==================== cache_refill_ctrl_flat
==> cache_refill_ctrl_flat/ff_map.png <==
Drawn at 4 px/um. Other sequential cells in the stronger gray, the rest of the logic in the fainter gray.
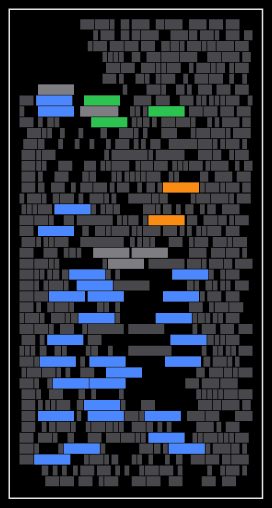
==> cache_refill_ctrl_flat/congestion_map.png <==
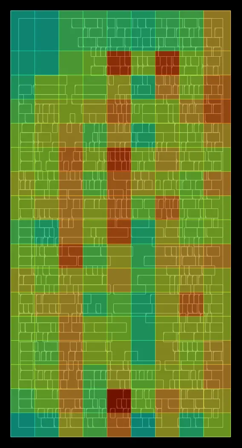
`src/rtl/cache_refill_ctrl_if.sv`:
```
// cache_refill_ctrl_if: miss-request, AHB-out read and data-RAM write signals of the refill sequencer
//   master: the refill sequencer (drives acks, read requests, RAM writes)
//   slave : miss/tag logic, AHB-out controller and data RAM seen as one environment
interface cache_refill_ctrl_if;
    logic        i_miss_req;
    logic [29:0] i_miss_addr;
    logic        o_miss_ack;
    logic        o_busy;
    logic        o_crit_valid;
    logic [31:0] o_crit_data;
    logic        o_done;
    logic        o_sel;
    logic [29:0] o_addr;
    logic [31:0] i_rdata;
    logic        i_ready;
    logic        o_wr_en;
    logic [29:0] o_wr_addr;
    logic [31:0] o_wr_data;
    modport master (
        input  i_miss_req, i_miss_addr, i_rdata, i_ready,
        output o_miss_ack, o_busy, o_crit_valid, o_crit_data, o_done,
               o_sel, o_addr, o_wr_en, o_wr_addr, o_wr_data
    );
    modport slave (
        output i_miss_req, i_miss_addr, i_rdata, i_ready,
        input  o_miss_ack, o_busy, o_crit_valid, o_crit_data, o_done,
               o_sel, o_addr, o_wr_en, o_wr_addr, o_wr_data
    );
endinterface

```
`src/rtl/cache_refill_ctrl.sv`:
```
// cache_refill_ctrl: cache line refill sequencer, critical-word-first reads into the data RAM
//   i_hclk, i_hnreset : clock, async active-low reset
//   bus.i_miss_req/i_miss_addr -> o_miss_ack, o_busy, o_done : miss request handshake
//   bus.o_sel/o_addr <- i_rdata/i_ready                       : AHB-out read controller
//   bus.o_wr_en/o_wr_addr/o_wr_data                           : data RAM write port
//   bus.o_crit_valid/o_crit_data                              : critical word to the CPU
module cache_refill_ctrl #(
    parameter int LINE_WORDS = 4,
    parameter bit WRAP       = 1'b1
) (
    input logic                i_hclk,
    input logic                i_hnreset,
    cache_refill_ctrl_if.master bus
);
    localparam int OW = $clog2(LINE_WORDS);
    localparam logic [OW:0] LW   = (OW+1)'(LINE_WORDS);
    localparam logic [OW:0] LAST = (OW+1)'(LINE_WORDS - 1);
    typedef enum logic [1:0] {IDLE, FILL, DONE} state_t;
    state_t          state, state_d;
    logic [29-OW:0]  base, base_d;
    logic [OW-1:0]   s, s_d;
    logic [OW:0]     issue_cnt, issue_d, recv_cnt, recv_d;
    logic [OW-1:0]   issue_off, recv_off;
    logic            rx;
    assign issue_off = WRAP ? s + issue_cnt[OW-1:0] : issue_cnt[OW-1:0];
    assign recv_off  = WRAP ? s + recv_cnt[OW-1:0]  : recv_cnt[OW-1:0];
    always_ff @(posedge i_hclk or negedge i_hnreset) begin
        if (!i_hnreset) begin
            state     <= IDLE;
            base      <= '0;
            s         <= '0;
            issue_cnt <= '0;
            recv_cnt  <= '0;
        end else begin
            state     <= state_d;
            base      <= base_d;
            s         <= s_d;
            issue_cnt <= issue_d;
            recv_cnt  <= recv_d;
        end
    end
    always_comb begin
        state_d          = state;
        base_d           = base;
        s_d              = s;
        issue_d          = issue_cnt;
        recv_d           = recv_cnt;
        rx               = 1'b0;
        bus.o_miss_ack   = 1'b0;
        bus.o_busy       = state != IDLE;
        bus.o_crit_valid = 1'b0;
        bus.o_crit_data  = '0;
        bus.o_done       = 1'b0;
        bus.o_sel        = 1'b0;
        bus.o_addr       = '0;
        bus.o_wr_en      = 1'b0;
        bus.o_wr_addr    = '0;
        bus.o_wr_data    = '0;
        case (state)
            IDLE: begin
                // ack is gated by reset so every output reads 0 while reset is held
                bus.o_miss_ack = bus.i_miss_req & i_hnreset;
                if (bus.o_miss_ack) begin
                    state_d = FILL;
                    base_d  = bus.i_miss_addr[29:OW];
                    s_d     = bus.i_miss_addr[OW-1:0];
                    issue_d = '0;
                    recv_d  = '0;
                end
            end
            FILL: begin
                // one word outstanding at most, so issued != received means data is due
                rx               = (issue_cnt != recv_cnt) && bus.i_ready;
                bus.o_sel        = issue_cnt < LW;
                bus.o_addr       = bus.o_sel ? {base, issue_off} : '0;
                bus.o_wr_en      = rx;
                bus.o_wr_addr    = rx ? {base, recv_off} : '0;
                bus.o_wr_data    = rx ? bus.i_rdata : '0;
                bus.o_crit_valid = rx && (recv_off == s);
                bus.o_crit_data  = bus.o_crit_valid ? bus.i_rdata : '0;
                issue_d          = (bus.o_sel && bus.i_ready) ? issue_cnt + 1'b1 : issue_cnt;
                recv_d           = rx ? recv_cnt + 1'b1 : recv_cnt;
                state_d          = (rx && recv_cnt == LAST) ? DONE : FILL;
            end
            DONE: begin
                bus.o_done = 1'b1;
                state_d    = IDLE;
            end
            default: state_d = IDLE;
        endcase
    end
endmodule
```
`src/flat_wrapper.sv`:
```
// flat-port wrapper written by rule: the top's interface ports become plain ports
module cache_refill_ctrl_flat 
#(
    parameter int LINE_WORDS = 4,
    parameter bit WRAP       = 1'b1
)
  (i_hclk, i_hnreset, bus_i_miss_req, bus_i_miss_addr, bus_i_rdata, bus_i_ready, bus_o_miss_ack, bus_o_busy, bus_o_crit_valid, bus_o_crit_data, bus_o_done, bus_o_sel, bus_o_addr, bus_o_wr_en, bus_o_wr_addr, bus_o_wr_data);
  cache_refill_ctrl_if bus_i ();
  input logic i_hclk;
  input logic i_hnreset;
  input wire logic [$bits(bus_i.i_miss_req)-1:0] bus_i_miss_req;
  input wire logic [$bits(bus_i.i_miss_addr)-1:0] bus_i_miss_addr;
  input wire logic [$bits(bus_i.i_rdata)-1:0] bus_i_rdata;
  input wire logic [$bits(bus_i.i_ready)-1:0] bus_i_ready;
  output wire logic [$bits(bus_i.o_miss_ack)-1:0] bus_o_miss_ack;
  output wire logic [$bits(bus_i.o_busy)-1:0] bus_o_busy;
  output wire logic [$bits(bus_i.o_crit_valid)-1:0] bus_o_crit_valid;
  output wire logic [$bits(bus_i.o_crit_data)-1:0] bus_o_crit_data;
  output wire logic [$bits(bus_i.o_done)-1:0] bus_o_done;
  output wire logic [$bits(bus_i.o_sel)-1:0] bus_o_sel;
  output wire logic [$bits(bus_i.o_addr)-1:0] bus_o_addr;
  output wire logic [$bits(bus_i.o_wr_en)-1:0] bus_o_wr_en;
  output wire logic [$bits(bus_i.o_wr_addr)-1:0] bus_o_wr_addr;
  output wire logic [$bits(bus_i.o_wr_data)-1:0] bus_o_wr_data;
  assign bus_i.i_miss_req = bus_i_miss_req;
  assign bus_i.i_miss_addr = bus_i_miss_addr;
  assign bus_i.i_rdata = bus_i_rdata;
  assign bus_i.i_ready = bus_i_ready;
  assign bus_o_miss_ack = bus_i.o_miss_ack;
  assign bus_o_busy = bus_i.o_busy;
  assign bus_o_crit_valid = bus_i.o_crit_valid;
  assign bus_o_crit_data = bus_i.o_crit_data;
  assign bus_o_done = bus_i.o_done;
  assign bus_o_sel = bus_i.o_sel;
  assign bus_o_addr = bus_i.o_addr;
  assign bus_o_wr_en = bus_i.o_wr_en;
  assign bus_o_wr_addr = bus_i.o_wr_addr;
  assign bus_o_wr_data = bus_i.o_wr_data;
  cache_refill_ctrl #(.LINE_WORDS(LINE_WORDS), .WRAP(WRAP)) u_core (.i_hclk(i_hclk), .i_hnreset(i_hnreset), .bus(bus_i));
endmodule
```
`config.mk`:
```
export PLATFORM = sky130hd
export DESIGN_NAME = cache_refill_ctrl_flat
export DESIGN_NICKNAME = d
export VERILOG_FILES = /design/src/rtl/cache_refill_ctrl_if.sv /design/src/rtl/cache_refill_ctrl.sv /design/src/flat_wrapper.sv
export SDC_FILE = /design/constraint.sdc
export NUM_CORES = 1
export LEC_CHECK = 0
export ABC_AREA = 1
export CAP_MARGIN = 10
export CORE_ASPECT_RATIO = 2
export CORE_MARGIN = 2
export CORE_UTILIZATION = 36
export CTS_CLUSTER_SIZE = 30
export DETAILED_ROUTE_END_ITERATION = 10
export PLACE_DENSITY = 0.86
export SETUP_SLACK_MARGIN = 0.2
export SLEW_MARGIN = 20
export SYNTH_ARGS = -nofsm -noshare
export SYNTH_HDL_FRONTEND = slang
export SYNTH_SLANG_ARGS = --single-unit
export TNS_END_PERCENT = 5
```
`constraint.sdc`:
```
create_clock -name i_hclk -period 2.9 [get_ports i_hclk]
set_clock_uncertainty 0.1 [all_clocks]
set_input_delay 0.435 -clock i_hclk [delete_from_list [all_inputs] [get_ports i_hclk]]
set_output_delay 0.435 -clock i_hclk [all_outputs]
set_load 0.01 [all_outputs]
```
==> flow_metrics.py <==
# Physical implementation metrics
metrics = {
    "clocking": {
        "cts_setup_buffers": 1,
        "cts_tree": "yes",
    },
    "placed_design": {
        "placed_cell_area_um2": 4486,
    },
    "layout": {
        "fin_area_um2": 4787,
        "combGateArea_um2": 1137,
    },
    "run_status": {
        "status": "completed",
    },
    "floorplan": {
        "die_area_um2": 7675,
        "floorplan.core_util_pct": 36.62,
        "tap_cells": 90,
    },
    "synthesis": {
        "ys_types": 19,
        "synth-edff-count": 0,
        "yosys-stat-cells": 376,
    },
    "drt": {
        "drt_pass1_iterations": 4,
        "wl_met1_um": 3166,
    },
    "final_timing": {
        "slew_headroom_pct": 66.65,
        "fmax_ghz": 0.3622,
        "finalSetupViolCount": 0,
    },
    "pwr": {
        "p_clk_share_pct": 14.6,
    },
    "setup_path": {
        "critical_path_depth": 8,
        "required_ns": 2.37,
    },
}
About cache_refill_ctrl_flat/ff_map.png:
legend:
  u_core.state:
    color: orange
    placed_flops: 2
  u_core.issue_cnt:
    color: green
    placed_flops: 3
  u_core.base:
    color: blue
    placed_flops: 28
not colored: 5

About cache_refill_ctrl_flat/congestion_map.png:
gr usage total: 20.23%
met3 Track Usage GR: 7.849%
met2 Use GR: 36.17%
Final Core Density: 70.06%
Avg WL per Cell: 12.55 um


==================== madd_err_accum
===== src/rtl/madd_err_accum.sv =====
// Error-metric accumulator for the 6x6+6 approximate multiply-add netlists.
// Recomputes exact = a*b+c for every accepted sample and folds approx-exact
// into run statistics (sample count, mismatch count, sum|err|, signed sum,
// max|err|) through a two-stage pipeline.
module madd_err_accum #(
   parameter int CNT_W = 20,
   parameter int SUM_W = 32
) (
   input  logic             clk,
   input  logic             rst_n,
   input  logic             start,
   input  logic             in_valid,
   output logic             in_ready,
   input  logic             in_last,
   input  logic [5:0]       op_a,
   input  logic [5:0]       op_b,
   input  logic [5:0]       op_c,
   input  logic [11:0]      approx,
   output logic             busy,
   output logic             done,
   output logic [CNT_W-1:0] n_samples,
   output logic [CNT_W-1:0] n_mismatch,
   output logic [SUM_W-1:0] sum_abs_err,
   output logic [SUM_W-1:0] sum_err,
   output logic [11:0]      max_abs_err
);

   // Wide enough that one 12-bit error can never overflow the accumulator
   // before the saturation check sees it.
   localparam int AW = SUM_W + 14;

   localparam logic signed [AW-1:0] ERR_MAX = {{(AW-SUM_W+1){1'b0}}, {(SUM_W-1){1'b1}}};
   localparam logic signed [AW-1:0] ERR_MIN = {{(AW-SUM_W+1){1'b1}}, {(SUM_W-1){1'b0}}};
   localparam logic [AW-1:0]        ABS_MAX = {{(AW-SUM_W){1'b0}}, {SUM_W{1'b1}}};

   typedef enum logic [1:0] {
      IDLE,
      RUN,
      DRAIN,
      DONE
   } state_t;

   state_t state;
   state_t next_state;

   logic                 accept;
   logic [11:0]          prod;
   logic [12:0]          exact;
   logic signed [12:0]   diff;

   logic                 s1_valid;
   logic signed [12:0]   s1_diff;

   logic signed [12:0]   neg_diff;
   logic [11:0]          abs_diff;
   logic [AW-1:0]        sum_abs_wide;
   logic signed [AW-1:0] sum_err_wide;
   logic [SUM_W-1:0]     sum_abs_next;
   logic [SUM_W-1:0]     sum_err_next;

   // in_ready depends only on the state register, so there is no path from
   // in_valid. A start pulse takes priority over a coincident sample.
   assign in_ready = (state == RUN);
   assign busy     = (state == RUN) || (state == DRAIN);
   assign accept   = in_valid && in_ready && !start;

   assign prod  = {6'b0, op_a} * {6'b0, op_b};
   assign exact = {1'b0, prod} + {7'b0, op_c};
   assign diff  = $signed({1'b0, approx} - exact);

   // Next-state logic; start restarts the run from any state.
   always_comb begin
      next_state = state;
      if (start) begin
         next_state = RUN;
      end else begin
         case (state)
            IDLE:    next_state = IDLE;
            RUN:     if (accept && in_last) next_state = DRAIN;
            DRAIN:   if (!s1_valid) next_state = DONE;
            DONE:    next_state = DONE;
            default: next_state = IDLE;
         endcase
      end
   end

   // State register plus the one-cycle done pulse on entry to DONE.
   always_ff @(posedge clk or negedge rst_n) begin
      if (!rst_n) begin
         state <= IDLE;
         done  <= 1'b0;
      end else begin
         state <= next_state;
         done  <= (state == DRAIN) && (next_state == DONE);
      end
   end

   // Saturating next values for the two error sums, computed in a wider
   // domain and clamped back to SUM_W bits.
   always_comb begin
      neg_diff     = -s1_diff;
      abs_diff     = s1_diff[12] ? neg_diff[11:0] : s1_diff[11:0];
      sum_abs_wide = {{(AW-SUM_W){1'b0}}, sum_abs_err} + {{(AW-12){1'b0}}, abs_diff};
      sum_err_wide = $signed({{(AW-SUM_W){sum_err[SUM_W-1]}}, sum_err})
                   + $signed({{(AW-13){s1_diff[12]}}, s1_diff});
      sum_abs_next = sum_abs_wide[SUM_W-1:0];
      sum_err_next = sum_err_wide[SUM_W-1:0];
      if (sum_abs_wide > ABS_MAX) begin
         sum_abs_next = {SUM_W{1'b1}};
      end
      if (sum_err_wide > ERR_MAX) begin
         sum_err_next = {1'b0, {(SUM_W-1){1'b1}}};
      end else if (sum_err_wide < ERR_MIN) begin
         sum_err_next = {1'b1, {(SUM_W-1){1'b0}}};
      end
   end

   // Stage 1 captures the signed error of each accepted sample; start
   // flushes whatever is in flight.
   always_ff @(posedge clk or negedge rst_n) begin
      if (!rst_n) begin
         s1_valid <= 1'b0;
         s1_diff  <= '0;
      end else if (start) begin
         s1_valid <= 1'b0;
         s1_diff  <= '0;
      end else begin
         s1_valid <= accept;
         if (accept) begin
            s1_diff <= diff;
         end
      end
   end

   // Stage 2 folds the stage-1 error into the statistics; start clears them.
   always_ff @(posedge clk or negedge rst_n) begin
      if (!rst_n) begin
         n_samples   <= '0;
         n_mismatch  <= '0;
         sum_abs_err <= '0;
         sum_err     <= '0;
         max_abs_err <= '0;
      end else if (start) begin
         n_samples   <= '0;
         n_mismatch  <= '0;
         sum_abs_err <= '0;
         sum_err     <= '0;
         max_abs_err <= '0;
      end else if (s1_valid) begin
         if (n_samples != {CNT_W{1'b1}}) begin
            n_samples <= n_samples + 1'b1;
         end
         if ((s1_diff != 13'sd0) && (n_mismatch != {CNT_W{1'b1}})) begin
            n_mismatch <= n_mismatch + 1'b1;
         end
         sum_abs_err <= sum_abs_next;
         sum_err     <= sum_err_next;
         if (abs_diff > max_abs_err) begin
            max_abs_err <= abs_diff;
         end
      end
   end

endmodule

===== config.mk =====
export PLATFORM = sky130hd
export DESIGN_NAME = madd_err_accum
export DESIGN_NICKNAME = d
export VERILOG_FILES = /design/src/rtl/madd_err_accum.sv
export SDC_FILE = /design/constraint.sdc
export NUM_CORES = 1
export LEC_CHECK = 0
export ABC_AREA = 1
export CAP_MARGIN = 10
export CORE_ASPECT_RATIO = 0.9
export CORE_MARGIN = 2
export CORE_UTILIZATION = 38
export CTS_BUF_LIST = sky130_fd_sc_hd__clkbuf_8
export CTS_CLUSTER_SIZE = 12
export DETAILED_ROUTE_END_ITERATION = 8
export GPL_TIMING_DRIVEN = 0
export PLACE_DENSITY = 0.6
export SLEW_MARGIN = 20
export SYNTH_ARGS = -nofsm -noshare
export SYNTH_HDL_FRONTEND = slang
export SYNTH_SLANG_ARGS = --single-unit

===== constraint.sdc =====
create_clock -name clk -period 3.5 [get_ports clk]
set_input_delay 0.35 -clock clk [delete_from_list [all_inputs] [get_ports clk]]
set_output_delay 0.35 -clock clk [all_outputs]
set_load 0.005 [all_outputs]

==> flow_metrics.py <==
# Physical implementation metrics
metrics = {
    "run_status": {
        "violations": "setup timing",
        "status": "complete, but fails checks",
    },
    "final_timing": {
        "fmax_ghz": 0.2836,
        "finalCritPeriodShare_pct": 100.8,
        "fin_ws_ns": -0.02625,
        "finalSetupViolCount": 3,
        "fin_crit_ns": 3.526,
    },
    "pwr": {
        "p_clk_share_pct": 21.5,
        "pwr-share-seq_pct": 26.5,
        "combPwrFrac_pct": 52.0,
    },
    "layout": {
        "post-route-util_pct": 48.63,
        "final_common_cell": "nand2_1",
        "instances_no_fill": 2362,
        "comb.multi_input.count": 1304,
    },
    "synthesis": {
        "syn_inst": 1750,
        "synth-edff-count": 0,
        "yosysWarnings": 0,
        "synth_seq_share_pct": 27.72,
        "syn_nets": 1920,
        "common_cells": "nand2_1 (589), inv_1 (280), dfrtp_1 (133), nor2_1 (118), ha_1 (100)",
    },
    "floorplan": {
        "die_y_um": 172.6,
        "core_um2": 30990,
    },
    "placed_design": {
        "dp_hpwl_um": 26910,
        "dp_cells": 2313,
    },
    "global_routing": {
        "grt_max_degree": 83,
    },
    "setup_path": {
        "cp_num_buf_inv": 5,
    },
}
==> madd_err_accum/m1.png <==
Drawn at 3 px/um. Supply wires on this layer in gray.
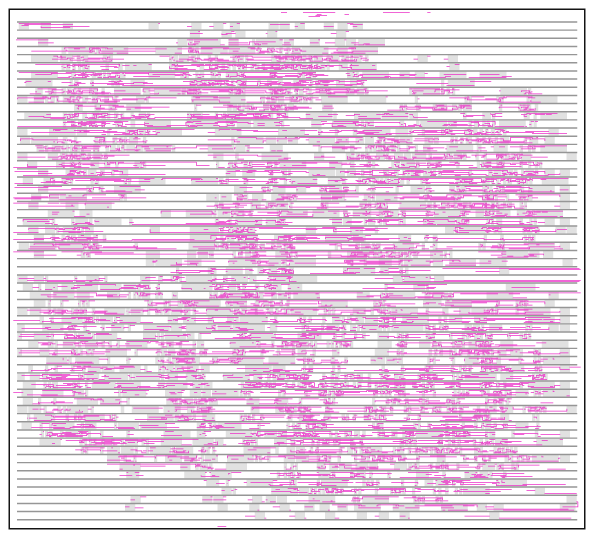
main direction: horizontal
share of all routed wire: 48%
longest straight run: 58.9 um
nets with wire on the layer: 1940
wire length on this layer: 16600 um

==> madd_err_accum/congestion_map.png <==
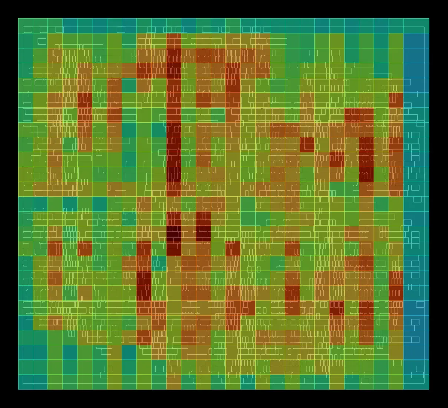
met2 Use GR: 32.97%
GRT Max-Usage Layer: met2


==================== rf_write_arbiter
<file path="src/rtl/rf_write_arbiter.sv">
// ----------------------------------------------------------------------------
// rf_write_arbiter
//
// Shares the single register-file write port among NREQ writeback sources
// (e.g. 0=ALU, 1=load unit, 2=mul/div) using round-robin arbitration.
// One write per cycle is accepted through a valid/ready handshake and
// registered into an output stage. That stage feeds the register file's
// we/writeRegister/writeData pins directly.
//
// Parameters
//   NREQ  number of requesters (2..8)
//   AW    register address width
//   DW    data width
//
// Ports
//   clk        in   1        clock, all state updates on posedge
//   rst        in   1        asynchronous active-low reset
//   hold       in   1        1 = accept nothing this cycle (pipeline freeze)
//   req_valid  in   NREQ     per-requester write request
//   req_addr   in   NREQ*AW  destination register, requester i at [i*AW +: AW]
//   req_data   in   NREQ*DW  write data, requester i at [i*DW +: DW]
//   req_ready  out  NREQ     one-hot grant, transfer = valid & ready
//   rf_we      out  1        register-file write enable (registered)
//   rf_waddr   out  AW       register-file write address (registered)
//   rf_wdata   out  DW       register-file write data (registered)
//   grant_id   out  3        requester index held in the output stage
//   busy       out  1        any request pending or a write in flight
// ----------------------------------------------------------------------------
module rf_write_arbiter #(
  parameter int NREQ = 3,
  parameter int AW   = 5,
  parameter int DW   = 32
) (
  input  logic               clk,
  input  logic               rst,
  input  logic               hold,
  input  logic [NREQ-1:0]    req_valid,
  input  logic [NREQ*AW-1:0] req_addr,
  input  logic [NREQ*DW-1:0] req_data,
  output logic [NREQ-1:0]    req_ready,
  output logic               rf_we,
  output logic [AW-1:0]      rf_waddr,
  output logic [DW-1:0]      rf_wdata,
  output logic [2:0]         grant_id,
  output logic               busy
);

  // Index of the most recently granted requester; the scan starts just past it.
  logic [2:0]    last;
  logic [2:0]    win;
  logic          found;
  logic          transfer;
  logic [3:0]    scan_idx;
  logic [AW-1:0] sel_addr;
  logic [DW-1:0] sel_data;

  // Round-robin scan: last+1, last+2, ... modulo NREQ, first valid wins.
  // NOTE: every variable assigned in always_comb gets a default at the top so
  // no path leaves it unassigned and no latch is inferred.
  always_comb begin
    found    = 1'b0;
    win      = '0;
    scan_idx = '0;
    for (int i = 1; i <= NREQ; i++) begin
      // last <= 7 and i <= 8, so one conditional subtract gives the modulo.
      scan_idx = {1'b0, last} + 4'(i);
      if (scan_idx >= 4'(NREQ)) scan_idx = scan_idx - 4'(NREQ);
      for (int j = 0; j < NREQ; j++) begin
        if (!found && (4'(j) == scan_idx) && req_valid[j]) begin
          found = 1'b1;
          win   = 3'(j);
        end
      end
    end
  end

  // Grants are suppressed under hold and while reset is asserted, so nothing
  // upstream sees a handshake the output stage cannot capture.
  assign transfer = found & ~hold & rst;

  always_comb begin
    req_ready = '0;
    sel_addr  = '0;
    sel_data  = '0;
    for (int i = 0; i < NREQ; i++) begin
      if (3'(i) == win) begin
        req_ready[i] = transfer;
        sel_addr     = req_addr[i*AW +: AW];
        sel_data     = req_data[i*DW +: DW];
      end
    end
  end

  // NOTE: sequential state uses non-blocking assignments so every register
  // samples pre-edge values regardless of statement order.
  always_ff @(posedge clk or negedge rst) begin
    if (!rst) begin
      rf_we    <= 1'b0;
      rf_waddr <= '0;
      rf_wdata <= '0;
      grant_id <= '0;
      last     <= 3'(NREQ - 1);
    end else begin
      rf_we <= 1'b0;
      if (transfer) begin
        // A write to r0 completes the handshake but never reaches the file.
        rf_we    <= (sel_addr != '0);
        rf_waddr <= sel_addr;
        rf_wdata <= sel_data;
        grant_id <= win;
        last     <= win;
      end
    end
  end

  assign busy = (|req_valid) | rf_we;

endmodule

</file>
<file path="config.mk">
export PLATFORM = sky130hd
export DESIGN_NAME = rf_write_arbiter
export DESIGN_NICKNAME = d
export VERILOG_FILES = /design/src/rtl/rf_write_arbiter.sv
export SDC_FILE = /design/constraint.sdc
export NUM_CORES = 1
export LEC_CHECK = 0
export ABC_AREA = 1
export CAP_MARGIN = 20
export CORE_ASPECT_RATIO = 1.4
export CORE_UTILIZATION = 36
export CTS_CLUSTER_SIZE = 24
export DETAILED_ROUTE_END_ITERATION = 6
export GPL_TIMING_DRIVEN = 0
export PLACE_DENSITY = 0.82
export SLEW_MARGIN = 40
export SYNTH_ARGS = -nofsm -noshare
export SYNTH_HDL_FRONTEND = slang
export SYNTH_SLANG_ARGS = --single-unit
</file>
<file path="constraint.sdc">
create_clock -name clk -period 2.3 [get_ports clk]
set_input_delay 0.345 -clock clk [delete_from_list [all_inputs] [get_ports clk]]
set_output_delay 0.345 -clock clk [all_outputs]
set_load 0.005 [all_outputs]
</file>
==> rf_write_arbiter/m1.png <==
Drawn at 6 px/um. Supply wires on this layer in gray.
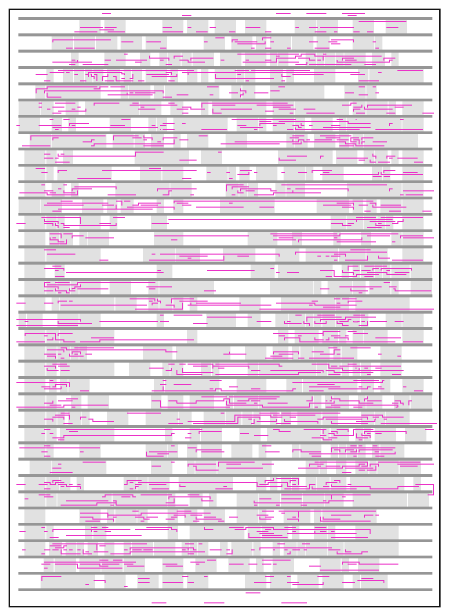
share of all routed wire: 37%
longest straight run: 37.3 um

==> rf_write_arbiter/congestion_map.png <==
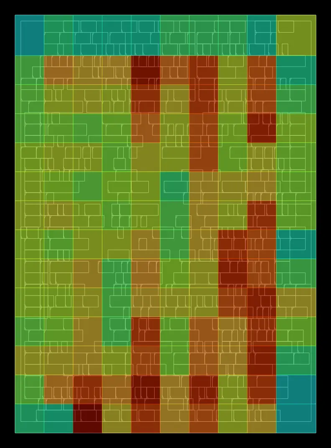
gr usage total: 25.38%
Final Core Density: 67.22%
GRT Max-Usage Layer: met2
met2 Use GR: 47.40%

==> flow_metrics.py <==
# Physical implementation metrics
metrics = {
    "setup_path": {
        "critPathTopFamily": "flip-flops",
        "cp_cell_sequence": "inv_2 -> ha_4 -> inv_4 -> nand2_4 -> nand2_4 -> nor2_4 -> nand4_2 -> inv_1 -> nand2_1 -> nand3_2 -> buf_8 -> buf_6 -> nor2_4 -> buf_2",
        "r2r.worst_path.cells": 16,
        "cp_max_fo": 4,
        "critical_path_depth": 14,
        "cp-end-kind": "primary output",
        "cp_num_buf_inv": 6,
        "r2r_start": "last[1]$_DFFE_PN1P_",
        "r2r_slack_ns": -0.08,
    },
    "layout": {
        "drive_gt1_share_pct": 15.92,
        "largest_reg_flops": 32,
        "final_common_cell": "clkdlybuf4s50_1",
        "largest-register": "rf_wdata",
        "combGateArea_um2": 1232,
        "areaGrowthSynthToFinish_pct": 81.25,
        "fin_area_um2": 4415,
        "dominant-cell-class": "buffers",
    },
    "clocking": {
        "post_cts_resized": 35,
        "root_buffer": "clkbuf_8",
        "cts.clk_slew.worst_paths_ns": 0.07,
        "cts_hold_buffers": 1,
        "cts_tree": "yes",
        "cts_setup_buffers": 10,
        "insertion_delay_ns": 0.28,
    },
    "drt": {
        "wl_met1_um": 3330,
        "drt_pass1_iterations": 6,
        "ant_nets": 0,
        "wl_met3_um": 481,
        "drt_iter0_markers": 106,
    },
    "global_routing": {
        "antenna_found_initial": 0,
        "gr-total-overflow": 0,
        "grt_use_met1_pct": 28.36,
        "grt_pass1_wl_um": 14340,
    },
    "pwr": {
        "p_sw_mw": 2.237,
        "pwr-share-seq_pct": 23.5,
        "p_seq_mw": 1.26,
        "swShare_pct": 41.79,
        "power.total_mw": 5.354,
        "combPwrFrac_pct": 68.2,
        "leakagePower_nw": 1.888,
        "ir_drop_uv": 697.6,
        "comb-power_mw": 3.65,
    },
    "synthesis": {
        "syn_inst": 311,
        "mappedNetlistArea_um2": 2436,
        "topCellsByArea": "dfrtp_1 (41%), nand2_1 (9.9%), a31oi_1 (8.2%), nand3_1 (7.2%), a21oi_1 (6.6%)",
        "logic_family": "simple AND/OR/NAND/NOR gates",
        "ys_sh_mux_pct": 0,
        "synth-adder-area-share_pct": 1.541,
        "synth_seq_share_pct": 42.17,
    },
    "run_status": {
        "violations": "setup timing",
        "status": "complete, but fails checks",
    },
    "final_timing": {
        "fin_ws_ns": -0.1586,
        "finalHoldViolCount": 0,
        "fin_crit_ns": 2.459,
        "finalSetupViolCount": 4,
        "slew_viol_final": 0,
    },
    "floorplan": {
        "tap_cells": 74,
        "io_pins": 162,
        "die_x_um": 71.53,
        "die_area_um2": 7105,
        "die_y_um": 99.33,
    },
    "job": {
        "warning_count": 30,
    },
}

==================== usr_seq_ctrl
===== config.mk =====
export PLATFORM = sky130hd
export DESIGN_NAME = usr_seq_ctrl
export DESIGN_NICKNAME = d
export VERILOG_FILES = /design/src/rtl/usr_pkg.sv /design/src/rtl/usr_seq_ctrl.sv
export SDC_FILE = /design/constraint.sdc
export NUM_CORES = 1
export LEC_CHECK = 0
export CORE_MARGIN = 8
export CORE_UTILIZATION = 53
export DETAILED_ROUTE_END_ITERATION = 10
export GPL_TIMING_DRIVEN = 0
export PLACE_DENSITY = 0.92
export SYNTH_ARGS = -nofsm -noshare
export SYNTH_HDL_FRONTEND = slang
export SYNTH_SLANG_ARGS = --single-unit
export TNS_END_PERCENT = 20

===== constraint.sdc =====
create_clock -name clk -period 5.4 [get_ports clk]
set_input_delay 0.81 -clock clk [delete_from_list [all_inputs] [get_ports clk]]
set_output_delay 0.81 -clock clk [all_outputs]
set_load 0.02 [all_outputs]

===== src/rtl/usr_pkg.sv =====
// ---------------------------------------------------------------------------
// usr_pkg
// Shared encodings for the shift-register sequence controller:
//   - sel codes driven to every mux_4to1 register cell
//   - cmd_op codes accepted on the command interface
//   - FSM state enum (also exposed on the controller's debug port)
// ---------------------------------------------------------------------------
package usr_pkg;

    // Mode select to each register cell
    localparam logic [1:0] SEL_HOLD = 2'b00;
    localparam logic [1:0] SEL_SHR  = 2'b01;
    localparam logic [1:0] SEL_SHL  = 2'b10;
    localparam logic [1:0] SEL_LOAD = 2'b11;

    // Command opcodes
    localparam logic [1:0] OP_LOAD     = 2'b00;
    localparam logic [1:0] OP_SHR      = 2'b01;
    localparam logic [1:0] OP_SHL      = 2'b10;
    localparam logic [1:0] OP_LOAD_SHR = 2'b11;

    typedef enum logic [1:0] {
        ST_IDLE  = 2'b00,
        ST_LOAD  = 2'b01,
        ST_SHIFT = 2'b10,
        ST_DONE  = 2'b11
    } state_t;

    // Shift direction used for an opcode once shifting starts.
    // Only SHL shifts left; SHR and LOAD_SHR both shift right.
    function automatic logic [1:0] shift_sel(input logic [1:0] op);
        return (op == OP_SHL) ? SEL_SHL : SEL_SHR;
    endfunction

endpackage


===== src/rtl/usr_seq_ctrl.sv =====
// ---------------------------------------------------------------------------
// usr_seq_ctrl
// Sequence controller for a universal shift register built from mux_4to1
// cells. Accepts one command at a time and drives the per-cell mode select
// for the right number of cycles, plus the serial fill bits.
//
// Ports
//   clk        in   single clock, rising edge
//   rst_n      in   synchronous active-low reset
//   cmd_valid  in   command presented
//   cmd_ready  out  controller can accept a command (IDLE only)
//   cmd_op     in   00 LOAD, 01 SHR, 10 SHL, 11 LOAD_SHR
//   cmd_cnt    in   number of shift cycles (unsigned, CNT_W bits)
//   cmd_rot    in   1: recirculate end bit, 0: shift in cmd_fill
//   cmd_fill   in   serial fill value
//   abort      in   cancel the active command (LOAD/SHIFT only)
//   q_lsb      in   register LSB from datapath
//   q_msb      in   register MSB from datapath
//   sel        out  cell mode: 00 hold, 01 shr, 10 shl, 11 load (registered)
//   ser_in_r   out  bit entering the MSB on shift right (combinational)
//   ser_in_l   out  bit entering the LSB on shift left (combinational)
//   busy       out  command in progress (registered)
//   done       out  one-cycle completion pulse (registered)
//   fsm_state  out  current FSM state, for debug/checkers
//
// Handshake: a command transfers on a rising edge where cmd_valid and
// cmd_ready are both 1. cmd_ready depends only on the FSM state, never on
// cmd_valid, and the command fields are captured on that same edge; the
// source may hold cmd_valid high while the controller is busy.
// ---------------------------------------------------------------------------
module usr_seq_ctrl
    import usr_pkg::*;
#(
    parameter int CNT_W = 4
) (
    input  logic             clk,
    input  logic             rst_n,
    input  logic             cmd_valid,
    output logic             cmd_ready,
    input  logic [1:0]       cmd_op,
    input  logic [CNT_W-1:0] cmd_cnt,
    input  logic             cmd_rot,
    input  logic             cmd_fill,
    input  logic             abort,
    input  logic             q_lsb,
    input  logic             q_msb,
    output logic [1:0]       sel,
    output logic             ser_in_r,
    output logic             ser_in_l,
    output logic             busy,
    output logic             done,
    output logic [1:0]       fsm_state
);

    state_t           state;
    logic [1:0]       op_q;
    logic [CNT_W-1:0] cnt_q;
    logic             rot_q;
    logic             fill_q;
    logic [CNT_W-1:0] ctr;

    assign cmd_ready = (state == ST_IDLE);
    assign fsm_state = state;

    // Serial inputs come from the latched command, so they stay stable for
    // the whole shift even if the command bus changes underneath.
    assign ser_in_r = rot_q ? q_lsb : fill_q;
    assign ser_in_l = rot_q ? q_msb : fill_q;

    always_ff @(posedge clk) begin
        if (!rst_n) begin
            state  <= ST_IDLE;
            op_q   <= '0;
            cnt_q  <= '0;
            rot_q  <= 1'b0;
            fill_q <= 1'b0;
            ctr    <= '0;
            sel    <= SEL_HOLD;
            busy   <= 1'b0;
            done   <= 1'b0;
        end else begin
            // done is a single-cycle pulse; only the entry into DONE sets it
            done <= 1'b0;

            case (state)
                ST_IDLE: begin
                    sel  <= SEL_HOLD;
                    busy <= 1'b0;
                    // abort is deliberately not looked at here
                    if (cmd_valid) begin
                        op_q   <= cmd_op;
                        cnt_q  <= cmd_cnt;
                        rot_q  <= cmd_rot;
                        fill_q <= cmd_fill;
                        if (cmd_op == OP_LOAD || cmd_op == OP_LOAD_SHR) begin
                            state <= ST_LOAD;
                            sel   <= SEL_LOAD;
                            busy  <= 1'b1;
                        end else if (cmd_cnt != '0) begin
                            state <= ST_SHIFT;
                            sel   <= shift_sel(cmd_op);
                            busy  <= 1'b1;
                            ctr   <= cmd_cnt;
                        end else begin
                            // zero-length shift: nothing to do but report
                            state <= ST_DONE;
                            done  <= 1'b1;
                        end
                    end
                end

                ST_LOAD: begin
                    if (abort) begin
                        state <= ST_IDLE;
                        sel   <= SEL_HOLD;
                        busy  <= 1'b0;
                    end else if (op_q == OP_LOAD_SHR && cnt_q != '0) begin
                        state <= ST_SHIFT;
                        sel   <= SEL_SHR;
                        ctr   <= cnt_q;
                    end else begin
                        state <= ST_DONE;
                        sel   <= SEL_HOLD;
                        busy  <= 1'b0;
                        done  <= 1'b1;
                    end
                end

                ST_SHIFT: begin
                    // ctr holds the number of shift cycles still to run,
                    // including the current one; leave when it reads 1.
                    if (abort) begin
                        state <= ST_IDLE;
                        sel   <= SEL_HOLD;
                        busy  <= 1'b0;
                    end else if (ctr == CNT_W'(1)) begin
                        state <= ST_DONE;
                        sel   <= SEL_HOLD;
                        busy  <= 1'b0;
                        done  <= 1'b1;
                        ctr   <= '0;
                    end else begin
                        ctr <= ctr - CNT_W'(1);
                    end
                end

                ST_DONE: begin
                    state <= ST_IDLE;
                    sel   <= SEL_HOLD;
                    busy  <= 1'b0;
                end

                default: begin
                    state <= ST_IDLE;
                    sel   <= SEL_HOLD;
                    busy  <= 1'b0;
                end
            endcase
        end
    end

endmodule

==> usr_seq_ctrl/m1.png <==
Drawn at 10 px/um. Supply wires on this layer in gray.
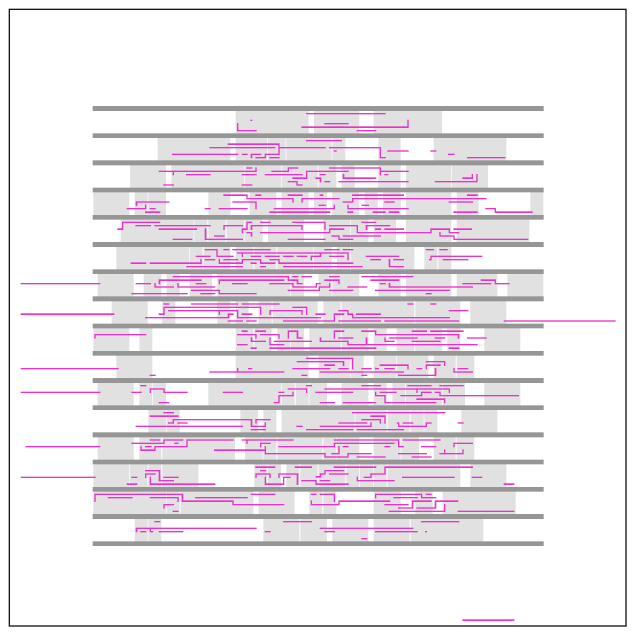
nets with wire on the layer: 161
main direction: horizontal
wire length on this layer: 1160 um

==> usr_seq_ctrl/layers.png <==
Drawn at 8 px/um. Two of the layers only.
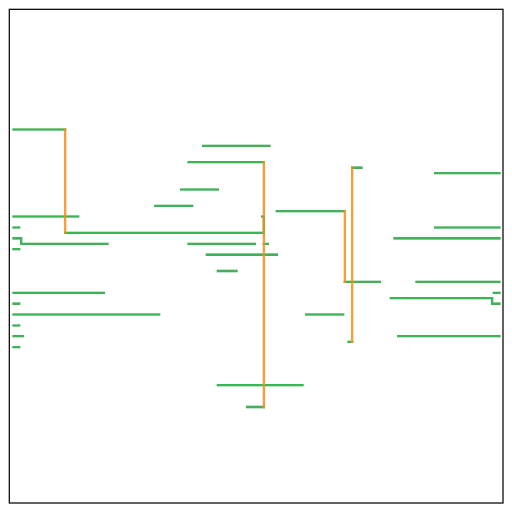
legend:
  M3:
    color: green
    wire_length: 233 um
  M4:
    color: orange
    wire_length: 74.1 um

==> flow_metrics.py <==
# Physical implementation metrics
metrics = {
    "synthesis": {
        "synthAoiAreaFrac_pct": 25.28,
        "yosys.area.top_type_share_pct": 32.80,
        "synth-simple-area-share_pct": 26.77,
        "logic_family": "simple AND/OR/NAND/NOR gates",
        "common_cells": "nand2_1 (32), dfxtp_1 (18), a21oi_1 (12), o21ai_0 (10), inv_1 (9)",
        "synth_seq_share_pct": 32.80,
        "ys_types": 34,
        "synth-adder-area-share_pct": 9.112,
    },
    "layout": {
        "post-route-util_pct": 69.07,
        "final_common_cell": "nand2_1",
        "comb.multi_input.count": 108,
        "seqAreaFraction_pct": 26.59,
        "inverters_excl_clock": 9,
        "lay_top_cells": "nand2_1 (32), clkdlybuf4s50_1 (20), dfxtp_1 (18), a21oi_1 (12), o21ai_0 (10)",
        "combGateArea_um2": 681.9,
    },
    "placed_design": {
        "dp_cells": 186,
        "pre_cts_slack_ns": 2.516,
        "place_congestion": 0.9056,
    },
    "setup_path": {
        "critical_path_depth": 4,
        "r2r.worst_path.cells": 6,
        "cp_num_buf_inv": 2,
        "critPathKind": "in2out",
        "critPathTopFamily": "buffers and inverters",
        "cp_slowest_cell": "clkdlybuf4s50_1",
    },
    "floorplan": {
        "core_um2": 1962,
        "io_pins": 23,
    },
    "final_timing": {
        "finalHoldViolCount": 0,
        "fmax_ghz": 0.3569,
        "finalSetupTns_ns": 0,
        "tightest_slew_ns": 0.7178,
    },
    "global_routing": {
        "grt_pass1_wl_um": 4436,
        "grt_max_degree": 11,
        "grt_use_met1_pct": 16.39,
        "grtUsageMet2_pct": 25.70,
    },
    "drt": {
        "finalWirelength_um": 2774,
        "num_vias": 1113,
        "wl_met1_um": 1160,
    },
    "pwr": {
        "swShare_pct": 44.02,
        "p_clk_share_pct": 10.4,
        "pg_clk_mw": 0.0707,
        "combPwrFrac_pct": 58.5,
        "power.density_nw_per_um2": 500.7,
    },
    "min_path": {
        "hold_class": "reg2reg",
    },
    "clocking": {
        "insertion_delay_ns": 0.31,
        "cts_buffers": 3,
        "htreeDepth": 1,
        "cts.sinks": 18,
    },
    "run_status": {
        "status": "completed",
    },
    "job": {
        "warning_count": 31,
    },
}
==> usr_seq_ctrl/ff_map.png <==
Drawn at 8 px/um. Other sequential cells in the stronger gray, the rest of the logic in the fainter gray.
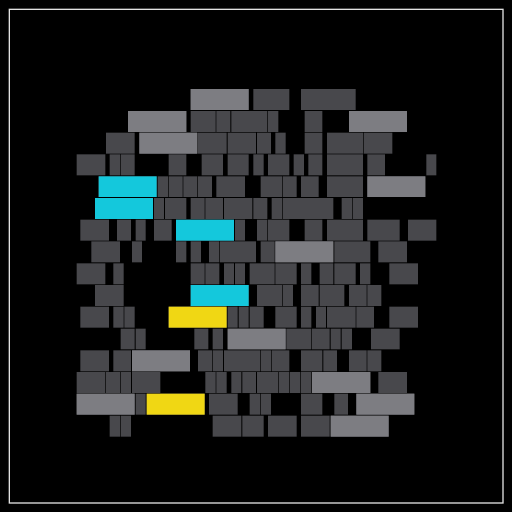
legend:
  cnt_q:
    color: cyan
    placed_flops: 4
  op_q:
    color: yellow
    placed_flops: 2


==================== fetch_stage_flat
==> fetch_stage_flat/congestion_map.png <==
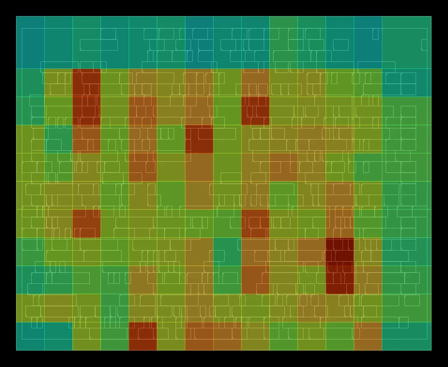
==> fetch_stage_flat/ff_map.png <==
Drawn at 4 px/um. Other sequential cells in the stronger gray, the rest of the logic in the fainter gray.
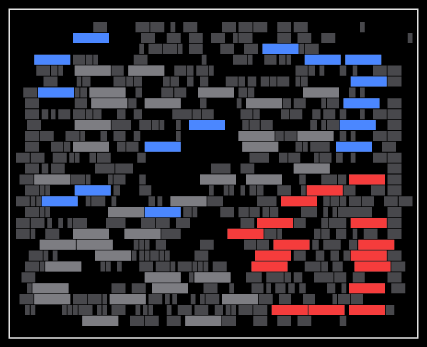
`config.mk`:
```
export PLATFORM = sky130hd
export DESIGN_NAME = fetch_stage_flat
export DESIGN_NICKNAME = d
export VERILOG_FILES = /design/src/rtl/fetch_if.sv /design/src/rtl/fetch_stage.sv /design/src/flat_wrapper.sv
export SDC_FILE = /design/constraint.sdc
export NUM_CORES = 1
export LEC_CHECK = 0
export CORE_ASPECT_RATIO = 0.8
export CORE_UTILIZATION = 40
export CTS_BUF_LIST = sky130_fd_sc_hd__clkbuf_8
export DETAILED_ROUTE_END_ITERATION = 12
export GPL_TIMING_DRIVEN = 0
export PLACE_DENSITY = 0.7
export REMOVE_ABC_BUFFERS = 1
export SYNTH_ARGS = -nofsm -noshare
export SYNTH_HDL_FRONTEND = slang
export SYNTH_SLANG_ARGS = --single-unit
```
`constraint.sdc`:
```
create_clock -name clk -period 3.5 [get_ports clk]
set_input_delay 0.35 -clock clk [delete_from_list [all_inputs] [get_ports clk]]
set_output_delay 0.35 -clock clk [all_outputs]
set_load 0.01 [all_outputs]
```
`src/rtl/fetch_if.sv`:
```
// Fetch-stage bundle: pipeline control, instruction-memory port and IF/ID outputs.
// The master side is the surrounding pipeline/testbench, the slave side is fetch_stage.
interface fetch_if;
  logic        stall;
  logic        flush;
  logic        redirect;
  logic [15:0] redirect_pc;
  logic [15:0] imem_rdata;
  logic [15:0] imem_addr;
  logic [15:0] pc;
  logic [15:0] ifid_instr;
  logic [15:0] ifid_pc_plus2;
  logic        ifid_valid;
  logic        halted;
  logic [15:0] fetch_count;

  modport master (
    output stall, flush, redirect, redirect_pc, imem_rdata,
    input  imem_addr, pc, ifid_instr, ifid_pc_plus2, ifid_valid, halted, fetch_count
  );

  modport slave (
    input  stall, flush, redirect, redirect_pc, imem_rdata,
    output imem_addr, pc, ifid_instr, ifid_pc_plus2, ifid_valid, halted, fetch_count
  );
endinterface

```
`src/rtl/fetch_stage.sv`:
```
// Instruction fetch stage: PC register, IF/ID pipeline register and a RUN/HALT
// state machine that parks fetch on a HLT opcode until a redirect arrives.
module fetch_stage #(
  parameter logic [15:0] RESET_PC = 16'h0000,
  parameter logic [3:0]  HLT_OPC  = 4'hF
) (
  input logic   clk,
  input logic   rst,
  fetch_if.slave bus
);

  typedef enum logic {RUN, HALT} state_t;

  state_t      state;
  logic [15:0] pc_q;
  logic [15:0] instr_q;
  logic [15:0] pc_plus2_q;
  logic        valid_q;
  logic        halted_q;
  logic [15:0] count_q;

  logic [15:0] pc_plus2;
  logic        is_hlt;

  assign pc_plus2 = pc_q + 16'd2;
  assign is_hlt   = (bus.imem_rdata[15:12] == HLT_OPC);

  always_ff @(posedge clk or posedge rst) begin
    if (rst) begin
      state      <= RUN;
      pc_q       <= RESET_PC;
      instr_q    <= '0;
      pc_plus2_q <= '0;
      valid_q    <= 1'b0;
      halted_q   <= 1'b0;
      count_q    <= '0;
    end else if (bus.redirect) begin
      // Redirect beats stall and HALT; squashes anything fetched in the shadow.
      state    <= RUN;
      halted_q <= 1'b0;
      pc_q     <= {bus.redirect_pc[15:1], 1'b0};
      valid_q  <= 1'b0;
    end else if (bus.stall) begin
      if (bus.flush)
        valid_q <= 1'b0;
    end else begin
      case (state)
        RUN: begin
          instr_q    <= bus.imem_rdata;
          pc_plus2_q <= pc_plus2;
          valid_q    <= ~bus.flush;
          if (!bus.flush && count_q != 16'hFFFF)
            count_q <= count_q + 16'd1;
          if (is_hlt) begin
            state    <= HALT;
            halted_q <= 1'b1;
          end else begin
            pc_q <= pc_plus2;
          end
        end
        HALT: begin
          valid_q <= 1'b0;
        end
        default: begin
          state    <= RUN;
          halted_q <= 1'b0;
        end
      endcase
    end
  end

  assign bus.imem_addr     = pc_q;
  assign bus.pc            = pc_q;
  assign bus.ifid_instr    = instr_q;
  assign bus.ifid_pc_plus2 = pc_plus2_q;
  assign bus.ifid_valid    = valid_q;
  assign bus.halted        = halted_q;
  assign bus.fetch_count   = count_q;

endmodule

```
`src/flat_wrapper.sv`:
```
// flat-port wrapper written by rule: the top's interface ports become plain ports
module fetch_stage_flat 
#(
  parameter logic [15:0] RESET_PC = 16'h0000,
  parameter logic [3:0]  HLT_OPC  = 4'hF
)
  (clk, rst, bus_stall, bus_flush, bus_redirect, bus_redirect_pc, bus_imem_rdata, bus_imem_addr, bus_pc, bus_ifid_instr, bus_ifid_pc_plus2, bus_ifid_valid, bus_halted, bus_fetch_count);
  fetch_if bus_i ();
  input logic clk;
  input logic rst;
  input wire logic [$bits(bus_i.stall)-1:0] bus_stall;
  input wire logic [$bits(bus_i.flush)-1:0] bus_flush;
  input wire logic [$bits(bus_i.redirect)-1:0] bus_redirect;
  input wire logic [$bits(bus_i.redirect_pc)-1:0] bus_redirect_pc;
  input wire logic [$bits(bus_i.imem_rdata)-1:0] bus_imem_rdata;
  output wire logic [$bits(bus_i.imem_addr)-1:0] bus_imem_addr;
  output wire logic [$bits(bus_i.pc)-1:0] bus_pc;
  output wire logic [$bits(bus_i.ifid_instr)-1:0] bus_ifid_instr;
  output wire logic [$bits(bus_i.ifid_pc_plus2)-1:0] bus_ifid_pc_plus2;
  output wire logic [$bits(bus_i.ifid_valid)-1:0] bus_ifid_valid;
  output wire logic [$bits(bus_i.halted)-1:0] bus_halted;
  output wire logic [$bits(bus_i.fetch_count)-1:0] bus_fetch_count;
  assign bus_i.stall = bus_stall;
  assign bus_i.flush = bus_flush;
  assign bus_i.redirect = bus_redirect;
  assign bus_i.redirect_pc = bus_redirect_pc;
  assign bus_i.imem_rdata = bus_imem_rdata;
  assign bus_imem_addr = bus_i.imem_addr;
  assign bus_pc = bus_i.pc;
  assign bus_ifid_instr = bus_i.ifid_instr;
  assign bus_ifid_pc_plus2 = bus_i.ifid_pc_plus2;
  assign bus_ifid_valid = bus_i.ifid_valid;
  assign bus_halted = bus_i.halted;
  assign bus_fetch_count = bus_i.fetch_count;
  fetch_stage #(.RESET_PC(RESET_PC), .HLT_OPC(HLT_OPC)) u_core (.clk(clk), .rst(rst), .bus(bus_i));
endmodule
```
==> flow_metrics.py <==
# Physical implementation metrics
metrics = {
    "layout": {
        "instances_no_fill": 542,
        "inverters_excl_clock": 3,
        "lay_top_cells": "clkdlybuf4s50_1 (114), nand2_1 (90), dfrtp_1 (65), o21ai_0 (29), xor2_1 (29)",
        "comb.multi_input.count": 237,
        "num-nonclk-buffers": 116,
        "seqAreaFraction_pct": 36.37,
    },
    "floorplan": {
        "floorplan.core_util_pct": 42.08,
        "die_area_um2": 8324,
    },
    "clocking": {
        "post_cts_resized": 0,
        "cts_buffers": 9,
        "clk_path_buf_depth": 2,
        "insertion_delay_ns": 0.34,
    },
    "pwr": {
        "p_int_mw": 1.443,
        "power.total_mw": 2.077,
        "combPwrFrac_pct": 25.6,
        "ir_drop_uv": 202.5,
        "leakagePower_nw": 1.911,
        "pg_clk_mw": 0.582,
    },
    "drt": {
        "wl_met1_um": 3550,
        "drc": 0,
        "num_vias": 2640,
        "drt_iter0_markers": 95,
    },
    "final_timing": {
        "finalHoldViolCount": 0,
        "fmax_ghz": 0.3309,
        "slew_viol_final": 0,
        "fin_ws_ns": 0.4779,
        "finalSetupTns_ns": 0,
    },
    "setup_path": {
        "crit_start": "bus_redirect",
        "critPathLaunchType": "input port",
        "cp-end-kind": "flip-flop",
        "r2r_slack_ns": 1.40,
    },
    "placed_design": {
        "dp_hpwl_um": 5312,
        "portBuffers": 114,
        "dp_cells": 526,
    },
    "synthesis": {
        "ys_ff": 65,
        "yosysWarnings": 0,
        "common_cells": "nand2_1 (90), dfrtp_1 (65), o21ai_0 (29), xor2_1 (29), buf_4 (18)",
        "logic_family": "simple AND/OR/NAND/NOR gates",
        "synth-simple-area-share_pct": 23.65,
    },
    "run_status": {
        "status": "completed",
    },
    "job": {
        "drv_cap": 0,
        "warning_count": 26,
    },
}
About fetch_stage_flat/congestion_map.png:
met3 Track Usage GR: 5.447%
Avg WL per Cell: 14.11 um

About fetch_stage_flat/ff_map.png:
legend:
  u_core.bus.ifid_pc_plus2:
    color: blue
    placed_flops: 15
  u_core.bus.fetch_count:
    color: red
    placed_flops: 16
not colored: 34


==================== instr_decode_stage_flat
--- src/rtl/instr_decode_if.sv ---
// instr_decode_if: handshake and decoded-field bundle around instr_decode_stage.
//   in_valid/in_ready/in_instr   : raw instruction stream from fetch (master drives valid/instr)
//   out_valid/out_ready/out_*    : decoded fields toward register read (slave drives valid/fields)
//   Modports: master = upstream/downstream environment, slave = decode stage.
interface instr_decode_if #(
  parameter int unsigned WIDTH__INSTR     = 32,
  parameter int unsigned WIDTH__REG_INDEX = 4,
  parameter int unsigned WIDTH__DATA      = 32
);
  logic                        in_valid;
  logic                        in_ready;
  logic [WIDTH__INSTR-1:0]     in_instr;
  logic                        out_valid;
  logic                        out_ready;
  logic [3:0]                  out_group;
  logic [WIDTH__REG_INDEX-1:0] out_ra_index;
  logic [WIDTH__REG_INDEX-1:0] out_rb_index;
  logic [WIDTH__REG_INDEX-1:0] out_rc_index;
  logic [3:0]                  out_opcode;
  logic [WIDTH__DATA-1:0]      out_imm;
  logic                        out_illegal;

  modport slave (
    input  in_valid, in_instr, out_ready,
    output in_ready, out_valid, out_group, out_ra_index, out_rb_index,
           out_rc_index, out_opcode, out_imm, out_illegal
  );

  modport master (
    output in_valid, in_instr, out_ready,
    input  in_ready, out_valid, out_group, out_ra_index, out_rb_index,
           out_rc_index, out_opcode, out_imm, out_illegal
  );
endinterface

--- src/rtl/instr_decode_stage.sv ---
// instr_decode_stage: registered Frost32 decode stage with a two-entry skid buffer.
// Splits raw instruction words into group / ra / rb / rc / opcode / immediate and
// flags illegal encodings. in_ready is registered; flush drops every held entry.
// Ports:
//   clk, rst_n : clock, asynchronous active-low reset
//   flush      : synchronous discard of all held instructions (highest priority)
//   io         : instr_decode_if.slave (in_* handshake from fetch, out_* toward register read)
// Optional feature: define FROST32_DECODE_STRICT_EN to also flag nonzero fill in
// groups 0/2/3 and opcodes above each group's highest defined opcode.
module instr_decode_stage #(
  parameter int unsigned WIDTH__INSTR     = 32,
  parameter int unsigned WIDTH__REG_INDEX = 4,
  parameter int unsigned WIDTH__DATA      = 32
) (
  input logic         clk,
  input logic         rst_n,
  input logic         flush,
  instr_decode_if.slave io
);

  localparam int unsigned WIDTH__GROUP = 4;
  localparam int unsigned WIDTH__OPER  = 4;
  localparam int          FILL_SIGNED  = int'(WIDTH__INSTR) - 8 - 3 * int'(WIDTH__REG_INDEX);
  localparam int unsigned WIDTH__IMM   = WIDTH__INSTR - 8 - 2 * WIDTH__REG_INDEX;
  localparam int unsigned POS_RA_LSB   = WIDTH__INSTR - WIDTH__GROUP - WIDTH__REG_INDEX;
  localparam int unsigned POS_RB_LSB   = POS_RA_LSB - WIDTH__REG_INDEX;
  localparam int unsigned POS_RC_LSB   = POS_RB_LSB - WIDTH__REG_INDEX;

  // Reject parameter sets whose fields cannot fit the instruction or data word
  if (FILL_SIGNED < 0 || WIDTH__IMM > WIDTH__DATA) begin : g_bad_cfg
    $error("instr_decode_stage: invalid WIDTH__INSTR/WIDTH__REG_INDEX/WIDTH__DATA combination");
  end

  typedef struct packed {
    logic [WIDTH__GROUP-1:0]     group;
    logic [WIDTH__REG_INDEX-1:0] ra;
    logic [WIDTH__REG_INDEX-1:0] rb;
    logic [WIDTH__REG_INDEX-1:0] rc;
    logic [WIDTH__OPER-1:0]      opcode;
    logic [WIDTH__DATA-1:0]      imm;
    logic                        illegal;
  } dec_t;

  typedef enum logic [1:0] {
    EMPTY = 2'b00,   // {skid_valid, out_valid}
    BUSY  = 2'b01,
    FULL  = 2'b11
  } state_e;

`ifdef FROST32_DECODE_STRICT_EN
  localparam logic [WIDTH__OPER-1:0] OPC_MAX_G0 = 4'hf;
  localparam logic [WIDTH__OPER-1:0] OPC_MAX_G1 = 4'hf;
  localparam logic [WIDTH__OPER-1:0] OPC_MAX_G2 = 4'h3;
  localparam logic [WIDTH__OPER-1:0] OPC_MAX_G3 = 4'h5;
  localparam int unsigned WIDTH__FILL = (FILL_SIGNED < 0) ? 0 : unsigned'(FILL_SIGNED);
  localparam logic [WIDTH__INSTR-1:0] FILL_MASK =
    WIDTH__INSTR'(((64'd1 << WIDTH__FILL) - 64'd1) << WIDTH__OPER);

  logic fill_nz_c;
  assign fill_nz_c = |(io.in_instr & FILL_MASK);

  // Widened compare keeps "above the maximum" well-defined for a full-range limit
  function automatic logic opc_over(input logic [WIDTH__OPER-1:0] opc,
                                    input logic [WIDTH__OPER-1:0] lim);
    return {1'b0, opc} > {1'b0, lim};
  endfunction
`endif

  dec_t                  dec_c;
  logic [WIDTH__IMM-1:0] imm_raw;

  assign imm_raw = io.in_instr[WIDTH__IMM-1:0];

  // Combinational field split of the incoming word
  always_comb begin
    dec_c       = '0;
    dec_c.group = io.in_instr[WIDTH__INSTR-1 -: WIDTH__GROUP];
    dec_c.ra    = io.in_instr[POS_RA_LSB +: WIDTH__REG_INDEX];
    dec_c.rb    = io.in_instr[POS_RB_LSB +: WIDTH__REG_INDEX];
    if (dec_c.group == 4'd1) begin
      dec_c.opcode = io.in_instr[WIDTH__IMM +: WIDTH__OPER];
      dec_c.imm    = dec_c.opcode[3] ? WIDTH__DATA'($signed(imm_raw))
                                     : WIDTH__DATA'(imm_raw);
    end else begin
      dec_c.rc     = io.in_instr[POS_RC_LSB +: WIDTH__REG_INDEX];
      dec_c.opcode = io.in_instr[WIDTH__OPER-1:0];
    end
    dec_c.illegal = (dec_c.group > 4'd3);
`ifdef FROST32_DECODE_STRICT_EN
    case (dec_c.group)
      4'd0:    dec_c.illegal = fill_nz_c | opc_over(dec_c.opcode, OPC_MAX_G0);
      4'd1:    dec_c.illegal = opc_over(dec_c.opcode, OPC_MAX_G1);
      4'd2:    dec_c.illegal = fill_nz_c | opc_over(dec_c.opcode, OPC_MAX_G2);
      4'd3:    dec_c.illegal = fill_nz_c | opc_over(dec_c.opcode, OPC_MAX_G3);
      default: dec_c.illegal = 1'b1;
    endcase
`endif
  end

  state_e state_q, state_d;
  dec_t   main_q, main_d;
  dec_t   skid_q, skid_d;
  logic   in_ready_q;
  logic   accept_c;

  assign accept_c = io.in_valid & in_ready_q;

  // Next-state and storage steering; flush overrides every other event
  always_comb begin
    state_d = state_q;
    main_d  = main_q;
    skid_d  = skid_q;
    if (flush) begin
      state_d = EMPTY;
    end else begin
      case (state_q)
        EMPTY: begin
          if (accept_c) begin
            main_d  = dec_c;
            state_d = BUSY;
          end
        end
        BUSY: begin
          if (accept_c && io.out_ready) begin
            main_d = dec_c;
          end else if (accept_c) begin
            skid_d  = dec_c;
            state_d = FULL;
          end else if (io.out_ready) begin
            state_d = EMPTY;
          end
        end
        FULL: begin
          if (io.out_ready) begin
            main_d  = skid_q;
            state_d = BUSY;
          end
        end
        default: state_d = EMPTY;
      endcase
    end
  end

  // State and data registers
  always_ff @(posedge clk or negedge rst_n) begin
    if (!rst_n) begin
      state_q    <= EMPTY;
      main_q     <= '0;
      skid_q     <= '0;
      in_ready_q <= 1'b1;
    end else begin
      state_q    <= state_d;
      main_q     <= main_d;
      skid_q     <= skid_d;
      in_ready_q <= (state_d != FULL);
    end
  end

  assign io.in_ready     = in_ready_q;
  assign io.out_valid    = state_q[0];
  assign io.out_group    = main_q.group;
  assign io.out_ra_index = main_q.ra;
  assign io.out_rb_index = main_q.rb;
  assign io.out_rc_index = main_q.rc;
  assign io.out_opcode   = main_q.opcode;
  assign io.out_imm      = main_q.imm;
  assign io.out_illegal  = main_q.illegal;

endmodule

--- src/flat_wrapper.sv ---
// flat-port wrapper written by rule: the top's interface ports become plain ports
module instr_decode_stage_flat 
#(
  parameter int unsigned WIDTH__INSTR     = 32,
  parameter int unsigned WIDTH__REG_INDEX = 4,
  parameter int unsigned WIDTH__DATA      = 32
)
  (clk, rst_n, flush, io_in_valid, io_in_instr, io_out_ready, io_in_ready, io_out_valid, io_out_group, io_out_ra_index, io_out_rb_index, io_out_rc_index, io_out_opcode, io_out_imm, io_out_illegal);
  instr_decode_if #(.WIDTH__INSTR(WIDTH__INSTR), .WIDTH__REG_INDEX(WIDTH__REG_INDEX), .WIDTH__DATA(WIDTH__DATA)) io_i ();
  input logic clk;
  input logic rst_n;
  input logic flush;
  input wire logic [$bits(io_i.in_valid)-1:0] io_in_valid;
  input wire logic [$bits(io_i.in_instr)-1:0] io_in_instr;
  input wire logic [$bits(io_i.out_ready)-1:0] io_out_ready;
  output wire logic [$bits(io_i.in_ready)-1:0] io_in_ready;
  output wire logic [$bits(io_i.out_valid)-1:0] io_out_valid;
  output wire logic [$bits(io_i.out_group)-1:0] io_out_group;
  output wire logic [$bits(io_i.out_ra_index)-1:0] io_out_ra_index;
  output wire logic [$bits(io_i.out_rb_index)-1:0] io_out_rb_index;
  output wire logic [$bits(io_i.out_rc_index)-1:0] io_out_rc_index;
  output wire logic [$bits(io_i.out_opcode)-1:0] io_out_opcode;
  output wire logic [$bits(io_i.out_imm)-1:0] io_out_imm;
  output wire logic [$bits(io_i.out_illegal)-1:0] io_out_illegal;
  assign io_i.in_valid = io_in_valid;
  assign io_i.in_instr = io_in_instr;
  assign io_i.out_ready = io_out_ready;
  assign io_in_ready = io_i.in_ready;
  assign io_out_valid = io_i.out_valid;
  assign io_out_group = io_i.out_group;
  assign io_out_ra_index = io_i.out_ra_index;
  assign io_out_rb_index = io_i.out_rb_index;
  assign io_out_rc_index = io_i.out_rc_index;
  assign io_out_opcode = io_i.out_opcode;
  assign io_out_imm = io_i.out_imm;
  assign io_out_illegal = io_i.out_illegal;
  instr_decode_stage #(.WIDTH__INSTR(WIDTH__INSTR), .WIDTH__REG_INDEX(WIDTH__REG_INDEX), .WIDTH__DATA(WIDTH__DATA)) u_core (.clk(clk), .rst_n(rst_n), .flush(flush), .io(io_i));
endmodule
--- config.mk ---
export PLATFORM = sky130hd
export DESIGN_NAME = instr_decode_stage_flat
export DESIGN_NICKNAME = d
export VERILOG_FILES = /design/src/rtl/instr_decode_if.sv /design/src/rtl/instr_decode_stage.sv /design/src/flat_wrapper.sv
export SDC_FILE = /design/constraint.sdc
export NUM_CORES = 1
export LEC_CHECK = 0
export ABC_AREA = 1
export CORE_MARGIN = 1.5
export CORE_UTILIZATION = 50
export DETAILED_ROUTE_END_ITERATION = 16
export DONT_BUFFER_PORTS = 1
export PLACE_DENSITY = 0.67
export SLEW_MARGIN = 20
export SYNTH_ARGS = -nofsm -noshare
export SYNTH_HDL_FRONTEND = slang
export SYNTH_SLANG_ARGS = --single-unit
--- constraint.sdc ---
create_clock -name clk -period 1.5 [get_ports clk]
set_input_delay 0.225 -clock clk [delete_from_list [all_inputs] [get_ports clk]]
set_output_delay 0.225 -clock clk [all_outputs]
set_load 0.01 [all_outputs]
==> flow_metrics.py <==
# Physical implementation metrics
metrics = {
    "drt": {
        "drt_iter0_markers": 158,
    },
    "layout": {
        "fin_area_um2": 4319,
        "nets": 556,
        "flops": 79,
    },
    "synthesis": {
        "async_flop_share_pct": 100.0,
        "avgSynthCellArea_um2": 7.348,
    },
    "run_status": {
        "status": "complete, but fails checks",
        "violations": "hold timing",
    },
    "final_timing": {
        "fin_crit_ns": 1.459,
        "finalSetupTns_ns": 0,
        "hold_ws_ns": -0.4491,
        "finalCritPeriodShare_pct": 97.24,
        "finalHoldViolCount": 79,
    },
    "clocking": {
        "post_cts_resized": 0,
    },
    "pwr": {
        "p_clk_share_pct": 32.5,
    },
    "floorplan": {
        "die_x_um": 90.42,
    },
    "global_routing": {
        "grt_pass1_wl_um": 14260,
    },
}
==> instr_decode_stage_flat/congestion_map.png <==
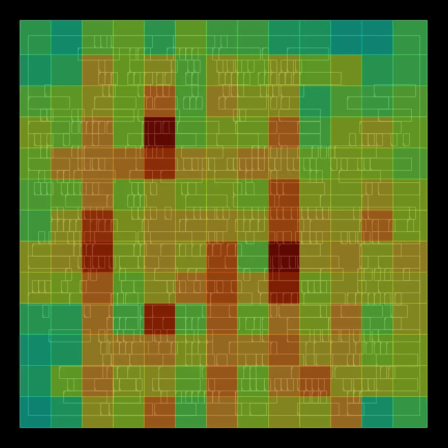
Final Core Density: 58.92%
Avg WL per Cell: 13.93 um

==> instr_decode_stage_flat/m3.png <==
Drawn at 4 px/um.
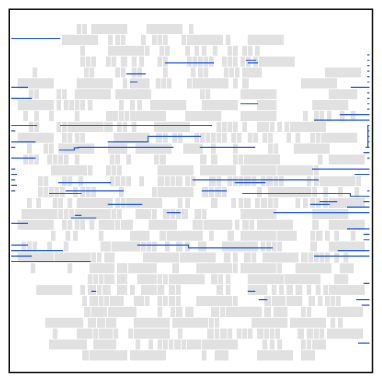
share of all routed wire: 6.0%
wire length on this layer: 518 um


==================== led_mode_ctrl
==> led_mode_ctrl/layers.png <==
Drawn at 4 px/um. Two of the layers only.
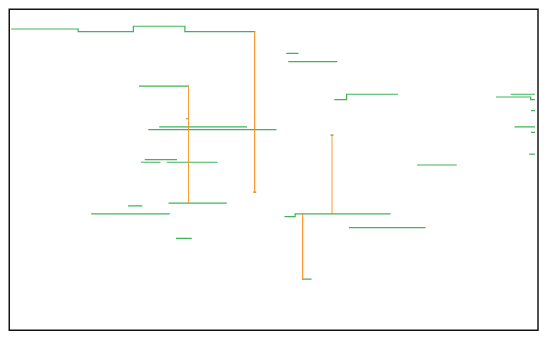
## config.mk

```make
export PLATFORM = sky130hd
export DESIGN_NAME = led_mode_ctrl
export DESIGN_NICKNAME = d
export VERILOG_FILES = /design/src/rtl/led_mode_ctrl.sv
export SDC_FILE = /design/constraint.sdc
export NUM_CORES = 1
export LEC_CHECK = 0
export CAP_MARGIN = 25
export CORE_ASPECT_RATIO = 0.6
export CORE_UTILIZATION = 40
export CTS_CLUSTER_SIZE = 28
export DETAILED_ROUTE_END_ITERATION = 8
export PLACE_DENSITY = 0.52
export SLEW_MARGIN = 20
export SYNTH_ARGS = -nofsm -noshare
export SYNTH_HDL_FRONTEND = slang
export SYNTH_SLANG_ARGS = --single-unit
```

## constraint.sdc

```tcl
create_clock -name sys_clk -period 2.5 [get_ports sys_clk]
set_input_delay 0.375 -clock sys_clk [delete_from_list [all_inputs] [get_ports sys_clk]]
set_output_delay 0.375 -clock sys_clk [all_outputs]
set_load 0.05 [all_outputs]
```

## src/rtl/led_mode_ctrl.sv

```systemverilog
// LED bank sequencer: debounced mode/pause buttons, step-tick divider, pattern FSM.
// Optional PWM dimming of the LED outputs when LED_PWM_DIM_EN is defined.
module led_mode_ctrl #(
  parameter int unsigned TICK_DIV     = 25_000_000,
  parameter int unsigned DEBOUNCE_CYC = 1_000_000,
  parameter int unsigned PWM_DUTY     = 16
) (
  input  logic       sys_clk,
  input  logic       rst_n,
  input  logic       btn_mode,
  input  logic       btn_pause,
  output logic [3:0] led,
  output logic [1:0] mode,
  output logic       paused,
  output logic       step_tick
);

  localparam int unsigned TickW = $clog2(TICK_DIV);
  localparam int unsigned DbW   = $clog2(DEBOUNCE_CYC + 1);
  localparam logic [TickW-1:0] TickMax = TickW'(TICK_DIV - 1);
  localparam logic [DbW-1:0]   DbMax   = DbW'(DEBOUNCE_CYC - 1);

  if (TICK_DIV < 2) begin : g_bad_tick_div
    $error("TICK_DIV must be at least 2");
  end
  if (DEBOUNCE_CYC < 1) begin : g_bad_debounce
    $error("DEBOUNCE_CYC must be at least 1");
  end
  if (PWM_DUTY > 16) begin : g_bad_pwm_duty
    $error("PWM_DUTY must be in 0..16");
  end

  typedef enum logic [1:0] {
    ModeBlink  = 2'd0,
    ModeChase  = 2'd1,
    ModeBounce = 2'd2,
    ModeOff    = 2'd3
  } mode_e;

  // Button path; bit 0 = mode, bit 1 = pause.
  logic [1:0]          btn_raw;
  logic [1:0]          sync1_q, sync2_q;
  logic [1:0]          level_q, level_d;
  logic [1:0]          press;
  logic [1:0][DbW-1:0] db_cnt_q, db_cnt_d;

  assign btn_raw = {btn_pause, btn_mode};

  // Counter tracks how long the synced input has disagreed with the accepted level.
  always_comb begin
    level_d  = level_q;
    db_cnt_d = '0;
    press    = '0;
    for (int i = 0; i < 2; i++) begin
      if (sync2_q[i] != level_q[i]) begin
        if (db_cnt_q[i] == DbMax) begin
          level_d[i] = sync2_q[i];
          press[i]   = sync2_q[i];
        end else begin
          db_cnt_d[i] = db_cnt_q[i] + 1'b1;
        end
      end
    end
  end

  always_ff @(posedge sys_clk or negedge rst_n) begin
    if (!rst_n) begin
      sync1_q  <= '0;
      sync2_q  <= '0;
      level_q  <= '0;
      db_cnt_q <= '0;
    end else begin
      sync1_q  <= btn_raw;
      sync2_q  <= sync1_q;
      level_q  <= level_d;
      db_cnt_q <= db_cnt_d;
    end
  end

  // Pattern sequencer.
  mode_e            mode_q, mode_d;
  logic             paused_q, paused_d;
  logic             step_q, step_d;
  logic             dir_down_q, dir_down_d;
  logic [3:0]       pattern_q, pattern_d;
  logic [TickW-1:0] tick_cnt_q, tick_cnt_d;
  logic             tick_fire;
  logic             mode_press, pause_press;

  assign mode_press  = press[0];
  assign pause_press = press[1];
  assign tick_fire   = !paused_q && (tick_cnt_q == TickMax);

  always_comb begin
    mode_d     = mode_q;
    paused_d   = paused_q ^ pause_press;
    step_d     = 1'b0;
    dir_down_d = dir_down_q;
    pattern_d  = pattern_q;
    tick_cnt_d = tick_cnt_q;

    if (!paused_q) begin
      tick_cnt_d = tick_fire ? '0 : tick_cnt_q + 1'b1;
    end

    // A mode press overrides a coincident step.
    if (mode_press) begin
      mode_d     = mode_e'(mode_q + 2'd1);
      tick_cnt_d = '0;
      dir_down_d = 1'b0;
      case (mode_d)
        ModeChase, ModeBounce: pattern_d = 4'b0001;
        default:               pattern_d = 4'b0000;
      endcase
    end else if (tick_fire) begin
      step_d = 1'b1;
      unique case (mode_q)
        ModeBlink: pattern_d = ~pattern_q;
        ModeChase: pattern_d = {pattern_q[2:0], pattern_q[3]};
        ModeBounce: begin
          pattern_d = dir_down_q ? (pattern_q >> 1) : (pattern_q << 1);
          if (pattern_d == 4'b1000) begin
            dir_down_d = 1'b1;
          end else if (pattern_d == 4'b0001) begin
            dir_down_d = 1'b0;
          end
        end
        ModeOff: pattern_d = 4'b0000;
      endcase
    end
  end

  always_ff @(posedge sys_clk or negedge rst_n) begin
    if (!rst_n) begin
      mode_q     <= ModeBlink;
      paused_q   <= 1'b0;
      step_q     <= 1'b0;
      dir_down_q <= 1'b0;
      pattern_q  <= '0;
      tick_cnt_q <= '0;
    end else begin
      mode_q     <= mode_d;
      paused_q   <= paused_d;
      step_q     <= step_d;
      dir_down_q <= dir_down_d;
      pattern_q  <= pattern_d;
      tick_cnt_q <= tick_cnt_d;
    end
  end

  assign mode      = mode_q;
  assign paused    = paused_q;
  assign step_tick = step_q;

`ifdef LED_PWM_DIM_EN
  localparam logic [4:0] PwmDuty = 5'(PWM_DUTY);
  logic [3:0] pwm_cnt_q;

  // Free-running frame counter; keeps dimming active while paused.
  always_ff @(posedge sys_clk or negedge rst_n) begin
    if (!rst_n) begin
      pwm_cnt_q <= '0;
    end else begin
      pwm_cnt_q <= pwm_cnt_q + 4'd1;
    end
  end

  assign led = pattern_q & {4{({1'b0, pwm_cnt_q} < PwmDuty)}};
`else
  assign led = pattern_q;
`endif

endmodule

```

==> flow_metrics.py <==
# Physical implementation metrics
metrics = {
    "floorplan": {
        "die_area_um2": 10530,
        "io_pins": 12,
        "core.rowCount": 28,
    },
    "layout": {
        "lay_top_cells": "dfrtp_1 (80), nor2_1 (65), xnor2_1 (30), nand3_1 (30), nand2_1 (28)",
        "comb.multi_input.count": 317,
        "final_common_cell": "dfrtp_1",
        "num_antenna_cells": 0,
        "largest-register": "db_cnt_q",
        "largest_reg_flops": 40,
        "clkCellAreaFrac_pct": 6.554,
        "inverters_excl_clock": 11,
        "areaGrowthSynthToFinish_pct": 15.19,
    },
    "setup_path": {
        "slowest_delay_ns": 0.45,
        "crit_start": "tick_cnt_q[0]$_DFFE_PN0P_",
        "cp_slowest_cell": "dfrtp_1",
    },
    "pwr": {
        "power_leader": "clock",
        "swShare_pct": 21.49,
        "pg_clk_mw": 1.33,
    },
    "min_path": {
        "min_from": "sync1_q[0]$_DFF_PN0_",
    },
    "placed_design": {
        "placed_cell_area_um2": 4343,
    },
    "clocking": {
        "root_buffer": "clkbuf_16",
        "cts_setup_buffers": 0,
    },
    "drt": {
        "wl_met2_um": 3051,
        "drc": 0,
    },
    "final_timing": {
        "hold_ws_ns": 0.3506,
        "finClkSkew_ns": 0.005594,
        "fin_ws_ns": 0.3800,
    },
    "synthesis": {
        "common_cells": "dfrtp_1 (80), nor2_1 (65), nand3_1 (30), xnor2_1 (30), nand2_1 (28)",
        "synth_seq_share_pct": 49.50,
    },
    "run_status": {
        "status": "completed",
    },
    "global_routing": {
        "busiest_layer": "met1",
    },
    "job": {
        "warning_count": 28,
    },
}
About led_mode_ctrl/layers.png:
legend:
  M3:
    color: green
    wire_length: 308 um
  M4:
    color: orange
    wire_length: 105 um


==================== pc_sequencer
$ cat config.mk
export PLATFORM = sky130hd
export DESIGN_NAME = pc_sequencer
export DESIGN_NICKNAME = d
export VERILOG_FILES = /design/src/rtl/pc_pkg.sv /design/src/rtl/ret_stack.sv /design/src/rtl/pc_sequencer.sv
export SDC_FILE = /design/constraint.sdc
export NUM_CORES = 1
export LEC_CHECK = 0
export ABC_AREA = 1
export CAP_MARGIN = 0
export CELL_PAD_IN_SITES_DETAIL_PLACEMENT = 1
export CELL_PAD_IN_SITES_GLOBAL_PLACEMENT = 1
export CORE_MARGIN = 5
export CORE_UTILIZATION = 35
export DETAILED_ROUTE_END_ITERATION = 16
export GPL_TIMING_DRIVEN = 0
export MAX_ROUTING_LAYER = met4
export PLACE_DENSITY_LB_ADDON = 0.3
export SLEW_MARGIN = 40
export SYNTH_ARGS = -nofsm -noshare
export SYNTH_HDL_FRONTEND = slang
export SYNTH_SLANG_ARGS = --single-unit
$ cat constraint.sdc
create_clock -name clock -period 4.6 [get_ports clock]
set_clock_uncertainty 0.2 [all_clocks]
set_input_delay 1.15 -clock clock [delete_from_list [all_inputs] [get_ports clock]]
set_output_delay 1.15 -clock clock [all_outputs]
set_load 0.02 [all_outputs]
$ cat src/rtl/pc_pkg.sv
// rtl/pc_pkg.sv - shared op encodings for the program-counter sequencer
package pc_pkg;

    localparam int PC_OP_W = 3;

    typedef enum logic [PC_OP_W-1:0] {
        PC_OP_SEQ  = 3'd0,
        PC_OP_REL  = 3'd1,
        PC_OP_ABS  = 3'd2,
        PC_OP_CALL = 3'd3,
        PC_OP_RET  = 3'd4
    } pc_op_e;

    // Reserved encodings fold onto SEQ so the control unit can never wedge the PC.
    function automatic pc_op_e pc_op_decode(input logic [PC_OP_W-1:0] raw);
        pc_op_e dec;
        case (raw)
            3'd1:    dec = PC_OP_REL;
            3'd2:    dec = PC_OP_ABS;
            3'd3:    dec = PC_OP_CALL;
            3'd4:    dec = PC_OP_RET;
            default: dec = PC_OP_SEQ;
        endcase
        return dec;
    endfunction

endpackage

$ cat src/rtl/ret_stack.sv
// rtl/ret_stack.sv - circular return-address LIFO with registered full/empty
module ret_stack #(
    parameter int DEPTH = 4,
    parameter int WIDTH = 16
) (
    input  logic                     clock,
    input  logic                     reset_n,
    input  logic                     push,
    input  logic                     pop,
    input  logic [WIDTH-1:0]         push_data,
    output logic [WIDTH-1:0]         top,
    output logic [$clog2(DEPTH):0]   count,
    output logic                     full,
    output logic                     empty
);

    localparam int PTR_W = $clog2(DEPTH);
    localparam int CNT_W = PTR_W + 1;
    localparam logic [CNT_W-1:0] CNT_MAX = CNT_W'(DEPTH);

    logic [PTR_W-1:0] wr_ptr_q, wr_ptr_d;
    logic [PTR_W-1:0] top_ptr;
    logic [CNT_W-1:0] count_q, count_d;
    logic             full_q, full_d;
    logic             empty_q, empty_d;
    logic [WIDTH-1:0] mem_q [DEPTH];
    logic [WIDTH-1:0] mem_d [DEPTH];

    assign top_ptr = wr_ptr_q - 1'b1;
    assign top     = mem_q[top_ptr];
    assign count   = count_q;
    assign full    = full_q;
    assign empty   = empty_q;

    // When full, wr_ptr already points at the oldest entry, so a push overwrites it.
    always_comb begin
        wr_ptr_d = wr_ptr_q;
        count_d  = count_q;
        mem_d    = mem_q;
        if (push) begin
            mem_d[wr_ptr_q] = push_data;
            wr_ptr_d        = wr_ptr_q + 1'b1;
            if (!full_q) begin
                count_d = count_q + 1'b1;
            end
        end else if (pop && !empty_q) begin
            wr_ptr_d = top_ptr;
            count_d  = count_q - 1'b1;
        end
        full_d  = (count_d == CNT_MAX);
        empty_d = (count_d == '0);
    end

    always_ff @(posedge clock or negedge reset_n) begin
        if (!reset_n) begin
            wr_ptr_q <= '0;
            count_q  <= '0;
            full_q   <= 1'b0;
            empty_q  <= 1'b1;
        end else begin
            wr_ptr_q <= wr_ptr_d;
            count_q  <= count_d;
            full_q   <= full_d;
            empty_q  <= empty_d;
        end
    end

    always_ff @(posedge clock) begin
        mem_q <= mem_d;
    end

endmodule

$ cat src/rtl/pc_sequencer.sv
// rtl/pc_sequencer.sv - PC register with next-PC select, return stack and sticky errors
module pc_sequencer
    import pc_pkg::*;
#(
    parameter int          ADDR_W      = 16,
    parameter int          INC         = 1,
    parameter int          STACK_DEPTH = 4,
    parameter int unsigned RESET_ADDR  = 0
) (
    input  logic               clock,
    input  logic               reset_n,
    input  logic               stall,
    input  logic [PC_OP_W-1:0] op,
    input  logic [ADDR_W-1:0]  target,
    input  logic [ADDR_W-1:0]  offset,
    input  logic               err_clear,
    output logic [ADDR_W-1:0]  pc,
    output logic [ADDR_W-1:0]  pc_inc,
    output logic               stack_empty,
    output logic               stack_full,
    output logic               stack_ovf,
    output logic               stack_unf
);

    localparam logic [ADDR_W-1:0] INC_V   = ADDR_W'(INC);
    localparam logic [ADDR_W-1:0] RESET_V = ADDR_W'(RESET_ADDR);
    localparam int                CNT_W   = $clog2(STACK_DEPTH) + 1;

    pc_op_e            op_dec;
    logic              do_call, do_ret, ret_hit, ret_miss;
    logic [ADDR_W-1:0] pc_q, pc_d;
    logic              ovf_q, ovf_d;
    logic              unf_q, unf_d;
    logic [ADDR_W-1:0] stk_top;
    logic [CNT_W-1:0]  stk_count;
    logic              stk_full, stk_empty;

    assign pc_inc      = pc_q + INC_V;
    assign pc          = pc_q;
    assign stack_empty = stk_empty;
    assign stack_full  = stk_full;
    assign stack_ovf   = ovf_q;
    assign stack_unf   = unf_q;

    always_comb begin
        op_dec   = pc_op_decode(op);
        do_call  = !stall && (op_dec == PC_OP_CALL);
        do_ret   = !stall && (op_dec == PC_OP_RET);
        ret_hit  = do_ret && (stk_count != '0);
        ret_miss = do_ret && (stk_count == '0);
    end

    // REL is relative to the current pc, not the link value.
    always_comb begin
        pc_d = pc_q;
        if (!stall) begin
            case (op_dec)
                PC_OP_REL:  pc_d = pc_q + offset;
                PC_OP_ABS:  pc_d = target;
                PC_OP_CALL: pc_d = target;
                PC_OP_RET:  pc_d = ret_hit ? stk_top : pc_inc;
                default:    pc_d = pc_inc;
            endcase
        end
    end

    // A new error in the same cycle as err_clear keeps the flag set.
    always_comb begin
        ovf_d = (ovf_q && !err_clear) || (do_call && stk_full);
        unf_d = (unf_q && !err_clear) || ret_miss;
    end

    always_ff @(posedge clock or negedge reset_n) begin
        if (!reset_n) begin
            pc_q  <= RESET_V;
            ovf_q <= 1'b0;
            unf_q <= 1'b0;
        end else begin
            pc_q  <= pc_d;
            ovf_q <= ovf_d;
            unf_q <= unf_d;
        end
    end

    ret_stack #(
        .DEPTH (STACK_DEPTH),
        .WIDTH (ADDR_W)
    ) u_ret_stack (
        .clock     (clock),
        .reset_n   (reset_n),
        .push      (do_call),
        .pop       (ret_hit),
        .push_data (pc_inc),
        .top       (stk_top),
        .count     (stk_count),
        .full      (stk_full),
        .empty     (stk_empty)
    );

endmodule
==> flow_metrics.py <==
# Physical implementation metrics
metrics = {
    "run_status": {
        "status": "completed",
    },
    "clocking": {
        "insertion_delay_ns": 0.34,
        "htreeDepth": 3,
        "cts.sinks": 89,
        "cts_setup_buffers": 0,
        "post_cts_resized": 0,
        "clk_path_buf_depth": 2,
    },
    "placed_design": {
        "placed_cell_area_um2": 6445,
        "pre_cts_slack_ns": 0.9348,
        "dp_cells": 960,
        "dp_hpwl_um": 13690,
    },
    "setup_path": {
        "cp_cell_sequence": "ha_1 -> nand2_1 -> nor2_1 -> inv_1 -> o21bai_1 -> nand2_1 -> inv_1 -> clkdlybuf4s50_1",
        "required_ns": 3.25,
        "critPathLaunchType": "flip-flop",
        "cp_max_fo": 7,
        "critical_path_depth": 8,
        "cp-endpoint": "pc_inc[12]",
        "cp_num_buf_inv": 3,
    },
    "pwr": {
        "power_leader": "combinational cells",
        "pg_clk_mw": 0.670,
        "p_sw_mw": 1.578,
        "p_clk_share_pct": 18.7,
        "pwr-share-seq_pct": 31.4,
    },
    "final_timing": {
        "fin_ws_ns": 0.5652,
        "fin_crit_ns": 4.035,
        "slew_viol_final": 0,
        "finalHoldViolCount": 0,
        "slew_headroom_pct": 56.37,
        "hold_ws_ns": 0.3350,
        "finalCritPeriodShare_pct": 87.71,
    },
    "drt": {
        "ant_nets": 0,
        "num_vias": 4945,
        "wl_met1_um": 7653,
        "vias_per_cell": 5.067,
        "finalWirelength_um": 17340,
    },
    "synthesis": {
        "syn_inst": 698,
        "top_area_cell": "edfxtp_1",
        "avgSynthCellArea_um2": 7.799,
        "ys_ff": 89,
        "synth_seq_share_pct": 46.82,
        "xor_area_share_pct": 1.770,
        "topCellsByArea": "edfxtp_1 (35%), nand2_1 (17%), dfrtp_1 (11%), ha_1 (5.3%), inv_1 (5.0%)",
        "ys_sh_mux_pct": 0,
        "synth-simple-area-share_pct": 30.31,
    },
    "floorplan": {
        "tap_cells": 188,
        "io_pins": 75,
        "core.rowCount": 45,
    },
    "global_routing": {
        "busiest_layer": "met2",
        "antenna_found_initial": 0,
        "grt_pass1_vias": 5358,
        "gr-total-overflow": 0,
    },
    "layout": {
        "flops": 89,
        "seqAreaFraction_pct": 38.00,
        "fill_cells": 1866,
        "num_antenna_cells": 0,
        "comb_area_share_pct": 37.64,
        "fin_area_um2": 6708,
        "nets": 846,
        "buf_share_pct": 12.01,
    },
    "job": {
        "drv_cap": 0,
    },
    "min_path": {
        "min_from": "stack_unf$_DFF_PN0_",
        "worstHoldEndpoint": "stack_unf$_DFF_PN0_",
    },
}
==> pc_sequencer/m4.png <==
Drawn at 4 px/um. Supply wires on this layer in gray.
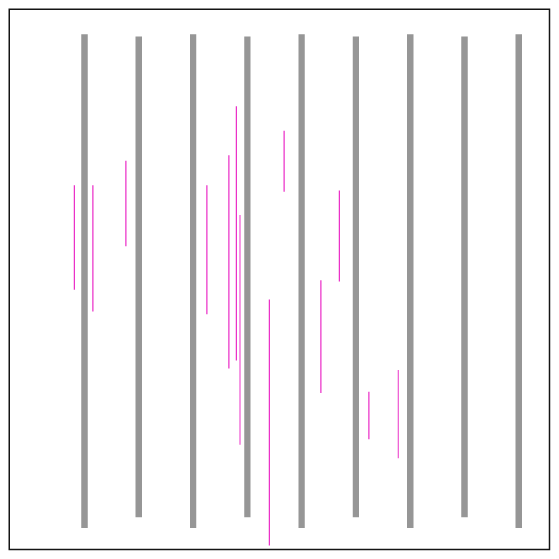
share of all routed wire: 2.6%
main direction: vertical
nets with wire on the layer: 10

==> pc_sequencer/congestion_map.png <==
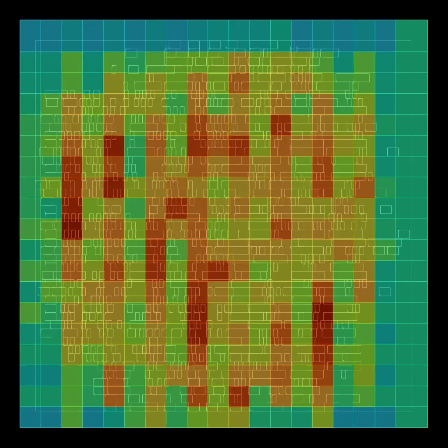
met2 Use GR: 35.38%
gr usage total: 20.11%
GR Util met1: 23.95%
Avg WL per Cell: 17.76 um


==================== state_sequencer
==> state_sequencer/ff_map.png <==
Drawn at 4 px/um. Other sequential cells in the stronger gray, the rest of the logic in the fainter gray.
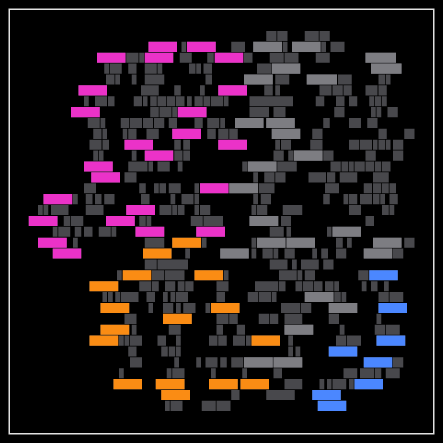
==> state_sequencer/congestion_map.png <==
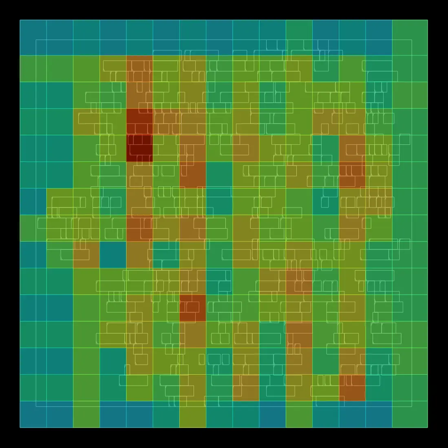
[src/rtl/state_sequencer.sv]
// SPI-commanded system state sequencer: a mode-0 SPI slave receives command codes that
// walk READY -> LISTEN -> PROCESS -> DONE -> RESULT, and returns a status byte on sdo.
//
// state   | meaning
// READY   | idle, waiting for the LISTEN command
// LISTEN  | acquisition armed, waiting for the PROCESS command
// PROCESS | processing running, waiting for the DONE command
// DONE    | waiting for the result_valid strobe
// RESULT  | result latched and displayed for HOLD_CYCLES, then back to READY
module state_sequencer #(
    parameter logic [23:0] HOLD_CYCLES = 24'd5_000_000,
    parameter logic [15:0] TIMEOUT     = 16'd2000
) (
    input  logic       clk,
    input  logic       reset,
    input  logic       sck,
    input  logic       sdi,
    output logic       sdo,
    input  logic [2:0] result,
    input  logic       result_valid,
    output logic [2:0] sys_state,
    output logic [2:0] result_q,
    output logic       byte_valid,
    output logic       frame_err
);

    localparam logic [2:0] S_READY   = 3'b001;
    localparam logic [2:0] S_LISTEN  = 3'b010;
    localparam logic [2:0] S_PROCESS = 3'b011;
    localparam logic [2:0] S_DONE    = 3'b100;
    localparam logic [2:0] S_RESULT  = 3'b101;
    localparam logic [2:0] C_ABORT   = 3'b001;

    logic        sck_s1_q, sck_s2_q, sck_s3_q;
    logic        sdi_s1_q, sdi_s2_q;
    logic [7:0]  rx_shift_q;
    logic [2:0]  bit_cnt_q;
    logic [15:0] tmo_cnt_q;
    logic [7:0]  tx_shift_q;
    logic        tx_err_q;
    logic        err_sticky_q;

    logic [2:0]  state_q, state_d;
    logic [2:0]  res_q, res_d;
    logic [23:0] hold_cnt_q, hold_d;
    logic        byte_valid_q, frame_err_q;

    logic        rise, fall, sck_edge, byte_done, tmo_fire;
    logic [7:0]  rx_byte;
    logic [2:0]  code;
    logic        byte_err, byte_moves, step_ok, err_d;

    assign rise      = sck_s2_q & ~sck_s3_q;
    assign fall      = ~sck_s2_q & sck_s3_q;
    assign sck_edge  = rise | fall;
    assign rx_byte   = {rx_shift_q[6:0], sdi_s2_q};
    assign code      = rx_byte[2:0];
    assign byte_done = rise && (bit_cnt_q == 3'd7);
    // A completing rising edge is itself an edge, so it always wins over the timeout.
    assign tmo_fire  = !sck_edge && (bit_cnt_q != 3'd0) && (tmo_cnt_q == TIMEOUT - 16'd1);
    assign err_d     = byte_err | tmo_fire;

    always_ff @(posedge clk) begin
        if (reset) begin
            sck_s1_q <= 1'b0;
            sck_s2_q <= 1'b0;
            sck_s3_q <= 1'b0;
            sdi_s1_q <= 1'b0;
            sdi_s2_q <= 1'b0;
        end else begin
            sck_s1_q <= sck;
            sck_s2_q <= sck_s1_q;
            sck_s3_q <= sck_s2_q;
            sdi_s1_q <= sdi;
            sdi_s2_q <= sdi_s1_q;
        end
    end

    always_ff @(posedge clk) begin
        if (reset) begin
            rx_shift_q   <= 8'd0;
            bit_cnt_q    <= 3'd0;
            tmo_cnt_q    <= 16'd0;
            tx_shift_q   <= 8'd0;
            tx_err_q     <= 1'b0;
            err_sticky_q <= 1'b0;
        end else begin
            if (rise) begin
                rx_shift_q <= rx_byte;
                bit_cnt_q  <= bit_cnt_q + 3'd1;
            end else if (tmo_fire) begin
                rx_shift_q <= 8'd0;
                bit_cnt_q  <= 3'd0;
            end
            if (sck_edge || bit_cnt_q == 3'd0 || tmo_fire)
                tmo_cnt_q <= 16'd0;
            else
                tmo_cnt_q <= tmo_cnt_q + 16'd1;
            // Status is refreshed while idle; tx_err_q remembers whether this byte reports the error.
            if (bit_cnt_q == 3'd0) begin
                tx_shift_q <= {2'b10, err_sticky_q, 2'b00, state_q};
                tx_err_q   <= err_sticky_q;
            end else if (fall) begin
                tx_shift_q <= {tx_shift_q[6:0], 1'b0};
            end
            if (err_d)
                err_sticky_q <= 1'b1;
            else if (byte_done && tx_err_q)
                err_sticky_q <= 1'b0;
        end
    end

    always_ff @(posedge clk) begin
        if (reset) begin
            state_q      <= S_READY;
            res_q        <= 3'd0;
            hold_cnt_q   <= 24'd0;
            byte_valid_q <= 1'b0;
            frame_err_q  <= 1'b0;
        end else begin
            state_q      <= state_d;
            res_q        <= res_d;
            hold_cnt_q   <= hold_d;
            byte_valid_q <= byte_done;
            frame_err_q  <= err_d;
        end
    end

    always_comb begin
        state_d    = state_q;
        res_d      = res_q;
        byte_err   = 1'b0;
        byte_moves = 1'b0;
        step_ok    = (state_q == S_READY   && code == S_LISTEN)  ||
                     (state_q == S_LISTEN  && code == S_PROCESS) ||
                     (state_q == S_PROCESS && code == S_DONE);
        hold_d     = (state_q == S_RESULT) ? hold_cnt_q + 24'd1 : 24'd0;
        if (byte_done) begin
            if (rx_byte[7:3] != 5'd0) begin
                byte_err = 1'b1;
            end else if (code == C_ABORT) begin
                state_d    = S_READY;
                byte_moves = 1'b1;
            end else if (code == state_q) begin
                byte_moves = 1'b0;
            end else if (step_ok) begin
                state_d    = code;
                byte_moves = 1'b1;
            end else begin
                byte_err = 1'b1;
            end
        end
        // A byte that moves the state takes precedence over result_valid and hold expiry.
        if (!byte_moves) begin
            if (state_q == S_DONE && result_valid) begin
                state_d = S_RESULT;
                res_d   = result;
            end else if (state_q == S_RESULT && hold_cnt_q == HOLD_CYCLES - 24'd1) begin
                state_d = S_READY;
            end
        end
    end

    always_comb begin
        sys_state  = state_q;
        result_q   = res_q;
        byte_valid = byte_valid_q;
        frame_err  = frame_err_q;
        sdo        = tx_shift_q[7];
    end

endmodule

[config.mk]
export PLATFORM = sky130hd
export DESIGN_NAME = state_sequencer
export DESIGN_NICKNAME = d
export VERILOG_FILES = /design/src/rtl/state_sequencer.sv
export SDC_FILE = /design/constraint.sdc
export NUM_CORES = 1
export LEC_CHECK = 0
export CAP_MARGIN = 0
export CORE_MARGIN = 4
export CORE_UTILIZATION = 35
export CTS_BUF_LIST = sky130_fd_sc_hd__clkbuf_8
export DETAILED_ROUTE_END_ITERATION = 12
export MAX_ROUTING_LAYER = met4
export PLACE_DENSITY_LB_ADDON = 0.1
export SYNTH_ARGS = -nofsm -noshare
export SYNTH_HDL_FRONTEND = slang
export SYNTH_SLANG_ARGS = --single-unit
[constraint.sdc]
create_clock -name clk -period 2 [get_ports clk]
set_input_delay 0.3 -clock clk [delete_from_list [all_inputs] [get_ports clk]]
set_output_delay 0.3 -clock clk [all_outputs]
set_load 0.1 [all_outputs]
==> flow_metrics.py <==
# Physical implementation metrics
metrics = {
    "setup_path": {
        "cp_num_buf_inv": 0,
        "cp-endpoint": "result_q[0]$_SDFFE_PP0P_",
        "reg2reg_to": "result_q[0]$_SDFFE_PP0P_",
        "cp_slowest_cell": "or4_4",
        "r2r_start": "rx_shift_q[3]$_SDFFE_PP0P_",
        "critPathKind": "reg2reg",
        "crit_start": "rx_shift_q[3]$_SDFFE_PP0P_",
    },
    "layout": {
        "drive_gt1_share_pct": 14.00,
        "nClkBuffers": 9,
        "num-nonclk-buffers": 33,
        "combGateArea_um2": 1712,
        "largest_reg_flops": 24,
        "fin_area_um2": 3867,
        "comb.multi_input.count": 272,
        "inverters_excl_clock": 13,
        "nets": 417,
        "comb_area_share_pct": 44.26,
    },
    "synthesis": {
        "common_cells": "dfxtp_1 (73), nor2_1 (64), nand2_1 (25), xnor2_1 (21), nand3_1 (15)",
        "async_flop_share_pct": 0,
        "top_area_cell": "dfxtp_1",
        "yosys.area.top_type_share_pct": 43.68,
        "yosys-stat-cells": 376,
        "syn_inst": 376,
        "ys_types": 49,
        "synth_seq_share_pct": 43.68,
    },
    "global_routing": {
        "grt_use_met3_pct": 2.388,
        "gr-total-overflow": 0,
        "grt_pass1_wl_um": 11570,
    },
    "pwr": {
        "p_sw_mw": 0.6378,
        "power.total_mw": 2.730,
        "ir_drop_uv": 264.6,
        "pwr-share-seq_pct": 53.9,
        "p_clk_share_pct": 42.6,
    },
    "drt": {
        "drt_iter0_markers": 94,
        "highest_layer": "met4",
        "drt_pass1_iterations": 4,
    },
    "final_timing": {
        "fmax_ghz": 0.5610,
        "grt_setup_unrepaired": "false",
    },
    "floorplan": {
        "floorplan.core_util_pct": 36.04,
        "die_x_um": 105.8,
        "die_y_um": 105.8,
        "die_area_um2": 11190,
        "io_pins": 17,
    },
    "clocking": {
        "cts_hold_buffers": 0,
        "cts.sinks": 73,
    },
    "min_path": {
        "min_from": "sck_s1_q$_SDFF_PP0_",
        "worstHoldPathCells": 1,
    },
    "run_status": {
        "status": "completed",
    },
    "placed_design": {
        "placed_cell_area_um2": 3656,
    },
    "job": {
        "drv_cap": 0,
    },
}
Notes on state_sequencer/ff_map.png above:
legend:
  tx_shift_q:
    color: blue
    placed_flops: 8
    where: lower right
  tmo_cnt_q:
    color: orange
    placed_flops: 16
  hold_cnt_q:
    color: magenta
    placed_flops: 24
not colored: 25

Notes on state_sequencer/congestion_map.png above:
Avg WL per Cell: 11.92 um
met2 Use GR: 20.36%


==================== sio_fifo_ctrl
## src/rtl/sio_fifo_ctrl.sv

```systemverilog
`timescale 1ns/1ps
`default_nettype none
// +--------------------------------------------------------------------------+
// | sio_fifo_ctrl: polls a byte-wide serial port and moves bytes between it  |
// | and host-side TX/RX FIFOs. Optional byte counters: SIO_CTRL_CNT_EN.      |
// | Revision: 1.0                                                            |
// +--------------------------------------------------------------------------+
module sio_fifo_ctrl #(
  parameter int DEPTH_LOG2 = 3,
  parameter int POLL_GAP   = 4
) (
  input  logic        clk,
  input  logic        n_rst,
  input  logic        en,
  input  logic        tx_wr,
  input  logic [7:0]  tx_data,
  output logic        tx_full,
  output logic        tx_drop,
  input  logic        rx_rd,
  output logic [7:0]  rx_data,
  output logic        rx_empty,
  output logic        sio_ce,
  output logic        sio_rd,
  output logic        sio_wr,
  output logic        sio_cd,
  output logic [7:0]  sio_wdata,
  input  logic [7:0]  sio_rdata
`ifdef SIO_CTRL_CNT_EN
  ,
  output logic [15:0] tx_bytes,
  output logic [15:0] rx_bytes
`endif
);

  localparam int DEPTH = 1 << DEPTH_LOG2;
  localparam int PW    = DEPTH_LOG2 + 1;
  // IDLE always lasts at least one cycle, so a gap of 0 or 1 behaves the same.
  localparam logic [15:0] GAP_LAST = (POLL_GAP > 1) ? 16'(POLL_GAP - 1) : 16'd0;

  typedef enum logic [2:0] {
    IDLE  = 3'd0,
    POLL  = 3'd1,
    PCAP  = 3'd2,
    RXRD  = 3'd3,
    RXCAP = 3'd4,
    TXWR  = 3'd5
  } state_t;

  state_t      state, state_nxt;
  logic [15:0] gap_cnt, gap_nxt;
  logic        last_tx, last_tx_nxt;

  // ---------------- TX FIFO ----------------
  logic [7:0]    tx_mem [DEPTH];
  logic [PW-1:0] tx_wp, tx_rp;
  logic          tx_empty, tx_push, tx_pop;
  logic [7:0]    tx_head;

  assign tx_empty = (tx_wp == tx_rp);
  assign tx_full  = (tx_wp[PW-1] != tx_rp[PW-1]) && (tx_wp[PW-2:0] == tx_rp[PW-2:0]);
  assign tx_pop   = (state == TXWR) && !tx_empty;
  assign tx_push  = tx_wr && (!tx_full || tx_pop);
  assign tx_drop  = tx_wr && !tx_push;
  assign tx_head  = tx_mem[tx_rp[PW-2:0]];

  always_ff @(posedge clk) begin
    if (tx_push) tx_mem[tx_wp[PW-2:0]] <= tx_data;
  end

  always_ff @(posedge clk) begin
    if (!n_rst) begin
      tx_wp <= '0;
      tx_rp <= '0;
    end else begin
      if (tx_push) tx_wp <= tx_wp + 1'b1;
      if (tx_pop)  tx_rp <= tx_rp + 1'b1;
    end
  end

  // ---------------- RX FIFO ----------------
  logic [7:0]    rx_mem [DEPTH];
  logic [PW-1:0] rx_wp, rx_rp;
  logic          rx_full, rx_push, rx_pop;

  assign rx_empty = (rx_wp == rx_rp);
  assign rx_full  = (rx_wp[PW-1] != rx_rp[PW-1]) && (rx_wp[PW-2:0] == rx_rp[PW-2:0]);
  assign rx_pop   = rx_rd && !rx_empty;
  assign rx_push  = (state == RXCAP) && (!rx_full || rx_pop);
  assign rx_data  = rx_mem[rx_rp[PW-2:0]];

  always_ff @(posedge clk) begin
    if (rx_push) rx_mem[rx_wp[PW-2:0]] <= sio_rdata;
  end

  always_ff @(posedge clk) begin
    if (!n_rst) begin
      rx_wp <= '0;
      rx_rp <= '0;
    end else begin
      if (rx_push) rx_wp <= rx_wp + 1'b1;
      if (rx_pop)  rx_rp <= rx_rp + 1'b1;
    end
  end

  // ---------------- Control FSM ----------------
  always_ff @(posedge clk) begin
    if (!n_rst) begin
      state   <= IDLE;
      gap_cnt <= '0;
      last_tx <= 1'b1;
    end else begin
      state   <= state_nxt;
      gap_cnt <= gap_nxt;
      last_tx <= last_tx_nxt;
    end
  end

  always_comb begin
    logic rx_ok, tx_ok;
    state_nxt   = state;
    gap_nxt     = gap_cnt;
    last_tx_nxt = last_tx;
    rx_ok       = sio_rdata[1] && !rx_full;
    tx_ok       = sio_rdata[0] && !tx_empty;
    unique case (state)
      IDLE: begin
        if (!en) begin
          gap_nxt = '0;
        end else if (gap_cnt == GAP_LAST) begin
          gap_nxt   = '0;
          state_nxt = POLL;
        end else begin
          gap_nxt = gap_cnt + 16'd1;
        end
      end
      POLL: state_nxt = PCAP;
      PCAP: begin
        // On a tie, serve whichever side did not go last.
        if (rx_ok && (!tx_ok || last_tx)) begin
          state_nxt   = RXRD;
          last_tx_nxt = 1'b0;
        end else if (tx_ok) begin
          state_nxt   = TXWR;
          last_tx_nxt = 1'b1;
        end else begin
          state_nxt = IDLE;
        end
      end
      RXRD:    state_nxt = RXCAP;
      RXCAP:   state_nxt = IDLE;
      TXWR:    state_nxt = IDLE;
      default: state_nxt = IDLE;
    endcase
  end

  // Strobes are registered from the next state so they line up with the state.
  always_ff @(posedge clk) begin
    if (!n_rst) begin
      sio_ce    <= 1'b0;
      sio_rd    <= 1'b0;
      sio_wr    <= 1'b0;
      sio_cd    <= 1'b0;
      sio_wdata <= 8'h00;
    end else begin
      sio_ce    <= (state_nxt == POLL) || (state_nxt == RXRD) || (state_nxt == TXWR);
      sio_rd    <= (state_nxt == POLL) || (state_nxt == RXRD);
      sio_wr    <= (state_nxt == TXWR);
      sio_cd    <= (state_nxt == POLL);
      sio_wdata <= (state_nxt == TXWR) ? tx_head : 8'h00;
    end
  end

`ifdef SIO_CTRL_CNT_EN
  always_ff @(posedge clk) begin
    if (!n_rst) begin
      tx_bytes <= '0;
      rx_bytes <= '0;
    end else begin
      if (state == TXWR)  tx_bytes <= tx_bytes + 16'd1;
      if (state == RXCAP) rx_bytes <= rx_bytes + 16'd1;
    end
  end
`endif

endmodule
`default_nettype wire

```

## config.mk

```make
export PLATFORM = sky130hd
export DESIGN_NAME = sio_fifo_ctrl
export DESIGN_NICKNAME = d
export VERILOG_FILES = /design/src/rtl/sio_fifo_ctrl.sv
export SDC_FILE = /design/constraint.sdc
export NUM_CORES = 1
export LEC_CHECK = 0
export ABC_CLOCK_PERIOD_IN_PS = 3300
export CORE_ASPECT_RATIO = 0.7
export CORE_MARGIN = 2
export CORE_UTILIZATION = 59
export CTS_BUF_LIST = sky130_fd_sc_hd__clkbuf_2
export CTS_CLUSTER_SIZE = 40
export DETAILED_ROUTE_END_ITERATION = 6
export PLACE_DENSITY = 0.87
export REMOVE_ABC_BUFFERS = 1
export SYNTH_ARGS = -nofsm -noshare
export SYNTH_HDL_FRONTEND = slang
export SYNTH_SLANG_ARGS = --single-unit
```

## constraint.sdc

```tcl
create_clock -name clk -period 3.3 [get_ports clk]
set_clock_uncertainty 0.05 [all_clocks]
set_input_delay 0.66 -clock clk [delete_from_list [all_inputs] [get_ports clk]]
set_output_delay 0.66 -clock clk [all_outputs]
set_load 0.02 [all_outputs]
```

==> sio_fifo_ctrl/m1.png <==
Drawn at 4 px/um. Supply wires on this layer in gray.
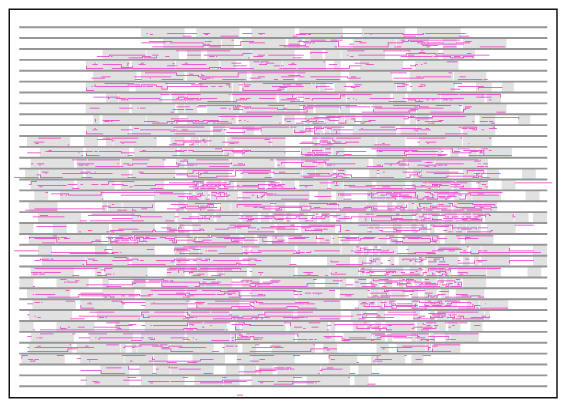
nets with wire on the layer: 517
main direction: horizontal
share of all routed wire: 44%

==> sio_fifo_ctrl/congestion_map.png <==
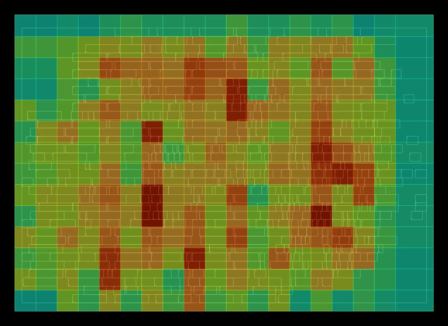
met3 Track Usage GR: 6.394%
GRT Max-Usage Layer: met2
Final Core Density: 69.73%
Avg WL per Cell: 19.55 um
gr usage total: 21.86%

==> flow_metrics.py <==
# Physical implementation metrics
metrics = {
    "setup_path": {
        "critPathKind": "reg2out",
        "r2r_start": "gap_cnt[0]$_SDFFE_PN0P_",
        "r2r.worst_path.cells": 6,
        "cp_slowest_cell": "clkdlybuf4s50_1",
        "critical_path_depth": 4,
    },
    "min_path": {
        "hold_class": "reg2reg",
        "min_from": "gap_cnt[1]$_SDFFE_PN0P_",
    },
    "floorplan": {
        "io_pins": 44,
        "die_area_um2": 13210,
        "core.rowCount": 33,
    },
    "layout": {
        "dominant-cell-class": "registers",
        "instances_no_fill": 689,
        "comb_area_share_pct": 27.30,
        "num_antenna_cells": 0,
    },
    "synthesis": {
        "syn_inst": 451,
        "async_flop_share_pct": 0,
    },
    "clocking": {
        "cts.clk_slew.worst_paths_ns": 0.27,
        "root_buffer": "clkbuf_2",
    },
    "run_status": {
        "status": "completed",
    },
    "final_timing": {
        "fmax_ghz": 0.3177,
        "finalCritPeriodShare_pct": 95.38,
        "finalHoldViolCount": 0,
    },
    "drt": {
        "num_vias": 4109,
        "drc": 0,
    },
}

==================== perceptron_sequencer
File: src/rtl/perceptron_pkg.sv
// Shared types and constants for the bit-serial perceptron sequencer.
// Holds the FSM state encoding, default widths and register-file reset values.
package perceptron_pkg;

    typedef enum logic [1:0] {
        IDLE = 2'd0,
        RUN  = 2'd1,
        DONE = 2'd2
    } state_e;

    localparam int NBITS_DEF = 8;
    localparam int WW_DEF    = 8;
    localparam int ACC_W_DEF = 12;

    localparam logic [3:0] CFG_ADDR_BIAS = 4'd8;
    localparam logic [7:0] W_RESET       = 8'h40;
    localparam logic [7:0] B_RESET       = 8'h00;

endpackage

File: src/rtl/perceptron_sequencer_rr_arbiter2.sv
// Two-requester round-robin arbiter: grants only while en is high and moves
// preference to the other requester whenever a grant is issued.
module rr_arbiter2 (
    input  logic       clk,
    input  logic       rst_n,
    input  logic [1:0] req,
    input  logic       en,
    output logic [1:0] gnt
);

    logic ptr_q;
    logic ptr_d;

    // Grant selection from the preference pointer, plus pointer advance
    always_comb begin
        gnt   = 2'b00;
        ptr_d = ptr_q;
        if (en) begin
            if (ptr_q == 1'b0) begin
                if (req[0]) begin
                    gnt = 2'b01;
                end else if (req[1]) begin
                    gnt = 2'b10;
                end else begin
                    gnt = 2'b00;
                end
            end else begin
                if (req[1]) begin
                    gnt = 2'b10;
                end else if (req[0]) begin
                    gnt = 2'b01;
                end else begin
                    gnt = 2'b00;
                end
            end
        end else begin
            gnt = 2'b00;
        end
        if (gnt[0]) begin
            ptr_d = 1'b1;
        end else if (gnt[1]) begin
            ptr_d = 1'b0;
        end else begin
            ptr_d = ptr_q;
        end
    end

    // Preference pointer register; requester 0 preferred out of reset
    always_ff @(posedge clk) begin
        if (!rst_n) begin
            ptr_q <= 1'b0;
        end else begin
            ptr_q <= ptr_d;
        end
    end

endmodule

File: src/rtl/perceptron_sequencer.sv
// Bit-serial perceptron controller: owns the weight/bias file, arbitrates two
// requesters and accumulates one feature bit per cycle into a signed result.
module perceptron_sequencer
    import perceptron_pkg::*;
#(
    parameter int NBITS = NBITS_DEF,
    parameter int WW    = WW_DEF,
    parameter int ACC_W = ACC_W_DEF
) (
    input  logic             clk,
    input  logic             rst_n,
    input  logic             cfg_we,
    input  logic [3:0]       cfg_addr,
    input  logic [WW-1:0]    cfg_wdata,
    output logic             cfg_ready,
    input  logic             req0_valid,
    input  logic [NBITS-1:0] req0_data,
    output logic             req0_ready,
    input  logic             req1_valid,
    input  logic [NBITS-1:0] req1_data,
    output logic             req1_ready,
    output logic             res_valid,
    input  logic             res_ready,
    output logic             res_id,
    output logic [ACC_W-1:0] res_sum,
    output logic             res_class
);

    localparam int               IDX_W    = $clog2(NBITS);
    localparam logic [3:0]       NB_ADDR  = 4'(NBITS);
    localparam logic [IDX_W-1:0] LAST_IDX = IDX_W'(NBITS - 1);
    localparam logic [IDX_W-1:0] IDX_ONE  = IDX_W'(1);

    function automatic logic [ACC_W-1:0] sext(input logic [WW-1:0] v);
        return {{(ACC_W - WW){v[WW-1]}}, v};
    endfunction

    state_e                   state_q, state_d;
    logic [NBITS-1:0][WW-1:0] w_q, w_d;
    logic [WW-1:0]            bias_q, bias_d;
    logic [NBITS-1:0]         data_q, data_d;
    logic                     id_q, id_d;
    logic [ACC_W-1:0]         acc_q, acc_d;
    logic [IDX_W-1:0]         idx_q, idx_d;
    logic                     res_valid_q, res_valid_d;
    logic                     res_id_q, res_id_d;
    logic [ACC_W-1:0]         res_sum_q, res_sum_d;
    logic                     res_class_q, res_class_d;
    logic [ACC_W-1:0]         acc_add_s;
    logic [1:0]               gnt_s;
    logic                     arb_en_s;

    // Config writes take precedence over request grants in IDLE
    assign arb_en_s   = rst_n && (state_q == IDLE) && !cfg_we;
    assign cfg_ready  = rst_n && (state_q == IDLE);
    assign req0_ready = gnt_s[0];
    assign req1_ready = gnt_s[1];

    assign res_valid = res_valid_q;
    assign res_id    = res_id_q;
    assign res_sum   = res_sum_q;
    assign res_class = res_class_q;

    rr_arbiter2 u_arb (
        .clk   (clk),
        .rst_n (rst_n),
        .req   ({req1_valid, req0_valid}),
        .en    (arb_en_s),
        .gnt   (gnt_s)
    );

    // Next-state, register-file write and accumulate step
    always_comb begin
        state_d     = state_q;
        w_d         = w_q;
        bias_d      = bias_q;
        data_d      = data_q;
        id_d        = id_q;
        acc_d       = acc_q;
        idx_d       = idx_q;
        res_valid_d = res_valid_q;
        res_id_d    = res_id_q;
        res_sum_d   = res_sum_q;
        res_class_d = res_class_q;
        acc_add_s   = acc_q + (data_q[idx_q] ? sext(w_q[idx_q]) : {ACC_W{1'b0}});

        case (state_q)
            IDLE: begin
                if (cfg_we) begin
                    if (cfg_addr < NB_ADDR) begin
                        w_d[cfg_addr[IDX_W-1:0]] = cfg_wdata;
                    end else if (cfg_addr == CFG_ADDR_BIAS) begin
                        bias_d = cfg_wdata;
                    end else begin
                        bias_d = bias_q;
                    end
                end else if (gnt_s != 2'b00) begin
                    data_d  = gnt_s[1] ? req1_data : req0_data;
                    id_d    = gnt_s[1];
                    acc_d   = sext(bias_q);
                    idx_d   = {IDX_W{1'b0}};
                    state_d = RUN;
                end else begin
                    state_d = IDLE;
                end
            end
            RUN: begin
                acc_d = acc_add_s;
                idx_d = idx_q + IDX_ONE;
                if (idx_q == LAST_IDX) begin
                    res_sum_d   = acc_add_s;
                    res_class_d = ~acc_add_s[ACC_W-1];
                    res_id_d    = id_q;
                    res_valid_d = 1'b1;
                    state_d     = DONE;
                end else begin
                    state_d = RUN;
                end
            end
            DONE: begin
                if (res_ready) begin
                    res_valid_d = 1'b0;
                    state_d     = IDLE;
                end else begin
                    state_d = DONE;
                end
            end
            default: begin
                res_valid_d = 1'b0;
                state_d     = IDLE;
            end
        endcase
    end

    // State, register file and result registers
    always_ff @(posedge clk) begin
        if (!rst_n) begin
            state_q     <= IDLE;
            w_q         <= {NBITS{WW'(W_RESET)}};
            bias_q      <= WW'(B_RESET);
            data_q      <= {NBITS{1'b0}};
            id_q        <= 1'b0;
            acc_q       <= {ACC_W{1'b0}};
            idx_q       <= {IDX_W{1'b0}};
            res_valid_q <= 1'b0;
            res_id_q    <= 1'b0;
            res_sum_q   <= {ACC_W{1'b0}};
            res_class_q <= 1'b0;
        end else begin
            state_q     <= state_d;
            w_q         <= w_d;
            bias_q      <= bias_d;
            data_q      <= data_d;
            id_q        <= id_d;
            acc_q       <= acc_d;
            idx_q       <= idx_d;
            res_valid_q <= res_valid_d;
            res_id_q    <= res_id_d;
            res_sum_q   <= res_sum_d;
            res_class_q <= res_class_d;
        end
    end

endmodule
File: config.mk
export PLATFORM = sky130hd
export DESIGN_NAME = perceptron_sequencer
export DESIGN_NICKNAME = d
export VERILOG_FILES = /design/src/rtl/perceptron_pkg.sv /design/src/rtl/perceptron_sequencer_rr_arbiter2.sv /design/src/rtl/perceptron_sequencer.sv
export SDC_FILE = /design/constraint.sdc
export NUM_CORES = 1
export LEC_CHECK = 0
export ABC_AREA = 1
export CORE_ASPECT_RATIO = 1.25
export CORE_MARGIN = 10
export CORE_UTILIZATION = 32
export CTS_CLUSTER_DIAMETER = 120
export CTS_CLUSTER_SIZE = 8
export DETAILED_ROUTE_END_ITERATION = 6
export GPL_TIMING_DRIVEN = 0
export SYNTH_ARGS = -nofsm -noshare
export SYNTH_HDL_FRONTEND = slang
export SYNTH_HIERARCHICAL = 1
export SYNTH_SLANG_ARGS = --single-unit
File: constraint.sdc
create_clock -name clk -period 2.8 [get_ports clk]
set_input_delay 0.56 -clock clk [delete_from_list [all_inputs] [get_ports clk]]
set_output_delay 0.56 -clock clk [all_outputs]
set_load 0.02 [all_outputs]
==> perceptron_sequencer/ff_map.png <==
Drawn at 3 px/um. Other sequential cells in the stronger gray, the rest of the logic in the fainter gray.
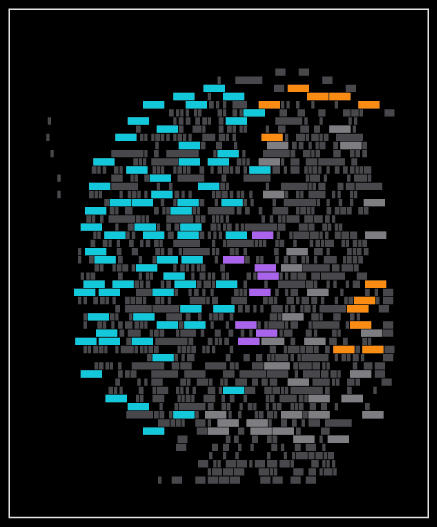
legend:
  bias_q:
    color: purple
    placed_flops: 8
    where: center
  w_q:
    color: cyan
    placed_flops: 64
  res_sum:
    color: orange
    placed_flops: 12
not colored: 30

==> flow_metrics.py <==
# Physical implementation metrics
metrics = {
    "synthesis": {
        "logic_family": "simple AND/OR/NAND/NOR gates",
        "top_area_cell": "dfxtp_1",
        "avgSynthCellArea_um2": 6.866,
        "synthAoiAreaFrac_pct": 18.31,
        "async_flop_share_pct": 0,
    },
    "clocking": {
        "cts.clk_slew.worst_paths_ns": 0.06,
        "cts_setup_buffers": 1,
    },
    "floorplan": {
        "tap_cells": 224,
        "core.rowCount": 54,
    },
    "layout": {
        "largest-register": "w_q",
        "largest_reg_flops": 64,
        "num-nonclk-buffers": 104,
        "flops": 114,
    },
    "global_routing": {
        "gr-total-overflow": 0,
        "grt_use_met3_pct": 2.856,
    },
    "setup_path": {
        "cp_max_fo": 7,
        "cp_num_buf_inv": 5,
    },
    "drt": {
        "wl_met2_um": 9499,
    },
    "run_status": {
        "status": "completed",
    },
    "pwr": {
        "comb-power_mw": 0.459,
    },
}
==> perceptron_sequencer/m1.png <==
Drawn at 3 px/um. Supply wires on this layer in gray.
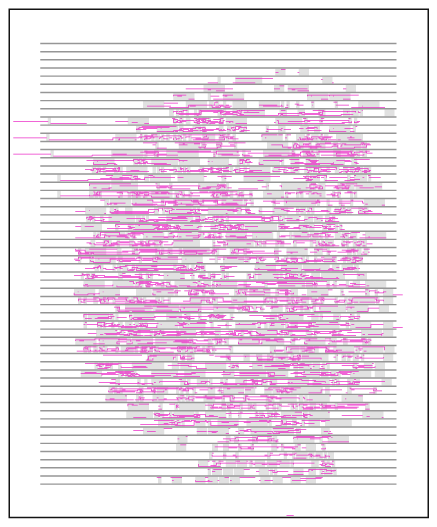
longest straight run: 35.4 um
main direction: horizontal
share of all routed wire: 41%
wire length on this layer: 7480 um
nets with wire on the layer: 902


==================== lbist_core_sequencer
File: src/rtl/lbist_core_sequencer.sv
// lbist_core_sequencer: sequences logic BIST across NUM_CORES cores, serially or in parallel.
// Latency: test_mode rises the cycle after bist_start; results are registered the cycle after the last core finishes.
// Backpressure: none; bist_start is only honoured in IDLE/DONE, and done bits of untested cores are ignored.
// Ports: clk/rst (sync, active-high); bist_start; core_bist_done/core_go_nogo per core in;
//        fetch_enable_i functional fetch request; core_test_mode/core_fetch_enable per core out;
//        bist_busy, bist_done, go_nogo status; fail_map/timeout_map per-core results.
module lbist_core_sequencer #(
  parameter int unsigned NUM_CORES      = 4,
  parameter int unsigned TIMEOUT_CYCLES = 1024,
  parameter bit          PARALLEL       = 1'b0
) (
  input  logic                 clk,
  input  logic                 rst,
  input  logic                 bist_start,
  input  logic [NUM_CORES-1:0] core_bist_done,
  input  logic [NUM_CORES-1:0] core_go_nogo,
  input  logic                 fetch_enable_i,
  output logic [NUM_CORES-1:0] core_test_mode,
  output logic [NUM_CORES-1:0] core_fetch_enable,
  output logic                 bist_busy,
  output logic                 bist_done,
  output logic                 go_nogo,
  output logic [NUM_CORES-1:0] fail_map,
  output logic [NUM_CORES-1:0] timeout_map
);

  localparam int unsigned TW = $clog2(TIMEOUT_CYCLES + 1);
  localparam int unsigned IW = (NUM_CORES > 1) ? $clog2(NUM_CORES) : 1;

  localparam logic [TW-1:0]        TMR_LAST = TW'(TIMEOUT_CYCLES - 1);
  localparam logic [TW-1:0]        TMR_MAX  = TW'(TIMEOUT_CYCLES);
  localparam logic [IW-1:0]        IDX_LAST = IW'(NUM_CORES - 1);
  localparam logic [NUM_CORES-1:0] ONE_HOT0 = NUM_CORES'(1);

  typedef enum logic [1:0] {
    S_IDLE,
    S_RUN,
    S_GAP,
    S_DONE
  } state_e;

  state_e               state_q;
  logic [TW-1:0]        timer_q;
  logic [IW-1:0]        idx_q;
  logic [NUM_CORES-1:0] test_mode_q;
  logic [NUM_CORES-1:0] fail_q;
  logic [NUM_CORES-1:0] tmo_q;
  logic                 busy_q;
  logic                 done_q;
  logic                 go_q;

  // Next-state helpers for RUN. Masking with test_mode_q both selects the
  // active core(s) and ignores done bits from cores not under test.
  logic [NUM_CORES-1:0] done_vec;
  logic                 expire;
  logic [NUM_CORES-1:0] stuck;
  logic [NUM_CORES-1:0] fail_d;
  logic [NUM_CORES-1:0] tmo_d;
  logic [NUM_CORES-1:0] test_mode_d;

  assign done_vec    = core_bist_done & test_mode_q;
  assign expire      = (timer_q == TMR_LAST);
  // A core finishing on the expiry cycle counts as done, not timed out.
  assign stuck       = expire ? (test_mode_q & ~done_vec) : '0;
  assign fail_d      = fail_q | (done_vec & ~core_go_nogo) | stuck;
  assign tmo_d       = tmo_q | stuck;
  assign test_mode_d = expire ? '0 : (test_mode_q & ~done_vec);

  always_ff @(posedge clk) begin
    if (rst) begin
      state_q     <= S_IDLE;
      timer_q     <= '0;
      idx_q       <= '0;
      test_mode_q <= '0;
      fail_q      <= '0;
      tmo_q       <= '0;
      busy_q      <= 1'b0;
      done_q      <= 1'b0;
      go_q        <= 1'b0;
    end else begin
      case (state_q)
        S_IDLE, S_DONE: begin
          if (bist_start) begin
            state_q     <= S_RUN;
            timer_q     <= '0;
            idx_q       <= '0;
            test_mode_q <= PARALLEL ? '1 : ONE_HOT0;
            fail_q      <= '0;
            tmo_q       <= '0;
            busy_q      <= 1'b1;
            done_q      <= 1'b0;
            go_q        <= 1'b0;
          end
        end
        S_RUN: begin
          fail_q      <= fail_d;
          tmo_q       <= tmo_d;
          test_mode_q <= test_mode_d;
          if (test_mode_d == '0) begin
            timer_q <= '0;
            if (!PARALLEL && (idx_q != IDX_LAST)) begin
              state_q <= S_GAP;
            end else begin
              state_q <= S_DONE;
              busy_q  <= 1'b0;
              done_q  <= 1'b1;
              go_q    <= ~|fail_d;
            end
          end else if (timer_q != TMR_MAX) begin
            // Saturate rather than wrap.
            timer_q <= timer_q + TW'(1);
          end
        end
        S_GAP: begin
          state_q     <= S_RUN;
          timer_q     <= '0;
          idx_q       <= idx_q + IW'(1);
          test_mode_q <= ONE_HOT0 << (idx_q + IW'(1));
        end
        default: state_q <= S_IDLE;
      endcase
    end
  end

  assign core_test_mode    = test_mode_q;
  assign core_fetch_enable = {NUM_CORES{fetch_enable_i & ~busy_q}} & ~fail_q;
  assign bist_busy         = busy_q;
  assign bist_done         = done_q;
  assign go_nogo           = go_q;
  assign fail_map          = fail_q;
  assign timeout_map       = tmo_q;

endmodule

File: config.mk
export PLATFORM = sky130hd
export DESIGN_NAME = lbist_core_sequencer
export DESIGN_NICKNAME = d
export VERILOG_FILES = /design/src/rtl/lbist_core_sequencer.sv
export SDC_FILE = /design/constraint.sdc
export NUM_CORES = 1
export LEC_CHECK = 0
export CAP_MARGIN = 25
export CORE_MARGIN = 2
export CORE_UTILIZATION = 35
export DETAILED_ROUTE_END_ITERATION = 10
export PLACE_DENSITY_LB_ADDON = 0.08
export REMOVE_ABC_BUFFERS = 1
export SETUP_SLACK_MARGIN = 0.02
export SLEW_MARGIN = 20
export SYNTH_ARGS = -nofsm -noshare
export SYNTH_HDL_FRONTEND = slang
export SYNTH_SLANG_ARGS = --single-unit
File: constraint.sdc
create_clock -name clk -period 2.3 [get_ports clk]
set_clock_uncertainty 0.15 [all_clocks]
set_input_delay 0.46 -clock clk [delete_from_list [all_inputs] [get_ports clk]]
set_output_delay 0.46 -clock clk [all_outputs]
set_load 0.05 [all_outputs]
==> flow_metrics.py <==
# Physical implementation metrics
metrics = {
    "run_status": {
        "status": "completed",
    },
    "global_routing": {
        "grt_use_met3_pct": 3.315,
        "grtUsageMet2_pct": 28.53,
        "grt_use_met1_pct": 27.92,
        "busiest_layer": "met2",
    },
    "layout": {
        "combGateArea_um2": 993.5,
        "seqAreaFraction_pct": 25.95,
        "nets": 272,
        "dominant-cell-class": "combinational gates",
        "flop_area_um2": 600.6,
        "lay_top_cells": "dfxtp_1 (30), nor2_1 (26), clkdlybuf4s50_1 (26), buf_4 (24), a21oi_1 (17)",
        "fill_cells": 464,
        "largest_reg_flops": 11,
        "instances_no_fill": 306,
        "inverters_excl_clock": 11,
        "comb.multi_input.count": 149,
    },
    "synthesis": {
        "yosysWarnings": 0,
        "yosys-stat-cells": 198,
        "yosys-stat-area_um2": 1668,
        "flop_cell": "dfxtp_1",
        "common_cells": "dfxtp_1 (30), nor2_1 (26), a21oi_1 (17), nand2_1 (12), inv_1 (11)",
        "avgSynthCellArea_um2": 8.423,
        "top_cell": "dfxtp_1",
        "async_flop_share_pct": 0,
        "synth-adder-area-share_pct": 6.752,
    },
    "min_path": {
        "hold_class": "reg2reg",
    },
    "floorplan": {
        "io_pins": 31,
        "floorplan.core_util_pct": 35.79,
        "die_x_um": 73.03,
        "tap_cells": 54,
    },
    "clocking": {
        "insertion_delay_ns": 0.28,
        "cts_hold_buffers": 0,
        "cts_buffers": 5,
        "clk_path_buf_depth": 2,
        "cts.clk_slew.worst_paths_ns": 0.07,
        "cts_setup_buffers": 0,
        "cts.sinks": 30,
    },
    "placed_design": {
        "place_congestion": 0.9496,
        "pre_cts_slack_ns": -0.04394,
        "portBuffers": 30,
    },
    "final_timing": {
        "finalSetupTns_ns": 0,
        "grt_setup_unrepaired": "false",
        "fin_crit_ns": 2.134,
        "slew_headroom_pct": 66.52,
        "hold_ws_ns": 0.3265,
        "finalHoldViolCount": 0,
    },
    "drt": {
        "wl_met2_um": 2083,
        "highest_layer": "met4",
        "vias_per_cell": 5.559,
        "wl_met1_um": 2312,
        "drc": 0,
    },
    "setup_path": {
        "slowest_delay_ns": 0.83,
        "critPathKind": "reg2out",
        "r2r_start": "timer_q[0]$_SDFFE_PP0P_",
        "cp-end-kind": "primary output",
        "cp_cell_sequence": "clkdlybuf4s50_1",
    },
    "pwr": {
        "p_clk_share_pct": 18.4,
    },
}
==> lbist_core_sequencer/ff_map.png <==
Drawn at 6 px/um. Other sequential cells in the stronger gray, the rest of the logic in the fainter gray.
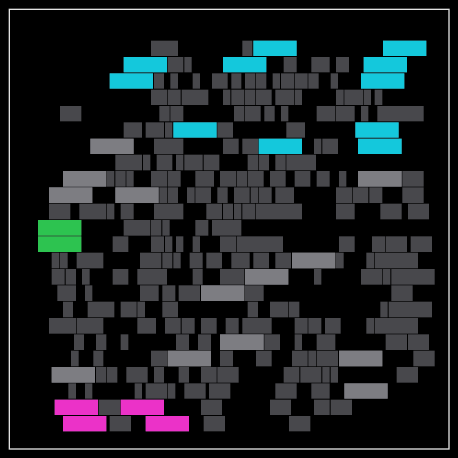
legend:
  idx_q:
    color: green
    placed_flops: 2
  timeout_map:
    color: magenta
    placed_flops: 4
    where: lower left
  timer_q:
    color: cyan
    placed_flops: 11


==================== product_accumulator_flat
==> product_accumulator_flat/layers.png <==
Drawn at 3 px/um. Two of the layers only.
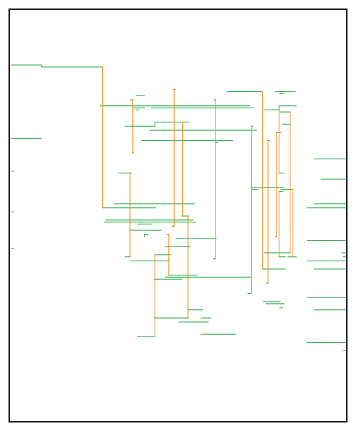
==> product_accumulator_flat/congestion_map.png <==
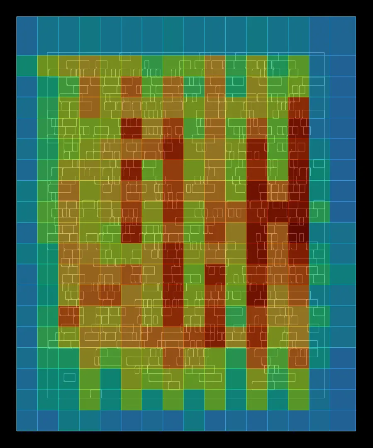
==> product_accumulator_flat/m1.png <==
Drawn at 4 px/um. Supply wires on this layer in gray.
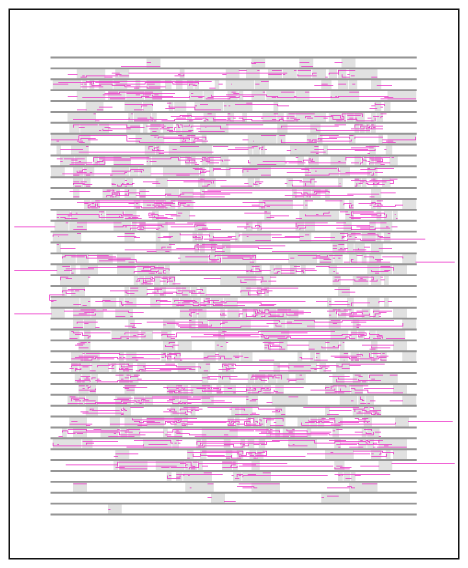
--- src/rtl/product_accumulator_if.sv ---
// Bus between the multiplier/consumer side (master) and product_accumulator (slave).
interface product_accumulator_if #(
  parameter int unsigned PW = 8,
  parameter int unsigned AW = 12
);
  logic [PW-1:0] product;
  logic          op_ready;
  logic          clr;
  logic [AW-1:0] sum;
  logic          sum_valid;
  logic          sum_ready;
  logic [7:0]    count;
  logic          overflow;
  logic          lost;

  modport master (
    output product, op_ready, clr, sum_ready,
    input  sum, sum_valid, count, overflow, lost
  );

  modport slave (
    input  product, op_ready, clr, sum_ready,
    output sum, sum_valid, count, overflow, lost
  );
endinterface

--- src/rtl/product_accumulator.sv ---
// product_accumulator: captures multiplier products on op_ready rising edges,
// sums groups of N into an AW-bit accumulator and hands each group sum out via
// valid/ready. One product may be parked while a finished sum is stalled.
// Optional macro PRODUCT_ACC_SATURATE_EN: clamp additions at 2^AW-1 instead of wrapping.
module product_accumulator #(
  parameter int unsigned PW = 8,
  parameter int unsigned N  = 4,
  parameter int unsigned AW = 12
) (
  input logic               clk,
  input logic               rst,
  product_accumulator_if.slave bus
);

  typedef enum logic {ST_ACC, ST_HOLD} state_t;

  localparam logic [7:0] NC = 8'(N);

  state_t        state_q, state_d;
  logic [AW-1:0] acc_q, acc_d;
  logic [7:0]    count_q, count_d;
  logic [AW-1:0] sum_q, sum_d;
  logic          valid_q, valid_d;
  logic [PW-1:0] pend_q, pend_d;
  logic          pfull_q, pfull_d;
  logic          ovf_q, ovf_d;
  logic          lost_q, lost_d;
  logic          op_q;
  logic          cap;

  logic [AW:0]   r1, r2;
  logic [AW-1:0] a1;
  logic [7:0]    c1, c2;

  // Adds a zero-extended product; bit AW is the carry out.
  function automatic logic [AW:0] add_p(input logic [AW-1:0] a, input logic [PW-1:0] b);
    logic [AW:0] ext;
    logic [AW:0] s;
    ext         = '0;
    ext[PW-1:0] = b;
    s           = {1'b0, a} + ext;
`ifdef PRODUCT_ACC_SATURATE_EN
    if (s[AW]) s[AW-1:0] = '1;
`else
`endif
    return s;
  endfunction

  assign cap = bus.op_ready & ~op_q;

  // Next-state: accumulate in ACC, park/drop products in HOLD, fold on handshake.
  always_comb begin
    state_d = state_q;
    acc_d   = acc_q;
    count_d = count_q;
    sum_d   = sum_q;
    valid_d = valid_q;
    pend_d  = pend_q;
    pfull_d = pfull_q;
    lost_d  = lost_q;
    r1      = '0;
    r2      = '0;
    a1      = acc_q;
    c1      = count_q;
    c2      = count_q;

    if (bus.clr) begin
      acc_d   = '0;
      count_d = '0;
      pfull_d = 1'b0;
      if (state_q == ST_HOLD && bus.sum_ready) begin
        valid_d = 1'b0;
        state_d = ST_ACC;
      end
    end else begin
      unique case (state_q)
        ST_ACC: begin
          if (cap) begin
            r2 = add_p(acc_q, bus.product);
            c2 = count_q + 8'd1;
            if (c2 == NC) begin
              sum_d   = r2[AW-1:0];
              valid_d = 1'b1;
              acc_d   = '0;
              count_d = '0;
              state_d = ST_HOLD;
            end else begin
              acc_d   = r2[AW-1:0];
              count_d = c2;
            end
          end
        end
        ST_HOLD: begin
          if (bus.sum_ready) begin
            valid_d = 1'b0;
            state_d = ST_ACC;
            pfull_d = 1'b0;
            // Pending product folds first; a same-cycle capture then follows it,
            // and either step may complete a group (only possible when N is small).
            if (pfull_q) begin
              r1 = add_p(acc_q, pend_q);
              a1 = r1[AW-1:0];
              c1 = count_q + 8'd1;
            end
            if (pfull_q && c1 == NC) begin
              sum_d   = a1;
              valid_d = 1'b1;
              acc_d   = '0;
              count_d = '0;
              state_d = ST_HOLD;
              if (cap) begin
                pend_d  = bus.product;
                pfull_d = 1'b1;
              end
            end else if (cap) begin
              r2 = add_p(a1, bus.product);
              c2 = c1 + 8'd1;
              if (c2 == NC) begin
                sum_d   = r2[AW-1:0];
                valid_d = 1'b1;
                acc_d   = '0;
                count_d = '0;
                state_d = ST_HOLD;
              end else begin
                acc_d   = r2[AW-1:0];
                count_d = c2;
              end
            end else begin
              acc_d   = a1;
              count_d = c1;
            end
          end else if (cap) begin
            if (pfull_q) begin
              lost_d = 1'b1;
            end else begin
              pend_d  = bus.product;
              pfull_d = 1'b1;
            end
          end
        end
        default: state_d = ST_ACC;
      endcase
    end
    ovf_d = ovf_q | r1[AW] | r2[AW];
  end

  // State registers with synchronous reset.
  always_ff @(posedge clk) begin
    if (rst) begin
      state_q <= ST_ACC;
      acc_q   <= '0;
      count_q <= '0;
      sum_q   <= '0;
      valid_q <= 1'b0;
      pend_q  <= '0;
      pfull_q <= 1'b0;
      ovf_q   <= 1'b0;
      lost_q  <= 1'b0;
      op_q    <= 1'b0;
    end else begin
      state_q <= state_d;
      acc_q   <= acc_d;
      count_q <= count_d;
      sum_q   <= sum_d;
      valid_q <= valid_d;
      pend_q  <= pend_d;
      pfull_q <= pfull_d;
      ovf_q   <= ovf_d;
      lost_q  <= lost_d;
      op_q    <= bus.op_ready;
    end
  end

  assign bus.sum       = sum_q;
  assign bus.sum_valid = valid_q;
  assign bus.count     = count_q;
  assign bus.overflow  = ovf_q;
  assign bus.lost      = lost_q;

endmodule

--- src/flat_wrapper.sv ---
// flat-port wrapper written by rule: the top's interface ports become plain ports
module product_accumulator_flat 
#(
  parameter int unsigned PW = 8,
  parameter int unsigned N  = 4,
  parameter int unsigned AW = 12
)
  (clk, rst, bus_product, bus_op_ready, bus_clr, bus_sum_ready, bus_sum, bus_sum_valid, bus_count, bus_overflow, bus_lost);
  product_accumulator_if #(.PW(PW), .AW(AW)) bus_i ();
  input logic clk;
  input logic rst;
  input wire logic [$bits(bus_i.product)-1:0] bus_product;
  input wire logic [$bits(bus_i.op_ready)-1:0] bus_op_ready;
  input wire logic [$bits(bus_i.clr)-1:0] bus_clr;
  input wire logic [$bits(bus_i.sum_ready)-1:0] bus_sum_ready;
  output wire logic [$bits(bus_i.sum)-1:0] bus_sum;
  output wire logic [$bits(bus_i.sum_valid)-1:0] bus_sum_valid;
  output wire logic [$bits(bus_i.count)-1:0] bus_count;
  output wire logic [$bits(bus_i.overflow)-1:0] bus_overflow;
  output wire logic [$bits(bus_i.lost)-1:0] bus_lost;
  assign bus_i.product = bus_product;
  assign bus_i.op_ready = bus_op_ready;
  assign bus_i.clr = bus_clr;
  assign bus_i.sum_ready = bus_sum_ready;
  assign bus_sum = bus_i.sum;
  assign bus_sum_valid = bus_i.sum_valid;
  assign bus_count = bus_i.count;
  assign bus_overflow = bus_i.overflow;
  assign bus_lost = bus_i.lost;
  product_accumulator #(.PW(PW), .N(N), .AW(AW)) u_core (.clk(clk), .rst(rst), .bus(bus_i));
endmodule
--- config.mk ---
export PLATFORM = sky130hd
export DESIGN_NAME = product_accumulator_flat
export DESIGN_NICKNAME = d
export VERILOG_FILES = /design/src/rtl/product_accumulator_if.sv /design/src/rtl/product_accumulator.sv /design/src/flat_wrapper.sv
export SDC_FILE = /design/constraint.sdc
export NUM_CORES = 1
export LEC_CHECK = 0
export ABC_CLOCK_PERIOD_IN_PS = 7290
export CELL_PAD_IN_SITES_DETAIL_PLACEMENT = 0
export CELL_PAD_IN_SITES_GLOBAL_PLACEMENT = 1
export CORE_AREA = 10 10 102 127
export DETAILED_ROUTE_END_ITERATION = 8
export DIE_AREA = 0 0 112 137
export PLACE_DENSITY_LB_ADDON = 0.1
export SETUP_SLACK_MARGIN = 0.05
export SLEW_MARGIN = 20
export SYNTH_ARGS = -nofsm -noshare
export SYNTH_HDL_FRONTEND = slang
export SYNTH_SLANG_ARGS = --single-unit
--- constraint.sdc ---
create_clock -name clk -period 7.29 [get_ports clk]
set_input_delay 1.458 -clock clk [delete_from_list [all_inputs] [get_ports clk]]
set_output_delay 1.458 -clock clk [all_outputs]
set_load 0.05 [all_outputs]
==> flow_metrics.py <==
# Physical implementation metrics
metrics = {
    "pwr": {
        "ir_drop_uv": 76.72,
        "pg_clk_mw": 0.271,
    },
    "floorplan": {
        "core.rowCount": 42,
        "io_pins": 36,
    },
    "layout": {
        "final_common_cell": "nor2_1",
        "nClkBuffers": 5,
        "clkCellAreaFrac_pct": 3.575,
        "drive_gt1_share_pct": 4.804,
    },
    "clocking": {
        "htreeDepth": 2,
        "post_cts_resized": 0,
        "cts_setup_buffers": 0,
        "cts_buffers": 5,
        "root_buffer": "clkbuf_16",
    },
    "synthesis": {
        "common_cells": "nor2_1 (61), nand2_1 (58), dfxtp_1 (46), o21ai_0 (36), a21oi_1 (28)",
        "synth-edff-count": 0,
        "syn_nets": 586,
        "mappedNetlistArea_um2": 4123,
        "yosys-stat-area_um2": 4123,
    },
    "global_routing": {
        "grt_use_met1_pct": 19.13,
        "antenna_found_initial": 0,
        "grt_use_met3_pct": 2.453,
        "busiest_layer": "met2",
    },
    "setup_path": {
        "r2r_slack_ns": 3.23,
        "cp_max_fo": 4,
    },
    "final_timing": {
        "fin_ws_ns": 3.234,
    },
    "placed_design": {
        "dp_cells": 686,
    },
    "run_status": {
        "status": "completed",
    },
}
## Picture notes: product_accumulator_flat/layers.png
legend:
  M3:
    color: green
    wire_length: 697 um
  M4:
    color: orange
    wire_length: 607 um

## Picture notes: product_accumulator_flat/congestion_map.png
met2 Use GR: 33.30%
Avg WL per Cell: 20.12 um
Final Core Density: 45.18%
gr usage total: 17.94%

## Picture notes: product_accumulator_flat/m1.png
wire length on this layer: 5530 um
nets with wire on the layer: 570


==================== reg_op_sequencer
`config.mk`:
```
export PLATFORM = sky130hd
export DESIGN_NAME = reg_op_sequencer
export DESIGN_NICKNAME = d
export VERILOG_FILES = /design/src/rtl/reg_op_sequencer.sv
export SDC_FILE = /design/constraint.sdc
export NUM_CORES = 1
export LEC_CHECK = 0
export CORE_ASPECT_RATIO = 1.75
export CORE_MARGIN = 1.5
export CORE_UTILIZATION = 38
export CTS_CLUSTER_DIAMETER = 50
export DETAILED_ROUTE_END_ITERATION = 10
export GPL_TIMING_DRIVEN = 0
export PLACE_DENSITY = 0.86
export SLEW_MARGIN = 25
export SYNTH_ARGS = -nofsm -noshare
export SYNTH_HDL_FRONTEND = slang
export SYNTH_SLANG_ARGS = --single-unit
```
`constraint.sdc`:
```
create_clock -name clk -period 2.6 [get_ports clk]
set_clock_uncertainty 0.2 [all_clocks]
set_input_delay 0.52 -clock clk [delete_from_list [all_inputs] [get_ports clk]]
set_output_delay 0.52 -clock clk [all_outputs]
set_load 0.05 [all_outputs]
```
`src/rtl/reg_op_sequencer.sv`:
```
// Sequences single-register micro-ops (transfer/inc/dec/load-imm) over the A/X/Y/S bank and produces N/Z flag updates.
// Optional op counter output enabled by defining REG_OP_SEQ_STATS_EN.
module reg_op_sequencer #(
  parameter int NUM_REGS = 4,
  parameter int WIDTH    = 8,
  parameter int SP_INDEX = 3
) (
  input  logic                      clk,
  input  logic                      reset,
  input  logic                      cmd_valid,
  output logic                      cmd_ready,
  input  logic [1:0]                cmd_op,
  input  logic [1:0]                cmd_src,
  input  logic [1:0]                cmd_dst,
  input  logic [WIDTH-1:0]          cmd_imm,
  input  logic [NUM_REGS*WIDTH-1:0] reg_q,
  output logic [WIDTH-1:0]          reg_d,
  output logic [NUM_REGS-1:0]       reg_load,
  output logic [NUM_REGS-1:0]       reg_inc,
  output logic [NUM_REGS-1:0]       reg_dec,
  output logic                      flag_n,
  output logic                      flag_z,
  output logic                      flag_we,
  output logic                      done
`ifdef REG_OP_SEQ_STATS_EN
  ,
  output logic [15:0]               op_count
`endif
);

  localparam logic [1:0] OP_TRANSFER = 2'd0;
  localparam logic [1:0] OP_INC      = 2'd1;
  localparam logic [1:0] OP_DEC      = 2'd2;
  localparam logic [1:0] OP_LOAD_IMM = 2'd3;

  typedef enum logic [1:0] {
    IDLE = 2'd0,
    EXEC = 2'd1,
    WB   = 2'd2
  } state_t;

  state_t state, state_next;

  logic [1:0]          op_q, src_q, dst_q;
  logic [WIDTH-1:0]    imm_q;
  logic                flag_n_q, flag_z_q;
  logic [WIDTH-1:0]    regs [NUM_REGS];
  logic [WIDTH-1:0]    result;
  logic [NUM_REGS-1:0] dst_hot;
  logic                flag_upd;
  logic                accept;

  always_comb begin
    for (int i = 0; i < NUM_REGS; i++) begin
      regs[i] = reg_q[i*WIDTH +: WIDTH];
    end
  end

  assign accept   = cmd_valid && (state == IDLE);
  assign result   = regs[dst_q];
  assign dst_hot  = NUM_REGS'(1) << dst_q;
  // Transfers into the stack pointer leave P untouched (TXS does not set flags).
  assign flag_upd = !((op_q == OP_TRANSFER) && (int'(dst_q) == SP_INDEX));

  always_ff @(posedge clk) begin
    if (reset) begin
      state <= IDLE;
    end else begin
      state <= state_next;
    end
  end

  always_ff @(posedge clk) begin
    if (reset) begin
      op_q     <= '0;
      src_q    <= '0;
      dst_q    <= '0;
      imm_q    <= '0;
      flag_n_q <= 1'b0;
      flag_z_q <= 1'b0;
    end else begin
      if (accept) begin
        op_q  <= cmd_op;
        src_q <= cmd_src;
        dst_q <= cmd_dst;
        imm_q <= cmd_imm;
      end
      if ((state == WB) && flag_upd) begin
        flag_n_q <= result[WIDTH-1];
        flag_z_q <= (result == '0);
      end
    end
  end

  always_comb begin
    state_next = state;
    case (state)
      IDLE:    if (accept) state_next = EXEC;
      EXEC:    state_next = WB;
      WB:      state_next = IDLE;
      default: state_next = IDLE;
    endcase
  end

  // Everything is gated by reset so an aborted op emits no strobe on the reset cycle.
  always_comb begin
    cmd_ready = (state == IDLE);
    reg_d     = '0;
    reg_load  = '0;
    reg_inc   = '0;
    reg_dec   = '0;
    flag_n    = flag_n_q;
    flag_z    = flag_z_q;
    flag_we   = 1'b0;
    done      = 1'b0;
    if (reset) begin
      flag_n = 1'b0;
      flag_z = 1'b0;
    end else begin
      case (state)
        EXEC: begin
          case (op_q)
            OP_TRANSFER: begin
              reg_load = dst_hot;
              reg_d    = regs[src_q];
            end
            OP_INC:      reg_inc = dst_hot;
            OP_DEC:      reg_dec = dst_hot;
            OP_LOAD_IMM: begin
              reg_load = dst_hot;
              reg_d    = imm_q;
            end
            default: ;
          endcase
        end
        WB: begin
          done = 1'b1;
          if (flag_upd) begin
            flag_we = 1'b1;
            flag_n  = result[WIDTH-1];
            flag_z  = (result == '0);
          end
        end
        default: ;
      endcase
    end
  end

`ifdef REG_OP_SEQ_STATS_EN
  always_ff @(posedge clk) begin
    if (reset) begin
      op_count <= '0;
    end else if (done && (op_count != 16'hFFFF)) begin
      op_count <= op_count + 16'd1;
    end
  end
`endif

endmodule

```
==> reg_op_sequencer/ff_map.png <==
Drawn at 8 px/um. Other sequential cells in the stronger gray, the rest of the logic in the fainter gray.
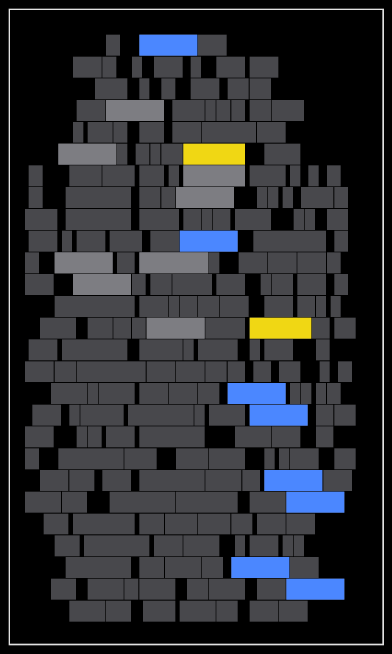
legend:
  op_q:
    color: yellow
    placed_flops: 2
  imm_q:
    color: blue
    placed_flops: 8

==> flow_metrics.py <==
# Physical implementation metrics
metrics = {
    "run_status": {
        "status": "complete, but fails checks",
        "violations": "setup timing",
    },
    "synthesis": {
        "synthAoiAreaFrac_pct": 10.02,
        "synth-simple-area-share_pct": 23.41,
        "ys_sh_mux_pct": 29.27,
        "topCellsByArea": "dfxtp_1 (29%), mux4_2 (16%), mux2i_1 (11%), nor2_1 (11%), a22oi_1 (4.8%)",
    },
    "pwr": {
        "ir_drop_uv": 286.8,
        "p_clk_share_pct": 27.3,
        "pwr-share-seq_pct": 37.1,
        "combPwrFrac_pct": 35.7,
    },
    "clocking": {
        "cts_hold_buffers": 0,
        "clk_path_buf_depth": 2,
    },
    "global_routing": {
        "grtUsageMet2_pct": 45.83,
        "grt_pass1_vias": 1447,
        "grtUsageTotal_pct": 24.60,
        "grt_max_degree": 11,
        "grt_use_met3_pct": 3.409,
    },
    "setup_path": {
        "reg2reg_to": "flag_z_q$_SDFFE_PP0N_",
        "cp_num_buf_inv": 2,
    },
    "layout": {
        "seqAreaFraction_pct": 16.11,
        "flop_area_um2": 367.9,
        "inverters_excl_clock": 4,
    },
    "floorplan": {
        "die_area_um2": 3687,
        "die_x_um": 46.55,
        "core_um2": 3142,
    },
    "placed_design": {
        "placed_cell_area_um2": 2126,
        "dp_cells": 256,
    },
    "final_timing": {
        "finalSetupViolCount": 1,
        "fin_ws_ns": -0.1562,
        "hold_ws_ns": 0.3289,
    },
    "drt": {
        "wl_met2_um": 2437,
        "vias_per_cell": 5.341,
    },
}

==================== hazard_ctrl
==> hazard_ctrl/congestion_map.png <==
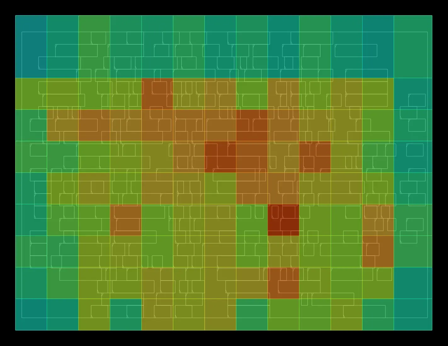
**src/rtl/hazard_ctrl_pkg.sv**
```systemverilog
// ============================================================================
// hazard_ctrl_pkg : shared forwarding encodings and tracking-stage types
// Rev 1.0
// ============================================================================
`default_nettype none

package hazard_ctrl_pkg;

  // Select encodings for the EX operand 3:1 muxes
  localparam logic [1:0] FWD_RF    = 2'd0;
  localparam logic [1:0] FWD_EXMEM = 2'd1;
  localparam logic [1:0] FWD_MEMWB = 2'd2;

  typedef struct packed {
    logic reg_write;
    logic mem_read;
    logic valid;
  } trk_ctrl_t;

  localparam trk_ctrl_t TRK_CTRL_BUBBLE = '{reg_write: 1'b0, mem_read: 1'b0, valid: 1'b0};

  function automatic logic is_write_hazard(input trk_ctrl_t ctrl, input logic rd_nonzero);
    return ctrl.valid & ctrl.reg_write & rd_nonzero;
  endfunction

  // The newer producer (MEM) must win over the older one (WB)
  function automatic logic [1:0] fwd_select(input logic mem_hit, input logic wb_hit);
    logic [1:0] sel;
    sel = FWD_RF;
    if (mem_hit) begin
      sel = FWD_EXMEM;
    end else if (wb_hit) begin
      sel = FWD_MEMWB;
    end
    return sel;
  endfunction

endpackage

`default_nettype wire

```
**src/rtl/hazard_track_reg.sv**
```systemverilog
// ============================================================================
// hazard_track_reg : one pipeline tracking stage with async reset and sync bubble
// Rev 1.0
// ============================================================================
`default_nettype none

module hazard_track_reg
  import hazard_ctrl_pkg::*;
#(
  parameter int REG_ADDR_W = 5
) (
  input  logic                  CLK,
  input  logic                  RESET,
  input  logic                  bubble,
  input  logic [REG_ADDR_W-1:0] rs_in,
  input  logic [REG_ADDR_W-1:0] rt_in,
  input  logic [REG_ADDR_W-1:0] rd_in,
  input  trk_ctrl_t             ctrl_in,
  output logic [REG_ADDR_W-1:0] rs_q,
  output logic [REG_ADDR_W-1:0] rt_q,
  output logic [REG_ADDR_W-1:0] rd_q,
  output trk_ctrl_t             ctrl_q
);

  logic [REG_ADDR_W-1:0] rs_d;
  logic [REG_ADDR_W-1:0] rt_d;
  logic [REG_ADDR_W-1:0] rd_d;
  trk_ctrl_t             ctrl_d;

  always_comb begin
    rs_d   = rs_in;
    rt_d   = rt_in;
    rd_d   = rd_in;
    ctrl_d = ctrl_in;
    if (bubble) begin
      rs_d   = '0;
      rt_d   = '0;
      rd_d   = '0;
      ctrl_d = TRK_CTRL_BUBBLE;
    end
  end

  always_ff @(posedge CLK or posedge RESET) begin
    if (RESET) begin
      rs_q   <= '0;
      rt_q   <= '0;
      rd_q   <= '0;
      ctrl_q <= TRK_CTRL_BUBBLE;
    end else begin
      rs_q   <= rs_d;
      rt_q   <= rt_d;
      rd_q   <= rd_d;
      ctrl_q <= ctrl_d;
    end
  end

endmodule

`default_nettype wire

```
**src/rtl/hazard_ctrl.sv**
```systemverilog
// ============================================================================
// hazard_ctrl : operand forwarding selects, load-use stall and branch flush
// Rev 1.0
// ============================================================================
`default_nettype none

module hazard_ctrl
  import hazard_ctrl_pkg::*;
#(
  parameter int REG_ADDR_W = 5,
  parameter int CNT_W      = 16
) (
  input  logic                  CLK,
  input  logic                  RESET,
  input  logic [REG_ADDR_W-1:0] ID_Rs,
  input  logic [REG_ADDR_W-1:0] ID_Rt,
  input  logic [REG_ADDR_W-1:0] ID_Rd,
  input  logic                  ID_RegWrite,
  input  logic                  ID_MemRead,
  input  logic                  ID_Valid,
  input  logic                  EX_BranchTaken,
  output logic [1:0]            Fwd_A_SEL,
  output logic [1:0]            Fwd_B_SEL,
  output logic                  Stall_IF_ID,
  output logic                  Flush_IF_ID,
  output logic                  Bubble_ID_EX,
  output logic [CNT_W-1:0]      Stall_Count
);

  trk_ctrl_t             id_ctrl;
  logic [REG_ADDR_W-1:0] ex_rs, ex_rt, ex_rd;
  logic [REG_ADDR_W-1:0] mem_rs, mem_rt, mem_rd;
  logic [REG_ADDR_W-1:0] wb_rs, wb_rt, wb_rd;
  trk_ctrl_t             ex_ctrl, mem_ctrl, wb_ctrl;

  logic                  mem_wr_hz;
  logic                  wb_wr_hz;
  logic                  load_use;
  logic [CNT_W-1:0]      stall_count_d;
  logic [CNT_W-1:0]      stall_count_q;
  logic                  unused_wb_fields;

  assign id_ctrl = '{reg_write: ID_RegWrite, mem_read: ID_MemRead, valid: ID_Valid};

  hazard_track_reg #(.REG_ADDR_W(REG_ADDR_W)) u_ex_stage (
    .CLK     (CLK),
    .RESET   (RESET),
    .bubble  (Bubble_ID_EX),
    .rs_in   (ID_Rs),
    .rt_in   (ID_Rt),
    .rd_in   (ID_Rd),
    .ctrl_in (id_ctrl),
    .rs_q    (ex_rs),
    .rt_q    (ex_rt),
    .rd_q    (ex_rd),
    .ctrl_q  (ex_ctrl)
  );

  hazard_track_reg #(.REG_ADDR_W(REG_ADDR_W)) u_mem_stage (
    .CLK     (CLK),
    .RESET   (RESET),
    .bubble  (1'b0),
    .rs_in   (ex_rs),
    .rt_in   (ex_rt),
    .rd_in   (ex_rd),
    .ctrl_in (ex_ctrl),
    .rs_q    (mem_rs),
    .rt_q    (mem_rt),
    .rd_q    (mem_rd),
    .ctrl_q  (mem_ctrl)
  );

  hazard_track_reg #(.REG_ADDR_W(REG_ADDR_W)) u_wb_stage (
    .CLK     (CLK),
    .RESET   (RESET),
    .bubble  (1'b0),
    .rs_in   (mem_rs),
    .rt_in   (mem_rt),
    .rd_in   (mem_rd),
    .ctrl_in (mem_ctrl),
    .rs_q    (wb_rs),
    .rt_q    (wb_rt),
    .rd_q    (wb_rd),
    .ctrl_q  (wb_ctrl)
  );

  // The retiring stage only needs its destination; its sources are dropped here
  assign unused_wb_fields = ^{wb_rs, wb_rt, wb_ctrl.mem_read};

  always_comb begin
    mem_wr_hz = is_write_hazard(mem_ctrl, |mem_rd);
    wb_wr_hz  = is_write_hazard(wb_ctrl, |wb_rd);
    Fwd_A_SEL = fwd_select(mem_wr_hz && (mem_rd == ex_rs), wb_wr_hz && (wb_rd == ex_rs));
    Fwd_B_SEL = fwd_select(mem_wr_hz && (mem_rd == ex_rt), wb_wr_hz && (wb_rd == ex_rt));
  end

  always_comb begin
    load_use = ex_ctrl.valid && ex_ctrl.mem_read && (ex_rd != '0) && ID_Valid &&
               ((ex_rd == ID_Rs) || (ex_rd == ID_Rt));
    // A taken branch squashes the ID instruction, so a pending stall is moot
    Stall_IF_ID  = load_use && !EX_BranchTaken;
    Flush_IF_ID  = EX_BranchTaken && !RESET;
    Bubble_ID_EX = load_use || EX_BranchTaken;
  end

  always_comb begin
    stall_count_d = stall_count_q;
    if (Stall_IF_ID && (stall_count_q != {CNT_W{1'b1}})) begin
      stall_count_d = stall_count_q + CNT_W'(1);
    end
  end

  always_ff @(posedge CLK or posedge RESET) begin
    if (RESET) begin
      stall_count_q <= '0;
    end else begin
      stall_count_q <= stall_count_d;
    end
  end

  assign Stall_Count = stall_count_q;

endmodule

`default_nettype wire

```
**config.mk**
```make
export PLATFORM = sky130hd
export DESIGN_NAME = hazard_ctrl
export DESIGN_NICKNAME = d
export VERILOG_FILES = /design/src/rtl/hazard_ctrl_pkg.sv /design/src/rtl/hazard_track_reg.sv /design/src/rtl/hazard_ctrl.sv
export SDC_FILE = /design/constraint.sdc
export NUM_CORES = 1
export LEC_CHECK = 0
export CAP_MARGIN = 20
export CELL_PAD_IN_SITES_DETAIL_PLACEMENT = 1
export CELL_PAD_IN_SITES_GLOBAL_PLACEMENT = 1
export CORE_ASPECT_RATIO = 0.75
export CORE_MARGIN = 1
export CORE_UTILIZATION = 40
export CTS_BUF_LIST = sky130_fd_sc_hd__clkbuf_2 sky130_fd_sc_hd__clkbuf_4 sky130_fd_sc_hd__clkbuf_8
export CTS_CLUSTER_SIZE = 12
export DETAILED_ROUTE_END_ITERATION = 8
export PLACE_DENSITY = 0.83
export SYNTH_ARGS = -nofsm -noshare
export SYNTH_HDL_FRONTEND = slang
export SYNTH_HIERARCHICAL = 1
export SYNTH_SLANG_ARGS = --single-unit
```
**constraint.sdc**
```tcl
create_clock -name CLK -period 5.85 [get_ports CLK]
set_clock_uncertainty 0.05 [all_clocks]
set_input_delay 1.17 -clock CLK [delete_from_list [all_inputs] [get_ports CLK]]
set_output_delay 1.17 -clock CLK [all_outputs]
set_load 0.005 [all_outputs]
```
==> flow_metrics.py <==
# Physical implementation metrics
metrics = {
    "layout": {
        "final_common_cell": "dfrtp_1",
        "comb_area_share_pct": 37.58,
        "num_antenna_cells": 0,
        "lay_top_cells": "dfrtp_1 (48), clkdlybuf4s50_1 (43), xor2_1 (31), nor2b_1 (24), xnor2_1 (13)",
        "flops": 48,
        "largest_reg_flops": 16,
        "post-route-util_pct": 54.25,
        "dominant-cell-class": "registers",
        "comb.multi_input.count": 154,
        "fin_area_um2": 3013,
        "nets": 280,
        "instances_no_fill": 333,
        "inverters_excl_clock": 5,
        "areaGrowthSynthToFinish_pct": 26.27,
    },
    "clocking": {
        "root_buffer": "clkbuf_8",
        "cts_hold_buffers": 0,
        "cts.sinks": 48,
        "clk_path_buf_depth": 2,
        "cts_buffers": 5,
        "htreeDepth": 2,
        "cts.clk_slew.worst_paths_ns": 0.09,
    },
    "final_timing": {
        "finalCritPeriodShare_pct": 81.19,
        "fin_ws_ns": 1.101,
        "tightest_slew_ns": 0.8341,
        "finalSetupViolCount": 0,
        "fin_crit_ns": 4.749,
        "fmax_ghz": 0.2106,
        "slew_headroom_pct": 44.39,
    },
    "setup_path": {
        "worstPathArrival_ns": 3.53,
        "slowest_delay_ns": 0.70,
        "critical_path_depth": 7,
        "r2r_slack_ns": 3.58,
        "cp_slowest_cell": "a22oi_2",
        "crit_start": "ID_Rt[1]",
        "reg2reg_to": "Stall_Count[1]$_DFFE_PP0P_",
    },
    "pwr": {
        "ir_drop_uv": 121.5,
        "combPwrFrac_pct": 9.0,
        "power.total_mw": 0.6911,
        "p_seq_mw": 0.352,
        "leakagePower_nw": 1.389,
        "p_clk_share_pct": 40.0,
        "power_leader": "sequential cells",
        "swShare_pct": 21.54,
        "power.density_nw_per_um2": 229.4,
    },
    "min_path": {
        "min_from": "u_ex_stage/ctrl_q[2]$_DFF_PP0_",
        "worstHoldEndpoint": "u_mem_stage/ctrl_q[2]$_DFF_PP0_",
    },
    "drt": {
        "ant_nets": 0,
        "drt_pass1_iterations": 4,
        "finalWirelength_um": 5263,
        "wl_met2_um": 2349,
        "wl_met1_um": 2668,
        "wl_met3_um": 190,
        "highest_layer": "met4",
        "num_vias": 1661,
        "drt_iter0_markers": 84,
        "vias_per_cell": 4.988,
        "drc": 0,
    },
    "floorplan": {
        "die_y_um": 68.89,
        "tap_cells": 75,
        "die_x_um": 91.18,
    },
    "global_routing": {
        "grt_pass1_wl_um": 8714,
        "grt_pass1_vias": 1647,
        "grtUsageTotal_pct": 18.80,
    },
    "placed_design": {
        "place_congestion": 0.8441,
        "placed_cell_area_um2": 2884,
    },
    "run_status": {
        "status": "completed",
    },
    "synthesis": {
        "syn_inst": 209,
        "mappedNetlistArea_um2": 2386,
        "yosysWarnings": 6,
    },
}
About hazard_ctrl/congestion_map.png:
met2 Use GR: 29.36%
GR Util met1: 26.88%
Avg WL per Cell: 15.80 um


==================== filterbank_scheduler
==> filterbank_scheduler/m4.png <==
Drawn at 1.5 px/um. Supply wires on this layer in gray.
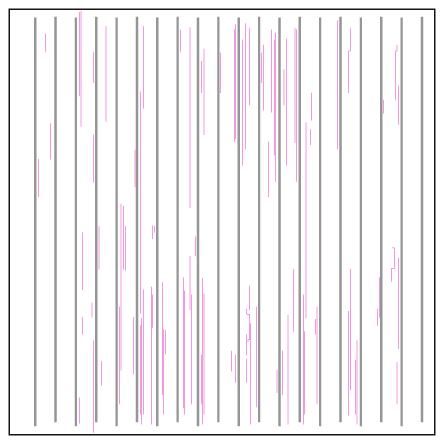
==> filterbank_scheduler/congestion_map.png <==
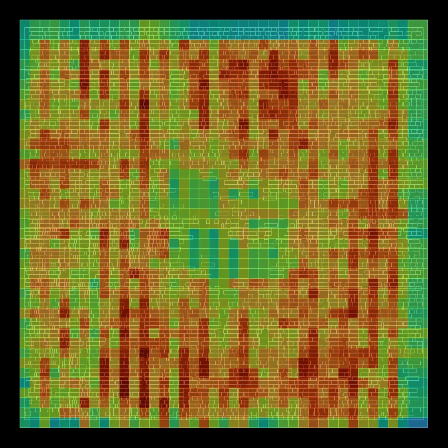
===== config.mk =====
export PLATFORM = sky130hd
export DESIGN_NAME = filterbank_scheduler
export DESIGN_NICKNAME = d
export VERILOG_FILES = /design/src/rtl/filterbank_scheduler.sv
export SDC_FILE = /design/constraint.sdc
export NUM_CORES = 1
export LEC_CHECK = 0
export CAP_MARGIN = 5
export CORE_MARGIN = 3
export CORE_UTILIZATION = 54
export CTS_CLUSTER_DIAMETER = 60
export DETAILED_ROUTE_END_ITERATION = 12
export PLACE_DENSITY_LB_ADDON = 0.15
export SLEW_MARGIN = 20
export SYNTH_ARGS = -nofsm -noshare
export SYNTH_HDL_FRONTEND = slang
export SYNTH_SLANG_ARGS = --single-unit
export TNS_END_PERCENT = 1

===== constraint.sdc =====
create_clock -name clk_in -period 2.6 [get_ports clk_in]
set_input_delay 0.78 -clock clk_in [delete_from_list [all_inputs] [get_ports clk_in]]
set_output_delay 0.78 -clock clk_in [all_outputs]
set_load 0.02 [all_outputs]

===== src/rtl/filterbank_scheduler.sv =====
// rtl/filterbank_scheduler.sv - time-multiplexes one band-filter engine across NUM_CH vocoder bands
module filterbank_scheduler #(
    parameter int NUM_CH       = 8,
    parameter int SAMPLE_WIDTH = 24,
    parameter int RESULT_WIDTH = 32,
    parameter int TIMEOUT      = 255
) (
    input  logic                           clk_in,
    input  logic                           rst_n_in,
    input  logic                           valid_in,
    input  logic signed [SAMPLE_WIDTH-1:0] carrier_in,
    input  logic signed [SAMPLE_WIDTH-1:0] modulator_in,
    output logic                           eng_start_out,
    output logic [$clog2(NUM_CH)-1:0]      eng_ch_out,
    output logic                           eng_src_out,
    output logic signed [SAMPLE_WIDTH-1:0] eng_sample_out,
    input  logic                           eng_done_in,
    input  logic signed [RESULT_WIDTH-1:0] eng_result_in,
    output logic signed [RESULT_WIDTH-1:0] carrier_out [NUM_CH],
    output logic signed [RESULT_WIDTH-1:0] modulator_out [NUM_CH],
    output logic                           valid_out,
    output logic                           busy_out,
    output logic [7:0]                     overrun_cnt_out,
    output logic                           timeout_out
);
    localparam int CW = $clog2(NUM_CH);
    localparam int JW = CW + 1;
    localparam int WW = $clog2(TIMEOUT + 1);
    localparam logic [JW-1:0] LAST_JOB = JW'(2 * NUM_CH - 1);

    typedef enum logic [1:0] {
        S_IDLE,
        S_ISSUE,
        S_WAIT,
        S_PUBLISH
    } state_t;

    state_t state_q, state_d;
    logic [JW-1:0] job_q, next_job;
    logic [WW-1:0] wait_q;
    logic signed [SAMPLE_WIDTH-1:0] car_lat, mod_lat;
    logic signed [RESULT_WIDTH-1:0] shadow_car [NUM_CH];
    logic signed [RESULT_WIDTH-1:0] shadow_mod [NUM_CH];
    logic signed [RESULT_WIDTH-1:0] store_val;
    logic advance, expired;

    // done beats a coincident expiry: the result is kept and no timeout is flagged
    always_comb begin
        state_d   = state_q;
        advance   = 1'b0;
        expired   = 1'b0;
        next_job  = job_q + 1'b1;
        store_val = eng_done_in ? eng_result_in : '0;
        case (state_q)
            S_IDLE:    if (valid_in) state_d = S_ISSUE;
            S_ISSUE:   state_d = S_WAIT;
            S_WAIT: begin
                if (eng_done_in) begin
                    advance = 1'b1;
                end else if (wait_q == WW'(TIMEOUT - 1)) begin
                    advance = 1'b1;
                    expired = 1'b1;
                end
                if (advance) state_d = (job_q == LAST_JOB) ? S_PUBLISH : S_ISSUE;
            end
            S_PUBLISH: state_d = S_IDLE;
            default:   state_d = S_IDLE;
        endcase
    end

    assign eng_start_out = (state_q == S_ISSUE);
    assign valid_out     = (state_q == S_PUBLISH);
    assign busy_out      = (state_q != S_IDLE);

    always_ff @(posedge clk_in or negedge rst_n_in) begin
        if (!rst_n_in) begin
            state_q         <= S_IDLE;
            job_q           <= '0;
            wait_q          <= '0;
            car_lat         <= '0;
            mod_lat         <= '0;
            eng_ch_out      <= '0;
            eng_src_out     <= 1'b0;
            eng_sample_out  <= '0;
            overrun_cnt_out <= '0;
            timeout_out     <= 1'b0;
        end else begin
            state_q <= state_d;
            if (state_q == S_IDLE && valid_in) begin
                car_lat        <= carrier_in;
                mod_lat        <= modulator_in;
                job_q          <= '0;
                eng_ch_out     <= '0;
                eng_src_out    <= 1'b0;
                eng_sample_out <= carrier_in;
            end
            if (state_q != S_IDLE && valid_in && overrun_cnt_out != 8'hFF)
                overrun_cnt_out <= overrun_cnt_out + 8'd1;
            if (state_q == S_ISSUE)
                wait_q <= '0;
            else if (state_q == S_WAIT && wait_q != WW'(TIMEOUT))
                wait_q <= wait_q + 1'b1;
            if (expired)
                timeout_out <= 1'b1;
            // job k maps to band k>>1, pass k&1; engine-facing fields are set on entry to ISSUE
            if (advance && job_q != LAST_JOB) begin
                job_q          <= next_job;
                eng_ch_out     <= next_job[JW-1:1];
                eng_src_out    <= next_job[0];
                eng_sample_out <= next_job[0] ? mod_lat : car_lat;
            end
        end
    end

    // the final job's result bypasses the shadow so it lands in the published bank on the same edge
    always_ff @(posedge clk_in or negedge rst_n_in) begin
        if (!rst_n_in) begin
            for (int i = 0; i < NUM_CH; i++) begin
                shadow_car[i]    <= '0;
                shadow_mod[i]    <= '0;
                carrier_out[i]   <= '0;
                modulator_out[i] <= '0;
            end
        end else if (advance) begin
            if (eng_src_out)
                shadow_mod[eng_ch_out] <= store_val;
            else
                shadow_car[eng_ch_out] <= store_val;
            if (job_q == LAST_JOB) begin
                for (int i = 0; i < NUM_CH; i++) begin
                    carrier_out[i]   <= shadow_car[i];
                    modulator_out[i] <= (i == NUM_CH - 1) ? store_val : shadow_mod[i];
                end
            end
        end
    end
endmodule


==> flow_metrics.py <==
# Physical implementation metrics
metrics = {
    "run_status": {
        "status": "completed",
    },
    "clocking": {
        "cts.clk_slew.worst_paths_ns": 0.07,
        "post_cts_resized": 8,
        "cts_setup_buffers": 0,
    },
    "floorplan": {
        "core_um2": 75200,
        "die_x_um": 282.7,
        "die_area_um2": 79920,
        "floorplan.core_util_pct": 54.98,
    },
    "final_timing": {
        "fin_ws_ns": 0.04394,
        "grt_setup_unrepaired": "false",
        "finalSetupTns_ns": 0,
        "fin_crit_ns": 2.556,
        "hold_ws_ns": 0.001912,
        "tightest_slew_ns": 0.6290,
        "fmax_ghz": 0.3912,
        "slew_headroom_pct": 57.88,
        "finalSetupViolCount": 0,
        "finalHoldViolCount": 0,
    },
    "pwr": {
        "swShare_pct": 25.79,
        "p_sw_mw": 10.98,
        "comb-power_mw": 5.66,
        "ir_drop_uv": 595.3,
        "pg_clk_mw": 17.1,
    },
    "setup_path": {
        "r2r.worst_path.cells": 5,
        "worstPathArrival_ns": 1.78,
        "required_ns": 1.82,
        "critPathKind": "reg2out",
        "reg2reg_to": "shadow_car[22]$_DFFE_PN0P_",
        "slowest_delay_ns": 0.72,
        "cp-end-kind": "primary output",
    },
    "synthesis": {
        "ys_types": 40,
        "topCellsByArea": "dfrtp_1 (66%), mux2_2 (15%), mux2_1 (5.5%), o2bb2ai_1 (4.7%), mux2i_1 (1.8%)",
        "yosysWarnings": 0,
        "logic_family": "multiplexers",
        "ys_ff": 1087,
        "yosys-stat-area_um2": 41340,
        "synth-simple-area-share_pct": 3.069,
        "mappedNetlistArea_um2": 41340,
        "syn_nets": 2783,
        "yosys.area.top_type_share_pct": 65.80,
        "ys_sh_mux_pct": 21.87,
        "async_flop_share_pct": 100.0,
        "common_cells": "dfrtp_1 (1087), mux2_2 (535), o2bb2ai_1 (224), mux2_1 (202), nand2_1 (189)",
    },
    "drt": {
        "wl_met1_um": 47190,
        "vias_per_cell": 5.779,
        "wl_met3_um": 8869,
        "drt_pass1_iterations": 5,
        "finalWirelength_um": 120100,
    },
    "global_routing": {
        "gr-total-overflow": 0,
        "grt_use_met3_pct": 7.001,
        "grt_pass1_vias": 27720,
        "grt_max_degree": 115,
        "antenna_found_initial": 5,
    },
    "layout": {
        "instances_no_fill": 4484,
        "comb_area_share_pct": 24.23,
        "flops": 1087,
        "nets": 3454,
        "dominant-cell-class": "registers",
        "seqAreaFraction_pct": 50.97,
        "num_antenna_cells": 5,
        "reg_top3": "carrier_out x256, modulator_out x256, shadow_car x256",
        "fill_cells": 4930,
        "flop_area_um2": 27200,
    },
    "placed_design": {
        "dp_hpwl_um": 82090,
        "dp_cells": 4276,
        "placed_cell_area_um2": 49410,
        "portBuffers": 635,
    },
    "job": {
        "drv_cap": 0,
    },
    "min_path": {
        "hold_class": "in2async",
    },
}
## Picture notes: filterbank_scheduler/m4.png
main direction: vertical
share of all routed wire: 3.8%

## Picture notes: filterbank_scheduler/congestion_map.png
GRT Max-Usage Layer: met2
GR Util met1: 38.94%
gr usage total: 30.10%


==================== adc_stream_reset_sequencer
==> adc_stream_reset_sequencer/ff_map.png <==
Drawn at 8 px/um. Other sequential cells in the stronger gray, the rest of the logic in the fainter gray.
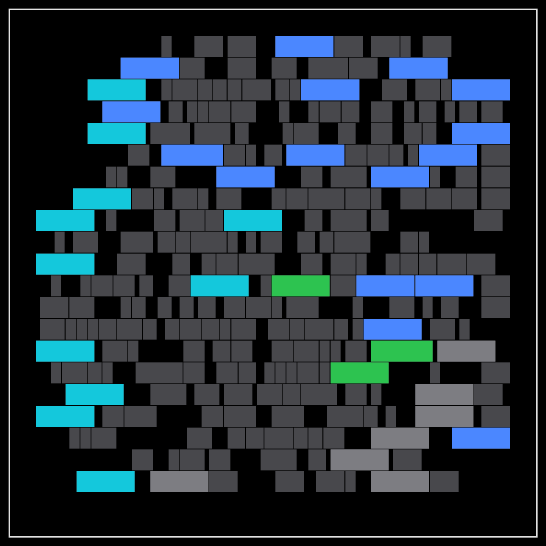
==> adc_stream_reset_sequencer/congestion_map.png <==
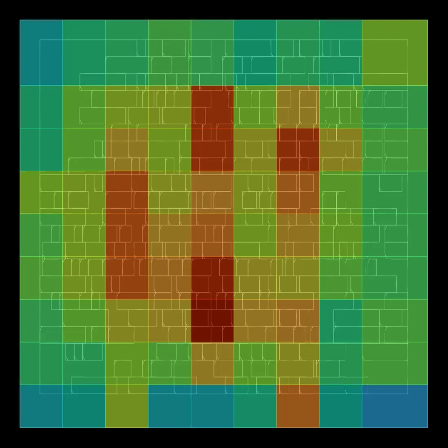
### src/rtl/adc_stream_reset_sequencer.sv
// Staged reset release for the ADC-to-UDP stream path (FIFO -> packetizer -> UDP TX -> stream enable).
// A soft reset taken while a UDP packet is in flight drains it to tlast (or a timeout) before resetting.
// Optional build macro RST_SEQ_STATE_PORT_EN adds the seq_state_out[2:0] debug port.
module adc_stream_reset_sequencer #(
  parameter int unsigned HOLD_CYCLES   = 16,
  parameter int unsigned STAGE_GAP     = 8,
  parameter int unsigned DRAIN_TIMEOUT = 1024
) (
  input  logic        clk1_in,
  input  logic        reset_clk1,
  input  logic        soft_reset_in,
  input  logic        s_tvalid,
  input  logic        s_tready,
  input  logic        s_tlast,
  output logic        rst_fifo_out,
  output logic        rst_pkt_out,
  output logic        rst_tx_out,
  output logic        stream_en_out,
  output logic        seq_busy_out,
  output logic        drain_timeout_out,
  output logic [15:0] reset_count_out
`ifdef RST_SEQ_STATE_PORT_EN
  ,
  output logic [2:0]  seq_state_out
`endif
);

  localparam int unsigned MAX_HS = (HOLD_CYCLES > STAGE_GAP) ? HOLD_CYCLES : STAGE_GAP;
  localparam int unsigned MAX_P  = (MAX_HS > DRAIN_TIMEOUT) ? MAX_HS : DRAIN_TIMEOUT;
  localparam int unsigned CNT_W  = $clog2(MAX_P) + 1;

  typedef enum logic [2:0] {
    ST_HOLD     = 3'd0,
    ST_REL_FIFO = 3'd1,
    ST_REL_PKT  = 3'd2,
    ST_REL_TX   = 3'd3,
    ST_RUN      = 3'd4,
    ST_DRAIN    = 3'd5
  } state_e;

  state_e             state_q, state_d;
  logic [CNT_W-1:0]   cnt_q, cnt_d;
  logic               in_pkt_q, in_pkt_d;
  logic [15:0]        count_q, count_d;
  logic               timeout_q, timeout_d;
  logic               rst_fifo_q, rst_fifo_d;
  logic               rst_pkt_q, rst_pkt_d;
  logic               rst_tx_q, rst_tx_d;
  logic               stream_en_q, stream_en_d;
  logic               busy_q, busy_d;
  logic               beat;
  logic               in_pkt_upd;

  // State register and registered outputs; reset lands every stage in HOLD.
  always_ff @(posedge clk1_in) begin
    if (reset_clk1) begin
      state_q     <= ST_HOLD;
      cnt_q       <= '0;
      in_pkt_q    <= 1'b0;
      count_q     <= '0;
      timeout_q   <= 1'b0;
      rst_fifo_q  <= 1'b1;
      rst_pkt_q   <= 1'b1;
      rst_tx_q    <= 1'b1;
      stream_en_q <= 1'b0;
      busy_q      <= 1'b1;
    end else begin
      state_q     <= state_d;
      cnt_q       <= cnt_d;
      in_pkt_q    <= in_pkt_d;
      count_q     <= count_d;
      timeout_q   <= timeout_d;
      rst_fifo_q  <= rst_fifo_d;
      rst_pkt_q   <= rst_pkt_d;
      rst_tx_q    <= rst_tx_d;
      stream_en_q <= stream_en_d;
      busy_q      <= busy_d;
    end
  end

  // Next-state, per-state cycle counter, packet tracking and output decode from the next state.
  always_comb begin
    state_d    = state_q;
    cnt_d      = cnt_q;
    count_d    = count_q;
    timeout_d  = timeout_q;
    beat       = s_tvalid & s_tready;
    in_pkt_upd = beat ? ~s_tlast : in_pkt_q;

    case (state_q)
      ST_HOLD: begin
        if (soft_reset_in) begin
          cnt_d = '0;
        end else if (cnt_q >= CNT_W'(HOLD_CYCLES)) begin
          state_d = ST_REL_FIFO;
          cnt_d   = CNT_W'(1);
        end else begin
          cnt_d = cnt_q + CNT_W'(1);
        end
      end
      ST_REL_FIFO, ST_REL_PKT, ST_REL_TX: begin
        if (soft_reset_in) begin
          state_d = ST_HOLD;
          cnt_d   = '0;
        end else if (cnt_q >= CNT_W'(STAGE_GAP)) begin
          cnt_d = CNT_W'(1);
          case (state_q)
            ST_REL_FIFO: state_d = ST_REL_PKT;
            ST_REL_PKT:  state_d = ST_REL_TX;
            default:     begin state_d = ST_RUN; cnt_d = '0; end
          endcase
        end else begin
          cnt_d = cnt_q + CNT_W'(1);
        end
      end
      ST_RUN: begin
        if (soft_reset_in) begin
          count_d = (count_q != 16'hFFFF) ? count_q + 16'd1 : count_q;
          if (in_pkt_upd) begin
            state_d = ST_DRAIN;
            cnt_d   = CNT_W'(1);
          end else begin
            state_d = ST_HOLD;
            cnt_d   = '0;
          end
        end
      end
      ST_DRAIN: begin
        // A tlast beat wins over a coincident timeout.
        if (beat && s_tlast) begin
          state_d = ST_HOLD;
          cnt_d   = '0;
        end else if (cnt_q >= CNT_W'(DRAIN_TIMEOUT)) begin
          state_d   = ST_HOLD;
          cnt_d     = '0;
          timeout_d = 1'b1;
        end else begin
          cnt_d = cnt_q + CNT_W'(1);
        end
      end
      default: begin
        state_d = ST_HOLD;
        cnt_d   = '0;
      end
    endcase

    in_pkt_d    = (state_d == ST_HOLD) ? 1'b0 : in_pkt_upd;
    rst_fifo_d  = (state_d == ST_HOLD);
    rst_pkt_d   = (state_d == ST_HOLD) || (state_d == ST_REL_FIFO);
    rst_tx_d    = (state_d == ST_HOLD) || (state_d == ST_REL_FIFO) || (state_d == ST_REL_PKT);
    stream_en_d = (state_d == ST_RUN);
    busy_d      = (state_d != ST_RUN);
  end

  assign rst_fifo_out      = rst_fifo_q;
  assign rst_pkt_out       = rst_pkt_q;
  assign rst_tx_out        = rst_tx_q;
  assign stream_en_out     = stream_en_q;
  assign seq_busy_out      = busy_q;
  assign drain_timeout_out = timeout_q;
  assign reset_count_out   = count_q;
`ifdef RST_SEQ_STATE_PORT_EN
  assign seq_state_out     = state_q;
`endif

endmodule

### config.mk
export PLATFORM = sky130hd
export DESIGN_NAME = adc_stream_reset_sequencer
export DESIGN_NICKNAME = d
export VERILOG_FILES = /design/src/rtl/adc_stream_reset_sequencer.sv
export SDC_FILE = /design/constraint.sdc
export NUM_CORES = 1
export LEC_CHECK = 0
export CORE_MARGIN = 3
export CORE_UTILIZATION = 50
export DETAILED_ROUTE_END_ITERATION = 7
export HOLD_SLACK_MARGIN = 0.15
export PLACE_DENSITY = 0.75
export SYNTH_ARGS = -nofsm -noshare
export SYNTH_HDL_FRONTEND = slang
export SYNTH_SLANG_ARGS = --single-unit
### constraint.sdc
create_clock -name clk1_in -period 1.9 [get_ports clk1_in]
set_clock_uncertainty 0.1 [all_clocks]
set_input_delay 0.38 -clock clk1_in [delete_from_list [all_inputs] [get_ports clk1_in]]
set_output_delay 0.38 -clock clk1_in [all_outputs]
set_load 0.005 [all_outputs]
==> flow_metrics.py <==
# Physical implementation metrics
metrics = {
    "layout": {
        "comb.multi_input.count": 156,
        "fill_cells": 265,
        "num-nonclk-buffers": 51,
        "inverters_excl_clock": 7,
        "dominant-cell-class": "combinational gates",
    },
    "placed_design": {
        "portBuffers": 27,
        "dp_hpwl_um": 2866,
        "place_congestion": 0.8257,
    },
    "setup_path": {
        "required_ns": 2.04,
        "r2r.worst_path.cells": 6,
        "critical_path_depth": 6,
        "cp_max_fo": 4,
        "critPathKind": "reg2reg",
        "cp-endpoint": "in_pkt_q$_SDFF_PP0_",
        "r2r_start": "cnt_q[10]$_SDFFE_PP0P_",
    },
    "pwr": {
        "pg_clk_mw": 0.481,
        "power.total_mw": 1.314,
    },
    "synthesis": {
        "synth-edff-count": 0,
        "mappedNetlistArea_um2": 1785,
        "synth-adder-area-share_pct": 2.102,
        "ys_ff": 37,
        "top_area_cell": "dfxtp_1",
        "ys_types": 48,
        "yosys.area.top_type_share_pct": 41.49,
        "logic_family": "simple AND/OR/NAND/NOR gates",
    },
    "final_timing": {
        "finalSetupViolCount": 0,
        "fin_ws_ns": 0.02701,
        "fin_crit_ns": 1.873,
        "grt_setup_unrepaired": "true",
    },
    "drt": {
        "drc": 0,
        "num_vias": 1687,
        "drt_iter0_markers": 74,
        "ant_nets": 0,
        "wl_met3_um": 147,
    },
    "run_status": {
        "status": "completed",
    },
    "global_routing": {
        "antenna_found_initial": 0,
        "grt_max_degree": 22,
        "grtUsageMet2_pct": 32.92,
        "grt_pass1_wl_um": 6872,
    },
    "min_path": {
        "worstHoldPathCells": 2,
    },
    "clocking": {
        "cts_setup_buffers": 0,
        "cts.sinks": 37,
    },
    "floorplan": {
        "core_um2": 3390,
    },
}
About adc_stream_reset_sequencer/ff_map.png:
legend:
  cnt_q:
    color: cyan
    placed_flops: 11
  reset_count_out:
    color: blue
    placed_flops: 16
  state_q:
    color: green
    placed_flops: 3
not colored: 7

About adc_stream_reset_sequencer/congestion_map.png:
Final Core Density: 70.10%
gr usage total: 20.42%
GRT Max-Usage Layer: met2
Avg WL per Cell: 13.18 um



==> screenshots <==
Met1 routing.
(a)
Drawn at 6 px/um. Supply wires on this layer in gray.
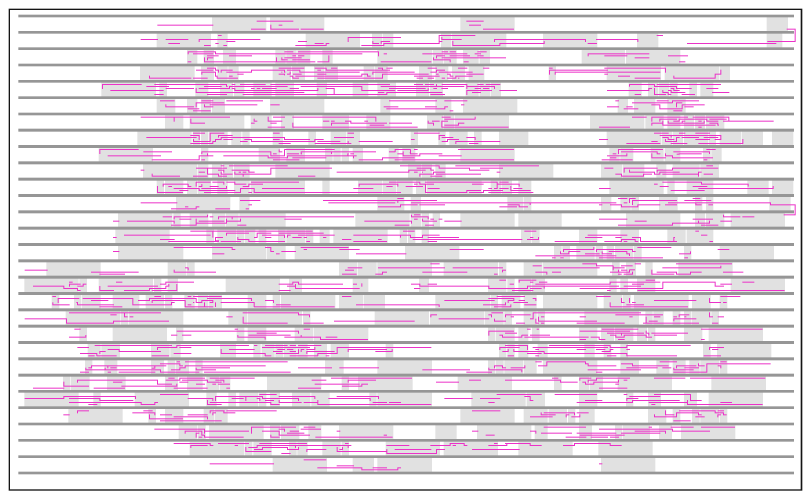
(b)
Drawn at 8 px/um. Supply wires on this layer in gray.
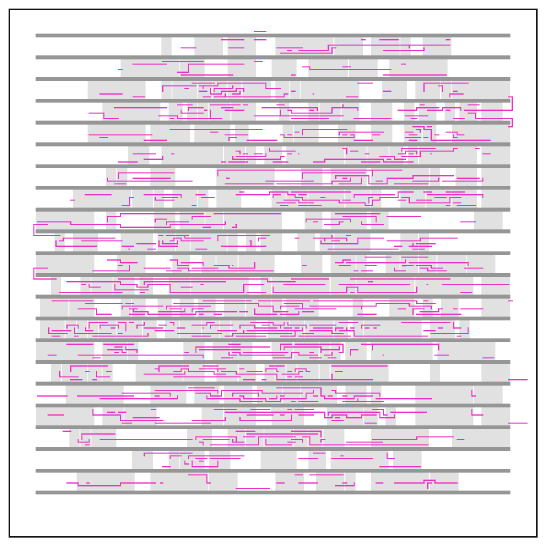
(c)
Drawn at 4 px/um. Supply wires on this layer in gray.
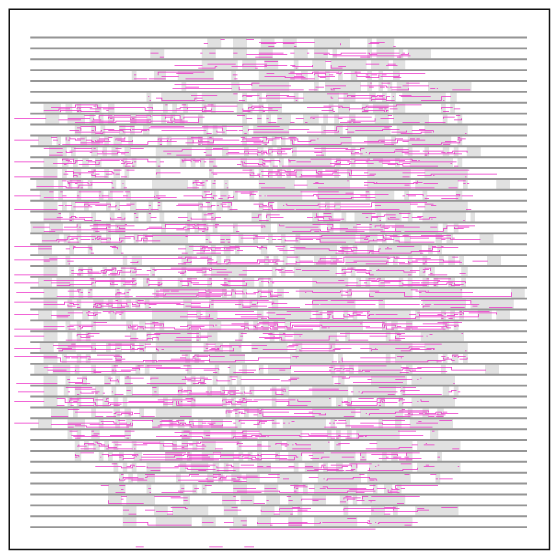
(d)
Drawn at 6 px/um. Supply wires on this layer in gray.
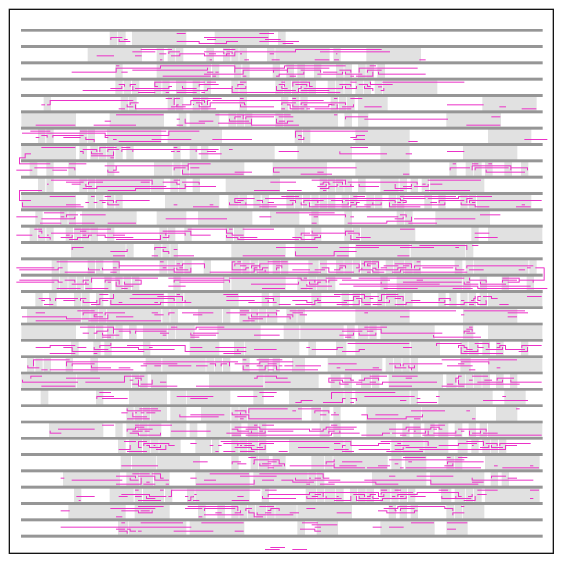
(e)
Drawn at 8 px/um. Supply wires on this layer in gray.
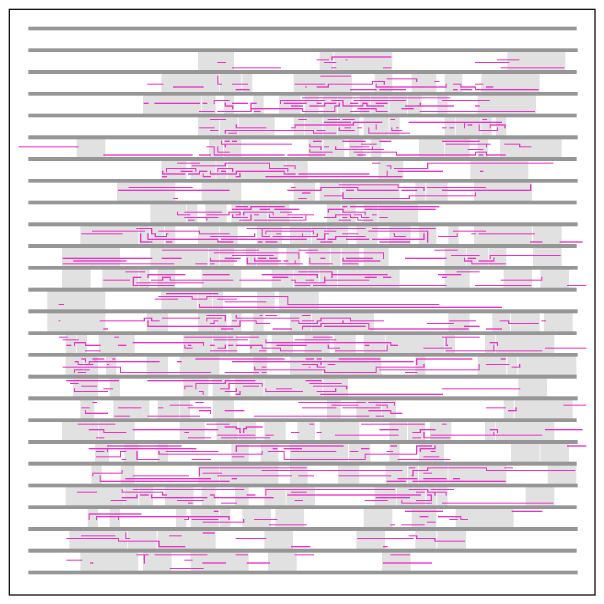
(f)
Drawn at 6 px/um. Supply wires on this layer in gray.
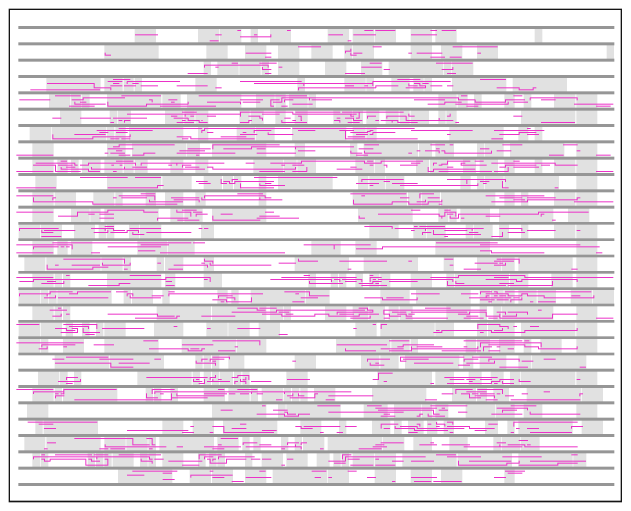
(e): lbist_core_sequencer
(a): led_mode_ctrl
(d): instr_decode_stage_flat
(c): pc_sequencer
(f): fetch_stage_flat
(b): adc_stream_reset_sequencer

Key to (f):
nets with wire on the layer: 400
main direction: horizontal


## Gallery

Sequential cells colored by netlist name.
image #1
Drawn at 3 px/um. Other sequential cells in the stronger gray, the rest of the logic in the fainter gray.
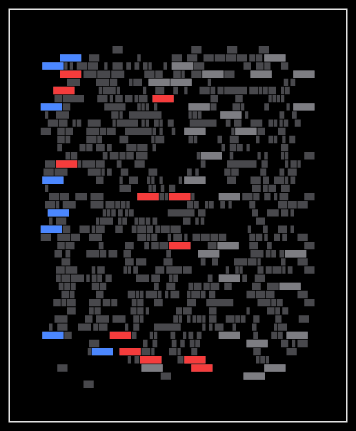
image #2
Drawn at 2 px/um. Other sequential cells in the stronger gray, the rest of the logic in the fainter gray.
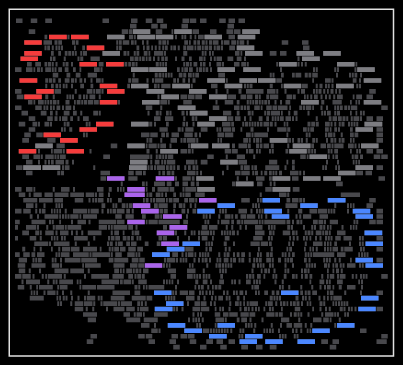
image #3
Drawn at 4 px/um. Other sequential cells in the stronger gray, the rest of the logic in the fainter gray.
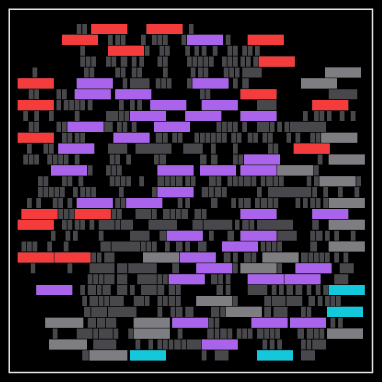
image #4
Drawn at 3 px/um. Other sequential cells in the stronger gray, the rest of the logic in the fainter gray.
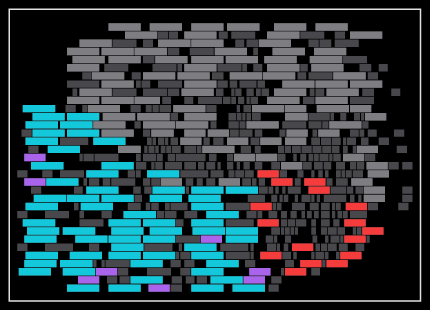
image #5
Drawn at 1.5 px/um. Other sequential cells in the stronger gray, the rest of the logic in the fainter gray.
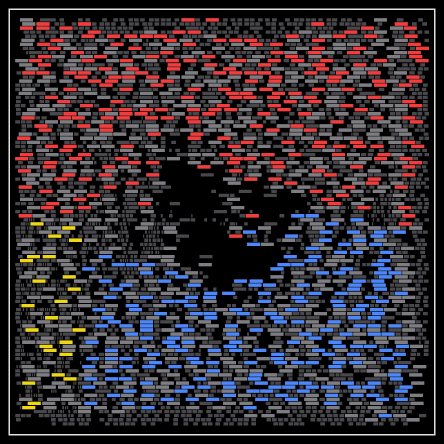
image #6
Drawn at 4 px/um. Other sequential cells in the stronger gray, the rest of the logic in the fainter gray.
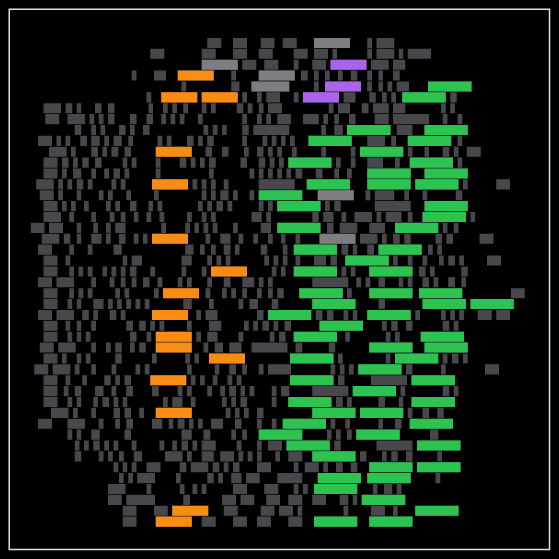
Of these, smallest die: image #3
Image #5 comes from filterbank_scheduler.
Image #2 comes from madd_err_accum.
Image #6 comes from pc_sequencer.
Image #1 comes from product_accumulator_flat.
Image #3 comes from instr_decode_stage_flat.
Image #4 comes from sio_fifo_ctrl.

Key to image #3:
legend:
  u_core.skid_q:
    color: purple
    placed_flops: 38
  u_core.io.out_ra_index:
    color: cyan
    placed_flops: 4
    where: lower right
  u_core.io.out_imm:
    color: red
    placed_flops: 17
not colored: 20

Power is estimated from default activity; no workload was simulated.
